# ---- player_motion_ctrl ----
**player_motion_ctrl: routing congestion map**

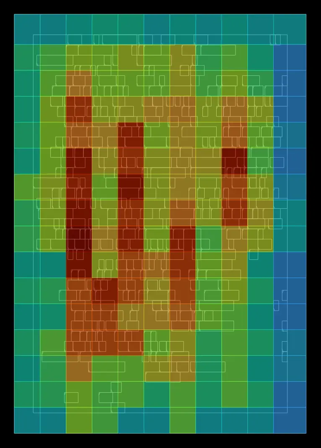
**player_motion_ctrl: register map, names as in the netlist**

Drawn at 3 px/um. Other sequential cells in the stronger grey, the rest of the logic in the fainter grey.
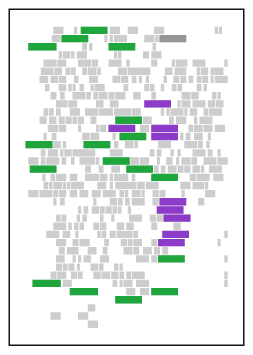
[config.mk]
export PLATFORM = sky130hd
export DESIGN_NAME = player_motion_ctrl
export DESIGN_NICKNAME = d
export VERILOG_FILES = /design/src/rtl/player_motion_ctrl.sv
export SDC_FILE = /design/constraint.sdc
export NUM_CORES = 1
export LEC_CHECK = 0
export CORE_ASPECT_RATIO = 1.5
export CORE_MARGIN = 5
export CORE_UTILIZATION = 45
export DETAILED_ROUTE_END_ITERATION = 16
export PLACE_DENSITY = 0.68
export SLEW_MARGIN = 20
export SYNTH_ARGS = -nofsm -noshare
export SYNTH_HDL_FRONTEND = slang
export SYNTH_SLANG_ARGS = --single-unit
[constraint.sdc]
create_clock -name clk -period 15.7 [get_ports clk]
set_input_delay 3.14 -clock clk [delete_from_list [all_inputs] [get_ports clk]]
set_output_delay 3.14 -clock clk [all_outputs]
set_load 0.1 [all_outputs]
[src/rtl/player_motion_ctrl.sv]
// Horizontal player motion: fixed-point position/velocity with accel/decel, screen clamping,
// shot freeze and optional hit-stun respawn (enabled by defining PLAYER_HIT_STUN_EN).
`timescale 1ns/1ps
module player_motion_ctrl #(
  parameter int INITIAL_X    = 280,
  parameter int INITIAL_Y    = 420,
  parameter int FRAC_BITS    = 6,
  parameter int MAX_SPEED    = 192,
  parameter int ACCEL        = 32,
  parameter int PLAYER_WIDTH = 26,
  parameter int LEFT_BOUND   = 5,
  parameter int RIGHT_BOUND  = 635,
  parameter int STUN_FRAMES  = 60
) (
  input  logic        clk,
  input  logic        resetN,
  input  logic        startOfFrame,
  input  logic        rightArrow,
  input  logic        leftArrow,
  input  logic        shootActive,
  input  logic        playerHit,
  output logic [10:0] topLeftX,
  output logic [10:0] topLeftY,
  output logic        facingLeft,
  output logic        moving,
  output logic        stunned
);

  localparam int PW = 11 + FRAC_BITS;
  localparam int VW = $clog2(MAX_SPEED + 1) + 1;
  localparam int SW = PW + 2;

  localparam logic [PW-1:0] SPAWN_POS = PW'(INITIAL_X << FRAC_BITS);
  localparam logic [PW-1:0] LEFT_POS  = PW'(LEFT_BOUND << FRAC_BITS);
  localparam logic [PW-1:0] RIGHT_POS = PW'((RIGHT_BOUND - PLAYER_WIDTH) << FRAC_BITS);

  localparam logic signed [VW:0] VMAX_W = (VW + 1)'(MAX_SPEED);
  localparam logic signed [VW:0] ACC_W  = (VW + 1)'(ACCEL);

  typedef enum logic [1:0] {IDLE, MOVE, FROZEN, STUNNED} stateT;

  stateT                 stateReg, stateNext;
  logic [PW-1:0]         posReg, posNext;
  logic signed [VW-1:0]  velReg, velNext;
  logic                  facingReg, facingNext;

  logic signed [VW:0]    targetW, velW, velUpW, velDnW, stepW;
  logic signed [VW-1:0]  velStep;
  logic signed [SW-1:0]  sumPos;

  // Velocity one ACCEL step toward the arrow target, saturating at the target.
  always_comb begin
    targetW = '0;
    if (rightArrow && !leftArrow)
      targetW = VMAX_W;
    else if (leftArrow && !rightArrow)
      targetW = -VMAX_W;
    velW   = (VW + 1)'(velReg);
    velUpW = velW + ACC_W;
    velDnW = velW - ACC_W;
    if (velW < targetW)
      stepW = (velUpW > targetW) ? targetW : velUpW;
    else
      stepW = (velDnW < targetW) ? targetW : velDnW;
    velStep = $signed(stepW[VW-1:0]);
    sumPos  = $signed({2'b00, posReg}) + SW'(velStep);
  end

`ifdef PLAYER_HIT_STUN_EN
  localparam int CW = (STUN_FRAMES > 1) ? $clog2(STUN_FRAMES) : 1;
  localparam logic [CW-1:0] STUN_LAST = CW'(STUN_FRAMES - 1);

  logic [CW-1:0] stunCntReg, stunCntNext;
  logic          hitPendingReg, hitPendingNext;
  logic          hitNow;
`else
  logic unusedHit;
  assign unusedHit = playerHit;
`endif

  always_comb begin
    stateNext  = stateReg;
    posNext    = posReg;
    velNext    = velReg;
    facingNext = facingReg;
`ifdef PLAYER_HIT_STUN_EN
    stunCntNext    = stunCntReg;
    hitPendingNext = hitPendingReg | playerHit;
    // A hit on the same edge as the tick is honoured immediately.
    hitNow         = hitPendingNext;
`endif
    if (startOfFrame) begin
`ifdef PLAYER_HIT_STUN_EN
      if (hitNow) begin
        stateNext      = STUNNED;
        velNext        = '0;
        stunCntNext    = STUN_LAST;
        hitPendingNext = 1'b0;
      end else if (stateReg == STUNNED) begin
        if (stunCntReg != '0) begin
          stunCntNext = stunCntReg - 1'b1;
        end else begin
          posNext   = SPAWN_POS;
          stateNext = IDLE;
        end
      end else
`endif
      if (shootActive) begin
        stateNext = FROZEN;
        velNext   = '0;
      end else begin
        if (velStep != '0)
          facingNext = (velStep < 0);
        if (sumPos < $signed({2'b00, LEFT_POS})) begin
          posNext = LEFT_POS;
          velNext = '0;
        end else if (sumPos > $signed({2'b00, RIGHT_POS})) begin
          posNext = RIGHT_POS;
          velNext = '0;
        end else begin
          posNext = sumPos[PW-1:0];
          velNext = velStep;
        end
        stateNext = (velNext != '0) ? MOVE : IDLE;
      end
    end
  end

  always_ff @(posedge clk or negedge resetN) begin
    if (!resetN) begin
      stateReg  <= IDLE;
      posReg    <= SPAWN_POS;
      velReg    <= '0;
      facingReg <= 1'b0;
    end else begin
      stateReg  <= stateNext;
      posReg    <= posNext;
      velReg    <= velNext;
      facingReg <= facingNext;
    end
  end

`ifdef PLAYER_HIT_STUN_EN
  always_ff @(posedge clk or negedge resetN) begin
    if (!resetN) begin
      stunCntReg    <= '0;
      hitPendingReg <= 1'b0;
    end else begin
      stunCntReg    <= stunCntNext;
      hitPendingReg <= hitPendingNext;
    end
  end

  assign stunned = (stateReg == STUNNED);
`else
  assign stunned = 1'b0;
`endif

  assign topLeftX   = posReg[PW-1:FRAC_BITS];
  assign topLeftY   = 11'(INITIAL_Y);
  assign facingLeft = facingReg;
  assign moving     = (velReg != '0);

endmodule

==> reports/metrics.cfg <==
[run_status]
status = completed

[worst_setup_path]
cp-end-kind = register
cpLargestDelayFamily = AND-OR/OR-AND gates
worstPathMaxFanout = 11
crit_start = rightArrow
rr_startpoint = velReg[5]
worst-path-buf-inv = 5
slowest_stage = or4b_1
reg2regPathDepth = 20

[placement]
hpwl_um = 5904
post-place-ws_ns = 6.723

[routing]
drtIter0Drc = 99

[clock_network]
cts.clk_slew.worst_paths_ns = 0.10
cts_buffers = 3
postCtsSetupBuffers = 0

[final_layout]
fillCellCount = 695
lay_top_count = ha_1
logic_gate_count = 297
clockNetworkAreaShare_pct = 1.402
flop_area_um2 = 679.4

[floorplan]
die_y_um = 111.5
fp_util_pct = 45.45

[yosys]
syn_inst = 374
syn-cell-area_mm2 = 0.003093
synth_chip_area_mm2 = 0.003093

[sta]
period_used_pct = 55.95
tightest_slew_ns = 0.9838

Notes on 'routing congestion map' of player_motion_ctrl above:
GRT Overall Usage: 17.50%
GRT met3 Usage: 0.8900%
Core Util, Final: 47.20%

Notes on 'register map, names as in the netlist' of player_motion_ctrl above:
| signal | colour | flops |
|---|---|---|
| `velReg` | purple | 9 |
| `posReg` | green | 17 |

worst register-to-register path, stage by stage, from the launching register on:
cell      delay (ns)
dfrtp_1         0.50
inv_1           0.13
ha_1            0.34
inv_1           0.08
ha_1            0.21
o41a_1          0.40
a31oi_1         0.29
a21o_2          0.27
nand2_1         0.16
o21ai_0         0.46
inv_1           0.11
ha_1            0.38
a21o_1          0.24
a221o_1         0.31
a21o_1          0.21
o21a_1          0.22
o2111a_1        0.26
or4b_1          0.52
o211ai_2        0.28
nor2_1          0.27
a31o_2          0.31
logic make-up after synthesis:
logic type                 after synthesis  synth area share [%]
and+or+nand+nor                        118                 20.83
AOI/OAI and AO/OA                      117                 27.55
buffers and inverters                   60                 10.96
adders and majority gates               32                 13.19
DFF                                     27                 21.97
xor gates and xnor gates                14                 3.964
muxes                                    4                 1.295
other                                    2                0.2428
metal layers:
layer	global-route usage (%)	vias to the layer above	part of all wire (%)	wire length, um
met4	7.683	0	3.4	255
met1	20.10	1279	41	3014
met5	0	-	0	0
met2	32.52	48	54	4017
li1	-	1337	-	-
met3	0.8900	16	2.0	149
registers in the layout, summed over array words and instances, names as in the netlist:
signal / cells
facingLeft: 1
posReg: 17
velReg: 9

# ---- rename_tag_allocator ----
==> src/rtl/rename_tag_allocator.sv <==
// Rename tag free-list with a 4-level branch checkpoint ring.
// Hands out the lowest free tag, recycles tags on writeback and squashes speculative tags on mispredict.
module rename_tag_allocator #(
   parameter int unsigned TAG_W    = 4,
   parameter int unsigned NUM_TAGS = 15,
   parameter int unsigned LEVELS   = 4
) (
   input  logic             clk,
   input  logic             rst,
   input  logic             rdy,
   input  logic             allocEn,
   output logic [TAG_W-1:0] allocTag,
   output logic             allocValid,
   input  logic             ALUwrtEn,
   input  logic [TAG_W-1:0] ALUwrtTag,
   input  logic             LSwrtEn,
   input  logic [TAG_W-1:0] LSwrtTag,
   input  logic             branchDeeper,
   input  logic             bFreeEn,
   input  logic             misTaken,
   output logic             branchFull,
   output logic [TAG_W-1:0] freeCnt
);

   localparam int unsigned PTR_W = $clog2(LEVELS);

   logic [NUM_TAGS-1:0] busy_q, busy_d;
   logic [NUM_TAGS-1:0] spec_q [LEVELS];
   logic [NUM_TAGS-1:0] spec_d [LEVELS];
   logic [PTR_W-1:0]    head_q, head_d;
   logic [PTR_W-1:0]    tail_q, tail_d;

   logic [PTR_W-1:0]    nxt_head, nxt_tail, ring_occ;
   logic [TAG_W-1:0]    alloc_tag;
   logic                alloc_valid;
   logic [TAG_W-1:0]    free_cnt;
   logic                branch_full, ring_empty;
   logic                alloc_fire, push, pop, flush;
   logic [NUM_TAGS-1:0] wb_clr;
   logic [LEVELS-1:0]   flush_lvl;

   assign nxt_head    = head_q + 1'b1;
   assign nxt_tail    = tail_q + 1'b1;
   assign ring_occ    = tail_q - head_q;
   assign ring_empty  = (head_q == tail_q);
   assign branch_full = (nxt_tail == head_q);

   // Lowest free index wins; all-ones is the tagFree encoding when nothing is free.
   always_comb begin
      alloc_tag   = '1;
      alloc_valid = 1'b0;
      for (int i = int'(NUM_TAGS) - 1; i >= 0; i--) begin
         if (!busy_q[i]) begin
            alloc_tag   = TAG_W'(i);
            alloc_valid = 1'b1;
         end
      end
   end

   always_comb begin
      free_cnt = '0;
      for (int i = 0; i < int'(NUM_TAGS); i++) begin
         free_cnt = free_cnt + {{(TAG_W-1){1'b0}}, ~busy_q[i]};
      end
   end

   assign allocTag   = alloc_tag;
   assign allocValid = alloc_valid;
   assign branchFull = branch_full;
   assign freeCnt    = free_cnt;

   // misTaken flushes the front end, so it also kills allocation and branch pushes.
   assign alloc_fire = allocEn & alloc_valid & ~misTaken;
   assign push       = branchDeeper & ~branch_full & ~misTaken;
   assign pop        = bFreeEn & ~misTaken & ~ring_empty;
   assign flush      = bFreeEn & misTaken & ~ring_empty;

   always_comb begin
      wb_clr = '0;
      if (ALUwrtEn && (int'(ALUwrtTag) < int'(NUM_TAGS))) begin
         wb_clr[ALUwrtTag] = 1'b1;
      end
      if (LSwrtEn && (int'(LSwrtTag) < int'(NUM_TAGS))) begin
         wb_clr[LSwrtTag] = 1'b1;
      end
   end

   // Levels strictly younger than head, up to and including tail, in ring order.
   always_comb begin
      flush_lvl = '0;
      for (int l = 0; l < int'(LEVELS); l++) begin
         logic [PTR_W-1:0] off;
         off = PTR_W'(l) - head_q;
         flush_lvl[l] = (off != '0) && (off <= ring_occ);
      end
   end

   always_comb begin
      busy_d = busy_q;
      spec_d = spec_q;
      head_d = head_q;
      tail_d = tail_q;

      if (flush) begin
         for (int l = 0; l < int'(LEVELS); l++) begin
            if (flush_lvl[l]) begin
               busy_d    = busy_d & ~spec_q[l];
               spec_d[l] = '0;
            end
         end
         tail_d = head_q;
      end else begin
         // Allocation is charged to the current tail before any push moves it.
         if (alloc_fire) begin
            busy_d[alloc_tag]         = 1'b1;
            spec_d[tail_q][alloc_tag] = 1'b1;
         end
         if (push) begin
            tail_d           = nxt_tail;
            spec_d[nxt_tail] = '0;
         end
         if (pop) begin
            head_d         = nxt_head;
            spec_d[head_q] = '0;
         end
      end

      busy_d = busy_d & ~wb_clr;
      for (int l = 0; l < int'(LEVELS); l++) begin
         spec_d[l] = spec_d[l] & ~wb_clr;
      end
   end

   always_ff @(posedge clk or negedge rst) begin
      if (!rst) begin
         busy_q <= '0;
         head_q <= '0;
         tail_q <= '0;
         for (int l = 0; l < int'(LEVELS); l++) begin
            spec_q[l] <= '0;
         end
      end else if (rdy) begin
         busy_q <= busy_d;
         head_q <= head_d;
         tail_q <= tail_d;
         for (int l = 0; l < int'(LEVELS); l++) begin
            spec_q[l] <= spec_d[l];
         end
      end
   end

endmodule

==> config.mk <==
export PLATFORM = sky130hd
export DESIGN_NAME = rename_tag_allocator
export DESIGN_NICKNAME = d
export VERILOG_FILES = /design/src/rtl/rename_tag_allocator.sv
export SDC_FILE = /design/constraint.sdc
export NUM_CORES = 1
export LEC_CHECK = 0
export ABC_AREA = 1
export CORE_ASPECT_RATIO = 1.5
export CORE_MARGIN = 3
export CORE_UTILIZATION = 56
export CTS_CLUSTER_SIZE = 16
export DETAILED_ROUTE_END_ITERATION = 16
export PLACE_DENSITY = 0.77
export SYNTH_ARGS = -nofsm -noshare
export SYNTH_HDL_FRONTEND = slang
export SYNTH_SLANG_ARGS = --single-unit
==> constraint.sdc <==
create_clock -name clk -period 5.2 [get_ports clk]
set_input_delay 1.56 -clock clk [delete_from_list [all_inputs] [get_ports clk]]
set_output_delay 1.56 -clock clk [all_outputs]
set_load 0.05 [all_outputs]
**rename_tag_allocator: routing congestion map**

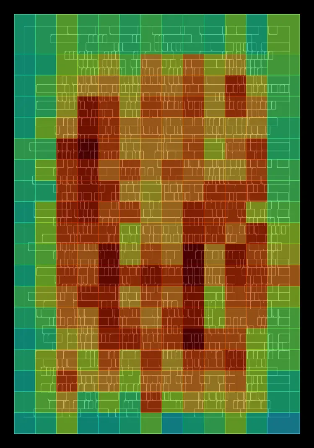
met2 usage: 52.13%
GR peak layer: met2
per-cell routed wire length: 17.86 um
GRT Overall Usage: 32.87%
GRT met3 Usage: 5.628%

==> reports/metrics.cfg <==
[run_status]
status = finished, violations left
violations = negative setup slack

[yosys]
ys_sh_simple_pct = 30.59
ys_sh_xor_pct = 0.5258
yosys-top-cells-area = dfrtp_1, nand2_1, inv_1, o21ai_0, a21oi_1
synth_adder_area_share_pct = 6.855

[clock_network]
clkSinkCount = 79
cts_tree = built

[sta]
finalSetupTns_ns = -0.4795
setup_violations = 2
grt_setup_unrepaired = yes
clock_skew_ns = 0.01045
worst_slack_ns = -0.2434

[worst_setup_path]
r2r_slack_ns = 1.60

[placement]
placed_cells = 1117
hpwl_um = 14150

[final_layout]
lay_top_count = nand2_1

[routing]
drc = 0

[global_routing]
grt_pass1_vias = 6381

**rename_tag_allocator: register map, names as in the netlist**

Drawn at 3 px/um. Other sequential cells in the stronger grey, the rest of the logic in the fainter grey.
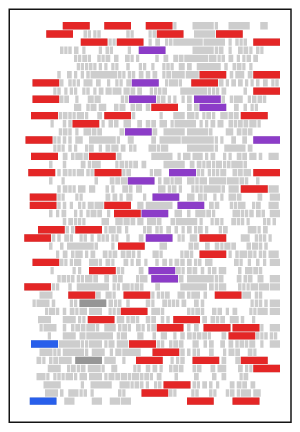
| signal | colour | flops |
|---|---|---|
| `busy_q` | purple | 15 |
| `spec_q` | red | 60 |
| `head_q` | blue | 2 |
not coloured: 2

==> worst max-delay path: stages, from the launching register on <==
cell     delay (ns)
dfrtp_1        0.36
inv_2          0.05
fa_1           0.57
fa_1           0.45
fa_1           0.57
fa_1           0.46
fa_2           0.37
fa_2           0.39
xor2_4         0.17
buf_12         0.15
==> sequential cells by signal (all words and copies together), names as in the netlist <==
register and count:
busy_q 15, tail_q 2, spec_q 60, head_q 2
==> path summary, 6_finish.rpt <==
check                      startpoint          to
hold reg to reg            spec_q[17]  spec_q[17]
hold / removal             spec_q[17]  spec_q[17]
setup / recovery            busy_q[1]  freeCnt[2]
max in group asynchronous         rst   spec_q[3]
setup reg to reg            tail_q[0]   busy_q[2]
min in group asynchronous         rst  spec_q[17]
==> timing repair <==
action                                  4_1_cts  5_1_grt
gates resized                                 1        1
buffers inserted                              0        3
endpoints found under the setup margin        2        2
pin swaps                                     2        4
==> layout make-up <==
class                      instances  area share (%)
sequential                        79           27.34
clock buffer                      11           3.218
multi-input combinational        717           52.63
inverter                         130           6.851
timing repair buffer              47           6.298
clock inverter                     5           1.125
tap                              147           2.543

# ---- eth_frame_parser_flat ----
`src/rtl/eth_frame_parser_pkg.sv`:
```
// Shared types and constants for the Ethernet frame parser front end.
// Build option: define ETH_PARSE_VLAN_EN to decode a single 802.1Q tag.
package eth_frame_parser_pkg;

   localparam logic [15:0] ETH_TYPE_IPV4 = 16'h0800;
   localparam logic [15:0] ETH_TYPE_IPV6 = 16'h86DD;
   localparam logic [15:0] ETH_TYPE_VLAN = 16'h8100;

   localparam logic [7:0]  PREAMBLE_BYTE = 8'h55;
   localparam logic [7:0]  SFD_BYTE      = 8'hD5;

   // Index of the final header byte, untagged and tagged.
   localparam logic [4:0]  HDR_LAST_BASE = 5'd13;
   localparam logic [4:0]  HDR_LAST_VLAN = 5'd17;

   // Parser states, kept as plain constants for drop-in use by older blocks.
   localparam logic [1:0]  S_HUNT = 2'd0;
   localparam logic [1:0]  S_HDR  = 2'd1;
   localparam logic [1:0]  S_PAY  = 2'd2;

   typedef struct packed {
      logic [47:0] dst_mac;
      logic [47:0] src_mac;
      logic [15:0] ethertype;
      logic        vlan_present;
      logic [15:0] vlan_tci;
   } eth_hdr_ext_t;

   // Consecutive-preamble counter; it only has to reach 7.
   function automatic logic [2:0] pre_cnt_inc(input logic [2:0] cnt);
      return (cnt == 3'd7) ? 3'd7 : cnt + 3'd1;
   endfunction

endpackage

```
`src/rtl/eth_frame_parser_if.sv`:
```
// AXI-Stream ingress plus header side channel of the frame parser.
// master = environment driving frames / taking records, slave = the parser.
interface eth_frame_parser_if #(
   parameter int DATA_W = 64
) ();
   import eth_frame_parser_pkg::*;

   localparam int NB = DATA_W / 8;

   logic [DATA_W-1:0] s_axis_tdata;
   logic [NB-1:0]     s_axis_tkeep;
   logic              s_axis_tvalid;
   logic              s_axis_tlast;
   logic              s_axis_tready;

   logic              m_hdr_valid;
   logic              m_hdr_ready;
   eth_hdr_ext_t      m_hdr;

   modport master (
      output s_axis_tdata, s_axis_tkeep, s_axis_tvalid, s_axis_tlast,
      input  s_axis_tready,
      input  m_hdr_valid, m_hdr,
      output m_hdr_ready
   );

   modport slave (
      input  s_axis_tdata, s_axis_tkeep, s_axis_tvalid, s_axis_tlast,
      output s_axis_tready,
      output m_hdr_valid, m_hdr,
      input  m_hdr_ready
   );
endinterface

```
`src/rtl/eth_frame_parser_stats.sv`:
```
// Saturating frame / runt statistics counters for the frame parser.
module eth_parse_stats #(
   parameter int CNT_W = 16
) (
   input  logic             aclk,
   input  logic             aresetn,
   input  logic             inc_frame,
   input  logic             inc_runt,
   output logic [CNT_W-1:0] stat_frames,
   output logic [CNT_W-1:0] stat_runts
);

   // Count each strobe, holding at all-ones instead of wrapping.
   // NOTE: sequential state uses non-blocking assignments so every register samples pre-edge values.
   always_ff @(posedge aclk or negedge aresetn) begin
      if (!aresetn) begin
         stat_frames <= '0;
         stat_runts  <= '0;
      end else begin
         if (inc_frame && (stat_frames != '1)) stat_frames <= stat_frames + CNT_W'(1);
         if (inc_runt  && (stat_runts  != '1)) stat_runts  <= stat_runts  + CNT_W'(1);
      end
   end

endmodule

```
`src/rtl/eth_frame_parser.sv`:
```
// Multi-lane Ethernet frame parser: preamble/SFD hunt, header extraction,
// one header record per frame plus IPv4/IPv6 start strobes.
// Build option: ETH_PARSE_VLAN_EN enables 802.1Q tag decoding (18-byte header).
module eth_frame_parser
   import eth_frame_parser_pkg::*;
#(
   parameter int DATA_W  = 64,
   parameter int PRE_MIN = 7,
   parameter int CNT_W   = 16
) (
   input  logic              aclk,
   input  logic              aresetn,
   eth_frame_parser_if.slave bus,
   output logic              start_ipv4,
   output logic              start_ipv6,
   output logic              frame_err,
   output logic [CNT_W-1:0]  stat_frames,
   output logic [CNT_W-1:0]  stat_runts
);

   localparam int         NB        = DATA_W / 8;
   localparam logic [2:0] PRE_MIN_C = 3'(PRE_MIN);

   logic [1:0]   state_q,    state_n;
   logic [2:0]   pre_cnt_q,  pre_cnt_n;
   logic [4:0]   byte_idx_q, byte_idx_n;
   eth_hdr_ext_t work_q,     work_n;
   eth_hdr_ext_t hdr_q;
   logic         hdr_valid_q;
   logic         hdr_done;
   logic         runt;
   logic         hdr_last;
   logic [7:0]   lane_byte;
   logic         tready;
   logic         beat_acc;

   // Header bytes arrive MSB first, so each field is a shift register cleared at the SFD.
   function automatic eth_hdr_ext_t put_byte(input eth_hdr_ext_t h, input logic [4:0] idx,
                                             input logic [7:0] b);
      eth_hdr_ext_t r;
      r = h;
      if (idx < 5'd6)       r.dst_mac   = {h.dst_mac[39:0], b};
      else if (idx < 5'd12) r.src_mac   = {h.src_mac[39:0], b};
      else if (idx < 5'd14) r.ethertype = {h.ethertype[7:0], b};
`ifdef ETH_PARSE_VLAN_EN
      else if (idx < 5'd16) r.vlan_tci  = {h.vlan_tci[7:0], b};
      else                  r.ethertype = {h.ethertype[7:0], b};
      if ((idx == HDR_LAST_BASE) && (r.ethertype == ETH_TYPE_VLAN)) r.vlan_present = 1'b1;
`endif
      return r;
   endfunction

   // A pending record stalls all input until it is consumed.
   assign tready            = !(hdr_valid_q && !bus.m_hdr_ready);
   assign beat_acc          = bus.s_axis_tvalid && tready;
   assign bus.s_axis_tready = tready;
   assign bus.m_hdr_valid   = hdr_valid_q;
   assign bus.m_hdr         = hdr_q;

   // Walk the lanes of the current beat in wire order, starting from the registered state.
   // NOTE: every signal written here gets a default first, so no latch can be inferred.
   always_comb begin
      state_n    = state_q;
      pre_cnt_n  = pre_cnt_q;
      byte_idx_n = byte_idx_q;
      work_n     = work_q;
      hdr_done   = 1'b0;
      runt       = 1'b0;
      hdr_last   = 1'b0;
      lane_byte  = '0;
      for (int i = 0; i < NB; i++) begin
         lane_byte = bus.s_axis_tdata[8*i +: 8];
         if (bus.s_axis_tkeep[i]) begin
            case (state_n)
               S_HUNT: begin
                  if (lane_byte == PREAMBLE_BYTE) begin
                     pre_cnt_n = pre_cnt_inc(pre_cnt_n);
                  end else if ((lane_byte == SFD_BYTE) && (pre_cnt_n >= PRE_MIN_C)) begin
                     state_n    = S_HDR;
                     byte_idx_n = '0;
                     pre_cnt_n  = '0;
                     work_n     = '0;
                  end else begin
                     pre_cnt_n = '0;
                  end
               end
               S_HDR: begin
                  work_n = put_byte(work_n, byte_idx_n, lane_byte);
`ifdef ETH_PARSE_VLAN_EN
                  hdr_last = ((byte_idx_n == HDR_LAST_BASE) && !work_n.vlan_present) ||
                             (byte_idx_n == HDR_LAST_VLAN);
`else
                  hdr_last = (byte_idx_n == HDR_LAST_BASE);
`endif
                  if (hdr_last) begin
                     state_n  = S_PAY;
                     hdr_done = 1'b1;
                  end else begin
                     byte_idx_n = byte_idx_n + 5'd1;
                  end
               end
               default: ;
            endcase
         end
      end
      // Lanes past the tlast lane carry no keep, so ending the frame here
      // is the same as ending it at the tlast lane itself.
      if (bus.s_axis_tlast) begin
         runt      = (state_n == S_HDR);
         state_n   = S_HUNT;
         pre_cnt_n = '0;
      end
   end

   // Commit the lane walk once per accepted beat; manage the record handshake and strobes.
   always_ff @(posedge aclk or negedge aresetn) begin
      if (!aresetn) begin
         state_q     <= S_HUNT;
         pre_cnt_q   <= '0;
         byte_idx_q  <= '0;
         work_q      <= '0;
         hdr_q       <= '0;
         hdr_valid_q <= 1'b0;
         start_ipv4  <= 1'b0;
         start_ipv6  <= 1'b0;
         frame_err   <= 1'b0;
      end else begin
         if (beat_acc) begin
            state_q    <= state_n;
            pre_cnt_q  <= pre_cnt_n;
            byte_idx_q <= byte_idx_n;
            work_q     <= work_n;
         end
         start_ipv4 <= beat_acc && hdr_done && (work_n.ethertype == ETH_TYPE_IPV4);
         start_ipv6 <= beat_acc && hdr_done && (work_n.ethertype == ETH_TYPE_IPV6);
         frame_err  <= beat_acc && runt;
         if (beat_acc && hdr_done) begin
            hdr_valid_q <= 1'b1;
            hdr_q       <= work_n;
         end else if (bus.m_hdr_ready) begin
            hdr_valid_q <= 1'b0;
         end
      end
   end

   eth_parse_stats #(.CNT_W(CNT_W)) u_stats (
      .aclk        (aclk),
      .aresetn     (aresetn),
      .inc_frame   (beat_acc && hdr_done),
      .inc_runt    (beat_acc && runt),
      .stat_frames (stat_frames),
      .stat_runts  (stat_runts)
   );

endmodule
```
`src/flat_wrapper.sv`:
```
// flat-port wrapper written by rule: the top's interface ports become plain ports
module eth_frame_parser_flat import eth_frame_parser_pkg::*;
#(
   parameter int DATA_W  = 64,
   parameter int PRE_MIN = 7,
   parameter int CNT_W   = 16
)
  (aclk, aresetn, start_ipv4, start_ipv6, frame_err, stat_frames, stat_runts, bus_s_axis_tdata, bus_s_axis_tkeep, bus_s_axis_tvalid, bus_s_axis_tlast, bus_s_axis_tready, bus_m_hdr_valid, bus_m_hdr, bus_m_hdr_ready);
  eth_frame_parser_if #(.DATA_W(DATA_W)) bus_i ();
  input  logic aclk;
  input  logic aresetn;
  output logic start_ipv4;
  output logic start_ipv6;
  output logic frame_err;
  output logic [CNT_W-1:0] stat_frames;
  output logic [CNT_W-1:0] stat_runts;
  input wire logic [$bits(bus_i.s_axis_tdata)-1:0] bus_s_axis_tdata;
  input wire logic [$bits(bus_i.s_axis_tkeep)-1:0] bus_s_axis_tkeep;
  input wire logic [$bits(bus_i.s_axis_tvalid)-1:0] bus_s_axis_tvalid;
  input wire logic [$bits(bus_i.s_axis_tlast)-1:0] bus_s_axis_tlast;
  output wire logic [$bits(bus_i.s_axis_tready)-1:0] bus_s_axis_tready;
  output wire logic [$bits(bus_i.m_hdr_valid)-1:0] bus_m_hdr_valid;
  output wire logic [$bits(bus_i.m_hdr)-1:0] bus_m_hdr;
  input wire logic [$bits(bus_i.m_hdr_ready)-1:0] bus_m_hdr_ready;
  assign bus_i.s_axis_tdata = bus_s_axis_tdata;
  assign bus_i.s_axis_tkeep = bus_s_axis_tkeep;
  assign bus_i.s_axis_tvalid = bus_s_axis_tvalid;
  assign bus_i.s_axis_tlast = bus_s_axis_tlast;
  assign bus_s_axis_tready = bus_i.s_axis_tready;
  assign bus_m_hdr_valid = bus_i.m_hdr_valid;
  assign bus_m_hdr = bus_i.m_hdr;
  assign bus_i.m_hdr_ready = bus_m_hdr_ready;
  eth_frame_parser #(.DATA_W(DATA_W), .PRE_MIN(PRE_MIN), .CNT_W(CNT_W)) u_core (.aclk(aclk), .aresetn(aresetn), .bus(bus_i), .start_ipv4(start_ipv4), .start_ipv6(start_ipv6), .frame_err(frame_err), .stat_frames(stat_frames), .stat_runts(stat_runts));
endmodule
```
`config.mk`:
```
export PLATFORM = sky130hd
export DESIGN_NAME = eth_frame_parser_flat
export DESIGN_NICKNAME = d
export VERILOG_FILES = /design/src/rtl/eth_frame_parser_pkg.sv /design/src/rtl/eth_frame_parser_if.sv /design/src/rtl/eth_frame_parser_stats.sv /design/src/rtl/eth_frame_parser.sv /design/src/flat_wrapper.sv
export SDC_FILE = /design/constraint.sdc
export NUM_CORES = 2
export LEC_CHECK = 0
export CORE_ASPECT_RATIO = 2
export CORE_MARGIN = 3
export CORE_UTILIZATION = 35
export DETAILED_ROUTE_END_ITERATION = 10
export SYNTH_ARGS = -nofsm -noshare
export SYNTH_HDL_FRONTEND = slang
export SYNTH_HIERARCHICAL = 1
export SYNTH_SLANG_ARGS = --single-unit
```
`constraint.sdc`:
```
create_clock -name aclk -period 16.15 [get_ports aclk]
set_clock_uncertainty 0.2 [all_clocks]
set_input_delay 3.23 -clock aclk [delete_from_list [all_inputs] [get_ports aclk]]
set_output_delay 3.23 -clock aclk [all_outputs]
set_load 0.05 [all_outputs]
```
**eth_frame_parser_flat: cell sizes after repair**

Drawn at 1.5 px/um.
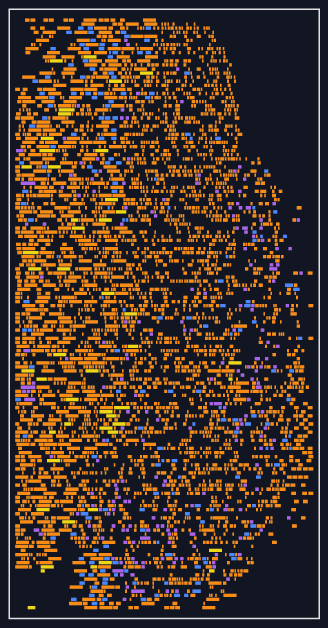
| size | colour | cells |
|---|---|---|
| x2 | blue | 184 |
| x3 and x4 | purple | 201 |
| x1 and smaller | orange | 3622 |
| x6 and larger | yellow | 48 |
setup ws final: 0.9332 ns
final instance area: 0.03304 mm2
count of non-CTS buffers in the layout: 427
Syn-to-layout area delta: 18.47%

**eth_frame_parser_flat: register map, names as in the netlist**

Drawn at 1 px/um. Other sequential cells in the stronger grey, the rest of the logic in the fainter grey.
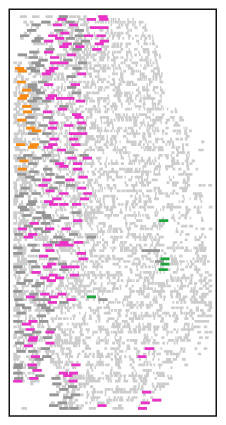
| signal | colour | flops |
|---|---|---|
| `u_core/u_stats/stat_runts` | orange | 16 |
| `u_core/work_q` | magenta | 129 |
| `u_core/byte_idx_q` | green | 5 |
not coloured: 154
Flop area: 0.007607 mm2
P_seq: 1.17 mW
Core Util, Final: 42.06%
Seq area share: 23.03%

==> reports/metrics.cfg <==
[run_status]
status = completed

[final_layout]
clockBufferCount = 36
lay_top_count = nand2_1
mi_logic_area_mm2 = 0.01907
fillCellCount = 8139
ff_count = 304
layout_top_cells = nand2_1, nor2_1, a21oi_1
clockNetworkAreaShare_pct = 2.999

[sta]
relSlewSlack_pct = 13.58
setup_violations = 0
finalSetupTns_ns = 0

[routing]
num_vias = 32680

[worst_setup_path]
cpPeakStageDelay_ns = 0.70
cpLargestDelayFamily = simple AND/OR/NAND/NOR gates
cp-end-kind = register

[yosys]
ys_seq_share_pct = 27.28
ys_sh_xor_pct = 0.9736
yosys.cell_types.count = 107
yosys-top-cells-area = dfrtp_1, nand2_1, a21oi_1, o21ai_0, nor2_1
synthesis.nets = 3988
synthDominantCellAreaShare_pct = 27.28
async_reset_ff_share_pct = 100.0

[clock_network]
cts_resized = 0
cts_buffers = 28
clkSinkCount = 304

[floorplan]
dieArea_mm2 = 0.08331
core-area_mm2 = 0.07856

[run]
drv_cap = 0

**eth_frame_parser_flat: routing congestion map**

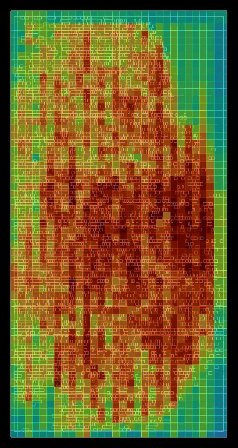
GR peak layer: met2
GRT Overall Usage: 36.09%
met1 usage: 41.35%
GRT met3 Usage: 6.746%
met2 usage: 58.42%

per-layer routing:
layer	share of wire (%)	up-vias	track usage, %
met4	10	4	28.62
met1	36	15700	41.35
met3	8.1	553	6.746
li1	-	14560	-
met2	46	1863	58.42
met5	0.017	-	0
state kept, by name, summed over array words and instances (netlist names):
register	cells
u_core/byte_idx_q	5
u_core/start_ipv6	1
u_core/frame_err	1
u_core/bus.m_hdr	129
u_core/work_q	129
u_core/u_stats/stat_frames	16
u_core/state_q	2
u_core/bus.m_hdr_valid	1
u_core/u_stats/stat_runts	16
u_core/start_ipv4	1
u_core/pre_cnt_q	3
per-stage QoR:
| step | std cells | instance area, um2 | hold slack [ns] |
|---|---|---|---|
| after floorplan | 3885 | 27890 | 0.2376 |
| after global placement | 5033 | 32030 | 0.2515 |
| after detailed placement | 5033 | 32030 | 0.2545 |
| after CTS | 5084 | 33020 | 0.2798 |
| after global routing | 5086 | 33030 | 0.3029 |
| final | 5091 | 33040 | 0.2754 |
report_power, final:
part	switching (mW)	internal [mW]	leakage [nW]	total [mW]
Sequential	0.241	0.929	4.07	1.17
Clock	0.333	0.414	0.489	0.747
Combinational	2.47	1.30	9.41	3.77
Total	3.04	2.64	14.0	5.69

# ---- capture_sequencer_flat ----
<file path="src/rtl/capture_seq_pkg.sv">
// -----------------------------------------------------------------------------
// capture_seq_pkg
// Shared definitions for the capture sequencer:
//   - state_t        : sequencer FSM states
//   - *_BIT / CH_LSB : bit positions inside the sw_ctrl software register
//   - ST_*           : bit positions inside the status register
//   - clamp_len()    : maps the software length register onto 1..2^addr_w
//   - sat16()        : saturates a sample count to the 16-bit status field
// -----------------------------------------------------------------------------
package capture_seq_pkg;

  typedef enum logic [1:0] {
    IDLE    = 2'd0,
    ARMED   = 2'd1,
    CAPTURE = 2'd2,
    DONE    = 2'd3
  } state_t;

  // sw_ctrl fields
  localparam int ARM_BIT   = 0;
  localparam int FORCE_BIT = 1;
  localparam int CONT_BIT  = 2;
  localparam int ABORT_BIT = 3;
  localparam int CH_LSB    = 8;

  // status fields
  localparam int ST_BUSY_BIT  = 0;
  localparam int ST_DONE_BIT  = 1;
  localparam int ST_ARMED_BIT = 2;
  localparam int ST_COUNT_LSB = 16;

  // A length of 0, or anything beyond the BRAM depth, means "fill the BRAM".
  function automatic logic [31:0] clamp_len(input logic [31:0] len, input int addr_w);
    logic [31:0] depth;
    depth = 32'd1 << addr_w;
    return ((len == 32'd0) || (len > depth)) ? depth : len;
  endfunction

  function automatic logic [15:0] sat16(input logic [31:0] value);
    return (value > 32'h0000_FFFF) ? 16'hFFFF : value[15:0];
  endfunction

endpackage

</file>
<file path="src/rtl/capture_sequencer_if.sv">
// -----------------------------------------------------------------------------
// capture_sequencer_if
// Groups the channelised sample stream and the capture BRAM write port.
//   in_valid / in_ch / in_data : sample stream into the sequencer
//   bram_we / bram_addr / bram_din : capture BRAM write port out of it
// Modports:
//   master : the sequencer (consumes samples, drives the BRAM port)
//   slave  : the surrounding fabric (drives samples, observes BRAM writes)
// -----------------------------------------------------------------------------
interface capture_sequencer_if #(
  parameter int DATA_W = 32,
  parameter int ADDR_W = 10,
  parameter int CH_W   = 8
) ();

  logic              in_valid;
  logic [CH_W-1:0]   in_ch;
  logic [DATA_W-1:0] in_data;

  logic              bram_we;
  logic [ADDR_W-1:0] bram_addr;
  logic [DATA_W-1:0] bram_din;

  modport master (
    input  in_valid, in_ch, in_data,
    output bram_we, bram_addr, bram_din
  );

  modport slave (
    output in_valid, in_ch, in_data,
    input  bram_we, bram_addr, bram_din
  );

endinterface

</file>
<file path="src/rtl/capture_seq_edge.sv">
// -----------------------------------------------------------------------------
// capture_seq_edge
// Rising-edge detector for a software register level bit.
//   clk   : clock
//   rst   : synchronous, active-high reset (history cleared to 0)
//   level : register bit, treated as a level
//   rise  : high for the single cycle where level is 1 and was 0 last cycle
// -----------------------------------------------------------------------------
module capture_seq_edge (
  input  logic clk,
  input  logic rst,
  input  logic level,
  output logic rise
);

  logic prev;

  // History is updated every cycle regardless of what the FSM does with the
  // edge, so an edge that is ignored is not replayed later.
  always_ff @(posedge clk) begin
    if (rst) prev <= 1'b0;
    else     prev <= level;
  end

  assign rise = level & ~prev;

endmodule

</file>
<file path="src/rtl/capture_sequencer.sv">
// -----------------------------------------------------------------------------
// capture_sequencer
// Arms on a software edge, triggers on a below-threshold phase sample of the
// selected channel (or a software force), then writes a programmed number of
// samples of that channel into a capture BRAM and reports status.
//
// Ports:
//   user_clk, user_rst : clock and synchronous active-high reset
//   sw_ctrl            : bit0 arm, bit1 force_trig, bit2 continuous, bit3 abort,
//                        [15:8] channel select
//   sw_base_kq         : [15:0] signed trigger threshold
//   sw_len             : capture length in samples (0 = full BRAM)
//   bus (master)       : sample stream in, BRAM write port out (registered)
//   status             : bit0 busy, bit1 done, bit2 armed, [31:16] count
//   trig_ts            : trigger timestamp (only with CAPTURE_SEQ_TIMESTAMP_EN)
//
// Build option: define CAPTURE_SEQ_TIMESTAMP_EN to add a free-running 32-bit
// cycle counter and the trig_ts port.
// -----------------------------------------------------------------------------
module capture_sequencer
  import capture_seq_pkg::*;
#(
  parameter int DATA_W = 32,
  parameter int ADDR_W = 10,
  parameter int CH_W   = 8
) (
  input  logic                user_clk,
  input  logic                user_rst,
  input  logic [31:0]         sw_ctrl,
  input  logic [31:0]         sw_base_kq,
  input  logic [31:0]         sw_len,
  capture_sequencer_if.master bus,
  output logic [31:0]         status
`ifdef CAPTURE_SEQ_TIMESTAMP_EN
  ,
  output logic [31:0]         trig_ts
`endif
);

  // One extra bit so the count can hold the full depth 2^ADDR_W.
  localparam int CNT_W = ADDR_W + 1;

  state_t             state;
  logic [CH_W-1:0]    ch_q;
  logic signed [15:0] thr_q;
  logic               cont_q;
  logic [CNT_W-1:0]   len_q;
  logic [CNT_W-1:0]   count;
  logic               done_q;

  logic        arm_rise;
  logic        force_rise;
  logic        abort;
  logic        ch_match;
  logic        thr_hit;
  logic        last;
  logic        do_write;
  logic        load_cfg;
  logic        trig_accept;
  logic [31:0] len_clamped;

  capture_seq_edge u_arm_edge (
    .clk   (user_clk),
    .rst   (user_rst),
    .level (sw_ctrl[ARM_BIT]),
    .rise  (arm_rise)
  );

  capture_seq_edge u_force_edge (
    .clk   (user_clk),
    .rst   (user_rst),
    .level (sw_ctrl[FORCE_BIT]),
    .rise  (force_rise)
  );

  assign abort       = sw_ctrl[ABORT_BIT];
  assign len_clamped = clamp_len(sw_len, ADDR_W);
  assign ch_match    = bus.in_valid && (bus.in_ch == ch_q);
  assign thr_hit     = ch_match && ($signed(bus.in_data[15:0]) < thr_q);
  assign last        = (count == len_q - CNT_W'(1));

  // A force edge coinciding with a matching sample starts the capture on that
  // sample, the same as a threshold hit: one start, first word captured now.
  assign trig_accept = !abort && (state == ARMED) && (thr_hit || force_rise);
  assign do_write    = !abort && (((state == ARMED) && (thr_hit || (force_rise && ch_match))) ||
                                  ((state == CAPTURE) && ch_match));
  assign load_cfg    = !abort && (((state == IDLE) && arm_rise) || ((state == DONE) && cont_q));

  // NOTE: every register below is assigned with <= so all of them update from
  // the same pre-edge values; mixing in = would make the result depend on
  // statement order inside the block.
  always_ff @(posedge user_clk) begin
    if (user_rst) begin
      state         <= IDLE;
      ch_q          <= '0;
      thr_q         <= '0;
      cont_q        <= 1'b0;
      len_q         <= '0;
      count         <= '0;
      done_q        <= 1'b0;
      bus.bram_we   <= 1'b0;
      bus.bram_addr <= '0;
      bus.bram_din  <= '0;
    end else begin
      bus.bram_we <= 1'b0;

      if (abort) begin
        // count is deliberately left alone so software can see progress.
        state  <= IDLE;
        done_q <= 1'b0;
      end else begin
        if (load_cfg) begin
          ch_q          <= sw_ctrl[CH_LSB +: CH_W];
          thr_q         <= $signed(sw_base_kq[15:0]);
          cont_q        <= sw_ctrl[CONT_BIT];
          len_q         <= len_clamped[CNT_W-1:0];
          count         <= '0;
          bus.bram_addr <= '0;
        end

        if (do_write) begin
          bus.bram_we   <= 1'b1;
          bus.bram_addr <= count[ADDR_W-1:0];
          bus.bram_din  <= bus.in_data;
          count         <= count + CNT_W'(1);
          // In continuous mode done stays up until the first write of the
          // next capture; the final write of a capture raises it again.
          done_q        <= last;
        end

        case (state)
          IDLE: begin
            if (arm_rise) begin
              state  <= ARMED;
              done_q <= 1'b0;
            end
          end
          ARMED: begin
            if (do_write)        state <= last ? DONE : CAPTURE;
            else if (force_rise) state <= CAPTURE;
          end
          CAPTURE: begin
            if (do_write && last) state <= DONE;
          end
          DONE: begin
            state <= cont_q ? ARMED : IDLE;
          end
          default: state <= IDLE;
        endcase
      end
    end
  end

  // Status is a pure register copy of the sequencer state, so software sees
  // it one cycle behind the FSM.
  always_ff @(posedge user_clk) begin
    if (user_rst) begin
      status <= '0;
    end else begin
      status                        <= '0;
      status[ST_BUSY_BIT]           <= (state == ARMED) || (state == CAPTURE);
      status[ST_DONE_BIT]           <= done_q;
      status[ST_ARMED_BIT]          <= (state == ARMED);
      status[ST_COUNT_LSB +: 16]    <= sat16(32'(count));
    end
  end

`ifdef CAPTURE_SEQ_TIMESTAMP_EN
  logic [31:0] ts_cnt;

  always_ff @(posedge user_clk) begin
    if (user_rst) begin
      ts_cnt  <= '0;
      trig_ts <= '0;
    end else begin
      ts_cnt <= ts_cnt + 32'd1;
      if (trig_accept) trig_ts <= ts_cnt;
    end
  end
`else
  logic unused_trig;
  assign unused_trig = trig_accept;
`endif

  // Register bits with no function in this block.
  logic unused_bits;
  assign unused_bits = ^{sw_ctrl[7:4], sw_ctrl[31:CH_LSB+CH_W], sw_base_kq[31:16],
                         len_clamped[31:CNT_W]};

endmodule

</file>
<file path="src/flat_wrapper.sv">
// flat-port wrapper written by rule: the top's interface ports become plain ports
module capture_sequencer_flat import capture_seq_pkg::*;
#(
  parameter int DATA_W = 32,
  parameter int ADDR_W = 10,
  parameter int CH_W   = 8
)
  (user_clk, user_rst, sw_ctrl, sw_base_kq, sw_len, status, bus_in_valid, bus_in_ch, bus_in_data, bus_bram_we, bus_bram_addr, bus_bram_din);
  capture_sequencer_if #(.DATA_W(DATA_W), .ADDR_W(ADDR_W), .CH_W(CH_W)) bus_i ();
  input  logic user_clk;
  input  logic user_rst;
  input  logic [31:0] sw_ctrl;
  input  logic [31:0] sw_base_kq;
  input  logic [31:0] sw_len;
  output logic [31:0] status;
  input wire logic [$bits(bus_i.in_valid)-1:0] bus_in_valid;
  input wire logic [$bits(bus_i.in_ch)-1:0] bus_in_ch;
  input wire logic [$bits(bus_i.in_data)-1:0] bus_in_data;
  output wire logic [$bits(bus_i.bram_we)-1:0] bus_bram_we;
  output wire logic [$bits(bus_i.bram_addr)-1:0] bus_bram_addr;
  output wire logic [$bits(bus_i.bram_din)-1:0] bus_bram_din;
  assign bus_i.in_valid = bus_in_valid;
  assign bus_i.in_ch = bus_in_ch;
  assign bus_i.in_data = bus_in_data;
  assign bus_bram_we = bus_i.bram_we;
  assign bus_bram_addr = bus_i.bram_addr;
  assign bus_bram_din = bus_i.bram_din;
  capture_sequencer #(.DATA_W(DATA_W), .ADDR_W(ADDR_W), .CH_W(CH_W)) u_core (.user_clk(user_clk), .user_rst(user_rst), .sw_ctrl(sw_ctrl), .sw_base_kq(sw_base_kq), .sw_len(sw_len), .bus(bus_i), .status(status));
endmodule
</file>
<file path="config.mk">
export PLATFORM = sky130hd
export DESIGN_NAME = capture_sequencer_flat
export DESIGN_NICKNAME = d
export VERILOG_FILES = /design/src/rtl/capture_seq_pkg.sv /design/src/rtl/capture_sequencer_if.sv /design/src/rtl/capture_seq_edge.sv /design/src/rtl/capture_sequencer.sv /design/src/flat_wrapper.sv
export SDC_FILE = /design/constraint.sdc
export NUM_CORES = 1
export LEC_CHECK = 0
export CAP_MARGIN = 40
export CORE_MARGIN = 2
export CORE_UTILIZATION = 40
export CTS_BUF_LIST = sky130_fd_sc_hd__clkbuf_4
export DETAILED_ROUTE_END_ITERATION = 10
export PLACE_DENSITY_LB_ADDON = 0.2
export SYNTH_ARGS = -nofsm -noshare
export SYNTH_HDL_FRONTEND = slang
export SYNTH_SLANG_ARGS = --single-unit
</file>
<file path="constraint.sdc">
create_clock -name user_clk -period 2.7 [get_ports user_clk]
set_input_delay 0.27 -clock user_clk [delete_from_list [all_inputs] [get_ports user_clk]]
set_output_delay 0.27 -clock user_clk [all_outputs]
set_load 0.005 [all_outputs]
</file>
**capture_sequencer_flat: routing congestion map**

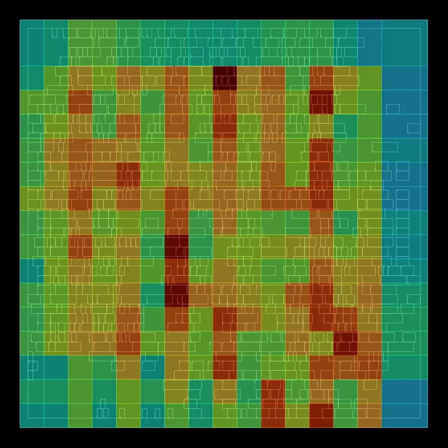
GR peak layer: met2
met2 usage: 33.84%
GRT met3 Usage: 5.553%
met1 usage: 23.80%
GRT Overall Usage: 19.95%

**capture_sequencer_flat: the metal 2 layer**

Drawn at 3 px/um.
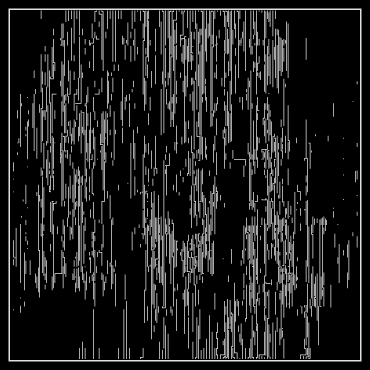
nets with wire on the layer: 759
share of all routed wire: 49%
main direction: vertical

**capture_sequencer_flat: register map, names as in the netlist**

Drawn at 3 px/um. Other sequential cells in the stronger grey, the rest of the logic in the fainter grey.
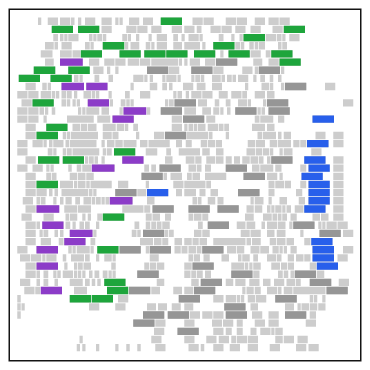
| signal | colour | flops |
|---|---|---|
| `u_core.status` | blue | 14 |
| `u_core.thr_q` | purple | 16 |
| `u_core.bus.bram_din` | green | 32 |
not coloured: 47

==> reports/metrics.cfg <==
[run_status]
status = finished, violations left
violations = negative setup slack

[sta]
tightest_slew_ns = 0.6641
setup_violations = 1
finalCriticalPeriod_ns = 2.703
worst_slack_ns = -0.003180

[power_and_ir_drop]
power_density_mw_per_mm2 = 404.0
p_total_mw = 2.932

[clock_network]
htreeDepth = 3
cts_root_buffer = clkbuf_4

[yosys]
synth_chip_area_mm2 = 0.005075
synth-edff-count = 0
yosys.cell_types.count = 49
synth_adder_area_share_pct = 5.178
ys.flops = 109
ys_sh_aoi_pct = 15.93
top_area_cell = dfxtp_1
yosysWarnings = 0
yosysMostFrequentCell = nand2_1

[routing]
wl_met2_um = 6902
top_layer = met4
wl_met3_um = 779

[placement]
hpwl_um = 10350
gp_congestion = 0.8646

[worst_setup_path]
cp-start-kind = register
reg2regPathDepth = 12

[floorplan]
core-area_mm2 = 0.01252

[global_routing]
grt_first_pass_wirelength_um = 21170

## power groups by stage
stage,Clock [mW],Sequential (mW),Combinational (mW)
after floorplan,0,1.68,0.168
after global placement,0,1.68,0.359
after detailed placement,0,1.68,0.367
after CTS,0.932,1.65,0.370
after global routing,0.994,1.65,0.422
final,0.902,1.65,0.384
## final cells by class
cell class / count / area, um2 / share of cell area, %
Clock buffer: 9 / 67.56 / 0.9310
Clock inverter: 7 / 88.84 / 1.224
Inverter: 27 / 101.3 / 1.397
Multi-Input combinational cell: 445 / 2685 / 37.00
Sequential cell: 109 / 2191 / 30.19
Tap cell: 172 / 215.2 / 2.966
Timing Repair Buffer: 186 / 1908 / 26.29
## registers in the layout, indices dropped and copies added, names as in the netlist
| signal | count |
|---|---|
| u_core.state | 2 |
| u_core.count | 11 |
| u_core.bus.bram_we | 1 |
| u_core.len_q | 11 |
| u_core.ch_q | 8 |
| u_core.u_force_edge.prev | 1 |
| u_core.cont_q | 1 |
| u_core.status | 14 |
| u_core.thr_q | 16 |
| u_core.bus.bram_addr | 10 |
| u_core.u_arm_edge.prev | 1 |
| u_core.bus.bram_din | 32 |
| u_core.done_q | 1 |

# ---- mux_scan_n_1_flat ----
**mux_scan_n_1_flat: routing congestion map**

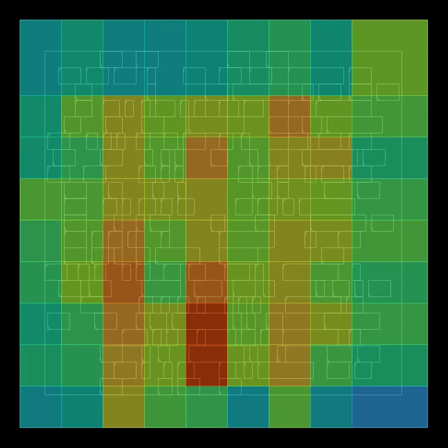
==> config.mk <==
export PLATFORM = sky130hd
export DESIGN_NAME = mux_scan_n_1_flat
export DESIGN_NICKNAME = d
export VERILOG_FILES = /design/src/rtl/mux_scan_n_1_if.sv /design/src/rtl/mux_scan_n_1.sv /design/src/flat_wrapper.sv
export SDC_FILE = /design/constraint.sdc
export NUM_CORES = 1
export LEC_CHECK = 0
export ABC_AREA = 1
export CAP_MARGIN = 20
export CELL_PAD_IN_SITES_DETAIL_PLACEMENT = 1
export CELL_PAD_IN_SITES_GLOBAL_PLACEMENT = 1
export CORE_MARGIN = 4
export CORE_UTILIZATION = 29
export CTS_BUF_LIST = sky130_fd_sc_hd__clkbuf_2
export DETAILED_ROUTE_END_ITERATION = 8
export PLACE_DENSITY_LB_ADDON = 0.1
export SYNTH_ARGS = -nofsm -noshare
export SYNTH_HDL_FRONTEND = slang
export SYNTH_SLANG_ARGS = --single-unit
==> constraint.sdc <==
create_clock -name i_clk -period 1.9 [get_ports i_clk]
set_input_delay 0.38 -clock i_clk [delete_from_list [all_inputs] [get_ports i_clk]]
set_output_delay 0.38 -clock i_clk [all_outputs]
set_load 0.005 [all_outputs]
==> src/rtl/mux_scan_n_1_if.sv <==
// Bus bundle for mux_scan_n_1: channel data and controls in, registered result out.
// Signal map: i_data=I, i_sel=S, i_en=E, i_mode=MODE, i_hold=HOLD,
//             o_y=Y, o_ch=CH, o_valid=VALID, o_wrap=WRAP.
interface mux_scan_n_1_if #(
    parameter int unsigned WIDTH    = 8,
    parameter int unsigned CHANNELS = 4
);
    localparam int unsigned SEL_W = $clog2(CHANNELS);

    logic [CHANNELS*WIDTH-1:0] i_data;
    logic [SEL_W-1:0]          i_sel;
    logic                      i_en;
    logic                      i_mode;
    logic                      i_hold;
    logic [WIDTH-1:0]          o_y;
    logic [SEL_W-1:0]          o_ch;
    logic                      o_valid;
    logic                      o_wrap;

    modport master (
        output i_data, i_sel, i_en, i_mode, i_hold,
        input  o_y, o_ch, o_valid, o_wrap
    );

    modport slave (
        input  i_data, i_sel, i_en, i_mode, i_hold,
        output o_y, o_ch, o_valid, o_wrap
    );
endinterface

==> src/rtl/mux_scan_n_1.sv <==
// N:1 enabled mux with registered output and an auto-scan sequencer that presents
// each channel for DWELL cycles, tagging the output with its source channel.
module mux_scan_n_1 #(
    parameter int unsigned WIDTH    = 8,
    parameter int unsigned CHANNELS = 4,
    parameter int unsigned DWELL    = 4
) (
    input  logic          i_clk,
    input  logic          i_rst_n,
    mux_scan_n_1_if.slave bus
);
    localparam int unsigned SEL_W = $clog2(CHANNELS);
    localparam int unsigned CNT_W = (DWELL > 1) ? $clog2(DWELL) : 1;

    typedef enum logic [1:0] {StIdle, StManual, StScan} state_e;

    state_e             r_state;
    state_e             w_state_nxt;
    logic [WIDTH-1:0]   r_y;
    logic [WIDTH-1:0]   w_y_nxt;
    logic [SEL_W-1:0]   r_ch;
    logic [SEL_W-1:0]   w_ch_nxt;
    logic [CNT_W-1:0]   r_cnt;
    logic [CNT_W-1:0]   w_cnt_nxt;
    logic               r_valid;
    logic               w_valid_nxt;
    logic               r_wrap;
    logic               w_wrap_nxt;
    logic               w_last_ch;

    assign w_last_ch = (r_ch == SEL_W'(CHANNELS - 1));

    // State is simply the mode requested at this edge.
    always_comb begin
        w_state_nxt = StIdle;
        if (bus.i_en) begin
            w_state_nxt = bus.i_mode ? StScan : StManual;
        end
    end

    // Next channel tag, dwell count, valid and wrap for the state being entered.
    always_comb begin
        w_ch_nxt    = r_ch;
        w_cnt_nxt   = '0;
        w_valid_nxt = 1'b0;
        w_wrap_nxt  = 1'b0;
        case (w_state_nxt)
            StManual: begin
                // Out-of-range selects (non power-of-two CHANNELS) keep CH and drop valid.
                if (32'(bus.i_sel) < CHANNELS) begin
                    w_ch_nxt    = bus.i_sel;
                    w_valid_nxt = 1'b1;
                end
            end
            StScan: begin
                w_valid_nxt = 1'b1;
                if (r_state != StScan) begin
                    // Entry edge: present current CH with a fresh dwell.
                    w_cnt_nxt = '0;
                end else if (bus.i_hold) begin
                    w_cnt_nxt = r_cnt;
                end else if (r_cnt == CNT_W'(DWELL - 1)) begin
                    w_ch_nxt   = w_last_ch ? '0 : r_ch + SEL_W'(1);
                    w_wrap_nxt = w_last_ch;
                end else begin
                    w_cnt_nxt = r_cnt + CNT_W'(1);
                end
            end
            default: ;
        endcase
    end

    // Data mux on the new channel tag so Y and CH always move together; never indexes out of range.
    always_comb begin
        w_y_nxt = '0;
        if (w_valid_nxt) begin
            for (int unsigned k = 0; k < CHANNELS; k++) begin
                if (w_ch_nxt == SEL_W'(k)) begin
                    w_y_nxt = bus.i_data[k*WIDTH +: WIDTH];
                end
            end
        end
    end

    // Output and sequencer registers.
    always_ff @(posedge i_clk or negedge i_rst_n) begin
        if (!i_rst_n) begin
            r_state <= StIdle;
            r_y     <= '0;
            r_ch    <= '0;
            r_cnt   <= '0;
            r_valid <= 1'b0;
            r_wrap  <= 1'b0;
        end else begin
            r_state <= w_state_nxt;
            r_y     <= w_y_nxt;
            r_ch    <= w_ch_nxt;
            r_cnt   <= w_cnt_nxt;
            r_valid <= w_valid_nxt;
            r_wrap  <= w_wrap_nxt;
        end
    end

    assign bus.o_y     = r_y;
    assign bus.o_ch    = r_ch;
    assign bus.o_valid = r_valid;
    assign bus.o_wrap  = r_wrap;
endmodule

==> src/flat_wrapper.sv <==
// flat-port wrapper written by rule: the top's interface ports become plain ports
module mux_scan_n_1_flat 
#(
    parameter int unsigned WIDTH    = 8,
    parameter int unsigned CHANNELS = 4,
    parameter int unsigned DWELL    = 4
)
  (i_clk, i_rst_n, bus_i_data, bus_i_sel, bus_i_en, bus_i_mode, bus_i_hold, bus_o_y, bus_o_ch, bus_o_valid, bus_o_wrap);
  mux_scan_n_1_if #(.WIDTH(WIDTH), .CHANNELS(CHANNELS)) bus_i ();
  input  logic i_clk;
  input  logic i_rst_n;
  input wire logic [$bits(bus_i.i_data)-1:0] bus_i_data;
  input wire logic [$bits(bus_i.i_sel)-1:0] bus_i_sel;
  input wire logic [$bits(bus_i.i_en)-1:0] bus_i_en;
  input wire logic [$bits(bus_i.i_mode)-1:0] bus_i_mode;
  input wire logic [$bits(bus_i.i_hold)-1:0] bus_i_hold;
  output wire logic [$bits(bus_i.o_y)-1:0] bus_o_y;
  output wire logic [$bits(bus_i.o_ch)-1:0] bus_o_ch;
  output wire logic [$bits(bus_i.o_valid)-1:0] bus_o_valid;
  output wire logic [$bits(bus_i.o_wrap)-1:0] bus_o_wrap;
  assign bus_i.i_data = bus_i_data;
  assign bus_i.i_sel = bus_i_sel;
  assign bus_i.i_en = bus_i_en;
  assign bus_i.i_mode = bus_i_mode;
  assign bus_i.i_hold = bus_i_hold;
  assign bus_o_y = bus_i.o_y;
  assign bus_o_ch = bus_i.o_ch;
  assign bus_o_valid = bus_i.o_valid;
  assign bus_o_wrap = bus_i.o_wrap;
  mux_scan_n_1 #(.WIDTH(WIDTH), .CHANNELS(CHANNELS), .DWELL(DWELL)) u_core (.i_clk(i_clk), .i_rst_n(i_rst_n), .bus(bus_i));
endmodule
==> reports/metrics.cfg <==
[run_status]
status = completed

[sta]
slew_viol_final = 0
setup_violations = 0
period_used_pct = 95.16

[global_routing]
grt_pass1_vias = 1201
overflow = 0

[floorplan]
dieArea_mm2 = 0.004593
rows = 21
core-area_mm2 = 0.003390
fp_util_pct = 30.56

[final_layout]
fin_nets = 226
stdcell_count = 229
diodes = 0
flop_area_um2 = 400.4

[min_path]
hold_class = input pin to async pin

[placement]
port_buffers = 50
post-place-ws_ns = -0.2145

[yosys]
yosys-top-cells-area = dfrtp_1, nand2_1, a21oi_2, nand3b_1, inv_1
yosysWarnings = 0
ff_type = dfrtp_1
ys_sh_aoi_pct = 14.98
synth-edff-count = 0
syn-cell-area_mm2 = 0.001036
synthesis.nets = 161
ys_sh_simple_pct = 33.82

[clock_network]
htreeDepth = 1
cts_root_buffer = clkbuf_2
insertion_delay_ns = 0.27
ctsHoldBuffers = 0

[worst_setup_path]
slowest_stage = clkdlybuf4s50_1
crit_required_ns = 2.06
critPathKind = input pin to register
cp-end-kind = register
cpPeakStageDelay_ns = 0.56

[power_and_ir_drop]
maxPowerGroup = combinational cells

Notes on 'routing congestion map' of mux_scan_n_1_flat above:
met2 usage: 26.25%
Core Util, Final: 49.58%
met1 usage: 19.43%

==> routing by layer <==
metal | part of all wire (%) | global-route usage (%) | wire length (um)
met3 | 4.5 | 1.830 | 142
met1 | 45 | 19.43 | 1404
met4 | 1.3 | 6.700 | 41
met5 | 0 | 0 | 0
met2 | 49 | 26.25 | 1557
==> cell usage in the layout (no fill, tap or decap), types with 3 or more instances in the layout <==
master	n
o21ai_0	7
clkdlybuf4s50_1	50
inv_1	10
nand2_1	22
a21oi_2	8
buf_4	13
or2_0	6
nand3b_1	6
nand3_1	4
inv_2	3
nand4_1	4
nor2_1	9
clkbuf_2	3
dfrtp_1	16
o21ai_1	4
==> final timing paths <==
kind	from	end	cells after the start
max	bus_i_en	u_core.bus.o_y[0]	8
min	i_rst_n	u_core.r_state[1]	2
max reg2reg	u_core.bus.o_ch[0]	u_core.bus.o_y[0]	10
min reg2reg	u_core.r_cnt[1]	u_core.r_cnt[1]	2
max in group asynchronous	i_rst_n	u_core.bus.o_y[5]	2
min in group i_clk	u_core.r_cnt[1]	u_core.r_cnt[1]	2
==> what timing repair did <==
| action | CTS | global route |
|---|---|---|
| setup buffers | 0 | 0 |
| gates resized | 0 | 3 |
| endpoints found under the setup margin | 0 | 2 |

# ---- pwm_led_driver ----
**pwm_led_driver: routing congestion map**

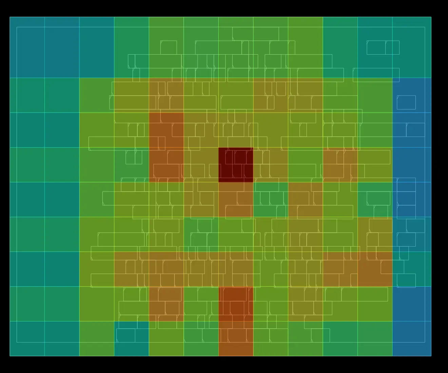
**pwm_led_driver: close-up of the layout**

Window x 29 to 54, y 21 to 46 um. Cells in grey, sequential cells in the stronger grey; small squares are vias.
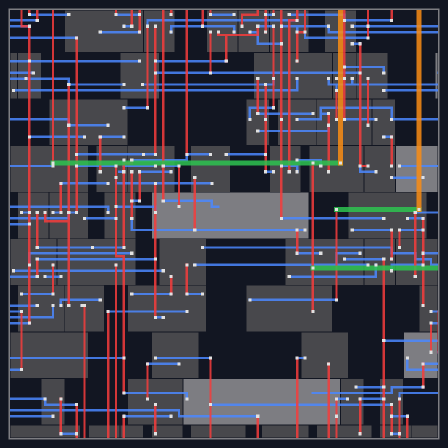
**src/rtl/pwm_pkg.sv**
```systemverilog
// -----------------------------------------------------------------------------
// pwm_pkg
// Shared constants, types and helpers for the LED PWM driver.
//   PWM_CNT_LAST     : last PWM counter value; the period is 255 ticks (0..254)
//   PWM_DUTY_MAX     : largest duty value; it keeps the output high all period
//   duty_t           : 8-bit duty word as delivered by the duty PIO
//   duty_step_toward : moves a duty value one step toward a target, never past it
// -----------------------------------------------------------------------------
package pwm_pkg;

  localparam int PWM_CNT_LAST = 254;
  localparam int PWM_DUTY_MAX = 255;

  typedef logic [7:0] duty_t;

  // The direction is decided from the current target on every call, so a
  // target that moves mid-ramp reverses the ramp without overshoot. The
  // +1 only happens when tgt > cur (so cur < 255) and the -1 only when
  // tgt < cur (so cur > 0): the result always stays within 0..255.
  function automatic duty_t duty_step_toward(input duty_t cur, input duty_t tgt);
    duty_t res;
    res = cur;
    if (tgt > cur) begin
      res = cur + 8'd1;
    end else if (tgt < cur) begin
      res = cur - 8'd1;
    end
    return res;
  endfunction

endpackage

```
**src/rtl/pwm_tick_gen.sv**
```systemverilog
// -----------------------------------------------------------------------------
// pwm_tick_gen
// Prescaler producing one PWM tick every PRESCALE_DIV system clocks.
//   clk_clk       : in  system clock
//   reset_reset_n : in  asynchronous active-low reset
//   enable_i      : in  1 = count; 0 = prescaler held at 0 and no ticks
//   tick          : out one-clock strobe in the last prescaler count
// -----------------------------------------------------------------------------
module pwm_tick_gen #(
  parameter int PRESCALE_DIV = 196
) (
  input  logic clk_clk,
  input  logic reset_reset_n,
  input  logic enable_i,
  output logic tick
);

  localparam int PRE_W = (PRESCALE_DIV > 1) ? $clog2(PRESCALE_DIV) : 1;
  localparam logic [PRE_W-1:0] PRE_LAST = PRE_W'(PRESCALE_DIV - 1);

  logic [PRE_W-1:0] r_pre_cnt;
  logic             w_pre_last;

  assign w_pre_last = (r_pre_cnt == PRE_LAST);

  always_ff @(posedge clk_clk or negedge reset_reset_n) begin
    if (!reset_reset_n) begin
      r_pre_cnt <= '0;
    end else if (!enable_i || w_pre_last) begin
      r_pre_cnt <= '0;
    end else begin
      r_pre_cnt <= r_pre_cnt + 1'b1;
    end
  end

  assign tick = w_pre_last & enable_i;

endmodule

```
**src/rtl/pwm_led_driver.sv**
```systemverilog
// -----------------------------------------------------------------------------
// pwm_led_driver
// Turns the 8-bit duty word from the processor PIO into a period-synchronous
// PWM waveform for the board LEDs, with optional slew-limited duty ramping.
//   clk_clk       : in  system clock (same domain as the processor system)
//   reset_reset_n : in  asynchronous active-low reset
//   enable_i      : in  1 = run; 0 = output low, counters held at 0
//   duty_i        : in  target duty 0..255, sampled every clock
//   pwm_o         : out registered PWM output
//   period_end_o  : out one-clock pulse in the cycle the PWM counter reads 0
//   duty_cur_o    : out duty currently applied
//   busy_o        : out 1 while the applied duty differs from the target
// -----------------------------------------------------------------------------
module pwm_led_driver
  import pwm_pkg::*;
#(
  parameter int PRESCALE_DIV = 196,
  parameter bit RAMP_EN      = 1'b1,
  parameter int RAMP_PERIODS = 4
) (
  input  logic       clk_clk,
  input  logic       reset_reset_n,
  input  logic       enable_i,
  input  logic [7:0] duty_i,
  output logic       pwm_o,
  output logic       period_end_o,
  output logic [7:0] duty_cur_o,
  output logic       busy_o
);

  localparam int RAMP_W = (RAMP_PERIODS > 1) ? $clog2(RAMP_PERIODS) : 1;
  localparam logic [RAMP_W-1:0] RAMP_LAST = RAMP_W'(RAMP_PERIODS - 1);
  localparam duty_t CNT_LAST = duty_t'(PWM_CNT_LAST);

  logic              w_tick;
  logic              w_wrap;
  duty_t             w_duty_next;
  logic [RAMP_W-1:0] w_ramp_cnt_next;

  duty_t             r_pwm_cnt;
  duty_t             r_duty_cur;
  logic [RAMP_W-1:0] r_ramp_cnt;
  logic              r_pwm;
  logic              r_period_end;
  logic              r_busy;

  pwm_tick_gen #(
    .PRESCALE_DIV (PRESCALE_DIV)
  ) u_tick_gen (
    .clk_clk       (clk_clk),
    .reset_reset_n (reset_reset_n),
    .enable_i      (enable_i),
    .tick          (w_tick)
  );

  // w_tick already includes enable_i, so a wrap can never occur while disabled.
  assign w_wrap = w_tick && (r_pwm_cnt == CNT_LAST);

  always_ff @(posedge clk_clk or negedge reset_reset_n) begin
    if (!reset_reset_n) begin
      r_pwm_cnt <= '0;
    end else if (!enable_i) begin
      r_pwm_cnt <= '0;
    end else if (w_tick) begin
      r_pwm_cnt <= (r_pwm_cnt == CNT_LAST) ? '0 : r_pwm_cnt + 8'd1;
    end
  end

  // Duty only moves at the period wrap, so the new value takes effect exactly
  // when the counter returns to 0 and a period is never cut short or stretched.
  always_comb begin
    w_duty_next     = r_duty_cur;
    w_ramp_cnt_next = r_ramp_cnt;
    if (!enable_i) begin
      w_ramp_cnt_next = '0;
    end else if (w_wrap) begin
      if (!RAMP_EN) begin
        w_duty_next = duty_i;
      end else if (r_duty_cur == duty_i) begin
        w_ramp_cnt_next = '0;
      end else if (r_ramp_cnt == RAMP_LAST) begin
        w_ramp_cnt_next = '0;
        w_duty_next     = duty_step_toward(r_duty_cur, duty_i);
      end else begin
        w_ramp_cnt_next = r_ramp_cnt + 1'b1;
      end
    end
  end

  always_ff @(posedge clk_clk or negedge reset_reset_n) begin
    if (!reset_reset_n) begin
      r_duty_cur   <= '0;
      r_ramp_cnt   <= '0;
      r_pwm        <= 1'b0;
      r_period_end <= 1'b0;
      r_busy       <= 1'b0;
    end else begin
      r_duty_cur   <= w_duty_next;
      r_ramp_cnt   <= w_ramp_cnt_next;
      // Counter tops out at 254, so duty 255 is high for the whole period.
      r_pwm        <= enable_i && (r_pwm_cnt < r_duty_cur);
      r_period_end <= w_wrap;
      r_busy       <= (r_duty_cur != duty_i);
    end
  end

  assign pwm_o        = r_pwm;
  assign period_end_o = r_period_end;
  assign duty_cur_o   = r_duty_cur;
  assign busy_o       = r_busy;

endmodule

```
**config.mk**
```make
export PLATFORM = sky130hd
export DESIGN_NAME = pwm_led_driver
export DESIGN_NICKNAME = d
export VERILOG_FILES = /design/src/rtl/pwm_pkg.sv /design/src/rtl/pwm_tick_gen.sv /design/src/rtl/pwm_led_driver.sv
export SDC_FILE = /design/constraint.sdc
export NUM_CORES = 1
export LEC_CHECK = 0
export CAP_MARGIN = 30
export CORE_ASPECT_RATIO = 0.8
export CORE_UTILIZATION = 35
export CTS_CLUSTER_SIZE = 8
export DETAILED_ROUTE_END_ITERATION = 10
export PLACE_DENSITY = 0.64
export SLEW_MARGIN = 0
export SYNTH_ARGS = -nofsm -noshare
export SYNTH_HDL_FRONTEND = slang
export SYNTH_SLANG_ARGS = --single-unit
```
**constraint.sdc**
```tcl
create_clock -name clk_clk -period 3.3 [get_ports clk_clk]
set_input_delay 0.33 -clock clk_clk [delete_from_list [all_inputs] [get_ports clk_clk]]
set_output_delay 0.33 -clock clk_clk [all_outputs]
set_load 0.01 [all_outputs]
```
==> reports/metrics.cfg <==
[floorplan]
die_w_um = 83.60
fp_util_pct = 36.81

[final_layout]
largest_class = combinational gates
drive_above_1_share_pct = 11.95
fillCellCount = 479
stdcell_count = 288
fin_area_mm2 = 0.002357
syn2layout_area_growth_pct = 26.44

[global_routing]
antenna_found_initial = 0
overflow = 0
met2_usage_pct = 22.26
top_usage_layer = met2

[routing]
wl_um = 3638
wl_met1_um = 1943
via_per_inst = 5.003

[clock_network]
cts_buffers = 5
clkSinkCount = 29
insertion_delay_ns = 0.27
cts_tree = built
cts.clk_slew.worst_paths_ns = 0.06
cts_root_buffer = clkbuf_8

[power_and_ir_drop]
clock_power_share_pct = 45.8
seq_power_share_pct = 44.2
p_sw_share_pct = 21.15

[yosys]
yosys-top-cells-area = dfrtp_1, ha_1, o21ai_0, xor2_1, xnor2_1
synthesis.nets = 225
yosysMostFrequentCell = dfrtp_1
syn_avg_cell_area_um2 = 9.916
ys.flops = 29

[sta]
period_used_pct = 92.87

[run]
drv_cap = 0

[worst_setup_path]
cp.depth = 14
worst-path-buf-inv = 2
timing.rr.end = duty_cur_o[6]

[run_status]
status = completed

## Picture notes: 'routing congestion map' of pwm_led_driver
GRT Overall Usage: 14.08%
met1 usage: 19.29%
per-cell routed wire length: 12.63 um
Core Util, Final: 46.54%

## Picture notes: 'close-up of the layout' of pwm_led_driver
| layer | colour |
|---|---|
| M1 | blue |
| M4 | orange |
| M3 | green |
| M2 | red |
netlist names of flops here include: `duty_cur_o` (1), `r_pwm_cnt` (1)
cells with their middle in the window: 47
sequential cells in the window: 2
most frequent: o21ai_0 (8), ha_1 (6), nand2_1 (5)

[flip-flops by register name (all words and copies together) (netlist names)]
register,cells
r_pwm_cnt,8
u_tick_gen.r_pre_cnt,8
period_end_o,1
r_ramp_cnt,2
duty_cur_o,8
busy_o,1
pwm_o,1
[cells in the final DEF, fill, tap and decap left out, types with 3 or more instances in the layout]
master,count
a21o_1,6
a21oi_1,6
and3_1,5
buf_4,11
clkbuf_8,6
clkdlybuf4s50_1,21
dfrtp_1,29
ha_1,25
inv_1,12
nand2_1,12
nand3_1,10
nand4_1,4
nor2_1,11
nor2b_1,3
o21ai_0,17
xnor2_1,6
xor2_1,9
[timing repair]
action,4_1_cts,5_1_grt
endpoints found under the setup margin,0,4
endpoints found under the hold margin,0,0
resized,0,6
[kinds of logic (layout without fill, tap and decap cells)]
| family | count (synthesis) | count (layout) | share of synthesized area [%] |
|---|---|---|---|
| fa+ha+maj | 26 | 26 | 17.85 |
| buf+inv | 14 | 52 | 3.423 |
| compound gates | 43 | 43 | 14.09 |
| flops | 29 | 29 | 38.93 |
| xor+xnor | 15 | 15 | 7.047 |
| simple gates | 59 | 59 | 17.58 |
| mux | 2 | 2 | 1.074 |

# ---- ternary_mvm_seq ----
**ternary_mvm_seq: cell sizes after repair**

Drawn at 3 px/um.
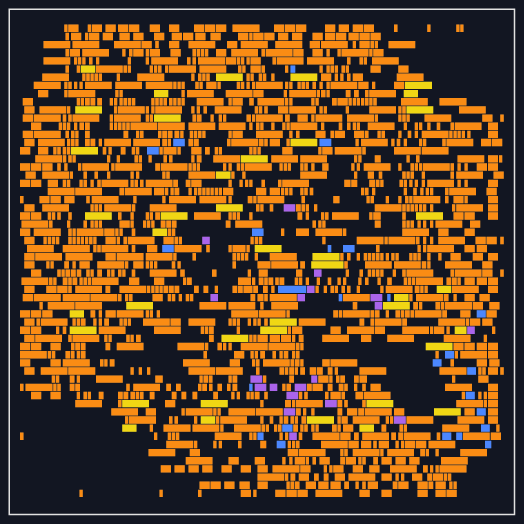
**src/rtl/ternary_mvm_pkg.sv**
```systemverilog
// Shared types and sizing for the ternary matrix-vector sequencer.
// Ternary weight code: 01 = +1, 11 = -1, 00/10 = 0.
package ternary_mvm_pkg;

    localparam int IN_LEN    = 14;
    localparam int OUT_LEN   = 7;
    localparam int BIT_WIDTH = 8;

    localparam int ROWS   = IN_LEN / 2;
    localparam int WBITS  = 2 * IN_LEN * OUT_LEN;
    localparam int WBYTES = (WBITS + 7) / 8;

    localparam logic [1:0] TW_ZERO = 2'b00;
    localparam logic [1:0] TW_POS  = 2'b01;
    localparam logic [1:0] TW_ZALT = 2'b10;
    localparam logic [1:0] TW_NEG  = 2'b11;

    typedef enum logic [2:0] {
        ST_IDLE,
        ST_LOAD_W,
        ST_COMPUTE,
        ST_SETTLE,
        ST_DRAIN
    } state_e;

endpackage

```
**src/rtl/ternary_wbuf.sv**
```systemverilog
// Packs the weight byte stream into the flat matrix register; byte k lands at bits [8k +: 8].
// Latency: matrix updated on the accepting edge, w_loaded one cycle after the last byte. No backpressure of its own.
module ternary_wbuf #(
    parameter int Wbits  = 196,
    parameter int Wbytes = 25
) (
    input  logic             clk,
    input  logic             rst,
    input  logic             clr,
    input  logic             wr_en,
    input  logic [7:0]       w_byte,
    output logic [Wbits-1:0] w_mat,
    output logic             w_loaded,
    output logic             last_wr
);
    localparam int CntW = $clog2(Wbytes);
    localparam logic [CntW-1:0] LastCnt = CntW'(Wbytes - 1);

    logic [CntW-1:0]  cnt_q, cnt_d;
    logic [Wbits-1:0] mat_q, mat_d;
    logic             loaded_q, loaded_d;
    logic [Wbits-1:0] byte_mask, byte_data;

    always_comb begin
        cnt_d    = cnt_q;
        mat_d    = mat_q;
        loaded_d = loaded_q;
        // Shifting into a Wbits-wide vector drops the pad bits of the final byte.
        byte_mask = Wbits'(8'hFF) << {cnt_q, 3'b000};
        byte_data = Wbits'(w_byte) << {cnt_q, 3'b000};
        last_wr   = wr_en && (cnt_q == LastCnt);
        if (clr) begin
            cnt_d    = '0;
            loaded_d = 1'b0;
        end else if (wr_en) begin
            mat_d = (mat_q & ~byte_mask) | byte_data;
            if (last_wr) begin
                cnt_d    = '0;
                loaded_d = 1'b1;
            end else begin
                cnt_d = cnt_q + CntW'(1);
            end
        end
    end

    always_ff @(posedge clk or posedge rst) begin
        if (rst) begin
            cnt_q    <= '0;
            mat_q    <= '0;
            loaded_q <= 1'b0;
        end else begin
            cnt_q    <= cnt_d;
            mat_q    <= mat_d;
            loaded_q <= loaded_d;
        end
    end

    assign w_mat    = mat_q;
    assign w_loaded = loaded_q;

endmodule

```
**src/rtl/ternary_mvm_seq.sv**
```systemverilog
// Sequencer for the ternary MVM datapath: weight load, row-by-row activation issue, result drain.
// Latency: ROWS accepted pairs + 1 settle cycle, then 2 cycles per result. x_valid/y_ready stalls hold all state.
// Optional stall counter enabled by TERNARY_STALL_CNT_EN.
module ternary_mvm_seq
    import ternary_mvm_pkg::*;
#(
    parameter int InLen    = IN_LEN,
    parameter int OutLen   = OUT_LEN,
    parameter int BitWidth = BIT_WIDTH
) (
    input  logic                      clk,
    input  logic                      rst,
    input  logic                      load_w,
    input  logic                      w_valid,
    input  logic [7:0]                w_byte,
    output logic                      w_ready,
    input  logic                      start,
    input  logic                      x_valid,
    input  logic [2*BitWidth-1:0]     x_data,
    output logic                      x_ready,
    output logic [2:0]                mult_row,
    output logic [2*BitWidth-1:0]     mult_vec,
    output logic [2*InLen*OutLen-1:0] mult_w,
    input  logic [BitWidth-1:0]       mult_vecout,
    output logic                      y_valid,
    output logic [BitWidth-1:0]       y_data,
    input  logic                      y_ready,
    output logic                      busy,
    output logic                      done,
    output logic                      w_loaded,
    output logic [15:0]               stall_cnt
);
    localparam int Wbits  = 2 * InLen * OutLen;
    localparam int Wbytes = (Wbits + 7) / 8;
    localparam logic [2:0] LastRow = 3'(InLen / 2 - 1);
    localparam logic [2:0] LastIdx = 3'(OutLen - 1);

    state_e                state_q, state_d;
    logic [2:0]            row_q, row_d;
    logic [2:0]            idx_q, idx_d;
    logic [2*BitWidth-1:0] vec_q, vec_d;
    logic [BitWidth-1:0]   y_data_q, y_data_d;
    logic                  y_vld_q, y_vld_d;
    logic                  w_clr, w_wr, w_last;

    ternary_wbuf #(
        .Wbits  (Wbits),
        .Wbytes (Wbytes)
    ) u_wbuf (
        .clk      (clk),
        .rst      (rst),
        .clr      (w_clr),
        .wr_en    (w_wr),
        .w_byte   (w_byte),
        .w_mat    (mult_w),
        .w_loaded (w_loaded),
        .last_wr  (w_last)
    );

    always_comb begin
        state_d  = state_q;
        row_d    = row_q;
        idx_d    = idx_q;
        vec_d    = vec_q;
        y_data_d = y_data_q;
        y_vld_d  = y_vld_q;
        w_clr    = 1'b0;
        w_wr     = 1'b0;
        w_ready  = 1'b0;
        x_ready  = 1'b0;
        mult_row = 3'd0;
        done     = 1'b0;
        case (state_q)
            ST_IDLE: begin
                if (load_w) begin
                    state_d = ST_LOAD_W;
                    w_clr   = 1'b1;
                end else if (start && w_loaded) begin
                    state_d = ST_COMPUTE;
                    row_d   = 3'd0;
                end
            end
            ST_LOAD_W: begin
                w_ready = 1'b1;
                w_wr    = w_valid;
                if (w_last) state_d = ST_IDLE;
            end
            ST_COMPUTE: begin
                x_ready  = 1'b1;
                mult_row = row_q;
                if (x_valid) begin
                    vec_d = x_data;
                    if (row_q == LastRow) begin
                        state_d = ST_SETTLE;
                        row_d   = 3'd0;
                    end else begin
                        row_d = row_q + 3'd1;
                    end
                end
            end
            ST_SETTLE: begin
                state_d = ST_DRAIN;
                idx_d   = 3'd0;
                y_vld_d = 1'b0;
            end
            ST_DRAIN: begin
                mult_row = idx_q;
                // Capture the selected result, then hold it until the sink takes it.
                if (!y_vld_q) begin
                    y_data_d = mult_vecout;
                    y_vld_d  = 1'b1;
                end else if (y_ready) begin
                    y_vld_d = 1'b0;
                    if (idx_q == LastIdx) begin
                        done    = 1'b1;
                        state_d = ST_IDLE;
                        idx_d   = 3'd0;
                    end else begin
                        idx_d = idx_q + 3'd1;
                    end
                end
            end
            default: state_d = ST_IDLE;
        endcase
    end

    always_ff @(posedge clk or posedge rst) begin
        if (rst) begin
            state_q  <= ST_IDLE;
            row_q    <= 3'd0;
            idx_q    <= 3'd0;
            vec_q    <= '0;
            y_data_q <= '0;
            y_vld_q  <= 1'b0;
        end else begin
            state_q  <= state_d;
            row_q    <= row_d;
            idx_q    <= idx_d;
            vec_q    <= vec_d;
            y_data_q <= y_data_d;
            y_vld_q  <= y_vld_d;
        end
    end

    assign mult_vec = vec_q;
    assign y_valid  = y_vld_q;
    assign y_data   = y_data_q;
    assign busy     = (state_q != ST_IDLE);

`ifdef TERNARY_STALL_CNT_EN
    logic [15:0] stall_q, stall_d;

    always_comb begin
        stall_d = stall_q;
        if (state_q == ST_IDLE && !load_w && start && w_loaded) begin
            stall_d = 16'd0;
        end else if (((state_q == ST_COMPUTE && !x_valid) ||
                      (state_q == ST_DRAIN && y_vld_q && !y_ready)) &&
                     stall_q != 16'hFFFF) begin
            stall_d = stall_q + 16'd1;
        end
    end

    always_ff @(posedge clk or posedge rst) begin
        if (rst) stall_q <= 16'd0;
        else     stall_q <= stall_d;
    end

    assign stall_cnt = stall_q;
`else
    assign stall_cnt = 16'd0;
`endif

endmodule

```
**config.mk**
```make
export PLATFORM = sky130hd
export DESIGN_NAME = ternary_mvm_seq
export DESIGN_NICKNAME = d
export VERILOG_FILES = /design/src/rtl/ternary_mvm_pkg.sv /design/src/rtl/ternary_wbuf.sv /design/src/rtl/ternary_mvm_seq.sv
export SDC_FILE = /design/constraint.sdc
export NUM_CORES = 1
export LEC_CHECK = 0
export ABC_AREA = 1
export CORE_MARGIN = 3
export CORE_UTILIZATION = 40
export DETAILED_ROUTE_END_ITERATION = 6
export PLACE_DENSITY = 0.7
export SLEW_MARGIN = 20
export SYNTH_ARGS = -nofsm -noshare
export SYNTH_HDL_FRONTEND = slang
export SYNTH_HIERARCHICAL = 1
export SYNTH_SLANG_ARGS = --single-unit
```
**constraint.sdc**
```tcl
create_clock -name clk -period 6.9 [get_ports clk]
set_input_delay 0.69 -clock clk [delete_from_list [all_inputs] [get_ports clk]]
set_output_delay 0.69 -clock clk [all_outputs]
set_load 0.005 [all_outputs]
```
==> reports/metrics.cfg <==
[final_layout]
stdcell_count = 1885
fin_nets = 1580
final_util_pct = 55.63

[global_routing]
grt_max_degree = 136
grtUsageTotal_pct = 22.55
grt_pass1_vias = 9266

[clock_network]
cts_resized = 0
cts_root_buffer = clkbuf_16
ctsHoldBuffers = 0

[routing]
first_pass_iters = 5

[yosys]
ys_seq_share_pct = 56.30

[sta]
setup_violations = 0
hold-worst-slack_ns = 0.4698

[worst_setup_path]
critPathKind = register to register

[power_and_ir_drop]
power.leakage_nw = 7.367

[run_status]
status = completed

About 'cell sizes after repair' of ternary_mvm_seq:
| size | colour | cells |
|---|---|---|
| x2 | blue | 25 |
| x1 and smaller | orange | 1471 |
| x6 and larger | yellow | 40 |
| x3 and x4 | purple | 19 |

-- flip-flops by register name, summed over array words and instances, names as in the netlist --
| name | flops |
|---|---|
| state_q | 3 |
| u_wbuf/w_mat | 196 |
| mult_vec | 16 |
| u_wbuf/w_loaded | 1 |
| u_wbuf/cnt_q | 5 |
| y_data | 8 |
| y_valid | 1 |
| row_q | 3 |
| idx_q | 3 |
-- per-stage QoR --
step,total power [mW],instance area (um2)
3_5_place_dp,3.316,13280
4_1_cts,4.760,14170
2_1_floorplan,2.549,10550
6_report,4.722,14170
3_3_place_gp,3.295,13280
5_1_grt,5.004,14170
-- area by class of cell --
cell class	count	area, um2	area share, %
clock buffer	44	849.6	5.995
clock inverter	3	42.54	0.3002
inverter	60	235.2	1.660
multi-input combinational	937	3991	28.17
sequential	236	5907	41.68
tap	330	412.9	2.914
timing repair buffer	275	2733	19.28
-- power by group --
group          switching (mW)  internal (mW)
Combinational           0.845          0.629
Clock                   0.554          0.869
Sequential              0.189           1.64
-- per-layer routing --
metal  wire (um)  track usage (%)
met5           0                0
met1       13910            31.10
met4         920            6.795
met2       15070            36.19
met3        2367            4.625

# ---- l09_counter_ctrl ----
**l09_counter_ctrl: register map, names as in the netlist**

Drawn at 6 px/um. Other sequential cells in the stronger grey, the rest of the logic in the fainter grey.
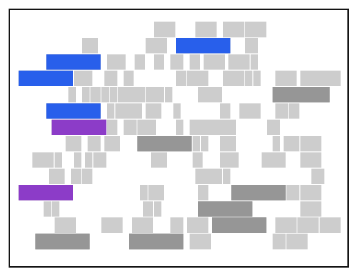
## config.mk

```make
export PLATFORM = sky130hd
export DESIGN_NAME = l09_counter_ctrl
export DESIGN_NICKNAME = d
export VERILOG_FILES = /design/src/rtl/l09_counter_ctrl.sv
export SDC_FILE = /design/constraint.sdc
export NUM_CORES = 1
export LEC_CHECK = 0
export CORE_ASPECT_RATIO = 0.75
export CORE_UTILIZATION = 35
export CTS_CLUSTER_SIZE = 28
export DETAILED_ROUTE_END_ITERATION = 12
export PLACE_DENSITY_LB_ADDON = 0.05
export SYNTH_ARGS = -nofsm -noshare
export SYNTH_HDL_FRONTEND = slang
export SYNTH_SLANG_ARGS = --single-unit
```

## constraint.sdc

```tcl
create_clock -name clk_i -period 3.1 [get_ports clk_i]
set_input_delay 0.62 -clock clk_i [delete_from_list [all_inputs] [get_ports clk_i]]
set_output_delay 0.62 -clock clk_i [all_outputs]
set_load 0.01 [all_outputs]
```

## src/rtl/l09_counter_ctrl.sv

```systemverilog
// Two-requester round-robin front end for l08_counter.
// Grants the counter to one requester at a time, pulses up for the sampled burst
// length, then reports completion together with the final counter value.
module l09_counter_ctrl #(
    parameter int unsigned LEN_W = 4
) (
    input  logic             clk_i,
    input  logic             n_rst_i,
    input  logic [1:0]       req_i,
    input  logic [LEN_W-1:0] len0_i,
    input  logic [LEN_W-1:0] len1_i,
    input  logic [1:0]       counter_3_i,
    output logic             up_o,
    output logic [1:0]       gnt_o,
    output logic             busy_o,
    output logic             done_o,
    output logic             done_id_o,
    output logic             done_abort_o,
    output logic [1:0]       done_cnt_o
);

    typedef enum logic [1:0] {
        StIdle,
        StRun,
        StDone
    } state_e;

    state_e             state_q;
    logic               id_q;
    logic               last_q;
    logic               abort_q;
    logic [LEN_W-1:0]   remaining_q;
    logic [1:0]         gnt_q;
    logic               busy_q;
    logic               done_q;

    logic               grant_id;
    logic [LEN_W-1:0]   grant_len;

    // Arbitration: a lone requester wins; on contention the one not served last wins.
    always_comb begin
        grant_id = 1'b0;
        unique case (req_i)
            2'b01:   grant_id = 1'b0;
            2'b10:   grant_id = 1'b1;
            2'b11:   grant_id = ~last_q;
            default: grant_id = 1'b0;
        endcase
        grant_len = grant_id ? len1_i : len0_i;
    end

    // Controller FSM with registered grant/busy/done and burst bookkeeping.
    always_ff @(posedge clk_i or negedge n_rst_i) begin
        if (!n_rst_i) begin
            state_q     <= StIdle;
            id_q        <= 1'b0;
            last_q      <= 1'b1;
            abort_q     <= 1'b0;
            remaining_q <= '0;
            gnt_q       <= 2'b00;
            busy_q      <= 1'b0;
            done_q      <= 1'b0;
        end else begin
            unique case (state_q)
                StIdle: begin
                    done_q <= 1'b0;
                    if (|req_i) begin
                        gnt_q       <= grant_id ? 2'b10 : 2'b01;
                        busy_q      <= 1'b1;
                        id_q        <= grant_id;
                        last_q      <= grant_id;
                        remaining_q <= grant_len;
                        abort_q     <= 1'b0;
                        if (grant_len != '0) begin
                            state_q <= StRun;
                        end else begin
                            // Zero-length burst completes without any up cycle.
                            state_q <= StDone;
                            done_q  <= 1'b1;
                        end
                    end
                end
                StRun: begin
                    if (!req_i[id_q]) begin
                        // Requester withdrew: keep what was issued, report abort.
                        state_q <= StDone;
                        abort_q <= 1'b1;
                        done_q  <= 1'b1;
                    end else begin
                        remaining_q <= remaining_q - LEN_W'(1);
                        if (remaining_q == LEN_W'(1)) begin
                            state_q <= StDone;
                            done_q  <= 1'b1;
                        end
                    end
                end
                StDone: begin
                    state_q <= StIdle;
                    gnt_q   <= 2'b00;
                    busy_q  <= 1'b0;
                    done_q  <= 1'b0;
                    abort_q <= 1'b0;
                end
                default: begin
                    state_q <= StIdle;
                    gnt_q   <= 2'b00;
                    busy_q  <= 1'b0;
                    done_q  <= 1'b0;
                end
            endcase
        end
    end

    // up follows req combinationally so a dropped request stops counting at once.
    always_comb begin
        up_o         = (state_q == StRun) & req_i[id_q];
        gnt_o        = gnt_q;
        busy_o       = busy_q;
        done_o       = done_q;
        done_id_o    = done_q & id_q;
        done_abort_o = done_q & abort_q;
        done_cnt_o   = done_q ? counter_3_i : 2'b00;
    end

endmodule

```

==> reports/metrics.cfg <==
[run_status]
status = completed

[worst_setup_path]
reg2regPathDepth = 4
r2r_slack_ns = 1.63
critPathCapture = up_o

[final_layout]
stdcell_count = 131
clockNetworkAreaShare_pct = 2.632
lay_top_count = clkdlybuf4s50_1

[clock_network]
insertion_delay_ns = 0.28
cts_buffers = 3
cts_tree = built

[yosys]
synthDominantCellAreaShare_pct = 38.90
top_area_cell = dfrtp_1

[power_and_ir_drop]
p_seq_mw = 0.348
maxPowerGroup = combinational cells
p_comb_mw = 0.482
p_sw_share_pct = 40.40

[routing]
num_vias = 673

[floorplan]
die_y_um = 42.68

## Picture notes: 'register map, names as in the netlist' of l09_counter_ctrl
| signal | colour | flops |
|---|---|---|
| `gnt_o` | purple | 2 |
| `remaining_q` | blue | 4 |
Seq area share: 31.22%
Flop area: 326.6 um2

kinds of logic after synthesis:
kind of cell / count (synthesis) / share of synthesized area (%)
muxes: 3 / 4.214
adders and majority gates: 2 / 3.241
DFF: 13 / 42.30
AOI/OAI and AO/OA: 25 / 25.93
buffers and inverters: 6 / 4.376
and+or+nand+nor: 32 / 19.94
state kept, by name, indices dropped and copies added (netlist names):
name         flops
abort_q          1
busy_o           1
done_o           1
gnt_o            2
id_q             1
last_q           1
remaining_q      4
state_q          2
worst max-delay path, delay by kind of cell:
family                 cells  cell delay (ns)
buffers and inverters      3             1.01
muxes                      1             0.34
and+or+nand+nor            1             0.17
per-layer routing:
metal / part of all wire [%] / vias to the layer above / GRT usage [%] / wire [um]
met1: 54 / 311 / 23.40 / 962
li1: - / 342 / - / -
met4: 0 / 0 / 2.927 / 0
met5: 0 / - / 0 / 0
met2: 41 / 20 / 24.29 / 735
met3: 5.5 / 0 / 6.402 / 99

# ---- seq_chunk_adder ----
$ cat src/rtl/seq_chunk_adder.sv
// Multi-cycle WIDTH-bit adder/subtractor: one CHUNK-bit slice per clock, LSB first,
// with a registered carry between slices and valid/ready handshakes on both sides.
module seq_chunk_adder #(
  parameter int WIDTH = 100,
  parameter int CHUNK = 25
) (
  input  logic             clk,
  input  logic             rst_n,
  input  logic             in_valid,
  output logic             in_ready,
  input  logic [WIDTH-1:0] A,
  input  logic [WIDTH-1:0] B,
  input  logic             Cin,
  input  logic             Sub,
  output logic             out_valid,
  input  logic             out_ready,
  output logic [WIDTH-1:0] Sum,
  output logic             Cout,
  output logic             Ovf
);

  localparam int NCHUNK = WIDTH / CHUNK;
  localparam int IDX_W  = (NCHUNK > 1) ? $clog2(NCHUNK) : 1;
  localparam logic [IDX_W-1:0] LAST_IDX = IDX_W'(NCHUNK - 1);

  typedef enum logic [1:0] {
    IDLE = 2'd0,
    RUN  = 2'd1,
    DONE = 2'd2
  } state_t;

  state_t           r_state;
  state_t           w_next_state;
  logic [WIDTH-1:0] r_a;
  logic [WIDTH-1:0] r_b;
  logic             r_carry;
  logic [IDX_W-1:0] r_idx;
  logic [WIDTH-1:0] r_sum;
  logic             r_cout;
  logic             r_ovf;

  logic [CHUNK-1:0] w_a_slice;
  logic [CHUNK-1:0] w_b_slice;
  logic [CHUNK:0]   w_slice_sum;
  logic             w_msb_cin;
  logic             w_last;
  logic             w_accept;

  // Handshake outputs decode only the state register, so neither in_valid nor
  // out_ready has a combinational path to the flags.
  assign in_ready  = (r_state == IDLE);
  assign out_valid = (r_state == DONE);
  assign Sum       = r_sum;
  assign Cout      = r_cout;
  assign Ovf       = r_ovf;

  assign w_accept    = in_valid && (r_state == IDLE);
  assign w_last      = (r_idx == LAST_IDX);
  assign w_a_slice   = r_a[int'(r_idx) * CHUNK +: CHUNK];
  assign w_b_slice   = r_b[int'(r_idx) * CHUNK +: CHUNK];
  assign w_slice_sum = {1'b0, w_a_slice} + {1'b0, w_b_slice} + (CHUNK + 1)'(r_carry);
  // Carry into the top bit recovered from sum ^ a ^ b at that bit position.
  assign w_msb_cin   = w_slice_sum[CHUNK-1] ^ w_a_slice[CHUNK-1] ^ w_b_slice[CHUNK-1];

  always_comb begin
    // NOTE: default assigned first so every path writes w_next_state and no latch is inferred.
    w_next_state = r_state;
    unique case (r_state)
      IDLE:    if (in_valid) w_next_state = RUN;
      RUN:     if (w_last) w_next_state = DONE;
      DONE:    if (out_ready) w_next_state = IDLE;
      default: w_next_state = IDLE;
    endcase
  end

  always_ff @(posedge clk or negedge rst_n) begin
    if (!rst_n) begin
      r_state <= IDLE;
    end else begin
      // NOTE: non-blocking assignments so every flop samples pre-edge values together.
      r_state <= w_next_state;
    end
  end

  // Subtraction is A + ~B + ~Cin, so Cout=1 means no borrow in sub mode.
  always_ff @(posedge clk or negedge rst_n) begin
    if (!rst_n) begin
      r_a     <= '0;
      r_b     <= '0;
      r_carry <= 1'b0;
      r_idx   <= '0;
      r_sum   <= '0;
      r_cout  <= 1'b0;
      r_ovf   <= 1'b0;
    end else if (w_accept) begin
      r_a     <= A;
      r_b     <= Sub ? ~B : B;
      r_carry <= Sub ? ~Cin : Cin;
      r_idx   <= '0;
      r_sum   <= '0;
    end else if (r_state == RUN) begin
      r_sum[int'(r_idx) * CHUNK +: CHUNK] <= w_slice_sum[CHUNK-1:0];
      r_carry <= w_slice_sum[CHUNK];
      r_idx   <= r_idx + 1'b1;
      if (w_last) begin
        r_cout <= w_slice_sum[CHUNK];
        r_ovf  <= w_msb_cin ^ w_slice_sum[CHUNK];
      end
    end
  end

endmodule
$ cat config.mk
export PLATFORM = sky130hd
export DESIGN_NAME = seq_chunk_adder
export DESIGN_NICKNAME = d
export VERILOG_FILES = /design/src/rtl/seq_chunk_adder.sv
export SDC_FILE = /design/constraint.sdc
export NUM_CORES = 1
export LEC_CHECK = 0
export CAP_MARGIN = 20
export CORE_MARGIN = 10
export CORE_UTILIZATION = 36
export DETAILED_ROUTE_END_ITERATION = 7
export HOLD_SLACK_MARGIN = 0.05
export PLACE_DENSITY = 0.57
export SYNTH_ARGS = -nofsm -noshare
export SYNTH_HDL_FRONTEND = slang
export SYNTH_SLANG_ARGS = --single-unit
$ cat constraint.sdc
create_clock -name clk -period 6.4 [get_ports clk]
set_input_delay 1.28 -clock clk [delete_from_list [all_inputs] [get_ports clk]]
set_output_delay 1.28 -clock clk [all_outputs]
set_load 0.005 [all_outputs]
==> reports/metrics.cfg <==
[global_routing]
grt_first_pass_wirelength_um = 69560
grt_max_degree = 182

[clock_network]
cts_buffers = 36
htreeDepth = 2
clk_path_buf_depth = 3

[yosys]
synth_chip_area_mm2 = 0.01462
ys_sh_simple_pct = 13.20
yosys-top-cells-area = dfrtp_1, nand2_1, mux4_2, xnor2_1, a22o_1
yosysMostFrequentCell = nand2_1
ys_sh_xor_pct = 7.478
ys_sh_aoi_pct = 13.46
logic_family = AND-OR/OR-AND gates

[min_path]
holdPathEnd = r_a[34]
hold_class = register to register

[worst_setup_path]
slowest_stage = dfrtp_4
rr_startpoint = r_idx[0]
crit_required_ns = 6.78
crit_chain = mux4_2 > fa_1 > fa_1 > a211oi_1 > o211ai_2 > o211ai_2 > o22ai_2 > o221a_4 > xor2_2 > nor3_1 > a221oi_1 > o31ai_1

[placement]
gp_congestion = 0.7859
hpwl_um = 32260

[final_layout]
syn2layout_area_growth_pct = 32.82
layout_top_cells = nand2_1, clkdlybuf4s50_1, dfrtp_1

[power_and_ir_drop]
peakVddDrop_mv = 0.2568

[routing]
wl_um = 44180
via_per_inst = 5.009

[run_status]
status = completed

[sta]
tightest_slew_ns = 1.072
grt_setup_unrepaired = no

-- power by group --
part / internal, mW / leakage, nW / total [mW] / switching, mW
sequential: 2.79 / 3.95 / 3.36 / 0.571
combinational: 2.50 / 4.14 / 6.01 / 3.51
clock: 1.30 / 0.575 / 2.09 / 0.798
total: 6.58 / 8.66 / 11.5 / 4.88
-- worst max-delay path: cells and delay by family, from the launching register on --
kind	cells	cell delay (ns)
flops	1	0.83
simple gates	1	0.09
compound gates	7	1.67
mux	1	0.60
fa+ha+maj	2	0.96
xor+xnor	1	0.26
-- sequential cells by signal (all words and copies together) (netlist names) --
register,flops
Cout,1
r_state,2
r_idx,2
r_carry,1
Ovf,1
r_b,100
r_a,100
Sum,100
-- area by class of cell --
type	instances	share of cell area, %
multi-input cells	989	33.99
clock inverters	8	0.8890
diodes	3	0.03865
repair buffers	323	16.73
well taps	525	3.382
flip-flops and latches	307	39.58
inverters	9	0.1739
clock buffers	52	5.212
-- layer usage --
metal	track usage (%)	share of wire, %	vias to the layer above
met5	0	0.050	-
met4	3.717	1.5	4
met3	4.587	6.1	49
met2	26.51	44	301
met1	24.76	48	5398
li1	-	-	5349
**seq_chunk_adder: close-up of the layout**

Window x 98 to 123, y 98 to 123 um. Cells in grey, sequential cells in the stronger grey; small squares are vias.
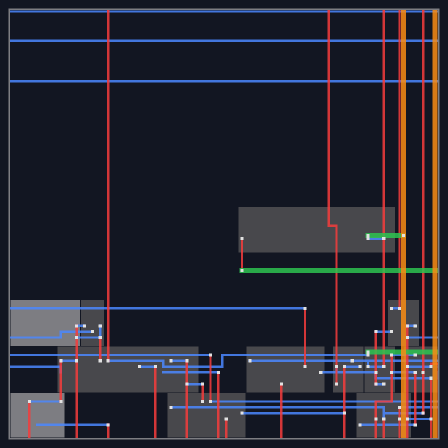
| layer | colour |
|---|---|
| M4 | orange |
| M3 | green |
| M2 | red |
| M1 | blue |
sequential cells in the window: 0
most frequent: a21oi_1 (2), ha_1 (2)
cells with their middle in the window: 10

**seq_chunk_adder: routing congestion map**

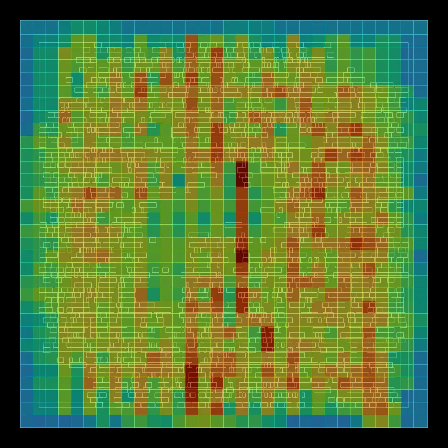
Core Util, Final: 48.66%
met1 usage: 24.76%

**seq_chunk_adder: the metal 2 layer**

Drawn at 1.5 px/um.
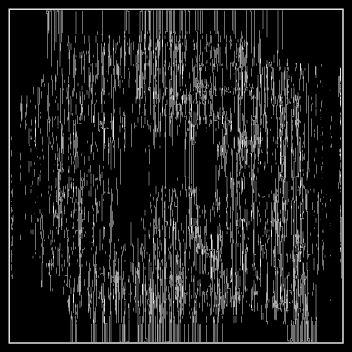
wire length on this layer: 19400 um
longest straight run: 72.4 um
nets with wire on the layer: 1534
share of all routed wire: 44%
main direction: vertical


# ---- button_decoder_flat ----
**button_decoder_flat: close-up of the layout**

Window x 21 to 46, y 8 to 33 um. Cells in grey, sequential cells in the stronger grey; small squares are vias.
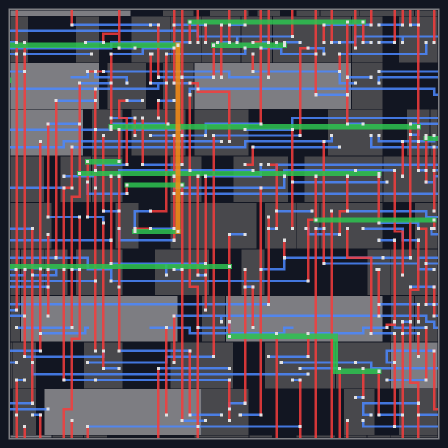
**button_decoder_flat: cell sizes after repair**

Drawn at 10 px/um.
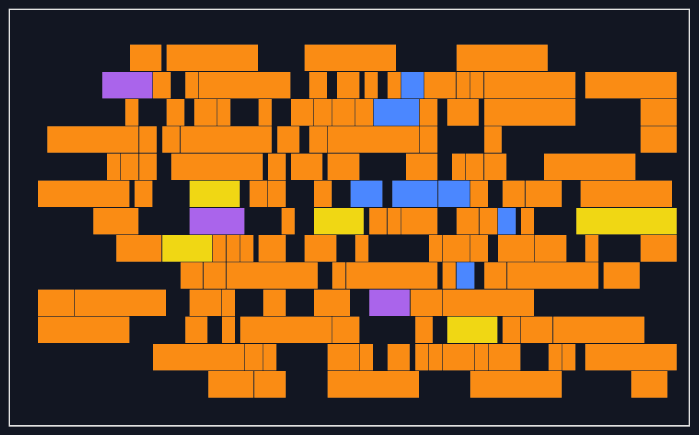
**button_decoder_flat: routing congestion map**

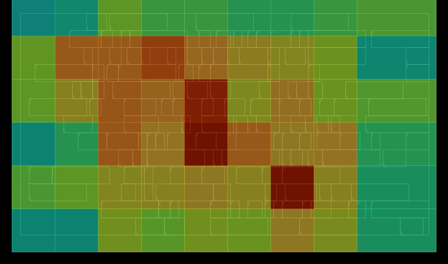
`config.mk`:
```
export PLATFORM = sky130hd
export DESIGN_NAME = button_decoder_flat
export DESIGN_NICKNAME = d
export VERILOG_FILES = /design/src/rtl/button_pkg.sv /design/src/rtl/button_decoder_if.sv /design/src/rtl/btn_debounce.sv /design/src/rtl/button_decoder.sv /design/src/flat_wrapper.sv
export SDC_FILE = /design/constraint.sdc
export NUM_CORES = 1
export LEC_CHECK = 0
export CAP_MARGIN = 20
export CORE_ASPECT_RATIO = 0.6
export CORE_UTILIZATION = 50
export CTS_CLUSTER_DIAMETER = 40
export DETAILED_ROUTE_END_ITERATION = 7
export GPL_ROUTABILITY_DRIVEN = 0
export GPL_TIMING_DRIVEN = 0
export PLACE_DENSITY = 0.77
export SKIP_CTS_REPAIR_TIMING = 1
export SYNTH_ARGS = -nofsm -noshare
export SYNTH_HDL_FRONTEND = slang
export SYNTH_SLANG_ARGS = --single-unit
```
`constraint.sdc`:
```
create_clock -name clk -period 4.44 [get_ports clk]
set_input_delay 1.332 -clock clk [delete_from_list [all_inputs] [get_ports clk]]
set_output_delay 1.332 -clock clk [all_outputs]
set_load 0.01 [all_outputs]
```
`src/rtl/button_pkg.sv`:
```
`default_nettype none
// ============================================================================
//  Module   : button_pkg
//  Purpose  : Shared types and default constants for the push-button decoder:
//             press-classifier state encoding and default cycle counts.
//  Revision : 1.0 - initial release
// ============================================================================
package button_pkg;

    // Press-classifier states; explicit 3-bit encoding keeps the register
    // width fixed regardless of tool enum sizing.
    typedef enum logic [2:0] {
        IDLE   = 3'd0,
        PRESS1 = 3'd1,
        HELD   = 3'd2,
        GAP    = 3'd3,
        PRESS2 = 3'd4
    } btn_state_t;

    localparam int unsigned C_DEBOUNCE_CYCLES = 4;
    localparam int unsigned C_LONG_CYCLES     = 20;
    localparam int unsigned C_DOUBLE_GAP      = 10;
    localparam int unsigned C_CNT_W           = 8;

endpackage : button_pkg
`default_nettype wire

```
`src/rtl/button_decoder_if.sv`:
```
`default_nettype none
// ============================================================================
//  Module   : button_if
//  Purpose  : Groups the raw button input and the decoded level/event
//             outputs. The decoder uses the slave view; the stimulus / mode
//             select logic uses the master view.
//  Revision : 1.0 - initial release
// ============================================================================
interface button_if;

    logic btn_raw;
    logic btn_level;
    logic short_press;
    logic long_press;
    logic double_press;
    logic busy;

    modport master (
        output btn_raw,
        input  btn_level,
        input  short_press,
        input  long_press,
        input  double_press,
        input  busy
    );

    modport slave (
        input  btn_raw,
        output btn_level,
        output short_press,
        output long_press,
        output double_press,
        output busy
    );

endinterface : button_if
`default_nettype wire

```
`src/rtl/btn_debounce.sv`:
```
`default_nettype none
// ============================================================================
//  Module   : btn_debounce
//  Purpose  : Two-flop synchroniser followed by a consecutive-sample
//             debouncer. btn_level only flips after DEBOUNCE_CYCLES
//             consecutive synchronised samples disagree with it.
//  Revision : 1.0 - initial release
// ============================================================================
module btn_debounce
    import button_pkg::*;
#(
    parameter int unsigned DEBOUNCE_CYCLES = C_DEBOUNCE_CYCLES,
    parameter int unsigned CNT_W           = C_CNT_W
) (
    input  wire logic clk,
    input  wire logic rstbtn_n,
    input  wire logic btn_raw,
    output logic      btn_level
);

    localparam logic [CNT_W-1:0] c_DB_LAST = CNT_W'(DEBOUNCE_CYCLES - 1);

    logic             r_s1;
    logic             r_s2;
    logic [CNT_W-1:0] r_cnt;
    logic             r_level;

    // Bring the asynchronous button into the clk domain.
    always_ff @(posedge clk or negedge rstbtn_n) begin
        if (!rstbtn_n) begin
            r_s1 <= 1'b0;
            r_s2 <= 1'b0;
        end else begin
            r_s1 <= btn_raw;
            r_s2 <= r_s1;
        end
    end

    // Count consecutive disagreeing samples; any agreeing sample restarts the count.
    always_ff @(posedge clk or negedge rstbtn_n) begin
        if (!rstbtn_n) begin
            r_cnt   <= '0;
            r_level <= 1'b0;
        end else if (r_s2 == r_level) begin
            r_cnt <= '0;
        end else if (r_cnt == c_DB_LAST) begin
            r_level <= r_s2;
            r_cnt   <= '0;
        end else begin
            r_cnt <= r_cnt + 1'b1;
        end
    end

    assign btn_level = r_level;

endmodule : btn_debounce
`default_nettype wire

```
`src/rtl/button_decoder.sv`:
```
`default_nettype none
// ============================================================================
//  Module   : button_decoder
//  Purpose  : Turns a raw, bouncing push-button into a debounced level and
//             single-cycle short / long / double press event pulses.
//  Revision : 1.0 - initial release
// ============================================================================
module button_decoder
    import button_pkg::*;
#(
    parameter int unsigned DEBOUNCE_CYCLES = C_DEBOUNCE_CYCLES,
    parameter int unsigned LONG_CYCLES     = C_LONG_CYCLES,
    parameter int unsigned DOUBLE_GAP      = C_DOUBLE_GAP,
    parameter int unsigned CNT_W           = C_CNT_W
) (
    input  wire logic clk,
    input  wire logic rstbtn_n,
    button_if.slave   bus
);

    localparam logic [CNT_W-1:0] c_LONG_LAST = CNT_W'(LONG_CYCLES - 1);
    localparam logic [CNT_W-1:0] c_GAP_LAST  = CNT_W'(DOUBLE_GAP - 1);

    logic             w_level;
    btn_state_t       r_state;
    logic [CNT_W-1:0] r_tcnt;
    logic             r_short;
    logic             r_long;
    logic             r_double;
    logic             r_busy;

    btn_debounce #(
        .DEBOUNCE_CYCLES (DEBOUNCE_CYCLES),
        .CNT_W           (CNT_W)
    ) u_debounce (
        .clk       (clk),
        .rstbtn_n  (rstbtn_n),
        .btn_raw   (bus.btn_raw),
        .btn_level (w_level)
    );

    // Press classifier: pulses default low each cycle and are raised only on
    // the classifying transition; busy tracks the next state leaving IDLE.
    always_ff @(posedge clk or negedge rstbtn_n) begin
        if (!rstbtn_n) begin
            r_state  <= IDLE;
            r_tcnt   <= '0;
            r_short  <= 1'b0;
            r_long   <= 1'b0;
            r_double <= 1'b0;
            r_busy   <= 1'b0;
        end else begin
            r_short  <= 1'b0;
            r_long   <= 1'b0;
            r_double <= 1'b0;
            case (r_state)
                IDLE: begin
                    if (w_level) begin
                        r_state <= PRESS1;
                        r_tcnt  <= '0;
                        r_busy  <= 1'b1;
                    end
                end
                PRESS1: begin
                    if (!w_level) begin
                        r_state <= GAP;
                        r_tcnt  <= '0;
                    end else if (r_tcnt == c_LONG_LAST) begin
                        r_long  <= 1'b1;
                        r_state <= HELD;
                    end else begin
                        r_tcnt <= r_tcnt + 1'b1;
                    end
                end
                HELD: begin
                    // Wait out the rest of the hold without further events.
                    if (!w_level) begin
                        r_state <= IDLE;
                        r_busy  <= 1'b0;
                    end
                end
                GAP: begin
                    // A second press wins over the timeout in the same cycle.
                    if (w_level) begin
                        r_state <= PRESS2;
                        r_tcnt  <= '0;
                    end else if (r_tcnt == c_GAP_LAST) begin
                        r_short <= 1'b1;
                        r_state <= IDLE;
                        r_busy  <= 1'b0;
                    end else begin
                        r_tcnt <= r_tcnt + 1'b1;
                    end
                end
                PRESS2: begin
                    if (!w_level) begin
                        r_double <= 1'b1;
                        r_state  <= IDLE;
                        r_busy   <= 1'b0;
                    end else if (r_tcnt == c_LONG_LAST) begin
                        r_double <= 1'b1;
                        r_state  <= HELD;
                    end else begin
                        r_tcnt <= r_tcnt + 1'b1;
                    end
                end
                default: begin
                    r_state <= IDLE;
                    r_busy  <= 1'b0;
                end
            endcase
        end
    end

    assign bus.btn_level    = w_level;
    assign bus.short_press  = r_short;
    assign bus.long_press   = r_long;
    assign bus.double_press = r_double;
    assign bus.busy         = r_busy;

endmodule : button_decoder
`default_nettype wire

```
`src/flat_wrapper.sv`:
```
// flat-port wrapper written by rule: the top's interface ports become plain ports
module button_decoder_flat import button_pkg::*;
#(
    parameter int unsigned DEBOUNCE_CYCLES = C_DEBOUNCE_CYCLES,
    parameter int unsigned LONG_CYCLES     = C_LONG_CYCLES,
    parameter int unsigned DOUBLE_GAP      = C_DOUBLE_GAP,
    parameter int unsigned CNT_W           = C_CNT_W
)
  (clk, rstbtn_n, bus_btn_raw, bus_btn_level, bus_short_press, bus_long_press, bus_double_press, bus_busy);
  button_if bus_i ();
  input  wire logic clk;
  input  wire logic rstbtn_n;
  input wire logic [$bits(bus_i.btn_raw)-1:0] bus_btn_raw;
  output wire logic [$bits(bus_i.btn_level)-1:0] bus_btn_level;
  output wire logic [$bits(bus_i.short_press)-1:0] bus_short_press;
  output wire logic [$bits(bus_i.long_press)-1:0] bus_long_press;
  output wire logic [$bits(bus_i.double_press)-1:0] bus_double_press;
  output wire logic [$bits(bus_i.busy)-1:0] bus_busy;
  assign bus_i.btn_raw = bus_btn_raw;
  assign bus_btn_level = bus_i.btn_level;
  assign bus_short_press = bus_i.short_press;
  assign bus_long_press = bus_i.long_press;
  assign bus_double_press = bus_i.double_press;
  assign bus_busy = bus_i.busy;
  button_decoder #(.DEBOUNCE_CYCLES(DEBOUNCE_CYCLES), .LONG_CYCLES(LONG_CYCLES), .DOUBLE_GAP(DOUBLE_GAP), .CNT_W(CNT_W)) u_core (.clk(clk), .rstbtn_n(rstbtn_n), .bus(bus_i));
endmodule
```
==> reports/metrics.cfg <==
[routing]
first_pass_iters = 4

[final_layout]
lay_top_count = dfrtp_1
fin_nets = 149

[yosys]
ys.flops = 26
ff_type = dfrtp_1
ys_sh_aoi_pct = 13.37

[placement]
port_buffers = 7

[worst_setup_path]
rr_startpoint = u_core.r_tcnt[2]
crit_chain = clkdlybuf4s50_1
r2r_slack_ns = 2.34
worstPathMaxFanout = 4

[run_status]
status = completed

[sta]
timing.fmax_mhz = 390.8
tightest_slew_ns = 0.5989

[floorplan]
io_pins = 8

About 'close-up of the layout' of button_decoder_flat:
| layer | colour |
|---|---|
| M1 | blue |
| M2 | red |
| M3 | green |
| M4 | orange |
netlist names of flops here include: `u_core.r_state` (2)
sequential cells in the window: 5
cells with their middle in the window: 52
most frequent: nor2_1 (5), nand3_1 (5), dfrtp_1 (5)

About 'cell sizes after repair' of button_decoder_flat:
| size | colour | cells |
|---|---|---|
| x3 and x4 | purple | 3 |
| x2 | blue | 7 |
| x6 and larger | yellow | 5 |
| x1 and smaller | orange | 127 |

About 'routing congestion map' of button_decoder_flat:
met1 usage: 34.98%
GR peak layer: met1

through the flow:
stage	cell area, um2	std cells	hold slack (ns)
6_report	1491	172	0.3571
5_1_grt	1491	172	0.3648
3_5_place_dp	1436	168	0.3418
2_1_floorplan	1301	130	0.3312
3_3_place_gp	1409	167	0.3368
4_1_cts	1491	172	0.3617
worst max path at each step:
stage	to	slack [ns]	cells after the start
6_report	bus_btn_level	1.88	1
5_1_grt	bus_btn_level	1.83	1
4_1_cts	bus_btn_level	1.87	1
3_5_place_dp	bus_btn_level	2.18	1
3_3_place_gp	u_core.r_tcnt[1]	1.73	1
2_1_floorplan	u_core.u_debounce.btn_level	2.63	4
area by class of cell:
cell class                      count  area share [%]
Timing Repair Buffer                8           6.544
Multi-Input combinational cell     94           40.94
Buffer                              3          0.9228
Inverter                            7           1.762
Sequential cell                    26           43.62
Tap cell                           30           2.517
Clock buffer                        4           3.691
power by group:
part	switching, mW	internal (mW)	total (mW)
Sequential	0.0444	0.280	0.324
Clock	0.0751	0.0794	0.155
Combinational	0.210	0.143	0.353
cells by family after synthesis:
kind of cell,after synthesis
simple gates,53
buf+inv,10
flops,26
xor+xnor,8
fa+ha+maj,4
mux,2
compound gates,27

# ---- alu_multiciclo ----
## config.mk

```make
export PLATFORM = sky130hd
export DESIGN_NAME = alu_multiciclo
export DESIGN_NICKNAME = d
export VERILOG_FILES = /design/src/rtl/alu_pkg.sv /design/src/rtl/alu_iter_unit.sv /design/src/rtl/alu_multiciclo.sv
export SDC_FILE = /design/constraint.sdc
export NUM_CORES = 1
export LEC_CHECK = 0
export CAP_MARGIN = 15
export CORE_MARGIN = 8
export CORE_UTILIZATION = 45
export DETAILED_ROUTE_END_ITERATION = 10
export PLACE_DENSITY_LB_ADDON = 0.05
export SLEW_MARGIN = 30
export SYNTH_ARGS = -nofsm -noshare
export SYNTH_HDL_FRONTEND = slang
export SYNTH_HIERARCHICAL = 1
export SYNTH_SLANG_ARGS = --single-unit
```

## constraint.sdc

```tcl
create_clock -name i_clk -period 4.2 [get_ports i_clk]
set_clock_uncertainty 0.15 [all_clocks]
set_input_delay 0.84 -clock i_clk [delete_from_list [all_inputs] [get_ports i_clk]]
set_output_delay 0.84 -clock i_clk [all_outputs]
set_load 0.05 [all_outputs]
```

## src/rtl/alu_pkg.sv

```systemverilog
// Shared types for the multi-cycle ALU: opcode encodings, FSM states and
// opcode groups. The BCD state only exists when ALU_BCD_EN is defined.
package alu_pkg;

  typedef enum logic [3:0] {
    OP_ADD = 4'b1110,
    OP_SUB = 4'b1101,
    OP_MUL = 4'b1100,
    OP_DIV = 4'b1011,
    OP_MOD = 4'b1010,
    OP_AND = 4'b1001,
    OP_OR  = 4'b1000,
    OP_XOR = 4'b0111,
    OP_SHL = 4'b0110,
    OP_SHR = 4'b0101
  } op_t;

  typedef enum logic [2:0] {
    ST_IDLE = 3'd0,
    ST_CALC = 3'd1,
    ST_ITER = 3'd2,
`ifdef ALU_BCD_EN
    ST_BCD  = 3'd3,
`endif
    ST_DONE = 3'd4
  } state_t;

  // Opcodes that need the WIDTH-cycle iterative unit; everything else is single-cycle.
  localparam int N_ITER_OPS = 3;
  localparam logic [4*N_ITER_OPS-1:0] ITER_OPS = {OP_MUL, OP_DIV, OP_MOD};

  function automatic logic is_iter_op(input logic [3:0] op);
    logic hit;
    hit = 1'b0;
    for (int i = 0; i < N_ITER_OPS; i++) begin
      if (op == ITER_OPS[i*4 +: 4]) begin
        hit = 1'b1;
      end else begin
        hit = hit;
      end
    end
    return hit;
  endfunction

endpackage

```

## src/rtl/alu_iter_unit.sv

```systemverilog
// Shift-add multiplier and restoring divider sharing one 2*WIDTH accumulator.
// Outputs reflect the accumulator after the step currently being applied, so
// the caller can capture the final result on the same edge as the last step.
module alu_iter_unit #(
  parameter int WIDTH = 8
) (
  input  logic               i_clk,
  input  logic               i_rst,
  input  logic               i_load,
  input  logic               i_step,
  input  logic               i_mul,
  input  logic [WIDTH-1:0]   i_a,
  input  logic [WIDTH-1:0]   i_b,
  output logic [WIDTH-1:0]   o_quo,
  output logic [WIDTH-1:0]   o_rem,
  output logic [2*WIDTH-1:0] o_prod
);

  // Multiply: {partial product, multiplier}; divide: {remainder, dividend/quotient}.
  logic [2*WIDTH-1:0] r_acc;
  logic [WIDTH-1:0]   r_opnd;
  logic               r_mul;
  logic [2*WIDTH-1:0] w_acc_next;
  logic [WIDTH:0]     w_add;
  logic [WIDTH:0]     w_shift;
  logic [WIDTH-1:0]   w_trial;

  // One iteration of either algorithm, selected by the latched mode.
  always_comb begin
    w_add      = '0;
    w_shift    = '0;
    w_trial    = '0;
    w_acc_next = r_acc;
    if (r_mul) begin
      if (r_acc[0]) begin
        w_add = {1'b0, r_acc[2*WIDTH-1:WIDTH]} + {1'b0, r_opnd};
      end else begin
        w_add = {1'b0, r_acc[2*WIDTH-1:WIDTH]};
      end
      w_acc_next = {w_add, r_acc[WIDTH-1:1]};
    end else begin
      // Remainder shifted left can need WIDTH+1 bits before the trial subtract.
      w_shift = {r_acc[2*WIDTH-1:WIDTH], r_acc[WIDTH-1]};
      w_trial = w_shift[WIDTH-1:0] - r_opnd;
      if (w_shift >= {1'b0, r_opnd}) begin
        w_acc_next = {w_trial, r_acc[WIDTH-2:0], 1'b1};
      end else begin
        w_acc_next = {w_shift[WIDTH-1:0], r_acc[WIDTH-2:0], 1'b0};
      end
    end
  end

  // Load operands on accept, then advance one step per enabled cycle.
  always_ff @(posedge i_clk or posedge i_rst) begin
    if (i_rst) begin
      r_acc  <= '0;
      r_opnd <= '0;
      r_mul  <= 1'b0;
    end else if (i_load) begin
      r_mul  <= i_mul;
      r_opnd <= i_mul ? i_a : i_b;
      r_acc  <= i_mul ? {{WIDTH{1'b0}}, i_b} : {{WIDTH{1'b0}}, i_a};
    end else if (i_step) begin
      r_acc <= w_acc_next;
    end
  end

  assign o_prod = w_acc_next;
  assign o_quo  = w_acc_next[WIDTH-1:0];
  assign o_rem  = w_acc_next[2*WIDTH-1:WIDTH];

endmodule

```

## src/rtl/alu_multiciclo.sv

```systemverilog
// Multi-cycle ALU top: single-cycle logic/arith ops, iterative mul/div/mod,
// registered result and flags, done pulse. Optional double-dabble BCD stage
// compiled in with the ALU_BCD_EN macro; without it o_bcd is tied to zero.
module alu_multiciclo
  import alu_pkg::*;
#(
  parameter int WIDTH  = 8,
  parameter int DIGITS = 3
) (
  input  logic                  i_clk,
  input  logic                  i_rst,
  input  logic                  i_start,
  input  logic [3:0]            i_op,
  input  logic [WIDTH-1:0]      i_a,
  input  logic [WIDTH-1:0]      i_b,
  input  logic                  i_cin,
  output logic                  o_busy,
  output logic                  o_done,
  output logic [WIDTH-1:0]      o_s,
  output logic                  o_cout,
  output logic                  o_z,
  output logic                  o_n,
  output logic                  o_v,
  output logic [4*DIGITS-1:0]   o_bcd
);

  localparam int CW = $clog2(WIDTH + 1);
  localparam logic [CW-1:0] LAST    = CW'(WIDTH - 1);
  localparam logic [CW-1:0] CNT_ONE = CW'(1'b1);

  state_t             r_state;
  logic [3:0]         r_op;
  logic [WIDTH-1:0]   r_a;
  logic [WIDTH-1:0]   r_b;
  logic               r_cin;
  logic [CW-1:0]      r_cnt;
  logic               w_leave;
  logic [WIDTH:0]     w_sum;
  logic [WIDTH:0]     w_diff;
  logic [WIDTH-1:0]   w_s;
  logic               w_cout;
  logic               w_n;
  logic               w_v;
  logic [WIDTH-1:0]   w_quo;
  logic [WIDTH-1:0]   w_rem;
  logic [2*WIDTH-1:0] w_prod;

  alu_iter_unit #(.WIDTH(WIDTH)) u_iter (
    .i_clk  (i_clk),
    .i_rst  (i_rst),
    .i_load ((r_state == ST_IDLE) && i_start),
    .i_step (r_state == ST_ITER),
    .i_mul  (i_op == OP_MUL),
    .i_a    (i_a),
    .i_b    (i_b),
    .o_quo  (w_quo),
    .o_rem  (w_rem),
    .o_prod (w_prod)
  );

  // Last cycle of CALC or ITER: the edge that commits result and flags.
  always_comb begin
    if (r_state == ST_CALC) begin
      w_leave = 1'b1;
    end else if ((r_state == ST_ITER) && (r_cnt == LAST)) begin
      w_leave = 1'b1;
    end else begin
      w_leave = 1'b0;
    end
  end

  // Result and flag values for the latched opcode (Z is derived when registering).
  always_comb begin
    w_sum  = {1'b0, r_a} + {1'b0, r_b} + {{WIDTH{1'b0}}, r_cin};
    w_diff = {1'b0, r_a} - {1'b0, r_b} - {{WIDTH{1'b0}}, r_cin};
    w_s    = '0;
    w_cout = 1'b0;
    w_n    = 1'b0;
    w_v    = 1'b0;
    case (r_op)
      OP_ADD: begin
        w_s    = w_sum[WIDTH-1:0];
        w_cout = w_sum[WIDTH];
        w_n    = w_sum[WIDTH-1];
        w_v    = (r_a[WIDTH-1] == r_b[WIDTH-1]) && (w_sum[WIDTH-1] != r_a[WIDTH-1]);
      end
      OP_SUB: begin
        w_s    = w_diff[WIDTH-1:0];
        w_cout = w_diff[WIDTH];
        w_n    = w_diff[WIDTH-1];
        w_v    = (r_a[WIDTH-1] != r_b[WIDTH-1]) && (w_diff[WIDTH-1] != r_a[WIDTH-1]);
      end
      OP_MUL: begin
        w_s = w_prod[WIDTH-1:0];
        w_v = |w_prod[2*WIDTH-1:WIDTH];
      end
      OP_DIV: begin
        if (r_b == '0) begin
          w_s = '1;
          w_v = 1'b1;
        end else begin
          w_s = w_quo;
        end
      end
      OP_MOD: begin
        if (r_b == '0) begin
          w_s = '0;
          w_v = 1'b1;
        end else begin
          w_s = w_rem;
        end
      end
      OP_AND: w_s = r_a & r_b;
      OP_OR:  w_s = r_a | r_b;
      OP_XOR: w_s = r_a ^ r_b;
      OP_SHL: begin
        w_s    = {r_a[WIDTH-2:0], 1'b0};
        w_cout = r_a[WIDTH-1];
      end
      OP_SHR: begin
        w_s    = {1'b0, r_a[WIDTH-1:1]};
        w_cout = r_a[0];
      end
      default: w_s = '0;
    endcase
  end

  // Sequencer: accepts requests in IDLE only, times CALC/ITER/BCD, drives busy/done.
  always_ff @(posedge i_clk or posedge i_rst) begin
    if (i_rst) begin
      r_state <= ST_IDLE;
      r_op    <= 4'b0000;
      r_a     <= '0;
      r_b     <= '0;
      r_cin   <= 1'b0;
      r_cnt   <= '0;
      o_busy  <= 1'b0;
      o_done  <= 1'b0;
    end else begin
      o_done <= 1'b0;
      case (r_state)
        ST_IDLE: begin
          if (i_start) begin
            r_op    <= i_op;
            r_a     <= i_a;
            r_b     <= i_b;
            r_cin   <= i_cin;
            r_cnt   <= '0;
            o_busy  <= 1'b1;
            r_state <= is_iter_op(i_op) ? ST_ITER : ST_CALC;
          end
        end
        ST_CALC, ST_ITER: begin
          if (w_leave) begin
            r_cnt <= '0;
`ifdef ALU_BCD_EN
            r_state <= ST_BCD;
`else
            r_state <= ST_DONE;
            o_busy  <= 1'b0;
            o_done  <= 1'b1;
`endif
          end else begin
            r_cnt <= r_cnt + CNT_ONE;
          end
        end
`ifdef ALU_BCD_EN
        ST_BCD: begin
          if (r_cnt == LAST) begin
            r_cnt   <= '0;
            r_state <= ST_DONE;
            o_busy  <= 1'b0;
            o_done  <= 1'b1;
          end else begin
            r_cnt <= r_cnt + CNT_ONE;
          end
        end
`endif
        ST_DONE: r_state <= ST_IDLE;
        default: begin
          r_state <= ST_IDLE;
          o_busy  <= 1'b0;
        end
      endcase
    end
  end

  // Result and flag registers: written only when CALC/ITER completes.
  always_ff @(posedge i_clk or posedge i_rst) begin
    if (i_rst) begin
      o_s    <= '0;
      o_cout <= 1'b0;
      o_z    <= 1'b0;
      o_n    <= 1'b0;
      o_v    <= 1'b0;
    end else if (w_leave) begin
      o_s    <= w_s;
      o_cout <= w_cout;
      o_z    <= (w_s == '0);
      o_n    <= w_n;
      o_v    <= w_v;
    end
  end

`ifdef ALU_BCD_EN
  localparam int BW = 4 * DIGITS;

  logic [WIDTH-1:0] r_bin;
  logic [BW-1:0]    r_bcd_work;
  logic [BW-1:0]    w_bcd_adj;
  logic [BW-1:0]    w_bcd_next;

  // One double-dabble step: add 3 to every digit >= 5, then shift in the next bit.
  always_comb begin
    w_bcd_adj = r_bcd_work;
    for (int d = 0; d < DIGITS; d++) begin
      if (r_bcd_work[4*d +: 4] >= 4'd5) begin
        w_bcd_adj[4*d +: 4] = r_bcd_work[4*d +: 4] + 4'd3;
      end else begin
        w_bcd_adj[4*d +: 4] = r_bcd_work[4*d +: 4];
      end
    end
    // The top bit shifted out is always zero because 10^DIGITS exceeds the range of S.
    w_bcd_next = BW'({w_bcd_adj, r_bin[WIDTH-1]});
  end

  // BCD converter: seeded from the new result, publishes digits on its final step.
  always_ff @(posedge i_clk or posedge i_rst) begin
    if (i_rst) begin
      r_bin      <= '0;
      r_bcd_work <= '0;
      o_bcd      <= '0;
    end else if (w_leave) begin
      r_bin      <= w_s;
      r_bcd_work <= '0;
    end else if (r_state == ST_BCD) begin
      r_bin      <= {r_bin[WIDTH-2:0], 1'b0};
      r_bcd_work <= w_bcd_next;
      if (r_cnt == LAST) begin
        o_bcd <= w_bcd_next;
      end
    end
  end
`else
  assign o_bcd = '0;
`endif

endmodule

```

==> reports/metrics.cfg <==
[run_status]
status = completed

[routing]
wl_um = 17560
top_layer = met4
wl_met3_um = 1037
via_per_inst = 5.886
num_vias = 5244
wl_met2_um = 7837

[final_layout]
seq_area_share_pct = 25.16
largest_class = combinational gates

[clock_network]
cts_buffers = 9
clkSinkCount = 67
ctsHoldBuffers = 0
cts_root_buffer = clkbuf_16
cts.clk_slew.worst_paths_ns = 0.06

[yosys]
yosysMostFrequentCell = dfrtp_1
ys_sh_simple_pct = 17.05
yosys-top-cells-area = dfrtp_1, ha_1, o21ai_0, mux2i_1, nand2_1
syn-cell-area_mm2 = 0.005938
ys_sh_xor_pct = 2.950
synth_chip_area_mm2 = 0.005938
ff_type = dfrtp_1
yosysWarnings = 6
async_reset_ff_share_pct = 100.0
ys_sh_mux_pct = 7.733
syn_inst = 704

[sta]
finalHoldViolations = 0
slew_viol_final = 0
grt_setup_unrepaired = no
relSlewSlack_pct = 41.53
period_used_pct = 91.87

[floorplan]
io_pins = 50
core-area_mm2 = 0.01309

[placement]
port_buffers = 37
hpwl_um = 13790

[worst_setup_path]
critPathKind = register to register

[global_routing]
met3_usage_pct = 4.140
grt_max_degree = 88
grt_first_pass_wirelength_um = 27700

[min_path]
holdPathEnd = o_s[5]
hold_class = register to register

## critical path, cell delays in order, from the launching register on
cell	delay, ns
dfrtp_1	0.44
ha_1	0.39
a21o_1	0.20
a211o_1	0.37
a211o_4	0.34
a311oi_1	0.44
nor2_1	0.15
nand3_1	0.13
a21oi_1	0.08
or3_1	0.40
a221oi_1	0.46
a32o_2	0.25
## worst max-delay path by stage
stage	end	startpoint	cells past startpoint
3_5_place_dp	o_z	u_iter/r_acc[13]	11
5_1_grt	o_z	u_iter/r_acc[13]	10
3_3_place_gp	o_z	u_iter/r_acc[13]	11
2_1_floorplan	o_z	u_iter/r_acc[8]	13
6_report	o_z	u_iter/r_acc[13]	11
4_1_cts	o_z	u_iter/r_acc[13]	11
## through the flow
stage	setup WS, ns	util (%)	cell area (um2)
6_report	0.3413	50.93	6664
2_1_floorplan	0.9338	-	5979
4_1_cts	0.4191	50.93	6664
5_1_grt	0.1792	50.93	6664
3_5_place_dp	0.4208	48.17	6304
3_3_place_gp	0.4491	48.17	6304
## power breakdown
group	total, mW	switching (mW)	internal, mW
clock	0.909	0.294	0.615
combinational	4.19	2.53	1.66
sequential	1.34	0.416	0.920
**alu_multiciclo: register map, names as in the netlist**

Drawn at 3 px/um. Other sequential cells in the stronger grey, the rest of the logic in the fainter grey.
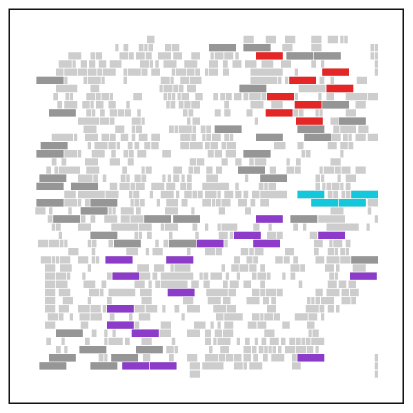
| signal | colour | flops |
|---|---|---|
| `o_s` | red | 8 |
| `r_cnt` | cyan | 4 |
| `u_iter/r_acc` | purple | 16 |
not coloured: 39

**alu_multiciclo: routing congestion map**

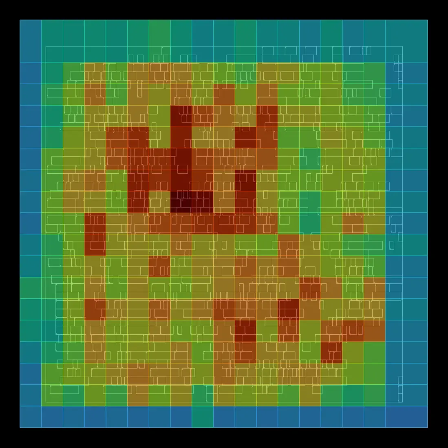
per-cell routed wire length: 19.70 um
GRT Overall Usage: 21.25%
met2 usage: 33.19%

**alu_multiciclo: the metal 2 layer**

Drawn at 3 px/um.
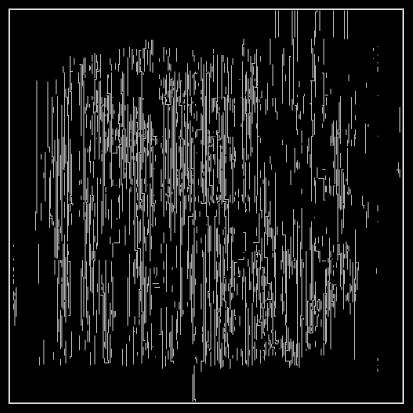
share of all routed wire: 45%
nets with wire on the layer: 657
main direction: vertical
longest straight run: 54.1 um
wire length on this layer: 7840 um


# ---- arm_motion_sequencer ----
<file path="config.mk">
export PLATFORM = sky130hd
export DESIGN_NAME = arm_motion_sequencer
export DESIGN_NICKNAME = d
export VERILOG_FILES = /design/src/rtl/arm_pkg.sv /design/src/rtl/arm_slew_limiter.sv /design/src/rtl/arm_motion_sequencer.sv
export SDC_FILE = /design/constraint.sdc
export NUM_CORES = 1
export LEC_CHECK = 0
export ABC_AREA = 1
export CORE_MARGIN = 4
export CORE_UTILIZATION = 35
export CTS_CLUSTER_DIAMETER = 100
export CTS_CLUSTER_SIZE = 24
export DETAILED_ROUTE_END_ITERATION = 12
export MAX_ROUTING_LAYER = met4
export PLACE_DENSITY_LB_ADDON = 0.15
export SLEW_MARGIN = 5
export SYNTH_ARGS = -nofsm -noshare
export SYNTH_HDL_FRONTEND = slang
export SYNTH_HIERARCHICAL = 1
export SYNTH_SLANG_ARGS = --single-unit
export TNS_END_PERCENT = 1
</file>
<file path="constraint.sdc">
create_clock -name i_clk -period 2.6 [get_ports i_clk]
set_clock_uncertainty 0.2 [all_clocks]
set_input_delay 0.26 -clock i_clk [delete_from_list [all_inputs] [get_ports i_clk]]
set_output_delay 0.26 -clock i_clk [all_outputs]
set_load 0.02 [all_outputs]
</file>
<file path="src/rtl/arm_pkg.sv">
// Shared types for the arm motion sequencer: state codes, default home pose and
// channel slicing helper for the packed N_CH*DW buses.
`ifndef ARM_PKG_SV
`define ARM_PKG_SV

`define ARM_CH(bus, i, dw) bus[(i)*(dw) +: (dw)]

package arm_pkg;

  typedef enum logic [2:0] {
    ST_IDLE     = 3'd0,
    ST_LIVE     = 3'd1,
    ST_PB_FETCH = 3'd2,
    ST_PB_HOLD  = 3'd3,
    ST_RETURN   = 3'd4
  } state_t;

  localparam int HOME_DEFAULT = 50;

endpackage

`endif

</file>
<file path="src/rtl/arm_slew_limiter.sv">
// One joint channel: on each tick moves out toward target by at most SLEW.
// Latency: 1 clk from tick to updated out; never overshoots or wraps.
module arm_slew_limiter
  import arm_pkg::*;
#(
  parameter int DW   = 8,
  parameter int SLEW = 4,
  parameter int HOME = HOME_DEFAULT
) (
  input  logic          i_clk,
  input  logic          i_rst,
  input  logic          i_tick,
  input  logic [DW-1:0] i_target,
  output logic [DW-1:0] o_out
);

  localparam logic signed [DW:0] SLEW_S = (DW+1)'(SLEW);

  logic [DW-1:0]        r_out;
  logic signed [DW:0]   w_diff;
  logic [DW-1:0]        w_next;

  assign w_diff = $signed({1'b0, i_target}) - $signed({1'b0, r_out});

  // Within the slew window the step lands exactly on target.
  always_comb begin
    w_next = i_target;
    if (w_diff > SLEW_S) begin
      w_next = r_out + DW'(SLEW);
    end else if (w_diff < -SLEW_S) begin
      w_next = r_out - DW'(SLEW);
    end
  end

  always_ff @(posedge i_clk or negedge i_rst) begin
    if (!i_rst) begin
      r_out <= DW'(HOME);
    end else if (i_tick) begin
      r_out <= w_next;
    end
  end

  assign o_out = r_out;

endmodule

</file>
<file path="src/rtl/arm_motion_sequencer.sv">
// Mode FSM selecting home / live / ROM-playback setpoints, with tick, step and ROM
// address counters and N_CH slew-limited output channels.
module arm_motion_sequencer
  import arm_pkg::*;
#(
  parameter int N_CH     = 3,
  parameter int DW       = 8,
  parameter int AW       = 6,
  parameter int PB_LEN   = 64,
  parameter int HOME     = HOME_DEFAULT,
  parameter int TICK_DIV = 50000,
  parameter int STEP_TK  = 10,
  parameter int SLEW     = 4,
  parameter int LOOP     = 0
) (
  input  logic               i_clk,
  input  logic               i_rst,
  input  logic               i_enable,
  input  logic               i_btn_mem,
  input  logic [N_CH*DW-1:0] i_accel_data,
  input  logic               i_accel_valid,
  output logic [AW-1:0]      o_rom_addr,
  input  logic [N_CH*DW-1:0] i_rom_data,
  output logic [N_CH*DW-1:0] o_data_out,
  output logic               o_out_valid,
  output logic [2:0]         o_state,
  output logic               o_at_home
);

  localparam int TW = (TICK_DIV > 1) ? $clog2(TICK_DIV) : 1;
  localparam int SW = $clog2(STEP_TK) + 1;
  localparam logic [N_CH*DW-1:0] HOME_VEC = {N_CH{DW'(HOME)}};

  state_t              r_state;
  logic [TW-1:0]       r_tick_cnt;
  logic [SW-1:0]       r_step_cnt;
  logic [AW-1:0]       r_rom_addr;
  logic                r_fetch_ph;
  logic                r_out_valid;
  logic [N_CH*DW-1:0]  r_target;
  logic                w_tick;
  logic                w_at_home;
  logic                w_last_word;

  assign w_tick      = (r_tick_cnt == TW'(TICK_DIV - 1));
  assign w_last_word = !({1'b0, r_rom_addr} < (AW+1)'(PB_LEN - 1));

  always_comb begin
    w_at_home = 1'b1;
    for (int i = 0; i < N_CH; i++) begin
      if (`ARM_CH(o_data_out, i, DW) != DW'(HOME)) w_at_home = 1'b0;
    end
  end

  always_ff @(posedge i_clk or negedge i_rst) begin
    if (!i_rst) begin
      r_state     <= ST_IDLE;
      r_tick_cnt  <= '0;
      r_step_cnt  <= '0;
      r_rom_addr  <= '0;
      r_fetch_ph  <= 1'b0;
      r_out_valid <= 1'b0;
      r_target    <= HOME_VEC;
    end else begin
      r_out_valid <= w_tick;
      r_tick_cnt  <= w_tick ? '0 : r_tick_cnt + 1'b1;

      case (r_state)
        ST_IDLE: begin
          r_target <= HOME_VEC;
          if (i_enable) begin
            if (i_btn_mem) begin
              r_state    <= ST_PB_FETCH;
              r_rom_addr <= '0;
              r_fetch_ph <= 1'b0;
            end else begin
              r_state <= ST_LIVE;
            end
          end
        end

        ST_LIVE: begin
          if (!i_enable) begin
            r_state  <= ST_RETURN;
            r_target <= HOME_VEC;
          end else if (i_accel_valid) begin
            r_target <= i_accel_data;
          end
        end

        // Phase 0 presents the address; the synchronous ROM answers in phase 1.
        ST_PB_FETCH: begin
          if (!i_enable) begin
            r_state  <= ST_RETURN;
            r_target <= HOME_VEC;
          end else if (!r_fetch_ph) begin
            r_fetch_ph <= 1'b1;
          end else begin
            r_target   <= i_rom_data;
            r_step_cnt <= '0;
            r_state    <= ST_PB_HOLD;
          end
        end

        ST_PB_HOLD: begin
          if (!i_enable) begin
            r_state  <= ST_RETURN;
            r_target <= HOME_VEC;
          end else if (w_tick) begin
            if (r_step_cnt == SW'(STEP_TK - 1)) begin
              r_step_cnt <= '0;
              if (!w_last_word) begin
                r_rom_addr <= r_rom_addr + 1'b1;
                r_fetch_ph <= 1'b0;
                r_state    <= ST_PB_FETCH;
              end else if (LOOP != 0) begin
                r_rom_addr <= '0;
                r_fetch_ph <= 1'b0;
                r_state    <= ST_PB_FETCH;
              end else begin
                r_target <= HOME_VEC;
                r_state  <= ST_RETURN;
              end
            end else begin
              r_step_cnt <= r_step_cnt + 1'b1;
            end
          end
        end

        ST_RETURN: begin
          r_target <= HOME_VEC;
          if (w_at_home) r_state <= ST_IDLE;
        end

        default: begin
          r_state  <= ST_IDLE;
          r_target <= HOME_VEC;
        end
      endcase
    end
  end

  for (genvar g = 0; g < N_CH; g++) begin : g_ch
    arm_slew_limiter #(
      .DW   (DW),
      .SLEW (SLEW),
      .HOME (HOME)
    ) u_slew (
      .i_clk    (i_clk),
      .i_rst    (i_rst),
      .i_tick   (w_tick),
      .i_target (`ARM_CH(r_target, g, DW)),
      .o_out    (`ARM_CH(o_data_out, g, DW))
    );
  end

  assign o_rom_addr  = r_rom_addr;
  assign o_out_valid = r_out_valid;
  assign o_state     = r_state;
  assign o_at_home   = w_at_home;

endmodule

</file>
**arm_motion_sequencer: register map, names as in the netlist**

Drawn at 2 px/um. Other sequential cells in the stronger grey, the rest of the logic in the fainter grey.
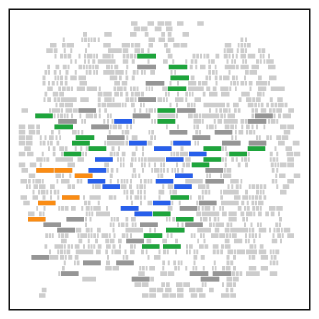
| signal | colour | flops |
|---|---|---|
| `r_target` | green | 24 |
| `o_rom_addr` | orange | 6 |
| `r_tick_cnt` | blue | 16 |
Seq area share: 23.08%
Flop area: 0.002026 mm2
P_seq: 1.25 mW
Core Util, Final: 44.80%

**arm_motion_sequencer: routing congestion map**

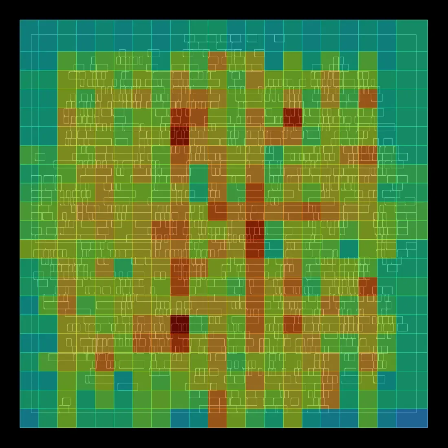
GRT met3 Usage: 3.089%
met1 usage: 24.41%
GRT Overall Usage: 18.03%
met2 usage: 28.82%
per-cell routed wire length: 13.74 um

==> reports/metrics.cfg <==
[final_layout]
logic_gate_count = 770
mi_logic_area_mm2 = 0.004458
buffer_area_share_pct = 13.70
comb_share_pct = 50.79
diodes = 0
largest_class = combinational gates

[worst_setup_path]
cpLargestDelayFamily = simple AND/OR/NAND/NOR gates
worstPathArrival_ns = 2.49
worst-path-buf-inv = 2
cp-end-kind = register
reg2regPathDepth = 16

[floorplan]
tapCellCount = 265
die_w_um = 149.5
dieArea_mm2 = 0.02236
io_pins = 88

[clock_network]
htreeDepth = 3

[placement]
dpl_cell_area_mm2 = 0.008354
gp_congestion = 0.8770

[sta]
relSlewSlack_pct = 66.81
period_used_pct = 94.53
setup_violations = 0

[routing]
num_vias = 6509
drc = 0

[yosys]
syn-cell-area_mm2 = 0.007010
ys_sh_mux_pct = 0
yosys.cell_types.count = 35
ys_cells = 995
ys_top_cells_by_count = nand2_1, nand3_1, inv_1

[global_routing]
grt_first_pass_wirelength_um = 31600

[power_and_ir_drop]
peakVddDrop_mv = 0.3295

[run_status]
status = completed

[run]
warning_count = 31

registers in the layout (all words and copies together), names as in the netlist:
| signal | cells |
|---|---|
| r_tick_cnt | 16 |
| o_state | 3 |
| o_rom_addr | 6 |
| r_fetch_ph | 1 |
| r_step_cnt | 5 |
| o_out_valid | 1 |
| r_target | 24 |
| g_ch.u_slew/o_out | 24 |
power by group:
part	internal, mW	switching [mW]
Clock	0.743	0.529
Sequential	1.25	0
Combinational	0.0766	0.0483
worst max-delay path by stage:
stage	start	to	slack [ns]	cells after the start
6_report	r_target[16]	g_ch[2].u_slew/o_out[7]	0.14	16
4_1_cts	g_ch[2].u_slew/o_out[1]	g_ch[2].u_slew/o_out[7]	0.06	14
5_1_grt	r_target[16]	g_ch[2].u_slew/o_out[7]	-0.03	16
3_5_place_dp	r_target[0]	g_ch[0].u_slew/o_out[2]	0.08	16
2_1_floorplan	g_ch[1].u_slew/o_out[4]	g_ch[1].u_slew/o_out[0]	0.05	15
3_3_place_gp	r_target[16]	g_ch[2].u_slew/o_out[7]	0.12	16

# ---- fifo_byte_serializer_flat ----
**fifo_byte_serializer_flat: routing congestion map**

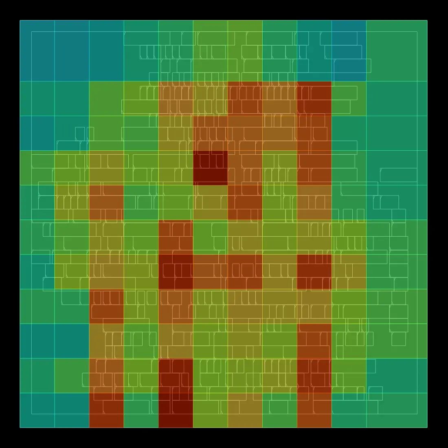
**fifo_byte_serializer_flat: close-up of the layout**

Window x 28 to 53, y 28 to 53 um. Cells in grey, sequential cells in the stronger grey; small squares are vias.
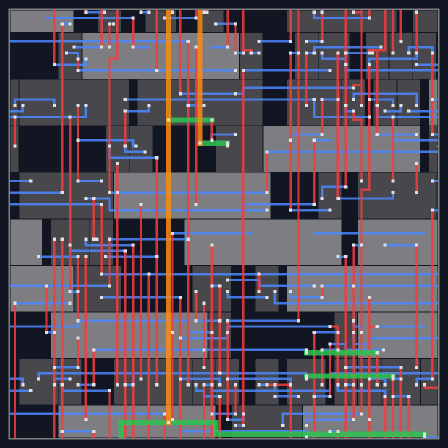
===== config.mk =====
export PLATFORM = sky130hd
export DESIGN_NAME = fifo_byte_serializer_flat
export DESIGN_NICKNAME = d
export VERILOG_FILES = /design/src/rtl/fifo_byte_serializer_if.sv /design/src/rtl/fifo_byte_serializer.sv /design/src/flat_wrapper.sv
export SDC_FILE = /design/constraint.sdc
export NUM_CORES = 1
export LEC_CHECK = 0
export ABC_AREA = 1
export CAP_MARGIN = 20
export CORE_MARGIN = 2
export CORE_UTILIZATION = 45
export CTS_BUF_LIST = sky130_fd_sc_hd__clkbuf_4
export DETAILED_ROUTE_END_ITERATION = 12
export PLACE_DENSITY = 0.81
export RECOVER_POWER = 50
export SYNTH_ARGS = -nofsm -noshare
export SYNTH_HDL_FRONTEND = slang
export SYNTH_SLANG_ARGS = --single-unit

===== constraint.sdc =====
create_clock -name clk -period 1.46 [get_ports clk]
set_input_delay 0.146 -clock clk [delete_from_list [all_inputs] [get_ports clk]]
set_output_delay 0.146 -clock clk [all_outputs]
set_load 0.05 [all_outputs]

===== src/rtl/fifo_byte_serializer_if.sv =====
// Byte serializer bus bundle: the FIFO read port plus the valid/ready byte stream.
// master = serializer side, slave = FIFO/downstream side.
interface fifo_byte_serializer_if #(
  parameter int unsigned DATA_W = 32,
  parameter int unsigned BYTE_W = 8
);
  logic              fifo_empty;
  logic              fifo_rd_en;
  logic [DATA_W-1:0] fifo_rd_data;
  logic [BYTE_W-1:0] m_data;
  logic              m_valid;
  logic              m_ready;

  modport master (
    input  fifo_empty, fifo_rd_data, m_ready,
    output fifo_rd_en, m_data, m_valid
  );

  modport slave (
    output fifo_empty, fifo_rd_data, m_ready,
    input  fifo_rd_en, m_data, m_valid
  );
endinterface


===== src/rtl/fifo_byte_serializer.sv =====
// Drains DATA_W words from a registered-read FIFO and emits them as a BYTE_W valid/ready stream.
// Optional macro SER_MSB_FIRST_EN: send the most significant byte of each word first.
module fifo_byte_serializer #(
  parameter int unsigned DATA_W = 32,
  parameter int unsigned BYTE_W = 8,
  parameter int unsigned CNT_W  = 16
) (
  input  logic                  clk,
  input  logic                  rst,
  fifo_byte_serializer_if.master bus_io,
  output logic                  busy_o,
  output logic [CNT_W-1:0]      word_cnt_o
);

  localparam int unsigned NB   = DATA_W / BYTE_W;
  localparam int unsigned IdxW = (NB > 1) ? $clog2(NB) : 1;
  localparam logic [IdxW-1:0] LastIdx = IdxW'(NB - 1);

  typedef enum logic [1:0] {StIdle, StRd, StCap, StSend} state_e;

  state_e            state_q, state_d;
  logic [DATA_W-1:0] shift_q, shift_d;
  logic [IdxW-1:0]   idx_q, idx_d;
  logic [CNT_W-1:0]  cnt_q, cnt_d;

  always_ff @(posedge clk or posedge rst) begin
    if (rst) begin
      state_q <= StIdle;
      shift_q <= '0;
      idx_q   <= '0;
      cnt_q   <= '0;
    end else begin
      state_q <= state_d;
      shift_q <= shift_d;
      idx_q   <= idx_d;
      cnt_q   <= cnt_d;
    end
  end

  always_comb begin
    state_d = state_q;
    shift_d = shift_q;
    idx_d   = idx_q;
    cnt_d   = cnt_q;
    unique case (state_q)
      StIdle: begin
        if (!bus_io.fifo_empty) state_d = StRd;
      end
      StRd: begin
        state_d = StCap;
      end
      StCap: begin
        shift_d = bus_io.fifo_rd_data;
        idx_d   = '0;
        state_d = StSend;
      end
      StSend: begin
        if (bus_io.m_ready) begin
          // The outgoing byte always sits at the same end, so shift it away on acceptance.
`ifdef SER_MSB_FIRST_EN
          shift_d = shift_q << BYTE_W;
`else
          shift_d = shift_q >> BYTE_W;
`endif
          idx_d = idx_q + 1'b1;
          if (idx_q == LastIdx) begin
            idx_d   = '0;
            cnt_d   = cnt_q + 1'b1;
            state_d = bus_io.fifo_empty ? StIdle : StRd;
          end
        end
      end
      default: state_d = StIdle;
    endcase
  end

  assign bus_io.fifo_rd_en = (state_q == StRd);
  assign bus_io.m_valid    = (state_q == StSend);
`ifdef SER_MSB_FIRST_EN
  assign bus_io.m_data     = shift_q[DATA_W-1 -: BYTE_W];
`else
  assign bus_io.m_data     = shift_q[BYTE_W-1:0];
`endif
  assign busy_o            = (state_q != StIdle);
  assign word_cnt_o        = cnt_q;

endmodule


===== src/flat_wrapper.sv =====
// flat-port wrapper written by rule: the top's interface ports become plain ports
module fifo_byte_serializer_flat 
#(
  parameter int unsigned DATA_W = 32,
  parameter int unsigned BYTE_W = 8,
  parameter int unsigned CNT_W  = 16
)
  (clk, rst, busy_o, word_cnt_o, bus_io_fifo_empty, bus_io_fifo_rd_data, bus_io_m_ready, bus_io_fifo_rd_en, bus_io_m_data, bus_io_m_valid);
  fifo_byte_serializer_if #(.DATA_W(DATA_W), .BYTE_W(BYTE_W)) bus_io_i ();
  input  logic clk;
  input  logic rst;
  output logic busy_o;
  output logic [CNT_W-1:0] word_cnt_o;
  input wire logic [$bits(bus_io_i.fifo_empty)-1:0] bus_io_fifo_empty;
  input wire logic [$bits(bus_io_i.fifo_rd_data)-1:0] bus_io_fifo_rd_data;
  input wire logic [$bits(bus_io_i.m_ready)-1:0] bus_io_m_ready;
  output wire logic [$bits(bus_io_i.fifo_rd_en)-1:0] bus_io_fifo_rd_en;
  output wire logic [$bits(bus_io_i.m_data)-1:0] bus_io_m_data;
  output wire logic [$bits(bus_io_i.m_valid)-1:0] bus_io_m_valid;
  assign bus_io_i.fifo_empty = bus_io_fifo_empty;
  assign bus_io_i.fifo_rd_data = bus_io_fifo_rd_data;
  assign bus_io_i.m_ready = bus_io_m_ready;
  assign bus_io_fifo_rd_en = bus_io_i.fifo_rd_en;
  assign bus_io_m_data = bus_io_i.m_data;
  assign bus_io_m_valid = bus_io_i.m_valid;
  fifo_byte_serializer #(.DATA_W(DATA_W), .BYTE_W(BYTE_W), .CNT_W(CNT_W)) u_core (.clk(clk), .rst(rst), .bus_io(bus_io_i), .busy_o(busy_o), .word_cnt_o(word_cnt_o));
endmodule

==> reports/metrics.cfg <==
[floorplan]
tapCellCount = 75
rows = 28
die_w_um = 81.12
die_y_um = 81.12

[sta]
slew_viol_final = 0
worst_slack_ns = 0.01782
setup_violations = 0
timing.fmax_mhz = 693.4

[run_status]
status = completed

[min_path]
min_path_cells = 3
worstHoldStart = bus_io_fifo_rd_data[31]

[final_layout]
fin_nets = 428
flop_area_mm2 = 0.001306
layout_top_cells = nand2_1, dfrtp_1, nor2_1
drive_above_1_share_pct = 19.17
stdcell_count = 461
diodes = 0
clockBufferCount = 6

[power_and_ir_drop]
power.leakage_nw = 1.701

[yosys]
synth-edff-count = 0
syn-cell-area_mm2 = 0.002676
async_reset_ff_share_pct = 100.0

[worst_setup_path]
rr_startpoint = u_core.state_q[1]
critPathKind = register to output pin
crit_required_ns = 1.31
reg2regPathDepth = 7

[clock_network]
clk_path_buf_depth = 2
ctsHoldBuffers = 0
htreeDepth = 2

[routing]
via_per_inst = 5.046

[placement]
post-place-ws_ns = -0.09113
placed_cells = 449

[global_routing]
grt_max_degree = 50

[run]
warning_count = 33

## Picture notes: 'routing congestion map' of fifo_byte_serializer_flat
met1 usage: 23.23%
Core Util, Final: 61.85%
met2 usage: 33.31%

## Picture notes: 'close-up of the layout' of fifo_byte_serializer_flat
| layer | colour |
|---|---|
| M4 | orange |
| M3 | green |
| M2 | red |
| M1 | blue |
cells with their middle in the window: 48
most frequent: nand2_1 (13), dfrtp_1 (10), nor2_1 (6)
sequential cells in the window: 10
netlist names of flops here include: `u_core.shift_q` (7), `u_core.word_cnt_o` (2)

==> per-stage QoR <==
stage,util [%],setup TNS [ns]
final,61.85,0
after global routing,61.85,-0.2328
after CTS,60.56,-0.01090
after detailed placement,58.60,-0.3231
after global placement,58.60,-0.03427
after floorplan,-,-0.2005
==> power breakdown <==
part / internal [mW] / switching, mW / total [mW]
combinational: 1.59 / 2.30 / 3.88
clock: 0.387 / 0.479 / 0.866
sequential: 1.99 / 0.357 / 2.35
total: 3.96 / 3.13 / 7.09
==> per-layer routing <==
metal / vias to the layer above / track usage (%) / part of all wire, %
li1: 1160 / - / -
met4: 0 / 6.271 / 1.3
met2: 58 / 33.31 / 53
met3: 7 / 3.444 / 4.6
met1: 1101 / 23.23 / 41
met5: - / 0 / 0
==> cells by family (layout without fill, tap and decap cells) <==
| kind of cell | count (synthesis) | in the layout | share of synthesized area [%] |
|---|---|---|---|
| AND/OR/NAND/NOR | 176 | 176 | 28.94 |
| flip-flops | 52 | 52 | 48.62 |
| buffers and inverters | 47 | 110 | 9.069 |
| AND-OR/OR-AND | 33 | 33 | 7.480 |
| XOR/XNOR | 8 | 8 | 2.618 |
| adder cells (fa/ha/maj) | 7 | 7 | 3.272 |

# ---- jt1942_rom_arb_flat ----
**jt1942_rom_arb_flat: close-up of the layout**

Window x 54 to 79, y 38 to 63 um. Cells in grey, sequential cells in the stronger grey; small squares are vias.
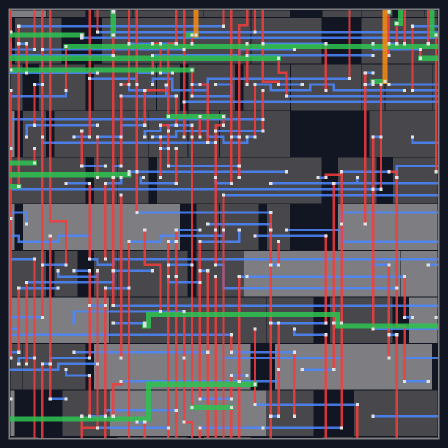
**jt1942_rom_arb_flat: routing congestion map**

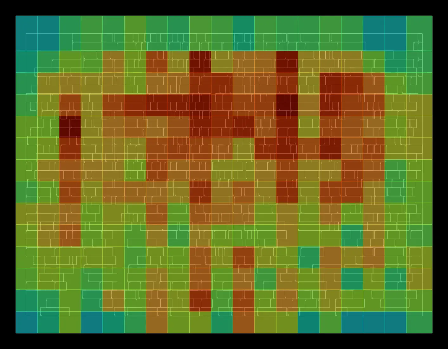
### src/rtl/jt1942_rom_arb_if.sv
// Bundle of the video ROM fetch ports and the SDRAM read port seen by jt1942_rom_arb.
// The master side is the arbiter; the slave side is the video block plus SDRAM controller.
interface jt1942_rom_arb_if;
    logic        downloading;
    logic [11:0] char_addr;
    logic [15:0] char_data;
    logic        char_ok;
    logic [14:0] scr_addr;
    logic [23:0] scr_data;
    logic        scr_ok;
    logic [14:0] obj_addr;
    logic [15:0] obj_data;
    logic        obj_ok;
    // sdram_req is raised with a stable sdram_addr and held until a single-cycle
    // sdram_rdy pulse; sdram_data is valid only in that rdy cycle.
    logic        sdram_req;
    logic [21:0] sdram_addr;
    logic        sdram_rdy;
    logic [31:0] sdram_data;
    logic        dbg_state;

    modport master (
        input  downloading, char_addr, scr_addr, obj_addr, sdram_rdy, sdram_data,
        output char_data, char_ok, scr_data, scr_ok, obj_data, obj_ok,
               sdram_req, sdram_addr, dbg_state
    );

    modport slave (
        output downloading, char_addr, scr_addr, obj_addr, sdram_rdy, sdram_data,
        input  char_data, char_ok, scr_data, scr_ok, obj_data, obj_ok,
               sdram_req, sdram_addr, dbg_state
    );
endinterface

### src/rtl/jt1942_rom_arb.sv
// Round-robin SDRAM reader for the char/scroll/object ROM ports, with a
// one-word cache per port so an unchanged address generates no SDRAM traffic.
module jt1942_rom_arb #(
    parameter logic [21:0] CHAR_OFF = 22'h00000,
    parameter logic [21:0] SCR_OFF  = 22'h02000,
    parameter logic [21:0] OBJ_OFF  = 22'h06000
) (
    input  logic             clk,
    input  logic             rst_n,
    jt1942_rom_arb_if.master bus
);

    typedef enum logic { IDLE, WAIT } state_t;
    typedef enum logic [1:0] { SLOT_CHAR = 2'd0, SLOT_SCR = 2'd1, SLOT_OBJ = 2'd2 } slot_t;

    state_t      state_q, state_d;
    slot_t       ptr_q, cur_q, pick;
    logic        pick_ok, start, done;
    logic [2:0]  valid_q, hit, pend;
    logic [11:0] char_last;
    logic [14:0] scr_last, obj_last, issue_addr, pick_addr;
    logic [21:0] pick_off;
    logic        dl_q;
    logic        unused_data_bits;

    assign unused_data_bits = ^bus.sdram_data[31:24];

    assign hit[0] = valid_q[0] & (bus.char_addr == char_last);
    assign hit[1] = valid_q[1] & (bus.scr_addr  == scr_last);
    assign hit[2] = valid_q[2] & (bus.obj_addr  == obj_last);
    assign pend   = ~hit;

    assign bus.char_ok   = hit[0];
    assign bus.scr_ok    = hit[1];
    assign bus.obj_ok    = hit[2];
    assign bus.dbg_state = (state_q == WAIT);

    // Search starts at the slot after the last one served, so no slot starves.
    always_comb begin
        pick    = ptr_q;
        pick_ok = 1'b1;
        case (ptr_q)
            SLOT_CHAR: begin
                if      (pend[1]) pick = SLOT_SCR;
                else if (pend[2]) pick = SLOT_OBJ;
                else if (pend[0]) pick = SLOT_CHAR;
                else              pick_ok = 1'b0;
            end
            SLOT_SCR: begin
                if      (pend[2]) pick = SLOT_OBJ;
                else if (pend[0]) pick = SLOT_CHAR;
                else if (pend[1]) pick = SLOT_SCR;
                else              pick_ok = 1'b0;
            end
            default: begin
                if      (pend[0]) pick = SLOT_CHAR;
                else if (pend[1]) pick = SLOT_SCR;
                else if (pend[2]) pick = SLOT_OBJ;
                else              pick_ok = 1'b0;
            end
        endcase
    end

    always_comb begin
        pick_addr = bus.obj_addr;
        pick_off  = OBJ_OFF;
        case (pick)
            SLOT_CHAR: begin
                pick_addr = {3'd0, bus.char_addr};
                pick_off  = CHAR_OFF;
            end
            SLOT_SCR: begin
                pick_addr = bus.scr_addr;
                pick_off  = SCR_OFF;
            end
            default: ;
        endcase
    end

    always_comb begin
        state_d = state_q;
        start   = 1'b0;
        done    = 1'b0;
        case (state_q)
            IDLE: begin
                if (!bus.downloading && pick_ok) begin
                    state_d = WAIT;
                    start   = 1'b1;
                end
            end
            WAIT: begin
                if (bus.sdram_rdy) begin
                    state_d = IDLE;
                    done    = 1'b1;
                end
            end
            default: state_d = IDLE;
        endcase
    end

    always_ff @(posedge clk or negedge rst_n) begin
        if (!rst_n) state_q <= IDLE;
        else        state_q <= state_d;
    end

    always_ff @(posedge clk or negedge rst_n) begin
        if (!rst_n) begin
            bus.sdram_req  <= 1'b0;
            bus.sdram_addr <= 22'd0;
            bus.char_data  <= 16'd0;
            bus.scr_data   <= 24'd0;
            bus.obj_data   <= 16'd0;
            valid_q        <= 3'b000;
            char_last      <= 12'd0;
            scr_last       <= 15'd0;
            obj_last       <= 15'd0;
            issue_addr     <= 15'd0;
            ptr_q          <= SLOT_CHAR;
            cur_q          <= SLOT_CHAR;
            dl_q           <= 1'b0;
        end else begin
            dl_q <= bus.downloading;
            if (start) begin
                bus.sdram_req  <= 1'b1;
                bus.sdram_addr <= pick_off + {7'd0, pick_addr};
                issue_addr     <= pick_addr;
                cur_q          <= pick;
            end
            // Data is tagged with the address that was issued, not the live one.
            if (done) begin
                bus.sdram_req <= 1'b0;
                ptr_q         <= cur_q;
                case (cur_q)
                    SLOT_CHAR: begin
                        bus.char_data <= bus.sdram_data[15:0];
                        char_last     <= issue_addr[11:0];
                        valid_q[0]    <= 1'b1;
                    end
                    SLOT_SCR: begin
                        bus.scr_data <= bus.sdram_data[23:0];
                        scr_last     <= issue_addr;
                        valid_q[1]   <= 1'b1;
                    end
                    default: begin
                        bus.obj_data <= bus.sdram_data[15:0];
                        obj_last     <= issue_addr;
                        valid_q[2]   <= 1'b1;
                    end
                endcase
            end
            // A finished download invalidates everything, even a fetch landing now.
            if (dl_q && !bus.downloading) valid_q <= 3'b000;
        end
    end

endmodule

### src/flat_wrapper.sv
// flat-port wrapper written by rule: the top's interface ports become plain ports
module jt1942_rom_arb_flat 
#(
    parameter logic [21:0] CHAR_OFF = 22'h00000,
    parameter logic [21:0] SCR_OFF  = 22'h02000,
    parameter logic [21:0] OBJ_OFF  = 22'h06000
)
  (clk, rst_n, bus_downloading, bus_char_addr, bus_scr_addr, bus_obj_addr, bus_sdram_rdy, bus_sdram_data, bus_char_data, bus_char_ok, bus_scr_data, bus_scr_ok, bus_obj_data, bus_obj_ok, bus_sdram_req, bus_sdram_addr, bus_dbg_state);
  jt1942_rom_arb_if bus_i ();
  input  logic clk;
  input  logic rst_n;
  input wire logic [$bits(bus_i.downloading)-1:0] bus_downloading;
  input wire logic [$bits(bus_i.char_addr)-1:0] bus_char_addr;
  input wire logic [$bits(bus_i.scr_addr)-1:0] bus_scr_addr;
  input wire logic [$bits(bus_i.obj_addr)-1:0] bus_obj_addr;
  input wire logic [$bits(bus_i.sdram_rdy)-1:0] bus_sdram_rdy;
  input wire logic [$bits(bus_i.sdram_data)-1:0] bus_sdram_data;
  output wire logic [$bits(bus_i.char_data)-1:0] bus_char_data;
  output wire logic [$bits(bus_i.char_ok)-1:0] bus_char_ok;
  output wire logic [$bits(bus_i.scr_data)-1:0] bus_scr_data;
  output wire logic [$bits(bus_i.scr_ok)-1:0] bus_scr_ok;
  output wire logic [$bits(bus_i.obj_data)-1:0] bus_obj_data;
  output wire logic [$bits(bus_i.obj_ok)-1:0] bus_obj_ok;
  output wire logic [$bits(bus_i.sdram_req)-1:0] bus_sdram_req;
  output wire logic [$bits(bus_i.sdram_addr)-1:0] bus_sdram_addr;
  output wire logic [$bits(bus_i.dbg_state)-1:0] bus_dbg_state;
  assign bus_i.downloading = bus_downloading;
  assign bus_i.char_addr = bus_char_addr;
  assign bus_i.scr_addr = bus_scr_addr;
  assign bus_i.obj_addr = bus_obj_addr;
  assign bus_i.sdram_rdy = bus_sdram_rdy;
  assign bus_i.sdram_data = bus_sdram_data;
  assign bus_char_data = bus_i.char_data;
  assign bus_char_ok = bus_i.char_ok;
  assign bus_scr_data = bus_i.scr_data;
  assign bus_scr_ok = bus_i.scr_ok;
  assign bus_obj_data = bus_i.obj_data;
  assign bus_obj_ok = bus_i.obj_ok;
  assign bus_sdram_req = bus_i.sdram_req;
  assign bus_sdram_addr = bus_i.sdram_addr;
  assign bus_dbg_state = bus_i.dbg_state;
  jt1942_rom_arb #(.CHAR_OFF(CHAR_OFF), .SCR_OFF(SCR_OFF), .OBJ_OFF(OBJ_OFF)) u_core (.clk(clk), .rst_n(rst_n), .bus(bus_i));
endmodule
### config.mk
export PLATFORM = sky130hd
export DESIGN_NAME = jt1942_rom_arb_flat
export DESIGN_NICKNAME = d
export VERILOG_FILES = /design/src/rtl/jt1942_rom_arb_if.sv /design/src/rtl/jt1942_rom_arb.sv /design/src/flat_wrapper.sv
export SDC_FILE = /design/constraint.sdc
export NUM_CORES = 1
export LEC_CHECK = 0
export ABC_AREA = 0
export ABC_CLOCK_PERIOD_IN_PS = 3600
export CAP_MARGIN = 20
export CORE_ASPECT_RATIO = 0.75
export CORE_MARGIN = 3
export CORE_UTILIZATION = 48
export DETAILED_ROUTE_END_ITERATION = 8
export PLACE_DENSITY = 0.84
export SETUP_SLACK_MARGIN = 0.4
export SLEW_MARGIN = 5
export SYNTH_ARGS = -nofsm -noshare
export SYNTH_HDL_FRONTEND = slang
export SYNTH_SLANG_ARGS = --single-unit
### constraint.sdc
create_clock -name clk -period 3.6 [get_ports clk]
set_clock_uncertainty 0.15 [all_clocks]
set_input_delay 1.08 -clock clk [delete_from_list [all_inputs] [get_ports clk]]
set_output_delay 1.08 -clock clk [all_outputs]
set_load 0.01 [all_outputs]
==> reports/metrics.cfg <==
[routing]
top_layer = met4
wl_met3_um = 1523
via_per_inst = 5.758
wl_met1_um = 7317
num_vias = 4716

[worst_setup_path]
critPathCapture = u_core.bus.sdram_addr[14]
reg2regPathDepth = 12
worstPathMaxFanout = 4
cp-start-kind = input pin
worstPathArrival_ns = 3.65
crit_start = bus_scr_addr[3]

[clock_network]
clk_path_buf_depth = 2
cts_buffers = 17
insertion_delay_ns = 0.41

[floorplan]
fp_util_pct = 50.86
rows = 33

[sta]
finalCriticalPeriod_ns = 3.514
finalHoldViolations = 0

[final_layout]
fin_nets = 729

[yosys]
syn_avg_cell_area_um2 = 12.79
yosysWarnings = 0
ys_top_cells_by_count = dfrtp_1, mux2_2, xnor2_1
ys_sh_aoi_pct = 6.980
yosysMostFrequentCell = dfrtp_1

[run_status]
status = completed

[min_path]
worstHoldStart = u_core.bus.scr_data[12]
hold_class = register to register

[placement]
port_buffers = 146
dpl_cell_area_mm2 = 0.007657

[global_routing]
grt_pass1_vias = 4967
grt_first_pass_wirelength_um = 27720

[power_and_ir_drop]
p_total_mw = 7.957
power.leakage_nw = 3.801

Notes on 'close-up of the layout' of jt1942_rom_arb_flat above:
| layer | colour |
|---|---|
| M3 | green |
| M2 | red |
| M4 | orange |
| M1 | blue |
cells with their middle in the window: 45
netlist names of flops here include: `u_core.cur_q` (2)
most frequent: buf_4 (8), dfrtp_1 (7), nor2_1 (4)
sequential cells in the window: 7

Notes on 'routing congestion map' of jt1942_rom_arb_flat above:
per-cell routed wire length: 21.90 um
GR peak layer: met2
met2 usage: 43.47%
Core Util, Final: 78.09%
GRT Overall Usage: 27.04%

## stage by stage
stage	setup slack (ns)	util, %
finish	0.08584	78.09
detailed placement	-0.7227	67.68
CTS	0.1184	76.40
global route	0.03834	78.09
global placement	-0.7151	67.68
floorplan	0.2506	-
## area by class of cell
type	instances	area, um2
inverter	6	25.02
multi-input combinational	282	2903
sequential	126	3153
clock buffer	26	509.2
tap	157	196.4
timing repair buffer	216	1968
fill	667	2479
clock inverter	6	80.08
## power breakdown
group          total [mW]  internal, mW  switching, mW
Combinational        3.50          2.13           1.38
Sequential           2.76          2.11          0.645
Clock                1.70          1.11          0.592
Total                7.96          5.34           2.61
## timing repair
| item | in CTS | in global routing |
|---|---|---|
| resized | 253 | 30 |
| gates cloned | 0 | 1 |
| setup buffers | 17 | 7 |
| pin swaps | 59 | 26 |
| endpoints found under the setup margin | 21 | 18 |
## critical path, stage by stage
cell,delay [ns]
buf_6,0.10
xnor2_2,0.14
nand4_1,0.19
or4_4,0.58
buf_4,0.16
buf_6,0.10
buf_6,0.12
a211oi_4,0.37
o21ai_2,0.14
nand2_2,0.09
ha_4,0.14
ha_4,0.19
mux2_4,0.26

# ---- fun_gen ----
## config.mk

```make
export PLATFORM = sky130hd
export DESIGN_NAME = fun_gen
export DESIGN_NICKNAME = d
export VERILOG_FILES = /design/src/rtl/fun_pkg.sv /design/src/rtl/mul_seq.sv /design/src/rtl/fun_gen.sv
export SDC_FILE = /design/constraint.sdc
export NUM_CORES = 1
export LEC_CHECK = 0
export ABC_CLOCK_PERIOD_IN_PS = 10000
export CAP_MARGIN = 20
export CORE_MARGIN = 2
export CORE_UTILIZATION = 50
export CTS_CLUSTER_SIZE = 28
export DETAILED_ROUTE_END_ITERATION = 10
export GPL_TIMING_DRIVEN = 0
export MAX_ROUTING_LAYER = met4
export PLACE_DENSITY = 0.66
export SYNTH_ARGS = -nofsm -noshare
export SYNTH_HDL_FRONTEND = slang
export SYNTH_HIERARCHICAL = 1
export SYNTH_SLANG_ARGS = --single-unit
export TNS_END_PERCENT = 20
```

## constraint.sdc

```tcl
create_clock -name clk_i -period 10 [get_ports clk_i]
set_input_delay 3 -clock clk_i [delete_from_list [all_inputs] [get_ports clk_i]]
set_output_delay 3 -clock clk_i [all_outputs]
set_load 0.005 [all_outputs]
```

## src/rtl/fun_pkg.sv

```systemverilog
// Shared encodings for the root-function generator: mode select, FSM states
// and the cube-root iteration count.
package fun_pkg;

    // Function select, captured together with start_i.
    typedef enum logic [1:0] {
        MODE_BOTH = 2'b00,
        MODE_SQRT = 2'b01,
        MODE_CBRT = 2'b10,
        MODE_NONE = 2'b11
    } mode_e;

    // Top-level controller states.
    typedef enum logic [1:0] {
        StIdle = 2'b00,
        StSqrt = 2'b01,
        StCbrt = 2'b10,
        StDone = 2'b11
    } state_e;

    // One cube-root iteration per 3-bit group of the operand: ceil(width/3).
    function automatic int unsigned nc_calc(input int unsigned width);
        return (width + 2) / 3;
    endfunction

endpackage

```

## src/rtl/mul_seq.sv

```systemverilog
// Shift-add sequential multiplier: WIDTH x WIDTH -> 2*WIDTH, one partial
// product per cycle. busy_o rises on the start edge and falls after exactly
// WIDTH further edges, at which point p_o holds the full product.
module mul_seq #(
    parameter int unsigned WIDTH = 8
) (
    input  logic                 clk_i,
    input  logic                 rst_i,
    input  logic                 start_i,
    input  logic [WIDTH-1:0]     a_i,
    input  logic [WIDTH-1:0]     b_i,
    output logic                 busy_o,
    output logic [2*WIDTH-1:0]   p_o
);

    localparam int unsigned CW = $clog2(WIDTH + 1);

    logic [2*WIDTH-1:0] mcand_q;
    logic [WIDTH-1:0]   mplier_q;
    logic [2*WIDTH-1:0] acc_q;
    logic [CW-1:0]      cnt_q;
    logic               busy_q;

    // Load operands on start, then add/shift one multiplier bit per cycle.
    always_ff @(posedge clk_i or negedge rst_i) begin
        if (!rst_i) begin
            mcand_q  <= '0;
            mplier_q <= '0;
            acc_q    <= '0;
            cnt_q    <= '0;
            busy_q   <= 1'b0;
        end else if (start_i && !busy_q) begin
            mcand_q  <= {{WIDTH{1'b0}}, a_i};
            mplier_q <= b_i;
            acc_q    <= '0;
            cnt_q    <= CW'(WIDTH);
            busy_q   <= 1'b1;
        end else if (busy_q) begin
            if (mplier_q[0]) begin
                acc_q <= acc_q + mcand_q;
            end
            mcand_q  <= mcand_q << 1;
            mplier_q <= mplier_q >> 1;
            cnt_q    <= cnt_q - CW'(1);
            if (cnt_q == CW'(1)) begin
                busy_q <= 1'b0;
            end
        end
    end

    assign busy_o = busy_q;
    assign p_o    = acc_q;

endmodule

```

## src/rtl/fun_gen.sv

```systemverilog
// Root-function generator: y = floor(sqrt(A)) and/or floor(cbrt(B)).
// Square root is restoring digit-by-digit (one bit per cycle); cube root is
// the bitwise method, using mul_seq for the 3*y*(y+1) term of each step.
module fun_gen
    import fun_pkg::*;
#(
    parameter int unsigned WIDTH = 8
) (
    input  logic             clk_i,
    input  logic             rst_i,
    input  logic             start_i,
    input  logic [1:0]       mode_i,
    input  logic [WIDTH-1:0] a_bi,
    input  logic [WIDTH-1:0] b_bi,
    output logic             busy_o,
    output logic             done_o,
    output logic [WIDTH-1:0] y_bo
);

    localparam int unsigned NC = nc_calc(WIDTH);
    localparam int unsigned HW = WIDTH / 2;
    localparam int unsigned CW = $clog2(WIDTH + 1);

    state_e state_q, state_d;
    mode_e  mode_q;

    // Square-root datapath
    logic [WIDTH-1:0] sa_q;
    logic [HW-1:0]    rem_q;
    logic [HW-1:0]    root_q;
    logic [CW-1:0]    sq_cnt_q;

    // Cube-root datapath
    logic [WIDTH-1:0] cx_q;
    logic [WIDTH-1:0] cy_q;
    logic [CW-1:0]    itc_q;
    logic             cb_wait_q;

    logic [WIDTH-1:0] y_q;
    logic             done_q;

    // Controller strobes
    logic load, sq_step, cb_setup, cb_update, fin;

    // Multiplier interface
    logic               mul_start;
    logic               mul_busy;
    logic [WIDTH-1:0]   mul_a, mul_b;
    logic [2*WIDTH-1:0] mul_p;

    // Datapath helpers
    logic [HW+1:0]    sq_rem_sh;
    logic [HW+1:0]    sq_trial;
    logic             sq_ge;
    logic [WIDTH-1:0] cy_dbl;
    logic [CW+1:0]    cb_shamt;
    logic [WIDTH-1:0] cb_xs;
    logic [2*WIDTH:0] cb_trial;
    logic             cb_ge;

    mul_seq #(
        .WIDTH(WIDTH)
    ) u_mul (
        .clk_i   (clk_i),
        .rst_i   (rst_i),
        .start_i (mul_start),
        .a_i     (mul_a),
        .b_i     (mul_b),
        .busy_o  (mul_busy),
        .p_o     (mul_p)
    );

    // Root-step arithmetic shared by the FSM-driven register updates.
    always_comb begin
        sq_rem_sh = {rem_q, sa_q[WIDTH-1 -: 2]};
        sq_trial  = {root_q, 2'b01};
        sq_ge     = (sq_rem_sh >= sq_trial);
        // Setup doubles y; the multiplier then sees 3*y and y+1 of the new y.
        cy_dbl    = cy_q << 1;
        mul_a     = cy_dbl + (cy_dbl << 1);
        mul_b     = cy_dbl + WIDTH'(1);
        // Group shift 3*itc; compare (x >> s) >= t instead of x >= (t << s) to avoid overflow.
        cb_shamt  = {2'b00, itc_q} + {1'b0, itc_q, 1'b0};
        cb_xs     = cx_q >> cb_shamt;
        cb_trial  = {1'b0, mul_p} + {{(2*WIDTH){1'b0}}, 1'b1};
        cb_ge     = ({{(WIDTH+1){1'b0}}, cb_xs} >= cb_trial);
    end

    // State register.
    always_ff @(posedge clk_i or negedge rst_i) begin
        if (!rst_i) begin
            state_q <= StIdle;
        end else begin
            state_q <= state_d;
        end
    end

    // Next state and datapath strobes.
    always_comb begin
        state_d   = state_q;
        load      = 1'b0;
        sq_step   = 1'b0;
        cb_setup  = 1'b0;
        cb_update = 1'b0;
        fin       = 1'b0;
        mul_start = 1'b0;
        case (state_q)
            StIdle: begin
                if (start_i) begin
                    load = 1'b1;
                    case (mode_e'(mode_i))
                        MODE_BOTH, MODE_SQRT: state_d = StSqrt;
                        MODE_CBRT:            state_d = StCbrt;
                        default:              state_d = StDone;
                    endcase
                end
            end
            StSqrt: begin
                sq_step = 1'b1;
                if (sq_cnt_q == CW'(1)) begin
                    state_d = (mode_q == MODE_BOTH) ? StCbrt : StDone;
                end
            end
            StCbrt: begin
                if (!cb_wait_q) begin
                    cb_setup  = 1'b1;
                    mul_start = 1'b1;
                end else if (!mul_busy) begin
                    cb_update = 1'b1;
                    if (itc_q == '0) begin
                        state_d = StDone;
                    end
                end
            end
            StDone: begin
                fin     = 1'b1;
                state_d = StIdle;
            end
            default: state_d = StIdle;
        endcase
    end

    // Operand latch, root iterations and result register.
    always_ff @(posedge clk_i or negedge rst_i) begin
        if (!rst_i) begin
            mode_q    <= MODE_BOTH;
            sa_q      <= '0;
            rem_q     <= '0;
            root_q    <= '0;
            sq_cnt_q  <= '0;
            cx_q      <= '0;
            cy_q      <= '0;
            itc_q     <= '0;
            cb_wait_q <= 1'b0;
            y_q       <= '0;
            done_q    <= 1'b0;
        end else begin
            done_q <= fin;
            if (load) begin
                mode_q    <= mode_e'(mode_i);
                sa_q      <= a_bi;
                rem_q     <= '0;
                root_q    <= '0;
                sq_cnt_q  <= CW'(HW);
                cx_q      <= b_bi;
                cy_q      <= '0;
                itc_q     <= CW'(NC - 1);
                cb_wait_q <= 1'b0;
            end
            if (sq_step) begin
                // Final-step remainder may lose its top bit; it is never used again.
                rem_q    <= HW'(sq_ge ? (sq_rem_sh - sq_trial) : sq_rem_sh);
                root_q   <= {root_q[HW-2:0], sq_ge};
                sa_q     <= sa_q << 2;
                sq_cnt_q <= sq_cnt_q - CW'(1);
            end
            if (cb_setup) begin
                cy_q      <= cy_dbl;
                cb_wait_q <= 1'b1;
            end
            if (cb_update) begin
                if (cb_ge) begin
                    cx_q <= cx_q - (cb_trial[WIDTH-1:0] << cb_shamt);
                    cy_q <= cy_q + WIDTH'(1);
                end
                cb_wait_q <= 1'b0;
                if (itc_q != '0) begin
                    itc_q <= itc_q - CW'(1);
                end
            end
            if (fin) begin
                case (mode_q)
                    MODE_BOTH: y_q <= {{(WIDTH-HW){1'b0}}, root_q} + cy_q;
                    MODE_SQRT: y_q <= {{(WIDTH-HW){1'b0}}, root_q};
                    MODE_CBRT: y_q <= cy_q;
                    default:   y_q <= '0;
                endcase
            end
        end
    end

    assign busy_o = (state_q != StIdle);
    assign done_o = done_q;
    assign y_bo   = y_q;

endmodule

```

==> reports/metrics.cfg <==
[worst_setup_path]
cpPeakStageDelay_ns = 0.51
crit_start = state_q[0]
slowest_stage = clkdlybuf4s50_1
crit_chain = inv_1 > ha_1 > inv_1 > clkdlybuf4s50_1
critPathCapture = busy_o
reg2regPathDepth = 14
worstPathArrival_ns = 1.73
cp-end-kind = output pin

[sta]
grt_setup_unrepaired = no
finalCriticalPeriod_ns = 4.733
period_used_pct = 47.33
hold-worst-slack_ns = 0.4895
slew_viol_final = 0

[final_layout]
stdcell_count = 1025
ff_count = 99
largest_class = combinational gates
inv_count = 52
buffer_area_share_pct = 6.020

[global_routing]
antenna_found_initial = 0
grtUsageTotal_pct = 23.71
grt_first_pass_wirelength_um = 29540

[routing]
antenna_left = 0
drc = 0

[power_and_ir_drop]
p_sw_mw = 1.281
peakVddDrop_mv = 0.1641

[clock_network]
ctsHoldBuffers = 0
cts_resized = 0
htreeDepth = 3

[run]
drv_cap = 0

[yosys]
syn-cell-area_mm2 = 0.007262
ys_sh_xor_pct = 4.945
yosys.cell_types.count = 75
ys_sh_simple_pct = 14.47
yosysWarnings = 6
syn_avg_cell_area_um2 = 9.146

[run_status]
status = completed

[floorplan]
rows = 44
io_pins = 31

[placement]
gp_congestion = 0.8809

[flip-flops by register name, indices dropped and copies added (netlist names), 8 cells and up]
signal,flops
cx_q,8
y_bo,8
sa_q,8
u_mul/mplier_q,8
cy_q,8
u_mul/p_o,16
u_mul/mcand_q,16
[critical path, delay by kind of cell (launching register included)]
| kind | cells | cell delay (ns) |
|---|---|---|
| fa+ha+maj | 1 | 0.23 |
| buf+inv | 3 | 0.73 |
| flops | 1 | 0.41 |
[metrics by stage]
step                      util, %  power (mW)
after floorplan                 -       1.944
after global placement      54.23       2.313
after detailed placement    54.41       2.373
after CTS                   56.56       2.754
after global routing        56.56       3.003
final                       56.56       2.749
[metal layers]
| layer | vias to the layer above | part of all wire, % | wire length, um | global-route usage [%] |
|---|---|---|---|---|
| li1 | 2948 | - | - | - |
| met1 | 2929 | 46 | 7894 | 29.43 |
| met2 | 110 | 49 | 8458 | 40.34 |
| met3 | 29 | 3.5 | 604 | 3.823 |
| met4 | 0 | 1.8 | 305 | 6.477 |
| met5 | - | 0 | 0 | - |
**fun_gen: cell sizes after repair**

Drawn at 4 px/um.
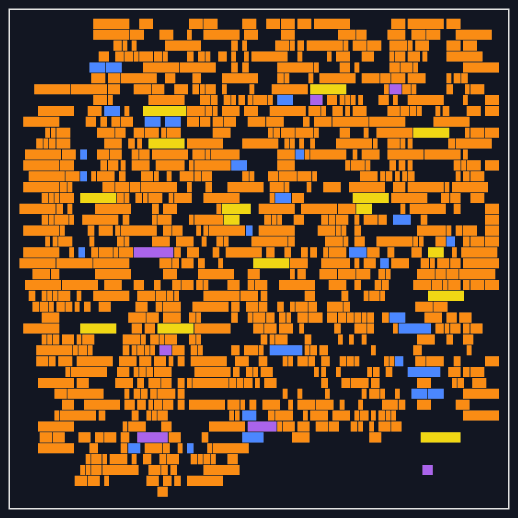
| size | colour | cells |
|---|---|---|
| x1 and smaller | orange | 791 |
| x3 and x4 | purple | 7 |
| x6 and larger | yellow | 15 |
| x2 | blue | 28 |
count of non-CTS buffers in the layout: 67
Syn-to-layout area delta: 11.91%
final instance area: 0.008127 mm2
setup ws final: 5.267 ns

**fun_gen: the metal 2 layer**

Drawn at 3 px/um.
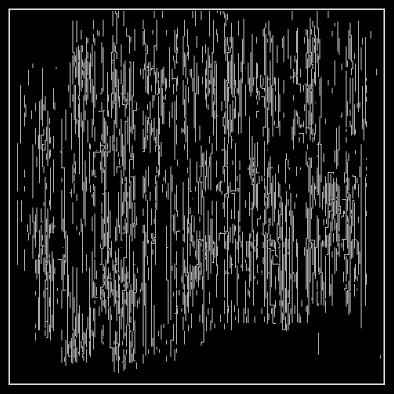
wire length on this layer: 8460 um
longest straight run: 61.2 um
share of all routed wire: 49%
main direction: vertical
nets with wire on the layer: 749


# ---- button_encoder ----
===== src/rtl/button_encoder.sv =====
// button_encoder
//   Conditions the eight raw player buttons and turns each clean, single-button
//   press into a one-cycle 3-bit symbol strobe for the input handler.
//   Path: 2-flop synchronizer -> debounce (DEBOUNCE_CYCLES identical samples)
//   -> press FSM (IDLE / HELD / REJECT) with registered outputs.
//
// Parameters
//   DEBOUNCE_CYCLES  consecutive identical synchronized samples before a
//                    button vector becomes stable (>= 2)
//   CNT_W            debounce counter width (2**CNT_W > DEBOUNCE_CYCLES)
//
// Ports
//   clk        system clock
//   rst        asynchronous, active-high reset
//   en         accept presses (sampled only when leaving IDLE)
//   btn_raw    asynchronous button levels, bit i = symbol i, 1 = pressed
//   sym        index of the last accepted button (holds between strobes)
//   sym_valid  one-cycle strobe: sym is new
//   multi_err  one-cycle strobe: chorded press rejected
//   busy       high while the FSM is not in IDLE
module button_encoder #(
  parameter int DEBOUNCE_CYCLES = 50000,
  parameter int CNT_W           = 16
) (
  input  logic       clk,
  input  logic       rst,
  input  logic       en,
  input  logic [7:0] btn_raw,
  output logic [2:0] sym,
  output logic       sym_valid,
  output logic       multi_err,
  output logic       busy
);

  localparam logic [CNT_W-1:0] CNT_LAST = CNT_W'(DEBOUNCE_CYCLES - 1);

  typedef enum logic [1:0] {
    IDLE,
    HELD,
    REJECT
  } state_t;

  logic [7:0]       sync_p0;
  logic [7:0]       sync_p1;
  logic [7:0]       cand;
  logic [7:0]       stable;
  logic [CNT_W-1:0] cnt;

  state_t     state;
  state_t     state_nxt;
  logic [7:0] held;
  logic [7:0] held_nxt;
  logic [2:0] sym_nxt;
  logic       sym_valid_nxt;
  logic       multi_err_nxt;

  function automatic logic is_one_hot(input logic [7:0] v);
    return (v != 8'd0) && ((v & (v - 8'd1)) == 8'd0);
  endfunction

  function automatic logic [2:0] encode(input logic [7:0] v);
    logic [2:0] idx;
    idx = 3'd0;
    for (int i = 0; i < 8; i++) begin
      if (v[i]) idx = 3'(i);
    end
    return idx;
  endfunction

  // Stage boundary: synchronizer and debounce
  // A change in the synchronized vector restarts the count; once the count
  // reaches its last value it parks there and keeps reloading stable, so a
  // long hold costs nothing and any glitch shorter than the window is lost.
  always_ff @(posedge clk or posedge rst) begin
    if (rst) begin
      sync_p0 <= 8'd0;
      sync_p1 <= 8'd0;
      cand    <= 8'd0;
      cnt     <= '0;
      stable  <= 8'd0;
    end else begin
      sync_p0 <= btn_raw;
      sync_p1 <= sync_p0;
      if (sync_p1 != cand) begin
        cand <= sync_p1;
        cnt  <= '0;
      end else if (cnt == CNT_LAST) begin
        stable <= cand;
      end else begin
        cnt <= cnt + CNT_W'(1);
      end
    end
  end

  // Stage boundary: press FSM next-state / next-output
  // held remembers the accepted button so that any newly added button while
  // holding it is recognised as a chord and parked in REJECT without a strobe.
  always_comb begin
    state_nxt     = state;
    held_nxt      = held;
    sym_nxt       = sym;
    sym_valid_nxt = 1'b0;
    multi_err_nxt = 1'b0;
    case (state)
      IDLE: begin
        if (stable != 8'd0) begin
          if (is_one_hot(stable)) begin
            state_nxt = HELD;
            held_nxt  = stable;
            if (en) begin
              sym_valid_nxt = 1'b1;
              sym_nxt       = encode(stable);
            end
          end else begin
            state_nxt     = REJECT;
            multi_err_nxt = en;
          end
        end
      end
      HELD: begin
        if (stable == 8'd0) begin
          state_nxt = IDLE;
        end else if ((stable & ~held) != 8'd0) begin
          state_nxt = REJECT;
        end
      end
      REJECT: begin
        if (stable == 8'd0) state_nxt = IDLE;
      end
      default: state_nxt = IDLE;
    endcase
  end

  // Stage boundary: registered FSM state and outputs
  always_ff @(posedge clk or posedge rst) begin
    if (rst) begin
      state     <= IDLE;
      held      <= 8'd0;
      sym       <= 3'd0;
      sym_valid <= 1'b0;
      multi_err <= 1'b0;
      busy      <= 1'b0;
    end else begin
      state     <= state_nxt;
      held      <= held_nxt;
      sym       <= sym_nxt;
      sym_valid <= sym_valid_nxt;
      multi_err <= multi_err_nxt;
      busy      <= (state_nxt != IDLE);
    end
  end

endmodule

===== config.mk =====
export PLATFORM = sky130hd
export DESIGN_NAME = button_encoder
export DESIGN_NICKNAME = d
export VERILOG_FILES = /design/src/rtl/button_encoder.sv
export SDC_FILE = /design/constraint.sdc
export NUM_CORES = 1
export LEC_CHECK = 0
export CORE_AREA = 2 2 66 81
export CTS_BUF_LIST = sky130_fd_sc_hd__clkbuf_4 sky130_fd_sc_hd__clkbuf_8
export CTS_CLUSTER_DIAMETER = 80
export DETAILED_ROUTE_END_ITERATION = 10
export DIE_AREA = 0 0 68 83
export HOLD_SLACK_MARGIN = 0.15
export PLACE_DENSITY = 0.81
export SLEW_MARGIN = 5
export SYNTH_ARGS = -nofsm -noshare
export SYNTH_HDL_FRONTEND = slang
export SYNTH_SLANG_ARGS = --single-unit

===== constraint.sdc =====
create_clock -name clk -period 2 [get_ports clk]
set_input_delay 0.4 -clock clk [delete_from_list [all_inputs] [get_ports clk]]
set_output_delay 0.4 -clock clk [all_outputs]
set_load 0.03 [all_outputs]

**button_encoder: cell sizes after repair**

Drawn at 6 px/um.
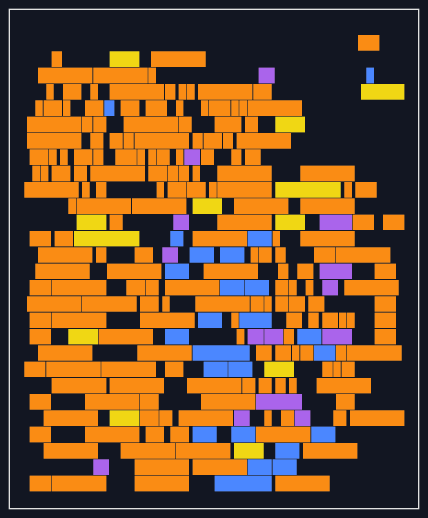
| size | colour | cells |
|---|---|---|
| x6 and larger | yellow | 12 |
| x1 and smaller | orange | 191 |
| x3 and x4 | purple | 14 |
| x2 | blue | 24 |
count of non-CTS buffers in the layout: 23
final instance area: 0.003090 mm2
Syn-to-layout area delta: 19.44%
setup ws final: 0.08893 ns

==> reports/metrics.cfg <==
[sta]
finalSetupTns_ns = 0
finalHoldViolations = 0
slew_viol_final = 0
grt_setup_unrepaired = yes

[final_layout]
diodes = 0
layout_top_cells = dfrtp_1, nor2_1, mux2_2, clkdlybuf4s50_1, xor2_1
largest_reg_flops = 16

[worst_setup_path]
cp-end-kind = register
cpPeakStageDelay_ns = 0.45
slowest_stage = dfrtp_2
worstPathMaxFanout = 6
r2r_slack_ns = 0.09
reg2regPathDepth = 5
critPathKind = register to register

[global_routing]
overflow = 0
grt_max_degree = 65
grt_pass1_vias = 1699

[yosys]
yosysWarnings = 0
synthesis.nets = 223
top_area_cell = dfrtp_1
synth_chip_area_mm2 = 0.002587

[power_and_ir_drop]
clock_power_share_pct = 46.4
powerClk_mw = 1.21
p_comb_share_pct = 2.3
p_sw_mw = 0.5225

[run_status]
status = completed

[floorplan]
fp_util_pct = 53.52
die_y_um = 83
core-area_mm2 = 0.004835
io_pins = 17

[placement]
placed_cells = 283
port_buffers = 16

[min_path]
holdPathEnd = sync_p1[3]
worstHoldStart = sync_p0[3]

[routing]
first_pass_iters = 4
detail_route.wl_per_cell_um = 13.25
drc = 0

[clock_network]
clk_path_buf_depth = 2
clkSinkCount = 64

-- logic make-up (layout without fill, tap and decap cells) --
kind of cell               Yosys count  in the layout  synth area share [%]
buffers and inverters               18             48                 2.611
AOI/OAI and AO/OA                   23             23                 5.609
and+or+nand+nor                     66             66                 14.36
xor gates and xnor gates            19             19                 6.431
adders and majority gates            1              1                0.4835
DFF                                 64             64                 61.90
muxes                               20             20                 8.607
-- layout make-up --
cell class                      instances  area share, %
Sequential cell                        64          51.90
Multi-Input combinational cell        129          30.16
Timing Repair Buffer                   23          7.287
Clock buffer                           11          4.494
Clock inverter                          5          2.632
Tap cell                               60          2.429
Inverter                                9          1.093
-- worst max-delay path, delay by kind of cell (launching register included) --
family / cells / cell delay, ns
and+or+nand+nor: 2 / 0.63
DFF: 1 / 0.45
AOI/OAI and AO/OA: 2 / 0.39
muxes: 1 / 0.31
-- what timing repair did --
action	4_1_cts	5_1_grt
setup buffers	0	2
gates resized	0	6
setup endpoints to repair	0	9
-- routing by layer --
layer	global-route usage, %	vias up	part of all wire (%)
li1	-	781	-
met1	20.95	817	44
met2	25.77	28	49
met3	4.065	11	3.5
met4	13.27	0	3.8
met5	0	-	0

# ---- pc_unit_ras ----
**pc_unit_ras: routing congestion map**

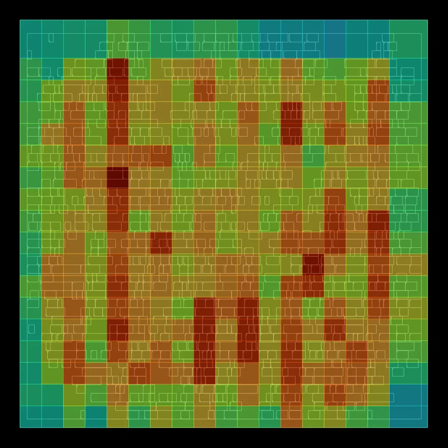
**pc_unit_ras: close-up of the layout**

Window x 52 to 77, y 52 to 77 um. Cells in grey, sequential cells in the stronger grey; small squares are vias.
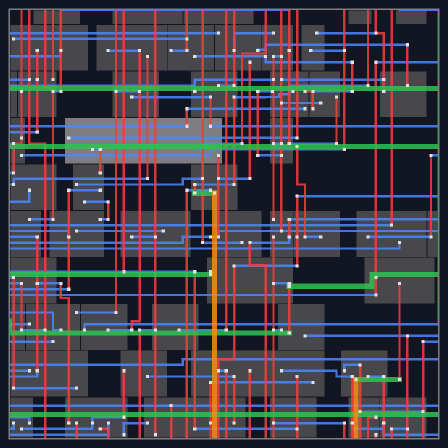
`src/rtl/pc_pkg.sv`:
```
// Shared types and helpers for the fetch-stage program-counter unit.
// Holds the next-PC source encoding, the word increment and a generic
// sign-extension helper used for branch/jump offsets.
package pc_pkg;

  // Next-PC source, listed from lowest to highest priority except RET (top).
  typedef enum logic [2:0] {
    SEQ = 3'd0,
    BR  = 3'd1,
    JMP = 3'd2,
    JR  = 3'd3,
    RET = 3'd4
  } pc_sel_e;

  // Addressing is in words, so the sequential step is one.
  localparam int unsigned PC_INC = 32'd1;

  // Sign-extend the low 'width' bits of 'val' to 64 bits. Callers truncate
  // the result to their address width, so XLEN must not exceed 64.
  function automatic logic [63:0] sext(input logic [63:0] val, input int unsigned width);
    logic [63:0] res;
    logic [5:0]  msb;
    logic        sign;
    msb  = 6'(width - 32'd1);
    sign = val[msb];
    res  = 64'd0;
    for (int i = 0; i < 64; i++) begin
      if (i < int'(width)) begin
        res[i] = val[i];
      end else begin
        res[i] = sign;
      end
    end
    return res;
  endfunction

endpackage

```
`src/rtl/return_addr_stack.sv`:
```
// Circular return-address stack. top_q points at the most recent entry;
// a push onto a full stack advances the pointer and overwrites the oldest
// entry. All request inputs arrive already qualified by the stall enable.
// RAS_DEPTH is expected to be a power of two and at least 2.
module return_addr_stack #(
  parameter int unsigned XLEN      = 32,
  parameter int unsigned RAS_DEPTH = 8
) (
  input  logic            clk,
  input  logic            reset,
  input  logic            push_i,
  input  logic            ret_i,
  input  logic            repl_i,
  input  logic            flush_i,
  input  logic [XLEN-1:0] wdata_i,
  output logic [XLEN-1:0] top_o,
  output logic            empty_o,
  output logic            full_o,
  output logic            overflow_o,
  output logic            underflow_o
);

  localparam int unsigned PTR_W = $clog2(RAS_DEPTH);
  localparam int unsigned CNT_W = $clog2(RAS_DEPTH + 1);
  localparam logic [CNT_W-1:0] CNT_MAX = CNT_W'(RAS_DEPTH);

  logic [XLEN-1:0]  mem_q [RAS_DEPTH];
  logic [PTR_W-1:0] top_q, top_d;
  logic [CNT_W-1:0] count_q, count_d;
  logic             ovf_q, ovf_d;
  logic             unf_q, unf_d;
  logic             we_s;
  logic [PTR_W-1:0] wr_ptr_s;
  logic             empty_s, full_s;

  assign empty_s     = (count_q == {CNT_W{1'b0}});
  assign full_s      = (count_q == CNT_MAX);
  assign empty_o     = empty_s;
  assign full_o      = full_s;
  assign top_o       = mem_q[top_q];
  assign overflow_o  = ovf_q;
  assign underflow_o = unf_q;

  // Next pointer/count, entry write and event pulses; flush beats ret beats push.
  always_comb begin
    top_d    = top_q;
    count_d  = count_q;
    we_s     = 1'b0;
    wr_ptr_s = top_q;
    ovf_d    = 1'b0;
    unf_d    = 1'b0;
    if (flush_i) begin
      count_d = {CNT_W{1'b0}};
    end else if (ret_i) begin
      if (empty_s) begin
        unf_d = 1'b1;
      end else if (repl_i) begin
        // ret together with call: consume the top and push in one step.
        we_s     = 1'b1;
        wr_ptr_s = top_q;
      end else begin
        top_d   = top_q - PTR_W'(1'b1);
        count_d = count_q - CNT_W'(1'b1);
      end
    end else if (push_i) begin
      top_d    = top_q + PTR_W'(1'b1);
      we_s     = 1'b1;
      wr_ptr_s = top_q + PTR_W'(1'b1);
      if (full_s) begin
        ovf_d = 1'b1;
      end else begin
        count_d = count_q + CNT_W'(1'b1);
      end
    end else begin
      top_d = top_q;
    end
  end

  // Pointer, occupancy and one-cycle event pulses.
  always_ff @(posedge clk or posedge reset) begin
    if (reset) begin
      top_q   <= {PTR_W{1'b0}};
      count_q <= {CNT_W{1'b0}};
      ovf_q   <= 1'b0;
      unf_q   <= 1'b0;
    end else begin
      top_q   <= top_d;
      count_q <= count_d;
      ovf_q   <= ovf_d;
      unf_q   <= unf_d;
    end
  end

  // Entry storage; contents are meaningless while not counted, so no reset.
  always_ff @(posedge clk) begin
    if (we_s) begin
      mem_q[wr_ptr_s] <= wdata_i;
    end
  end

endmodule

```
`src/rtl/pc_unit_ras.sv`:
```
// Fetch-stage program-counter unit. Selects the next word address from
// sequential, branch, jump/call, register jump and return sources and
// registers it on the rising clock edge when pc_write is high.
// Define PC_RAS_EN to build the return-address stack; without it, ret
// behaves exactly like jr and the stack status outputs are tied off.
module pc_unit_ras
  import pc_pkg::*;
#(
  parameter int unsigned     XLEN      = 32,
  parameter int unsigned     OFF_W     = 14,
  parameter int unsigned     RAS_DEPTH = 8,
  parameter logic [XLEN-1:0] RESET_PC  = {XLEN{1'b0}}
) (
  input  logic             clk,
  input  logic             reset,
  input  logic             pc_write,
  input  logic             branch,
  input  logic             jump,
  input  logic             call,
  input  logic             jr,
  input  logic             ret,
  input  logic             ras_flush,
  input  logic [OFF_W-1:0] offset,
  input  logic [OFF_W-1:0] target,
  input  logic [XLEN-1:0]  jump_addr,
  output logic [XLEN-1:0]  pc_out,
  output logic [XLEN-1:0]  return_addr,
  output logic             ras_empty,
  output logic             ras_full,
  output logic             ras_overflow,
  output logic             ras_underflow
);

  logic [XLEN-1:0] pc_q, pc_d;
  logic [XLEN-1:0] seq_pc_s, br_pc_s, jmp_pc_s, next_pc_s;
  logic [XLEN-1:0] ras_top_s;
  logic            ras_hit_s;
  pc_sel_e         sel_s;

  assign seq_pc_s    = pc_q + XLEN'(PC_INC);
  assign br_pc_s     = pc_q + XLEN'(sext(64'(offset), OFF_W));
  assign jmp_pc_s    = pc_q + XLEN'(sext(64'(target), OFF_W));
  assign pc_out      = pc_q;
  assign return_addr = seq_pc_s;

`ifdef PC_RAS_EN
  logic ras_push_s, ras_ret_s, ras_repl_s, ras_flush_s;
  logic ras_empty_s;

  // Stack requests only take effect on non-stalled cycles.
  assign ras_push_s  = pc_write & jump & call & ~ret;
  assign ras_ret_s   = pc_write & ret;
  assign ras_repl_s  = pc_write & ret & jump & call;
  assign ras_flush_s = pc_write & ras_flush;
  assign ras_hit_s   = ~ras_empty_s;
  assign ras_empty   = ras_empty_s;

  return_addr_stack #(
    .XLEN      (XLEN),
    .RAS_DEPTH (RAS_DEPTH)
  ) u_ras (
    .clk         (clk),
    .reset       (reset),
    .push_i      (ras_push_s),
    .ret_i       (ras_ret_s),
    .repl_i      (ras_repl_s),
    .flush_i     (ras_flush_s),
    .wdata_i     (seq_pc_s),
    .top_o       (ras_top_s),
    .empty_o     (ras_empty_s),
    .full_o      (ras_full),
    .overflow_o  (ras_overflow),
    .underflow_o (ras_underflow)
  );
`else
  logic unused_ras_s;

  assign ras_hit_s     = 1'b0;
  assign ras_top_s     = {XLEN{1'b0}};
  assign ras_empty     = 1'b1;
  assign ras_full      = 1'b0;
  assign ras_overflow  = 1'b0;
  assign ras_underflow = 1'b0;
  assign unused_ras_s  = ^{call, ras_flush};
`endif

  // Source priority: ret > jr > jump > branch > sequential.
  always_comb begin
    if (ret) begin
      sel_s = RET;
    end else if (jr) begin
      sel_s = JR;
    end else if (jump) begin
      sel_s = JMP;
    end else if (branch) begin
      sel_s = BR;
    end else begin
      sel_s = SEQ;
    end
  end

  // Next-PC mux; a stall holds the current PC.
  always_comb begin
    next_pc_s = seq_pc_s;
    case (sel_s)
      SEQ:     next_pc_s = seq_pc_s;
      BR:      next_pc_s = br_pc_s;
      JMP:     next_pc_s = jmp_pc_s;
      JR:      next_pc_s = jump_addr;
      RET:     next_pc_s = ras_hit_s ? ras_top_s : jump_addr;
      default: next_pc_s = seq_pc_s;
    endcase
    if (pc_write) begin
      pc_d = next_pc_s;
    end else begin
      pc_d = pc_q;
    end
  end

  // Architectural PC register.
  always_ff @(posedge clk or posedge reset) begin
    if (reset) begin
      pc_q <= RESET_PC;
    end else begin
      pc_q <= pc_d;
    end
  end

endmodule

```
`config.mk`:
```
export PLATFORM = sky130hd
export DESIGN_NAME = pc_unit_ras
export DESIGN_NICKNAME = d
export VERILOG_FILES = /design/src/rtl/pc_pkg.sv /design/src/rtl/return_addr_stack.sv /design/src/rtl/pc_unit_ras.sv
export SDC_FILE = /design/constraint.sdc
export NUM_CORES = 1
export LEC_CHECK = 0
export CORE_MARGIN = 2
export CORE_UTILIZATION = 30
export CTS_BUF_LIST = sky130_fd_sc_hd__clkbuf_4 sky130_fd_sc_hd__clkbuf_8
export CTS_CLUSTER_SIZE = 25
export DETAILED_ROUTE_END_ITERATION = 16
export PLACE_DENSITY_LB_ADDON = 0.12
export SYNTH_ARGS = -nofsm -noshare
export SYNTH_HDL_FRONTEND = slang
export SYNTH_SLANG_ARGS = --single-unit
```
`constraint.sdc`:
```
create_clock -name clk -period 2.59 [get_ports clk]
set_input_delay 0.518 -clock clk [delete_from_list [all_inputs] [get_ports clk]]
set_output_delay 0.518 -clock clk [all_outputs]
set_load 0.02 [all_outputs]
```
==> reports/metrics.cfg <==
[clock_network]
cts.clk_slew.worst_paths_ns = 0.08
cts_buffers = 5
htreeDepth = 2
cts_resized = 248

[sta]
setup_violations = 38
timing.fmax_mhz = 308.3
worst_slack_ns = -0.6539

[worst_setup_path]
cp-end-kind = register
cp-start-kind = input pin
cpPeakStageDelay_ns = 0.35
crit_top_cell = buf_6
timing.rr.end = pc_out[28]

[final_layout]
logic_gate_count = 547
seq_area_share_pct = 8.662
largest_reg_flops = 32
n_all_buffers = 368
layout_top_cells = buf_4, clkdlybuf4s50_1, nand2_1
clockBufferCount = 7

[yosys]
synth_adder_area_share_pct = 10.50
synth-edff-count = 0
ys_sh_simple_pct = 24.34
top_area_cell = dfrtp_1
syn_avg_cell_area_um2 = 7.386

[run_status]
violations = negative setup slack
status = finished, violations left

[placement]
gp_congestion = 0.9441

[routing]
num_vias = 6326

[power_and_ir_drop]
p_sw_share_pct = 45.72

[global_routing]
grt_pass1_vias = 6281
antenna_found_initial = 0

[floorplan]
tapCellCount = 211

About 'routing congestion map' of pc_unit_ras:
per-cell routed wire length: 19.90 um
met2 usage: 48.27%
GRT Overall Usage: 27.56%
GRT met3 Usage: 3.468%

About 'close-up of the layout' of pc_unit_ras:
| layer | colour |
|---|---|
| M1 | blue |
| M4 | orange |
| M2 | red |
| M3 | green |
netlist names of flops here include: `pc_out` (1)
cells with their middle in the window: 39
sequential cells in the window: 1
most frequent: buf_4 (15), buf_6 (4), nor2_1 (3)

==> cells in the mapped netlist, drive strengths merged (6+ instances only) <==
cell type  number
a31oi           7
buf            11
a22o           10
xnor2          24
a21o            9
nand2          81
ha             38
a22oi           9
mux2           14
nor2           52
o21ai          54
nand4          16
dfrtp          32
xor2           27
mux2i          12
and3            7
nor3           14
nand3          28
inv            22
clkbuf         29
a21oi          47
o211ai         18
o31ai           6
==> worst max-delay path: cells and delay by family <==
family                   cells  cell delay, ns
adder cells (fa/ha/maj)      1            0.26
buffers and inverters        7            0.90
AND/OR/NAND/NOR              3            0.35
AND-OR/OR-AND                6            1.08
multiplexers                 1            0.35
==> metrics by stage <==
stage / setup WS (ns) / instances / area [um2]
global route: -0.7831 / 1189 / 9303
detailed placement: -1.394 / 1138 / 7760
CTS: -0.6399 / 1176 / 8805
floorplan: -0.6884 / 641 / 4912
global placement: -1.341 / 1138 / 7760
finish: -0.6539 / 1189 / 9303
==> per-layer routing <==
metal / up-vias / wire [um] / track usage (%)
met3: 24 / 1216 / 3.468
met4: 0 / 365 / 6.388
li1: 3009 / - / -
met5: - / 0 / 0
met1: 3093 / 10410 / 36.24
met2: 200 / 11680 / 48.27

# ---- button_press_decoder ----
**button_press_decoder: cell sizes after repair**

Drawn at 6 px/um.
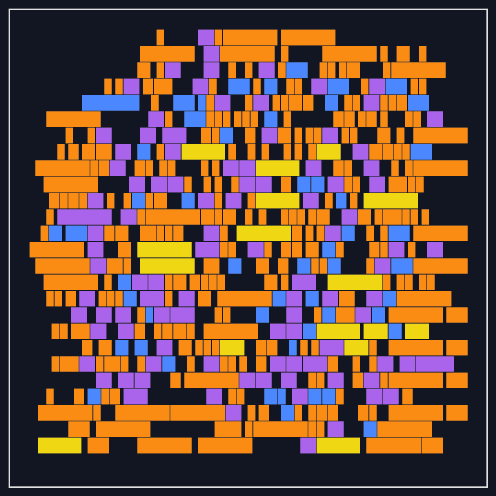
**button_press_decoder: register map, names as in the netlist**

Drawn at 4 px/um. Other sequential cells in the stronger grey, the rest of the logic in the fainter grey.
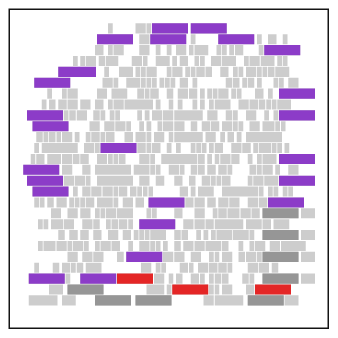
File: config.mk
export PLATFORM = sky130hd
export DESIGN_NAME = button_press_decoder
export DESIGN_NICKNAME = d
export VERILOG_FILES = /design/src/rtl/button_press_decoder.sv
export SDC_FILE = /design/constraint.sdc
export NUM_CORES = 1
export LEC_CHECK = 0
export ABC_AREA = 1
export CAP_MARGIN = 20
export CORE_MARGIN = 3
export CORE_UTILIZATION = 43
export CTS_BUF_LIST = sky130_fd_sc_hd__clkbuf_16
export CTS_CLUSTER_DIAMETER = 60
export DETAILED_ROUTE_END_ITERATION = 8
export PLACE_DENSITY = 0.58
export SLEW_MARGIN = 30
export SYNTH_ARGS = -nofsm -noshare
export SYNTH_HDL_FRONTEND = slang
export SYNTH_SLANG_ARGS = --single-unit
File: constraint.sdc
create_clock -name clock_in -period 1.5 [get_ports clock_in]
set_input_delay 0.3 -clock clock_in [delete_from_list [all_inputs] [get_ports clock_in]]
set_output_delay 0.3 -clock clock_in [all_outputs]
set_load 0.01 [all_outputs]
File: src/rtl/button_press_decoder.sv
// Synchronises a debounced button level into clock_in and classifies operator
// gestures (press, release, short, long, double) as one-cycle registered pulses.
module button_press_decoder #(
   parameter int CNT_WIDTH    = 24,
   parameter int LONG_TICKS   = 6000000,
   parameter int DOUBLE_TICKS = 3000000
) (
   input  logic clock_in,
   input  logic reset,
   input  logic button_level,
   output logic held,
   output logic press_pulse,
   output logic release_pulse,
   output logic short_press,
   output logic long_press,
   output logic double_press
);

   typedef enum logic [2:0] {
      IDLE,
      PRESSED,
      LONG_HELD,
      WAIT_SECOND,
      SECOND_PRESSED
   } state_t;

   localparam logic [CNT_WIDTH-1:0] LONG_LAST   = CNT_WIDTH'(LONG_TICKS - 1);
   localparam logic [CNT_WIDTH-1:0] DOUBLE_LAST = CNT_WIDTH'(DOUBLE_TICKS - 1);
   localparam logic [CNT_WIDTH-1:0] TIMER_ONE   = CNT_WIDTH'(1);

   logic                 s1;
   logic                 s2;
   logic                 s3;
   logic                 rise;
   logic                 fall;
   state_t               state;
   logic [CNT_WIDTH-1:0] timer;

   // s1/s2 form the synchroniser; s3 only remembers the previous synchronised level
   assign rise = s2 & ~s3;
   assign fall = ~s2 & s3;

   always_ff @(posedge clock_in or posedge reset) begin
      if (reset) begin
         s1            <= 1'b0;
         s2            <= 1'b0;
         s3            <= 1'b0;
         state         <= IDLE;
         timer         <= '0;
         held          <= 1'b0;
         press_pulse   <= 1'b0;
         release_pulse <= 1'b0;
         short_press   <= 1'b0;
         long_press    <= 1'b0;
         double_press  <= 1'b0;
      end else begin
         s1            <= button_level;
         s2            <= s1;
         s3            <= s2;
         held          <= s2;
         press_pulse   <= rise;
         release_pulse <= fall;
         short_press   <= 1'b0;
         long_press    <= 1'b0;
         double_press  <= 1'b0;

         // Edge checks come before timer thresholds so an edge always wins a tie
         case (state)
            IDLE: begin
               if (rise) begin
                  state <= PRESSED;
                  timer <= '0;
               end
            end
            PRESSED: begin
               if (fall) begin
                  state <= WAIT_SECOND;
                  timer <= '0;
               end else if (timer == LONG_LAST) begin
                  long_press <= 1'b1;
                  state      <= LONG_HELD;
               end else begin
                  timer <= timer + TIMER_ONE;
               end
            end
            LONG_HELD: begin
               if (fall) state <= IDLE;
            end
            WAIT_SECOND: begin
               if (rise) begin
                  double_press <= 1'b1;
                  state        <= SECOND_PRESSED;
               end else if (timer == DOUBLE_LAST) begin
                  short_press <= 1'b1;
                  state       <= IDLE;
               end else begin
                  timer <= timer + TIMER_ONE;
               end
            end
            SECOND_PRESSED: begin
               if (fall) state <= IDLE;
            end
            default: state <= IDLE;
         endcase
      end
   end

endmodule
==> reports/metrics.cfg <==
[clock_network]
cts_root_buffer = clkbuf_16
cts_tree = built
cts.clk_slew.worst_paths_ns = 0.06
clkSinkCount = 35

[sta]
timing.fmax_mhz = 632.5
grt_setup_unrepaired = yes
worst_slack_ns = -0.08094
slew_viol_final = 0
setup_violations = 26
clock_skew_ns = 0.005847
hold-worst-slack_ns = 0.3461

[final_layout]
fillCellCount = 435
syn2layout_area_growth_pct = 55.11
mi_logic_area_mm2 = 0.001539
fin_nets = 462
lay_top_count = nand2_1

[yosys]
top_area_cell = dfrtp_1
yosys.cell_types.count = 29
synth_chip_area_mm2 = 0.002316
yosys-top-cells-area = dfrtp_1, nand2_1, nand3_1, nor2_1, inv_1
ff_type = dfrtp_1
async_reset_ff_share_pct = 100.0

[floorplan]
core-area_mm2 = 0.005172
tapCellCount = 70
rows = 26

[routing]
detail_route.wl_per_cell_um = 14.21
first_pass_iters = 5

[power_and_ir_drop]
p_sw_mw = 2.005
p_comb_mw = 2.51
maxPowerGroup = combinational cells
clock_power_share_pct = 21.2
p_seq_mw = 1.11

[global_routing]
grtUsageTotal_pct = 24.63
grt_first_pass_wirelength_um = 12100

[run_status]
violations = negative setup slack
status = finished, violations left

Notes on 'cell sizes after repair' of button_press_decoder above:
| size | colour | cells |
|---|---|---|
| x6 and larger | yellow | 16 |
| x1 and smaller | orange | 294 |
| x3 and x4 | purple | 98 |
| x2 | blue | 51 |

Notes on 'register map, names as in the netlist' of button_press_decoder above:
| signal | colour | flops |
|---|---|---|
| `state` | red | 3 |
| `timer` | purple | 24 |
not coloured: 8

-- routing by layer --
layer / wire (um) / global-route usage [%] / vias up
li1: - / - / 1347
met1: 3328 / 31.59 / 1283
met2: 3559 / 42.42 / 85
met3: 393 / 4.176 / 27
met4: 234 / 7.216 / 0
met5: 0 / 0 / -
-- worst paths after layout --
path,startpoint,to,cells past startpoint
min,s1,s2,0
min in group asynchronous,reset,s2,3
min reg2reg,s1,s2,0
max,timer[6],timer[16],10
max reg2reg,timer[6],timer[16],10
max in group asynchronous,reset,timer[7],3
-- worst max-delay path: stages (launching register included) --
cell and delay [ns]:
dfrtp_1 0.40, buf_4 0.15, nor2_1 0.09, nand2_1 0.09
nor2_2 0.13, nand2_2 0.10, nand2_2 0.10, nand3_4 0.12
buf_6 0.18, nand3_2 0.06, nand2_1 0.06
-- what timing repair did --
item	in CTS	in global routing
gates cloned	4	2
setup buffers	4	7
setup endpoints to repair	26	27
gates resized	35	42
hold buffers	0	0
pin swaps	15	18
-- sequential cells by signal, summed over array words and instances, names as in the netlist --
name           flops
state              3
long_press         1
s3                 1
release_pulse      1
timer             24
press_pulse        1
s2                 1
double_press       1
short_press        1
s1                 1

# ---- eth_frame_log_packer ----
## src/rtl/eth_frame_log_packer.sv

```systemverilog
// Packs a control record plus its extracted frame bytes into a log message:
// three header beats followed by the frame data, on a registered AXI-Stream output.
module eth_frame_log_packer #(
    parameter logic [15:0] C_MSG_ID      = 16'h0101,
    parameter int unsigned C_NUM_SCRIPTS = 4
) (
    input  logic         clk,
    input  logic         rst_n,
    input  logic         srst,
    input  logic         enable,
    input  logic [119:0] s_axis_ctl_tdata,
    input  logic         s_axis_ctl_tvalid,
    output logic         s_axis_ctl_tready,
    input  logic [63:0]  s_axis_frame_tdata,
    input  logic         s_axis_frame_tvalid,
    output logic         s_axis_frame_tready,
    output logic [63:0]  m_axis_tdata,
    output logic [7:0]   m_axis_tkeep,
    output logic         m_axis_tlast,
    output logic         m_axis_tvalid,
    input  logic         m_axis_tready,
    output logic [31:0]  msg_count,
    output logic [31:0]  drop_count
);

    localparam int unsigned BL_W       = 17;
    localparam logic [7:0]  MATCH_MASK = 8'((16'd1 << C_NUM_SCRIPTS) - 16'd1);

    typedef enum logic [2:0] {
        ST_IDLE,
        ST_HDR0,
        ST_HDR1,
        ST_HDR2,
        ST_DATA,
        ST_DROP
    } state_t;

    state_t          state;
    logic [BL_W-1:0] beats_left;
    logic [31:0]     number_q;
    logic [15:0]     len_q;
    logic [15:0]     size_q;
    logic [63:0]     ts_q;
    logic [7:0]      match_q;

    logic            load_ok;
    logic            ctl_fire;
    logic            frame_fire;
    logic            last_fire;
    logic [7:0]      ctl_match;
    logic [15:0]     ctl_size;
    logic [31:0]     ctl_number;
    logic [63:0]     ctl_ts;
    logic [BL_W-1:0] ctl_beats;
    logic [7:0]      last_keep;
    logic            final_beat;

    assign ctl_match  = s_axis_ctl_tdata[119:112];
    assign ctl_size   = s_axis_ctl_tdata[111:96];
    assign ctl_number = s_axis_ctl_tdata[95:64];
    assign ctl_ts     = s_axis_ctl_tdata[63:0];
    assign ctl_beats  = BL_W'((BL_W'(ctl_size) + BL_W'(7)) >> 3);

    assign load_ok           = ~m_axis_tvalid | m_axis_tready;
    assign s_axis_ctl_tready = (state == ST_IDLE);
    assign ctl_fire          = s_axis_ctl_tvalid & s_axis_ctl_tready;
    assign frame_fire        = s_axis_frame_tvalid & s_axis_frame_tready;
    assign last_fire         = m_axis_tvalid & m_axis_tready & m_axis_tlast;
    assign final_beat        = (beats_left == BL_W'(1));
    assign last_keep         = (size_q[2:0] == 3'd0) ? 8'hFF
                             : 8'((9'd1 << size_q[2:0]) - 9'd1);

    // Frame input is only open while data is being forwarded or drained
    always_comb begin
        s_axis_frame_tready = 1'b0;
        case (state)
            ST_DATA: s_axis_frame_tready = load_ok;
            ST_DROP: s_axis_frame_tready = 1'b1;
            default: s_axis_frame_tready = 1'b0;
        endcase
    end

    always_ff @(posedge clk) begin
        if (!rst_n) begin
            state         <= ST_IDLE;
            beats_left    <= '0;
            number_q      <= '0;
            len_q         <= '0;
            size_q        <= '0;
            ts_q          <= '0;
            match_q       <= '0;
            m_axis_tvalid <= 1'b0;
            m_axis_tdata  <= '0;
            m_axis_tkeep  <= '0;
            m_axis_tlast  <= 1'b0;
        end else begin
            // A completed handshake empties the stage; a load below refills it
            if (m_axis_tready) begin
                m_axis_tvalid <= 1'b0;
            end
            case (state)
                ST_IDLE: begin
                    if (ctl_fire) begin
                        beats_left <= ctl_beats;
                        number_q   <= ctl_number;
                        len_q      <= 16'(ctl_size + 16'd24);
                        size_q     <= ctl_size;
                        ts_q       <= ctl_ts;
                        match_q    <= ctl_match & MATCH_MASK;
                        if (enable) begin
                            state <= ST_HDR0;
                        end else if (ctl_beats != '0) begin
                            state <= ST_DROP;
                        end
                    end
                end
                ST_HDR0: begin
                    if (load_ok) begin
                        m_axis_tvalid <= 1'b1;
                        m_axis_tdata  <= {number_q, len_q, C_MSG_ID};
                        m_axis_tkeep  <= 8'hFF;
                        m_axis_tlast  <= 1'b0;
                        state         <= ST_HDR1;
                    end
                end
                ST_HDR1: begin
                    if (load_ok) begin
                        m_axis_tvalid <= 1'b1;
                        m_axis_tdata  <= ts_q;
                        m_axis_tkeep  <= 8'hFF;
                        m_axis_tlast  <= 1'b0;
                        state         <= ST_HDR2;
                    end
                end
                ST_HDR2: begin
                    if (load_ok) begin
                        m_axis_tvalid <= 1'b1;
                        m_axis_tdata  <= {40'd0, match_q, size_q};
                        m_axis_tkeep  <= 8'hFF;
                        m_axis_tlast  <= (beats_left == '0);
                        state         <= (beats_left == '0) ? ST_IDLE : ST_DATA;
                    end
                end
                ST_DATA: begin
                    if (frame_fire) begin
                        m_axis_tvalid <= 1'b1;
                        m_axis_tdata  <= s_axis_frame_tdata;
                        m_axis_tkeep  <= final_beat ? last_keep : 8'hFF;
                        m_axis_tlast  <= final_beat;
                        beats_left    <= beats_left - BL_W'(1);
                        if (final_beat) begin
                            state <= ST_IDLE;
                        end
                    end
                end
                ST_DROP: begin
                    if (frame_fire) begin
                        beats_left <= beats_left - BL_W'(1);
                        if (final_beat) begin
                            state <= ST_IDLE;
                        end
                    end
                end
                default: state <= ST_IDLE;
            endcase
        end
    end

    // Statistics; srst wins over a same-cycle increment
    always_ff @(posedge clk) begin
        if (!rst_n || srst) begin
            msg_count  <= '0;
            drop_count <= '0;
        end else begin
            if (last_fire) begin
                msg_count <= msg_count + 32'd1;
            end
            if (ctl_fire && !enable) begin
                drop_count <= drop_count + 32'd1;
            end
        end
    end

endmodule

```

## config.mk

```make
export PLATFORM = sky130hd
export DESIGN_NAME = eth_frame_log_packer
export DESIGN_NICKNAME = d
export VERILOG_FILES = /design/src/rtl/eth_frame_log_packer.sv
export SDC_FILE = /design/constraint.sdc
export NUM_CORES = 1
export LEC_CHECK = 0
export CORE_ASPECT_RATIO = 1.75
export CORE_MARGIN = 5
export CORE_UTILIZATION = 45
export CTS_BUF_LIST = sky130_fd_sc_hd__clkbuf_8 sky130_fd_sc_hd__clkbuf_16
export CTS_CLUSTER_DIAMETER = 120
export DETAILED_ROUTE_END_ITERATION = 12
export PLACE_DENSITY = 0.81
export SYNTH_ARGS = -nofsm -noshare
export SYNTH_HDL_FRONTEND = slang
export SYNTH_SLANG_ARGS = --single-unit
```

## constraint.sdc

```tcl
create_clock -name clk -period 2.7 [get_ports clk]
set_clock_uncertainty 0.15 [all_clocks]
set_input_delay 0.54 -clock clk [delete_from_list [all_inputs] [get_ports clk]]
set_output_delay 0.54 -clock clk [all_outputs]
set_load 0.05 [all_outputs]
```

**eth_frame_log_packer: register map, names as in the netlist**

Drawn at 2 px/um. Other sequential cells in the stronger grey, the rest of the logic in the fainter grey.
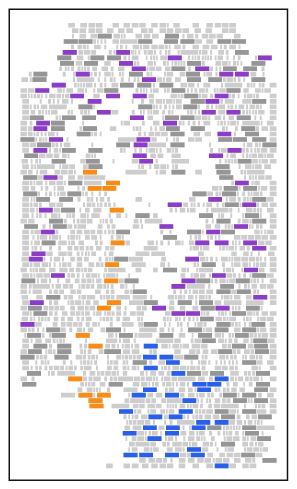
| signal | colour | flops |
|---|---|---|
| `drop_count` | blue | 32 |
| `beats_left` | orange | 17 |
| `ts_q` | purple | 64 |
not coloured: 174

==> final cells by class <==
cell class              instances  area [um2]
fillers                      2417       10590
multi-input cells            1234        6690
flip-flops and latches        287        5751
repair buffers                420        4126
clock buffers                  35       785.8
well taps                     378       473.0
clock inverters                11       96.34
inverters                      20       80.08
diodes                         13       32.53
==> cell usage after synthesis (3+ instances only) <==
master and instances:
nand2_1 381, dfxtp_1 287, a21oi_1 206, nor2_1 199
clkbuf_1 114, a221oi_1 48, xnor2_1 45, a311oi_1 44
o21ai_0 37, xor2_1 37, a211oi_1 32, nor3_1 32
nand3_1 26, mux2i_1 21, inv_1 19, nand4_1 18
or3_1 18, nor4_1 13, buf_1 10, and3_1 9
buf_2 9, and2_1 8, and4_1 7, ha_1 6
o22ai_1 4, or2_2 4, a31oi_1 3, mux2_2 3
nand2b_1 3
==> logic make-up after synthesis <==
kind of cell | after synthesis | share of synthesized area [%]
xor+xnor | 82 | 5.530
compound gates | 391 | 18.96
fa+ha+maj | 6 | 0.5780
buf+inv | 154 | 4.595
simple gates | 731 | 24.22
flops | 287 | 44.24
mux | 24 | 1.879
==> reports/metrics.cfg <==
[power_and_ir_drop]
maxPowerGroup = combinational cells
p_comb_mw = 9.04
clock_power_share_pct = 20.2

[yosys]
yosys-top-cells-area = dfxtp_1, nand2_1, a21oi_1, nor2_1, clkbuf_1
ys.flops = 287
syn_inst = 1675

[sta]
finalCriticalPeriod_ns = 2.574
worst_slack_ns = 0.1263
timing.fmax_mhz = 388.6
setup_violations = 0
relSlewSlack_pct = 57.79

[routing]
antenna_left = 0
detail_route.wl_per_cell_um = 18.08

[final_layout]
fin_area_mm2 = 0.01803

[floorplan]
die_y_um = 234.7

[clock_network]
htreeDepth = 1
ctsHoldBuffers = 0

[worst_setup_path]
critPathCapture = s_axis_ctl_tready
cp-start-kind = register
worst-path-buf-inv = 1

[run_status]
status = completed

[min_path]
hold_class = register to register

[global_routing]
grt_max_degree = 90


# ---- win_score_display ----
**win_score_display: the metal 2 layer**

Drawn at 8 px/um.
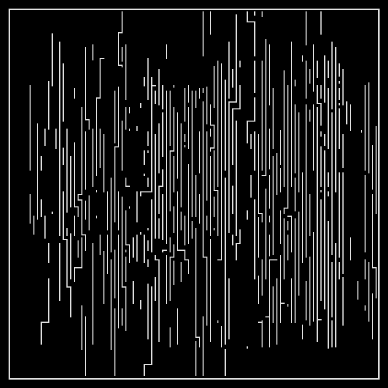
`src/rtl/win_score_display.sv`:
```
// Multi-digit BCD win counter with active-low 7-segment outputs and a win/playfield-reset flag.
// Optional build macro WIN_SCORE_BLANK_LEADING_EN blanks digits above the most significant nonzero digit.
module win_score_display #(
    parameter int DIGITS    = 2,
    parameter int WIN_LIMIT = 7
) (
    input  logic                  clk,
    input  logic                  reset,
    input  logic                  pin,
    input  logic                  farMost,
    input  logic                  clear,
    output logic [7*DIGITS-1:0]   HEX,
    output logic [4*DIGITS-1:0]   score_bcd,
    output logic                  out,
    output logic                  done
);

    localparam logic [0:0] STATE_RUN  = 1'b0;
    localparam logic [0:0] STATE_DONE = 1'b1;

    function automatic logic [4*DIGITS-1:0] toBcd(input int value);
        int v;
        logic [4*DIGITS-1:0] bcd;
        v   = value;
        bcd = '0;
        for (int i = 0; i < DIGITS; i++) begin
            bcd[4*i +: 4] = 4'(v % 10);
            v             = v / 10;
        end
        return bcd;
    endfunction

    function automatic logic [6:0] segOf(input logic [3:0] digit);
        logic [6:0] seg;
        case (digit)
            4'd0:    seg = 7'b1000000;
            4'd1:    seg = 7'b1111001;
            4'd2:    seg = 7'b0100100;
            4'd3:    seg = 7'b0110000;
            4'd4:    seg = 7'b0011001;
            4'd5:    seg = 7'b0010010;
            4'd6:    seg = 7'b0000010;
            4'd7:    seg = 7'b1111000;
            4'd8:    seg = 7'b0000000;
            4'd9:    seg = 7'b0010000;
            default: seg = 7'b1111111;
        endcase
        return seg;
    endfunction

    localparam logic [4*DIGITS-1:0] LIMIT_BCD = toBcd(WIN_LIMIT);

    generate
        if (DIGITS < 1 || DIGITS > 4) begin : g_badDigits
            $error("win_score_display: DIGITS must be 1..4");
        end else if (WIN_LIMIT < 1 || WIN_LIMIT > (10 ** DIGITS) - 1) begin : g_badLimit
            $error("win_score_display: WIN_LIMIT out of range for DIGITS");
        end
    endgenerate

    logic                 r_evtQ;
    logic [4*DIGITS-1:0]  r_score;
    logic [0:0]           r_state;
    logic                 r_out;
    logic                 r_done;

    logic                 w_evt;
    logic                 w_inc;
    logic                 w_hitLimit;
    logic [4*DIGITS-1:0]  w_scoreInc;
    logic [DIGITS-1:0]    w_blank;

    assign w_evt      = pin & farMost;
    assign w_inc      = w_evt & ~r_evtQ;
    assign w_hitLimit = (w_scoreInc == LIMIT_BCD);

    // Ripple BCD increment: a digit at 9 wraps to 0 and passes the carry upward.
    always_comb begin : incBcd
        logic carry;
        carry      = 1'b1;
        w_scoreInc = r_score;
        for (int i = 0; i < DIGITS; i++) begin
            if (carry) begin
                if (r_score[4*i +: 4] == 4'd9) begin
                    w_scoreInc[4*i +: 4] = 4'd0;
                end else begin
                    w_scoreInc[4*i +: 4] = r_score[4*i +: 4] + 4'd1;
                    carry                = 1'b0;
                end
            end
        end
    end

    // Clear beats everything; evt_q keeps tracking so an event held across clear never counts.
    always_ff @(posedge clk or negedge reset) begin
        if (!reset) begin
            r_evtQ  <= 1'b0;
            r_score <= '0;
            r_state <= STATE_RUN;
            r_out   <= 1'b0;
            r_done  <= 1'b0;
        end else begin
            r_evtQ <= w_evt;
            if (clear) begin
                r_score <= '0;
                r_state <= STATE_RUN;
                r_out   <= 1'b0;
                r_done  <= 1'b0;
            end else if (r_state == STATE_DONE) begin
                r_out  <= 1'b1;
                r_done <= 1'b1;
            end else if (w_inc) begin
                r_score <= w_scoreInc;
                r_out   <= 1'b1;
                if (w_hitLimit) begin
                    r_state <= STATE_DONE;
                    r_done  <= 1'b1;
                end
            end else begin
                r_out <= 1'b0;
            end
        end
    end

`ifdef WIN_SCORE_BLANK_LEADING_EN
    // Walk down from the top digit; a digit is blank while every digit above it is also zero.
    always_comb begin : blankLeading
        logic allZeroAbove;
        allZeroAbove = 1'b1;
        w_blank      = '0;
        for (int i = DIGITS - 1; i >= 1; i--) begin
            allZeroAbove = allZeroAbove & (r_score[4*i +: 4] == 4'd0);
            w_blank[i]   = allZeroAbove;
        end
    end
`else
    assign w_blank = '0;
`endif

    generate
        for (genvar g = 0; g < DIGITS; g++) begin : g_hex
            assign HEX[7*g +: 7] = w_blank[g] ? 7'b1111111 : segOf(r_score[4*g +: 4]);
        end
    endgenerate

    assign score_bcd = r_score;
    assign out       = r_out;
    assign done      = r_done;

endmodule

```
`config.mk`:
```
export PLATFORM = sky130hd
export DESIGN_NAME = win_score_display
export DESIGN_NICKNAME = d
export VERILOG_FILES = /design/src/rtl/win_score_display.sv
export SDC_FILE = /design/constraint.sdc
export NUM_CORES = 1
export LEC_CHECK = 0
export ABC_AREA = 1
export CORE_MARGIN = 2
export CORE_UTILIZATION = 55
export CTS_CLUSTER_SIZE = 8
export DETAILED_ROUTE_END_ITERATION = 12
export DONT_BUFFER_PORTS = 1
export GPL_TIMING_DRIVEN = 0
export HOLD_SLACK_MARGIN = 0.03
export PLACE_DENSITY = 0.7
export SLEW_MARGIN = 0
export SYNTH_ARGS = -nofsm -noshare
export SYNTH_HDL_FRONTEND = slang
export SYNTH_SLANG_ARGS = --single-unit
```
`constraint.sdc`:
```
create_clock -name clk -period 2 [get_ports clk]
set_clock_uncertainty 0.15 [all_clocks]
set_input_delay 0.3 -clock clk [delete_from_list [all_inputs] [get_ports clk]]
set_output_delay 0.3 -clock clk [all_outputs]
set_load 0.03 [all_outputs]
```
==> reports/metrics.cfg <==
[sta]
timing.fmax_mhz = 476.2
finalSetupTns_ns = -0.3557
worst_slack_ns = -0.09993
setup_violations = 9

[final_layout]
fillCellCount = 61
stdcell_count = 175

[global_routing]
grt_first_pass_wirelength_um = 3995
met3_usage_pct = 1.587

[power_and_ir_drop]
power_density_mw_per_mm2 = 318.8

[yosys]
ys_sh_simple_pct = 30.15
synth_chip_area_um2 = 970.9
synthDominantCellAreaShare_pct = 30.93
yosys-top-cells-area = dfrtp_1, nand2_1, ha_1, o21ai_0, inv_1
syn-cell-area_um2 = 970.9

[routing]
detail_route.wl_per_cell_um = 21.61

[floorplan]
die_y_um = 46.02
core-area_mm2 = 0.001689
die_w_um = 46.02
io_pins = 29

[run_status]
violations = negative setup slack
status = finished, violations left

[clock_network]
cts_tree = built
cts_buffers = 3

[worst_setup_path]
cp-start-kind = register

[min_path]
holdPathEnd = done

Notes on 'the metal 2 layer' of win_score_display above:
wire length on this layer: 1730 um
share of all routed wire: 46%
main direction: vertical
longest straight run: 29.2 um

[final cells by class]
class | instances | area, um2 | area share (%)
Timing Repair Buffer | 18 | 161.4 | 10.48
Multi-Input combinational cell | 103 | 894.6 | 58.08
Sequential cell | 12 | 317.8 | 20.63
Buffer | 2 | 22.52 | 1.462
Inverter | 20 | 100.1 | 6.499
Tap cell | 17 | 21.27 | 1.381
Clock buffer | 3 | 22.52 | 1.462
[power groups by stage]
stage	Clock [mW]	Combinational, mW	Sequential (mW)
floorplan	0	0.0418	0.260
global placement	0	0.0472	0.261
detailed placement	0	0.0477	0.261
CTS	0.142	0.0788	0.259
global route	0.155	0.0934	0.261
finish	0.142	0.0884	0.260
[how the worst max path moves through the flow]
stage                  end  cells after the start  slack (ns)
floorplan           HEX[3]                      5       -0.07
global route        HEX[4]                      5       -0.13
finish              HEX[4]                      5        -0.1
global placement    HEX[3]                      5       -0.20
CTS                 HEX[4]                      5       -0.04
detailed placement  HEX[3]                      5       -0.22
[state kept, by name, summed over array words and instances (netlist names)]
name and count:
out 1, r_state 1, done 1, score_bcd 8, r_evtQ 1

# ---- reset_txn_monitor ----
**reset_txn_monitor: close-up of the layout**

Window x 11 to 36, y 11 to 36 um. Cells in grey, sequential cells in the stronger grey; small squares are vias.
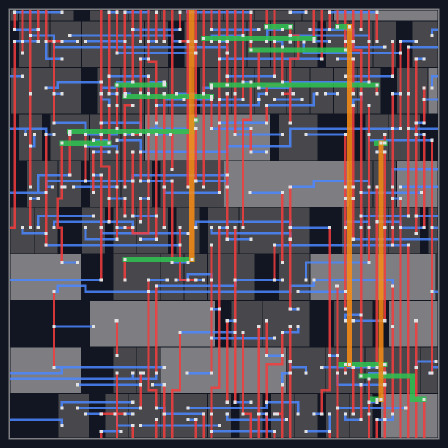
**reset_txn_monitor: register map, names as in the netlist**

Drawn at 8 px/um. Other sequential cells in the stronger grey, the rest of the logic in the fainter grey.
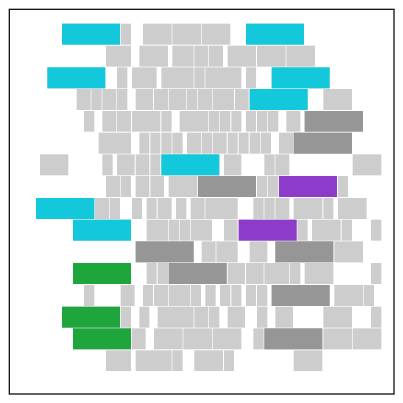
===== src/rtl/reset_txn_monitor_pkg.sv =====
`default_nettype none
// ============================================================================
//  Module      : reset_mon_pkg
//  Description : Shared types and helpers for the reset transaction monitor.
//                mstate_e : monitor FSM state encoding
//                viol_e   : violation kind reported with each violation
//                clog2    : width helper for the quiet-window counter
//  Revision    : 1.0  initial release
// ============================================================================
package reset_mon_pkg;

    typedef enum logic [1:0] {
        ST_RST    = 2'd0,
        ST_QUIET  = 2'd1,
        ST_ACTIVE = 2'd2
    } mstate_e;

    typedef enum logic [1:0] {
        VK_NONE    = 2'd0,
        VK_IN_RST  = 2'd1,
        VK_QUIET   = 2'd2,
        VK_RW_COLL = 2'd3
    } viol_e;

    // Ceiling log2; returns 0 for v <= 1, so callers clamp to a 1-bit minimum.
    function automatic int clog2(input int v);
        int r;
        r = 0;
        while ((1 << r) < v) begin
            r = r + 1;
        end
        return r;
    endfunction

endpackage : reset_mon_pkg
`default_nettype wire


===== src/rtl/rmon_sat_counter.sv =====
`default_nettype none
// ============================================================================
//  Module      : rmon_sat_counter
//  Description : Saturating up-counter with synchronous clear.
//                Clear and increment on the same edge load 1, so an event
//                coinciding with a clear is never lost.
//  Ports       : clk      - clock
//                rst_n    - synchronous active-low reset
//                i_inc    - count one event
//                i_clr    - clear count
//                o_count  - current count, holds at all-ones
//  Revision    : 1.0  initial release
// ============================================================================
module rmon_sat_counter #(
    parameter int W = 8
) (
    input  logic         clk,
    input  logic         rst_n,
    input  logic         i_inc,
    input  logic         i_clr,
    output logic [W-1:0] o_count
);

    logic [W-1:0] r_count;

    always_ff @(posedge clk) begin
        if (!rst_n) begin
            r_count <= '0;
        end else if (i_clr) begin
            r_count <= i_inc ? W'(1) : '0;
        end else if (i_inc && (r_count != {W{1'b1}})) begin
            r_count <= r_count + W'(1);
        end
    end

    assign o_count = r_count;

endmodule : rmon_sat_counter
`default_nettype wire


===== src/rtl/reset_txn_monitor.sv =====
`default_nettype none
// ============================================================================
//  Module      : reset_txn_monitor
//  Description : Multi-channel monitor flagging read/write traffic issued while
//                a monitored reset is asserted, during a quiet window after its
//                release, and (optionally) read+write collisions per channel.
//  Ports       : clk        - clock
//                reset_n    - synchronous active-low block reset
//                mon_reset  - monitored reset (active-high)
//                read/write - per-channel strobes
//                clr_err    - clear sticky error, counter and first capture
//                viol_valid/viol_ch/viol_kind - one-cycle violation report
//                err_sticky/err_count/first_ch - accumulated error status
//                mon_state  - current FSM state
//  Revision    : 1.0  initial release
// ============================================================================
module reset_txn_monitor
    import reset_mon_pkg::*;
#(
    parameter int NUM_CH       = 2,
    parameter int QUIET_CYCLES = 4,
    parameter int CNT_W        = 8,
    parameter int CHK_RW_COLL  = 1
) (
    input  logic              clk,
    input  logic              reset_n,
    input  logic              mon_reset,
    input  logic [NUM_CH-1:0] read,
    input  logic [NUM_CH-1:0] write,
    input  logic              clr_err,
    output logic              viol_valid,
    output logic [NUM_CH-1:0] viol_ch,
    output logic [1:0]        viol_kind,
    output logic              err_sticky,
    output logic [CNT_W-1:0]  err_count,
    output logic [NUM_CH-1:0] first_ch,
    output logic [1:0]        mon_state
);

    localparam int QW_RAW = clog2(QUIET_CYCLES + 1);
    localparam int QW     = (QW_RAW > 0) ? QW_RAW : 1;
    localparam logic [QW-1:0] c_QLOAD = QW'((QUIET_CYCLES > 0) ? (QUIET_CYCLES - 1) : 0);

    mstate_e           r_state;
    logic [QW-1:0]     r_qcnt;
    logic              r_valid;
    logic [NUM_CH-1:0] r_ch;
    viol_e             r_kind;
    logic              r_sticky;
    logic [NUM_CH-1:0] r_first;

    viol_e             w_kind;
    logic [NUM_CH-1:0] w_mask;
    logic              w_viol;

    // ------------------------------------------------------------------
    // FSM and quiet-window counter. The counter is loaded on release so
    // the QUIET state spans exactly QUIET_CYCLES edges.
    // ------------------------------------------------------------------
    always_ff @(posedge clk) begin
        if (!reset_n) begin
            r_state <= ST_RST;
            r_qcnt  <= '0;
        end else begin
            case (r_state)
                ST_RST: begin
                    if (!mon_reset) begin
                        r_state <= (QUIET_CYCLES > 0) ? ST_QUIET : ST_ACTIVE;
                        r_qcnt  <= c_QLOAD;
                    end
                end
                ST_QUIET: begin
                    if (mon_reset) begin
                        r_state <= ST_RST;
                    end else if (r_qcnt == '0) begin
                        r_state <= ST_ACTIVE;
                    end else begin
                        r_qcnt <= r_qcnt - QW'(1);
                    end
                end
                ST_ACTIVE: begin
                    if (mon_reset) begin
                        r_state <= ST_RST;
                    end
                end
                default: begin
                    r_state <= ST_RST;
                end
            endcase
        end
    end

    // ------------------------------------------------------------------
    // Violation check against the pre-edge state. A live mon_reset wins
    // over the state so traffic coincident with re-assertion is IN_RST.
    // ------------------------------------------------------------------
    always_comb begin
        w_kind = VK_NONE;
        w_mask = '0;
        if (mon_reset || (r_state == ST_RST)) begin
            w_kind = VK_IN_RST;
            w_mask = read | write;
        end else if (r_state == ST_QUIET) begin
            w_kind = VK_QUIET;
            w_mask = read | write;
        end else if (CHK_RW_COLL != 0) begin
            w_kind = VK_RW_COLL;
            w_mask = read & write;
        end
    end

    assign w_viol = |w_mask;

    // ------------------------------------------------------------------
    // Report and capture registers. A violation on a clearing edge is
    // treated as the first violation after the clear.
    // ------------------------------------------------------------------
    always_ff @(posedge clk) begin
        if (!reset_n) begin
            r_valid  <= 1'b0;
            r_ch     <= '0;
            r_kind   <= VK_NONE;
            r_sticky <= 1'b0;
            r_first  <= '0;
        end else begin
            r_valid <= w_viol;
            r_ch    <= w_viol ? w_mask : '0;
            r_kind  <= w_viol ? w_kind : VK_NONE;

            if (w_viol) begin
                r_sticky <= 1'b1;
            end else if (clr_err) begin
                r_sticky <= 1'b0;
            end

            if (w_viol && (!r_sticky || clr_err)) begin
                r_first <= w_mask;
            end else if (clr_err) begin
                r_first <= '0;
            end
        end
    end

    rmon_sat_counter #(
        .W (CNT_W)
    ) u_err_cnt (
        .clk     (clk),
        .rst_n   (reset_n),
        .i_inc   (w_viol),
        .i_clr   (clr_err),
        .o_count (err_count)
    );

    assign viol_valid = r_valid;
    assign viol_ch    = r_ch;
    assign viol_kind  = r_kind;
    assign err_sticky = r_sticky;
    assign first_ch   = r_first;
    assign mon_state  = r_state;

endmodule : reset_txn_monitor
`default_nettype wire


===== config.mk =====
export PLATFORM = sky130hd
export DESIGN_NAME = reset_txn_monitor
export DESIGN_NICKNAME = d
export VERILOG_FILES = /design/src/rtl/reset_txn_monitor_pkg.sv /design/src/rtl/rmon_sat_counter.sv /design/src/rtl/reset_txn_monitor.sv
export SDC_FILE = /design/constraint.sdc
export NUM_CORES = 1
export LEC_CHECK = 0
export ABC_AREA = 1
export CAP_MARGIN = 20
export CORE_UTILIZATION = 47
export DETAILED_ROUTE_END_ITERATION = 10
export PLACE_DENSITY = 0.9
export SYNTH_ARGS = -nofsm -noshare
export SYNTH_HDL_FRONTEND = slang
export SYNTH_SLANG_ARGS = --single-unit

===== constraint.sdc =====
create_clock -name clk -period 1.9 [get_ports clk]
set_clock_uncertainty 0.1 [all_clocks]
set_input_delay 0.38 -clock clk [delete_from_list [all_inputs] [get_ports clk]]
set_output_delay 0.38 -clock clk [all_outputs]
set_load 0.005 [all_outputs]

==> reports/metrics.cfg <==
[yosys]
ys_sh_aoi_pct = 10.73
syn_avg_cell_area_um2 = 7.340
synthDominantCellAreaShare_pct = 42.42
ff_type = dfxtp_1
synth_chip_area_um2 = 991.0
ys_sh_xor_pct = 1.768

[worst_setup_path]
cp-end-kind = output pin
slowest_stage = clkdlybuf4s50_1
cp-start-kind = register
crit_required_ns = 1.42
critPathKind = register to output pin
reg2regPathDepth = 7
cpPeakStageDelay_ns = 0.55

[min_path]
worstHoldStart = r_qcnt[0]
holdPathEnd = r_qcnt[0]

[sta]
finalHoldViolations = 0
finalCriticalPeriod_ns = 1.823
slew_viol_final = 0

[final_layout]
comb_share_pct = 37.46
clockNetworkAreaShare_pct = 2.002
stdcell_count = 192
diodes = 0
logic_gate_count = 93
flop_area_um2 = 420.4
largest_class = combinational gates
mi_logic_area_um2 = 491.7

[clock_network]
insertion_delay_ns = 0.31
clkSinkCount = 21

[power_and_ir_drop]
clock_power_share_pct = 26.1
internal_power_mw = 0.6146
power_density_mw_per_mm2 = 633.0

[global_routing]
grt_max_degree = 12
overflow = 0

[floorplan]
die_y_um = 47.92

[run_status]
status = completed

[placement]
post-place-ws_ns = -0.02632

Notes on 'close-up of the layout' of reset_txn_monitor above:
| layer | colour |
|---|---|
| M2 | red |
| M3 | green |
| M4 | orange |
| M1 | blue |
cells with their middle in the window: 81
most frequent: nand2_1 (21), inv_1 (11)
sequential cells in the window: 7
netlist names of flops here include: `mon_state` (2), `u_err_cnt.o_count` (2)

Notes on 'register map, names as in the netlist' of reset_txn_monitor above:
| signal | colour | flops |
|---|---|---|
| `viol_kind` | purple | 2 |
| `r_qcnt` | green | 3 |
| `u_err_cnt.o_count` | cyan | 8 |
not coloured: 8

-- flip-flops by register name, summed over array words and instances (netlist names) --
register           count
viol_kind              2
r_qcnt                 3
u_err_cnt.o_count      8
mon_state              2
viol_ch                2
viol_valid             1
first_ch               2
err_sticky             1
-- power groups by stage --
stage	logic [mW]	registers, mW	clock network (mW)
final	0.137	0.476	0.217
after global routing	0.154	0.480	0.237
after CTS	0.138	0.476	0.216
after detailed placement	0.138	0.486	0
after global placement	0.130	0.485	0
after floorplan	0.0643	0.486	0
-- cell families (layout without fill, tap and decap cells) --
group	after synthesis	count (layout)
buffers and inverters	21	51
adder cells (fa/ha/maj)	3	3
AND-OR/OR-AND	19	19
flip-flops	21	21
XOR/XNOR	2	2
AND/OR/NAND/NOR	69	69
-- metal layers --
layer	wire, um	global-route usage [%]
met1	920	25.00
met2	1153	40.54
met3	129	2.642
met4	55	11.67
met5	0	0
-- placed cells by master (no fill, tap or decap), drive strengths merged, types with 3 or more instances in the layout --
cell type,Yosys,final
dfxtp,21,21
o21ai,4,4
nor2,15,15
clkbuf,1,4
nand2,37,37
a21oi,12,12
clkdlybuf4s50,0,25
ha,3,3
nand3,13,13
inv,20,20

# ---- regwrite_arbiter ----
File: config.mk
export PLATFORM = sky130hd
export DESIGN_NAME = regwrite_arbiter
export DESIGN_NICKNAME = d
export VERILOG_FILES = /design/src/rtl/regwrite_arbiter_pkg.sv /design/src/rtl/regwrite_arbiter_wq.sv /design/src/rtl/regwrite_arbiter.sv
export SDC_FILE = /design/constraint.sdc
export NUM_CORES = 1
export LEC_CHECK = 0
export ABC_AREA = 0
export CAP_MARGIN = 10
export CORE_AREA = 2 2 103 105
export CTS_BUF_LIST = sky130_fd_sc_hd__clkbuf_8 sky130_fd_sc_hd__clkbuf_16
export CTS_CLUSTER_DIAMETER = 80
export DETAILED_ROUTE_END_ITERATION = 7
export DIE_AREA = 0 0 105 107
export PLACE_DENSITY = 0.69
export SLEW_MARGIN = 0
export SYNTH_ARGS = -nofsm -noshare
export SYNTH_HDL_FRONTEND = slang
export SYNTH_SLANG_ARGS = --single-unit
export TNS_END_PERCENT = 30
File: constraint.sdc
create_clock -name clk -period 3.39 [get_ports clk]
set_clock_uncertainty 0.05 [all_clocks]
set_input_delay 0.339 -clock clk [delete_from_list [all_inputs] [get_ports clk]]
set_output_delay 0.339 -clock clk [all_outputs]
set_load 0.01 [all_outputs]
File: src/rtl/regwrite_arbiter_pkg.sv
// Shared widths, zero-register address, FSM state encoding and write payload
// for the register-file write-port arbiter.
package regwrite_arbiter_pkg;

  localparam int unsigned REGADDR_W = 5;
  localparam int unsigned REG_W     = 32;

  // Writes to register 0 are architecturally discarded.
  localparam logic [REGADDR_W-1:0] ZERO_REG = '0;

  typedef enum logic [1:0] {
    ST_IDLE  = 2'd0,
    ST_PEND  = 2'd1,
    ST_FORCE = 2'd2
  } arb_state_e;

  typedef struct packed {
    logic [REGADDR_W-1:0] waddr;
    logic [REG_W-1:0]     wdata;
  } reg_wr_t;

endpackage

File: src/rtl/regwrite_arbiter_wq.sv
// wq_fifo: pending long-latency write queue.
// Ports: clk/rst; push_i with push_addr_i/push_data_i; pop_i; full_o, empty_o,
// count_o; head_addr_o/head_data_o (oldest entry); ent_addr_o/ent_valid_o give a
// per-slot view used for decode hazard lookup.
module wq_fifo
  import regwrite_arbiter_pkg::*;
#(
  parameter int unsigned DEPTH = 2
) (
  input  logic                              clk,
  input  logic                              rst,
  input  logic                              push_i,
  input  logic [REGADDR_W-1:0]              push_addr_i,
  input  logic [REG_W-1:0]                  push_data_i,
  input  logic                              pop_i,
  output logic                              full_o,
  output logic                              empty_o,
  output logic [$clog2(DEPTH):0]            count_o,
  output logic [REGADDR_W-1:0]              head_addr_o,
  output logic [REG_W-1:0]                  head_data_o,
  output logic [DEPTH-1:0][REGADDR_W-1:0]   ent_addr_o,
  output logic [DEPTH-1:0]                  ent_valid_o
);

  localparam int unsigned PTR_W = $clog2(DEPTH);
  localparam int unsigned CNT_W = PTR_W + 1;

  reg_wr_t           mem_q [DEPTH];
  logic [PTR_W-1:0]  wr_ptr_q, rd_ptr_q;
  logic [CNT_W-1:0]  count_q;
  logic [DEPTH-1:0]  valid_q, valid_d;

  // Payload storage needs no reset; slot validity is tracked separately.
  always_ff @(posedge clk) begin
    if (push_i) mem_q[wr_ptr_q] <= '{waddr: push_addr_i, wdata: push_data_i};
  end

  // Slot validity: pop and push never target the same slot in one cycle.
  always_comb begin
    valid_d = valid_q;
    if (pop_i)  valid_d[rd_ptr_q] = 1'b0;
    if (push_i) valid_d[wr_ptr_q] = 1'b1;
  end

  // Pointers wrap naturally since DEPTH is a power of two.
  always_ff @(posedge clk or posedge rst) begin
    if (rst) begin
      wr_ptr_q <= '0;
      rd_ptr_q <= '0;
      count_q  <= '0;
      valid_q  <= '0;
    end else begin
      if (push_i) wr_ptr_q <= PTR_W'(wr_ptr_q + 1'b1);
      if (pop_i)  rd_ptr_q <= PTR_W'(rd_ptr_q + 1'b1);
      count_q <= CNT_W'(count_q + CNT_W'(push_i) - CNT_W'(pop_i));
      valid_q <= valid_d;
    end
  end

  always_comb begin
    for (int unsigned i = 0; i < DEPTH; i++) ent_addr_o[i] = mem_q[i].waddr;
  end

  assign full_o      = (count_q == CNT_W'(DEPTH));
  assign empty_o     = (count_q == '0);
  assign count_o     = count_q;
  assign head_addr_o = mem_q[rd_ptr_q].waddr;
  assign head_data_o = mem_q[rd_ptr_q].wdata;
  assign ent_valid_o = valid_q;

endmodule

File: src/rtl/regwrite_arbiter.sv
// Register-file write-port arbiter: the pipeline write-back has priority; results
// from the long-latency unit are queued and written when the port is free. If the
// queue head is blocked for STARVE_LIMIT cycles, stall_req freezes the pipeline
// until the queue has drained.
// Ports: clk, rst (async, active-high); wb_* write-back request; lu_* long-latency
// result handshake; rf_* regfile write port; stall_req; q_addr/q_hit hazard lookup.
module regwrite_arbiter
  import regwrite_arbiter_pkg::*;
#(
  parameter int unsigned DEPTH        = 2,
  parameter int unsigned STARVE_LIMIT = 8
) (
  input  logic                 clk,
  input  logic                 rst,
  input  logic                 wb_we,
  input  logic [REGADDR_W-1:0] wb_waddr,
  input  logic [REG_W-1:0]     wb_wdata,
  input  logic                 lu_valid,
  output logic                 lu_ready,
  input  logic [REGADDR_W-1:0] lu_waddr,
  input  logic [REG_W-1:0]     lu_wdata,
  output logic                 rf_we,
  output logic [REGADDR_W-1:0] rf_waddr,
  output logic [REG_W-1:0]     rf_wdata,
  output logic                 stall_req,
  input  logic [REGADDR_W-1:0] q_addr,
  output logic                 q_hit
);

  localparam int unsigned CNT_W  = $clog2(DEPTH) + 1;
  localparam int unsigned WAIT_W = (STARVE_LIMIT > 1) ? $clog2(STARVE_LIMIT) : 1;

  logic                         q_full, q_empty;
  logic [CNT_W-1:0]             q_count;
  logic [REGADDR_W-1:0]         head_addr;
  logic [REG_W-1:0]             head_data;
  logic [DEPTH-1:0][REGADDR_W-1:0] ent_addr;
  logic [DEPTH-1:0]             ent_valid;

  logic wb_use_c, push_c, pop_c, last_c;

  arb_state_e        state_q;
  logic [WAIT_W-1:0] wait_q;
  logic              stall_q;

  wq_fifo #(.DEPTH(DEPTH)) u_wq (
    .clk         (clk),
    .rst         (rst),
    .push_i      (push_c),
    .push_addr_i (lu_waddr),
    .push_data_i (lu_wdata),
    .pop_i       (pop_c),
    .full_o      (q_full),
    .empty_o     (q_empty),
    .count_o     (q_count),
    .head_addr_o (head_addr),
    .head_data_o (head_data),
    .ent_addr_o  (ent_addr),
    .ent_valid_o (ent_valid)
  );

  // Port arbitration: a write-back to r0 leaves the port to the queue head.
  always_comb begin
    wb_use_c = wb_we && (wb_waddr != ZERO_REG);
    pop_c    = !rst && !wb_use_c && !q_empty;
    push_c   = !rst && lu_valid && !q_full && (lu_waddr != ZERO_REG);
    last_c   = pop_c && !push_c && (q_count == CNT_W'(1));
    rf_we    = 1'b0;
    rf_waddr = ZERO_REG;
    rf_wdata = '0;
    if (!rst) begin
      if (wb_use_c) begin
        rf_we    = 1'b1;
        rf_waddr = wb_waddr;
        rf_wdata = wb_wdata;
      end else if (!q_empty) begin
        rf_we    = 1'b1;
        rf_waddr = head_addr;
        rf_wdata = head_data;
      end
    end
  end

  assign lu_ready  = !q_full;
  assign stall_req = stall_q;

  // Hazard lookup sees current slots, so an entry popped this cycle still hits.
  always_comb begin
    q_hit = 1'b0;
    for (int unsigned i = 0; i < DEPTH; i++) begin
      if (ent_valid[i] && (ent_addr[i] == q_addr)) q_hit = 1'b1;
    end
    if (q_addr == ZERO_REG) q_hit = 1'b0;
  end

  // Starvation FSM with registered stall request.
  always_ff @(posedge clk or posedge rst) begin
    if (rst) begin
      state_q <= ST_IDLE;
      wait_q  <= '0;
      stall_q <= 1'b0;
    end else begin
      case (state_q)
        ST_IDLE: begin
          wait_q <= '0;
          if (push_c) state_q <= ST_PEND;
        end
        ST_PEND: begin
          if (pop_c) begin
            wait_q <= '0;
            if (last_c) state_q <= ST_IDLE;
          end else if (wait_q == WAIT_W'(STARVE_LIMIT - 1)) begin
            state_q <= ST_FORCE;
            stall_q <= 1'b1;
            wait_q  <= '0;
          end else begin
            wait_q <= WAIT_W'(wait_q + 1'b1);
          end
        end
        ST_FORCE: begin
          wait_q <= '0;
          if (last_c) begin
            state_q <= ST_IDLE;
            stall_q <= 1'b0;
          end
        end
        default: begin
          state_q <= ST_IDLE;
          wait_q  <= '0;
          stall_q <= 1'b0;
        end
      endcase
    end
  end

endmodule

**regwrite_arbiter: the metal 2 layer**

Drawn at 4 px/um.
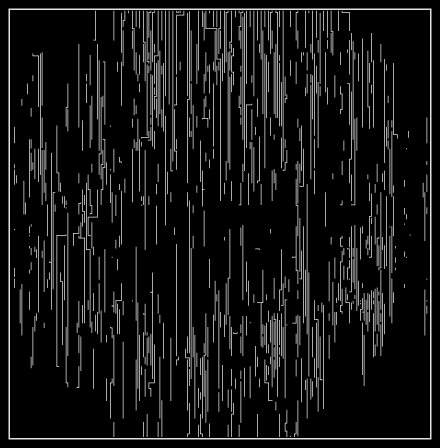
longest straight run: 39.4 um
main direction: vertical
wire length on this layer: 5060 um
nets with wire on the layer: 446
share of all routed wire: 53%
Routed WL: 9488 um
total number of vias: 2786
met2 usage: 31.82%

**regwrite_arbiter: register map, names as in the netlist**

Drawn at 4 px/um. Other sequential cells in the stronger grey, the rest of the logic in the fainter grey.
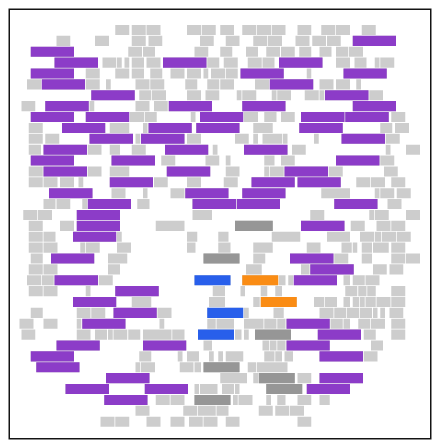
| signal | colour | flops |
|---|---|---|
| `u_wq.mem_q` | purple | 74 |
| `wait_q` | blue | 3 |
| `u_wq.ent_valid_o` | orange | 2 |

==> reports/metrics.cfg <==
[floorplan]
dieArea_mm2 = 0.01124
die_w_um = 105
die_y_um = 107
core-area_mm2 = 0.01009

[yosys]
ys_cells = 280
ff_type = edfxtp_1
ys_seq_share_pct = 63.76
yosysWarnings = 0
ys_sh_aoi_pct = 11.32
yosys-top-cells-area = edfxtp_1, mux2i_1, dfrtp_1, o22a_1, nor2_1

[min_path]
holdPathEnd = wait_q[0]
hold_class = register to register

[clock_network]
clk_path_buf_depth = 2
cts.clk_slew.worst_paths_ns = 0.09
ctsHoldBuffers = 0

[power_and_ir_drop]
power_density_mw_per_mm2 = 586.1
peakVddDrop_mv = 0.2960
power.leakage_nw = 2.062

[worst_setup_path]
reg2regPathDepth = 8
cp.depth = 7
cp-end-kind = output pin
worstPathMaxFanout = 25
worst-path-buf-inv = 3
cp-start-kind = input pin

[routing]
drc = 0
first_pass_iters = 4
detail_route.wl_per_cell_um = 17.38
wl_met3_um = 422

[final_layout]
final_util_pct = 54.92
regMostFlops = u_wq.mem_q
drive_above_1_share_pct = 8.780
diodes = 0

[run_status]
status = completed

[placement]
port_buffers = 123
placed_cells = 530

[sta]
period_used_pct = 89.11
finalCriticalPeriod_ns = 3.021
hold-worst-slack_ns = 0.3900

[run]
drv_cap = 0

**regwrite_arbiter: cell sizes after repair**

Drawn at 4 px/um.
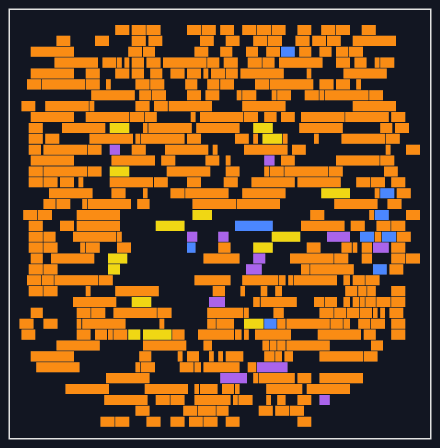
| size | colour | cells |
|---|---|---|
| x6 and larger | yellow | 15 |
| x1 and smaller | orange | 374 |
| x2 | blue | 9 |
| x3 and x4 | purple | 12 |
Syn-to-layout area delta: 40.10%
count of non-CTS buffers in the layout: 130
final instance area: 0.005543 mm2

area by class of cell:
| type | count | share of cell area, % |
|---|---|---|
| clock buffer | 9 | 2.235 |
| clock inverter | 7 | 0.8804 |
| inverter | 7 | 0.4740 |
| multi-input combinational | 171 | 23.75 |
| sequential | 86 | 45.53 |
| tap | 136 | 3.070 |
| timing repair buffer | 130 | 24.06 |
through the flow:
stage | cell area [um2] | power (mW)
floorplan | 3956 | 2.122
global placement | 5370 | 2.618
detailed placement | 5370 | 2.650
CTS | 5543 | 3.286
global route | 5543 | 3.430
finish | 5543 | 3.249
worst max path at each step:
| stage | from | end | slack [ns] |
|---|---|---|---|
| after floorplan | rst | u_wq.mem_q[0][0] | 0.26 |
| after global placement | wb_waddr[2] | rf_waddr[1] | 0.38 |
| after detailed placement | rst | u_wq.count_o[1] | 0.37 |
| after CTS | wb_waddr[2] | rf_waddr[1] | 0.36 |
| after global routing | wb_waddr[1] | rf_wdata[17] | 0.28 |
| final | wb_waddr[2] | rf_waddr[2] | 0.37 |
power by group:
part | switching, mW | internal [mW] | total [mW]
Combinational | 0.561 | 0.614 | 1.17
Clock | 0.375 | 0.268 | 0.643
Sequential | 0.0985 | 1.33 | 1.43

# ---- gather_output_arbiter ----
**config.mk**
```make
export PLATFORM = sky130hd
export DESIGN_NAME = gather_output_arbiter
export DESIGN_NICKNAME = d
export VERILOG_FILES = /design/src/rtl/gather_output_arbiter.sv
export SDC_FILE = /design/constraint.sdc
export NUM_CORES = 1
export LEC_CHECK = 0
export CAP_MARGIN = 20
export CORE_MARGIN = 2
export CORE_UTILIZATION = 40
export DETAILED_ROUTE_END_ITERATION = 12
export GPL_ROUTABILITY_DRIVEN = 0
export PLACE_DENSITY_LB_ADDON = 0.2
export SYNTH_ARGS = -nofsm -noshare
export SYNTH_HDL_FRONTEND = slang
export SYNTH_SLANG_ARGS = --single-unit
export TNS_END_PERCENT = 50
```
**constraint.sdc**
```tcl
create_clock -name clk -period 3 [get_ports clk]
set_clock_uncertainty 0.1 [all_clocks]
set_input_delay 0.45 -clock clk [delete_from_list [all_inputs] [get_ports clk]]
set_output_delay 0.45 -clock clk [all_outputs]
set_load 0.1 [all_outputs]
```
**src/rtl/gather_output_arbiter.sv**
```systemverilog
// Packet-level round-robin allocator for a gather node's single output.
// Locks the winning input until its TAIL flit fires; flits gated by credits.
module gather_output_arbiter #(
    parameter int N_IN = 4,
    parameter int BUF_DEPTH = 4,
    parameter int IDX_W = $clog2(N_IN),
    parameter int CRD_W = $clog2(BUF_DEPTH + 1),
    // BODY is any other non-zero code (2'b10); 2'b00 is unused
    parameter logic [1:0] HEAD = 2'b01,
    parameter logic [1:0] TAIL = 2'b11
) (
    input  logic              clk,
    input  logic              rstn,
    input  logic [N_IN-1:0]   in_valid,
    input  logic [2*N_IN-1:0] in_flit_type,
    input  logic              outVCAvailable,
    input  logic              credit_upd,
    output logic              outVCAvailableReset,
    output logic [N_IN-1:0]   grant,
    output logic [IDX_W-1:0]  out_sel,
    output logic              flit_fire,
    output logic [1:0]        out_flit_type,
    output logic [CRD_W-1:0]  credits,
    output logic              credit_err
);

    typedef enum logic {
        IDLE,
        LOCKED
    } state_t;

    state_t           state;
    logic [IDX_W-1:0] rr_ptr;
    logic [IDX_W-1:0] owner;
    logic [N_IN-1:0]  cand;
    logic [IDX_W-1:0] win;
    logic             found;
    logic [1:0]       own_type;
    logic             locked;
    logic             alloc;
    logic             tail_fire;

    function automatic int wrap(input int j);
        return (j >= N_IN) ? j - N_IN : j;
    endfunction

    assign locked = (state == LOCKED);
    assign own_type = in_flit_type[{owner, 1'b0} +: 2];

    // HEAD flits at a buffer head are the only allocation candidates
    always_comb begin
        cand = '0;
        for (int i = 0; i < N_IN; i++) begin
            cand[i] = in_valid[i] && (in_flit_type[2*i +: 2] == HEAD);
        end
    end

    // First candidate at or after the round-robin pointer wins
    always_comb begin
        win = '0;
        found = 1'b0;
        for (int k = 0; k < N_IN; k++) begin
            if (!found && cand[wrap(int'(rr_ptr) + k)]) begin
                found = 1'b1;
                win = IDX_W'(wrap(int'(rr_ptr) + k));
            end
        end
    end

    assign alloc = !locked && outVCAvailable && found;
    assign outVCAvailableReset = alloc;

    // Only the owner may be granted, and only when a credit is available
    always_comb begin
        grant = '0;
        if (locked) begin
            grant[owner] = in_valid[owner] && (credits != '0);
        end
    end

    assign flit_fire = |grant;
    assign tail_fire = flit_fire && (own_type == TAIL);
    assign out_sel = locked ? owner : '0;
    assign out_flit_type = locked ? own_type : 2'b00;

    // Allocation FSM: lock on allocation, release and advance pointer on TAIL
    always_ff @(posedge clk or negedge rstn) begin
        if (!rstn) begin
            state  <= IDLE;
            owner  <= '0;
            rr_ptr <= '0;
        end else begin
            unique case (state)
                IDLE: begin
                    if (alloc) begin
                        owner <= win;
                        state <= LOCKED;
                    end
                end
                LOCKED: begin
                    if (tail_fire) begin
                        state <= IDLE;
                        if (owner == IDX_W'(N_IN - 1)) begin
                            rr_ptr <= '0;
                        end else begin
                            rr_ptr <= owner + IDX_W'(1);
                        end
                    end
                end
                default: state <= IDLE;
            endcase
        end
    end

    // Downstream credit counter; a return at full count is flagged sticky
    always_ff @(posedge clk or negedge rstn) begin
        if (!rstn) begin
            credits    <= CRD_W'(BUF_DEPTH);
            credit_err <= 1'b0;
        end else if (flit_fire && !credit_upd) begin
            credits <= credits - CRD_W'(1);
        end else if (credit_upd && !flit_fire) begin
            if (credits == CRD_W'(BUF_DEPTH)) begin
                credit_err <= 1'b1;
            end else begin
                credits <= credits + CRD_W'(1);
            end
        end
    end

endmodule

```
**gather_output_arbiter: the metal 2 layer**

Drawn at 8 px/um.
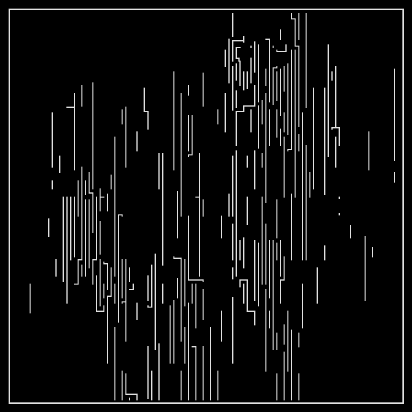
share of all routed wire: 53%
nets with wire on the layer: 126
longest straight run: 18.4 um
wire length on this layer: 1050 um

[critical path, cell delays in order, from the launching register on]
cell     delay (ns)
dfrtp_1        0.49
inv_1          0.12
ha_1           0.22
or4_1          0.58
and2_2         0.22
buf_4          0.14
buf_12         0.16
[cell type report]
type	count	area [um2]
sequential	9	232.7
multi-input combinational	61	540.5
tap	27	33.78
inverter	11	41.29
clock inverter	1	5.005
timing repair buffer	30	350.3
clock buffer	3	22.52
fill	164	715.7
[sequential cells by signal, indices dropped and copies added, names as in the netlist]
signal,count
credit_err,1
credits,3
locked,1
owner,2
rr_ptr,2
[layer usage]
metal  wire, um  vias up
li1           -      367
met1        835      376
met2       1045       20
met3         91        2
met4          4        0
met5          0        -
[metrics by stage]
stage / instances / instance area [um2] / setup WS, ns
2_1_floorplan: 82 / 819.5 / 0.05892
3_3_place_gp: 138 / 1199 / 0.08389
3_5_place_dp: 138 / 1199 / 0.05342
4_1_cts: 142 / 1226 / 0.2295
5_1_grt: 142 / 1226 / 0.08419
6_report: 142 / 1226 / 0.2551
==> reports/metrics.cfg <==
[placement]
port_buffers = 29

[sta]
timing.fmax_mhz = 364.3
finalHoldViolations = 0
setup_violations = 0
period_used_pct = 91.50
tightest_slew_ns = 0.4861

[yosys]
synth-edff-count = 0
async_reset_ff_share_pct = 100.0
synthesis.nets = 105
synth_adder_area_share_pct = 11.71
ys_sh_mux_pct = 13.41
ys.flops = 9
ys_sh_xor_pct = 0
yosysMostFrequentCell = inv_1
syn-cell-area_um2 = 812.0
yosysWarnings = 0

[routing]
drtIter0Drc = 13
first_pass_iters = 4

[global_routing]
use_met1_pct = 22.33
grt_first_pass_wirelength_um = 3539
met2_usage_pct = 33.11
met3_usage_pct = 6.135

[run]
drv_cap = 0

[clock_network]
postCtsSetupBuffers = 0
cts_buffers = 3
clkSinkCount = 9
cts_resized = 0
htreeDepth = 1

[run_status]
status = completed

[final_layout]
syn2layout_area_growth_pct = 51.00
diodes = 0
drive_above_1_share_pct = 26.96
final_util_pct = 63.14

[worst_setup_path]
worstPathMaxFanout = 8
r2r_slack_ns = 0.26
crit_required_ns = 2.45
reg2regPathDepth = 11
critPathCapture = flit_fire

[floorplan]
die_y_um = 49.06
fp_util_pct = 41.82
io_pins = 30



==> screenshots <==
Register map, names as in the netlist.
(a)
Drawn at 4 px/um. Other sequential cells in the stronger grey, the rest of the logic in the fainter grey.
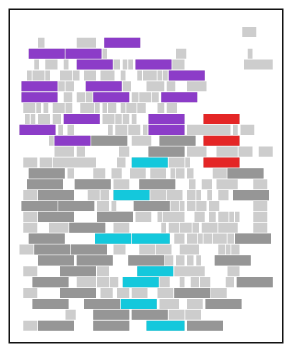
(b)
Drawn at 4 px/um. Other sequential cells in the stronger grey, the rest of the logic in the fainter grey.
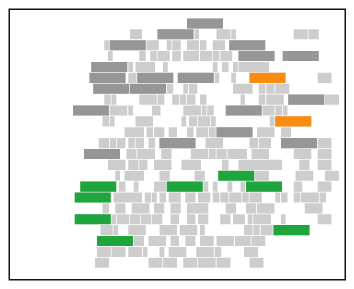
(c)
Drawn at 3 px/um. Other sequential cells in the stronger grey, the rest of the logic in the fainter grey.
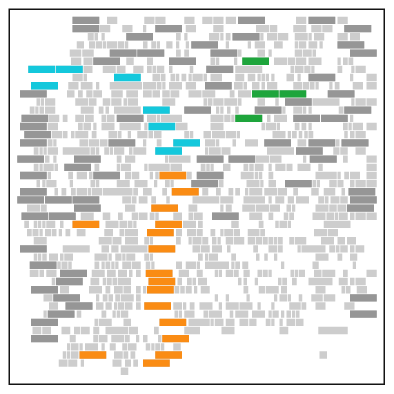
(d)
Drawn at 1.5 px/um. Other sequential cells in the stronger grey, the rest of the logic in the fainter grey.
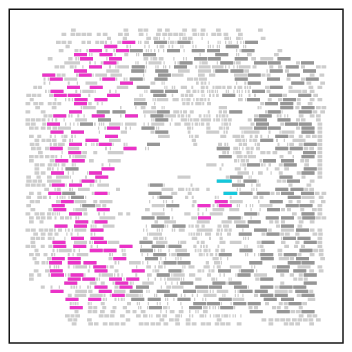
(e)
Drawn at 2 px/um. Other sequential cells in the stronger grey, the rest of the logic in the fainter grey.
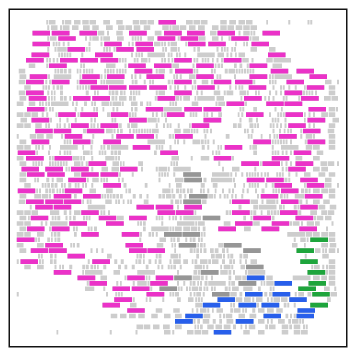
(f)
Drawn at 8 px/um. Other sequential cells in the stronger grey, the rest of the logic in the fainter grey.
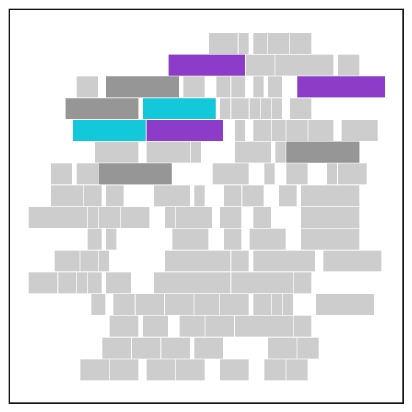
(f) is gather_output_arbiter.
(a) is button_encoder.
(d) is seq_chunk_adder.
(e) is ternary_mvm_seq.
(b) is pwm_led_driver.
(c) is fun_gen.
- most cells: (d)
- largest die: (d)

Key to (a):
| signal | colour | flops |
|---|---|---|
| `sym` | red | 3 |
| `cnt` | purple | 16 |
| `stable` | cyan | 8 |
not coloured: 37


==> notes/layouts.md <==
Pictures saved along the way, in no particular order.

Close-up of the layout.
picture 1
Window x 57 to 82, y 105 to 130 um. Cells in grey, sequential cells in the stronger grey; small squares are vias.
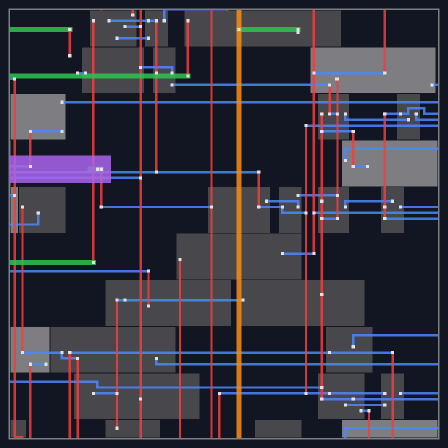
picture 2
Window x 12 to 37, y 12 to 37 um. Cells in grey, sequential cells in the stronger grey; small squares are vias.
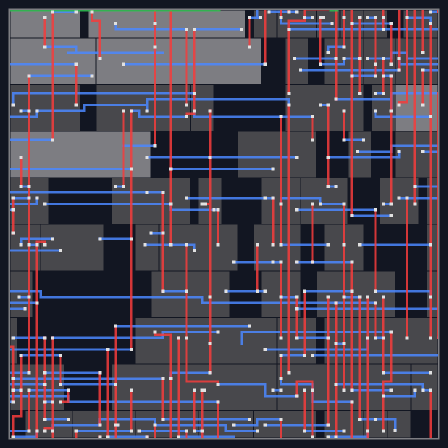
picture 3
Window x 46 to 71, y 46 to 71 um. Cells in grey, sequential cells in the stronger grey; small squares are vias.
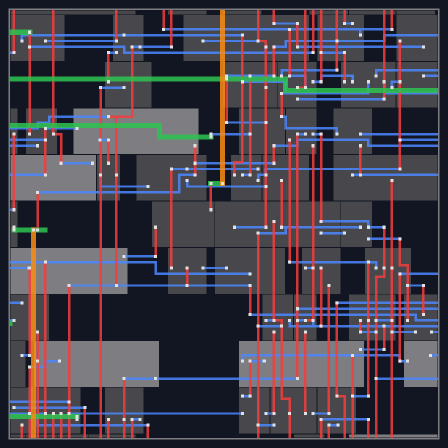
picture 4
Window x 50 to 75, y 50 to 75 um. Cells in grey, sequential cells in the stronger grey; small squares are vias.
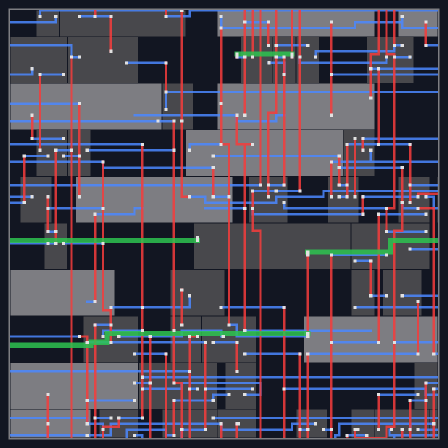
picture 5
Window x 53 to 78, y 53 to 78 um. Cells in grey, sequential cells in the stronger grey; small squares are vias.
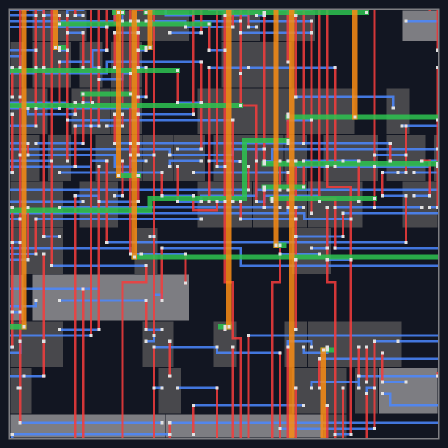
picture 6
Window x 71 to 96, y 71 to 96 um. Cells in grey, sequential cells in the stronger grey; small squares are vias.
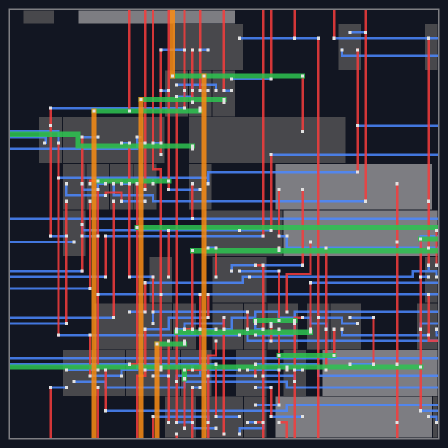
For fun_gen, see picture 4.
For gather_output_arbiter, see picture 2.
For alu_multiciclo, see picture 5.
For ternary_mvm_seq, see picture 6.
For capture_sequencer_flat, see picture 3.
For eth_frame_log_packer, see picture 1.

Key to picture 5:
| layer | colour |
|---|---|
| M4 | orange |
| M1 | blue |
| M3 | green |
| M2 | red |
sequential cells in the window: 3
most frequent: nand2_1 (5), nor2_1 (5), o21ai_0 (5)
cells with their middle in the window: 46

No activity file was given, so power comes from the tool's default toggle rates.
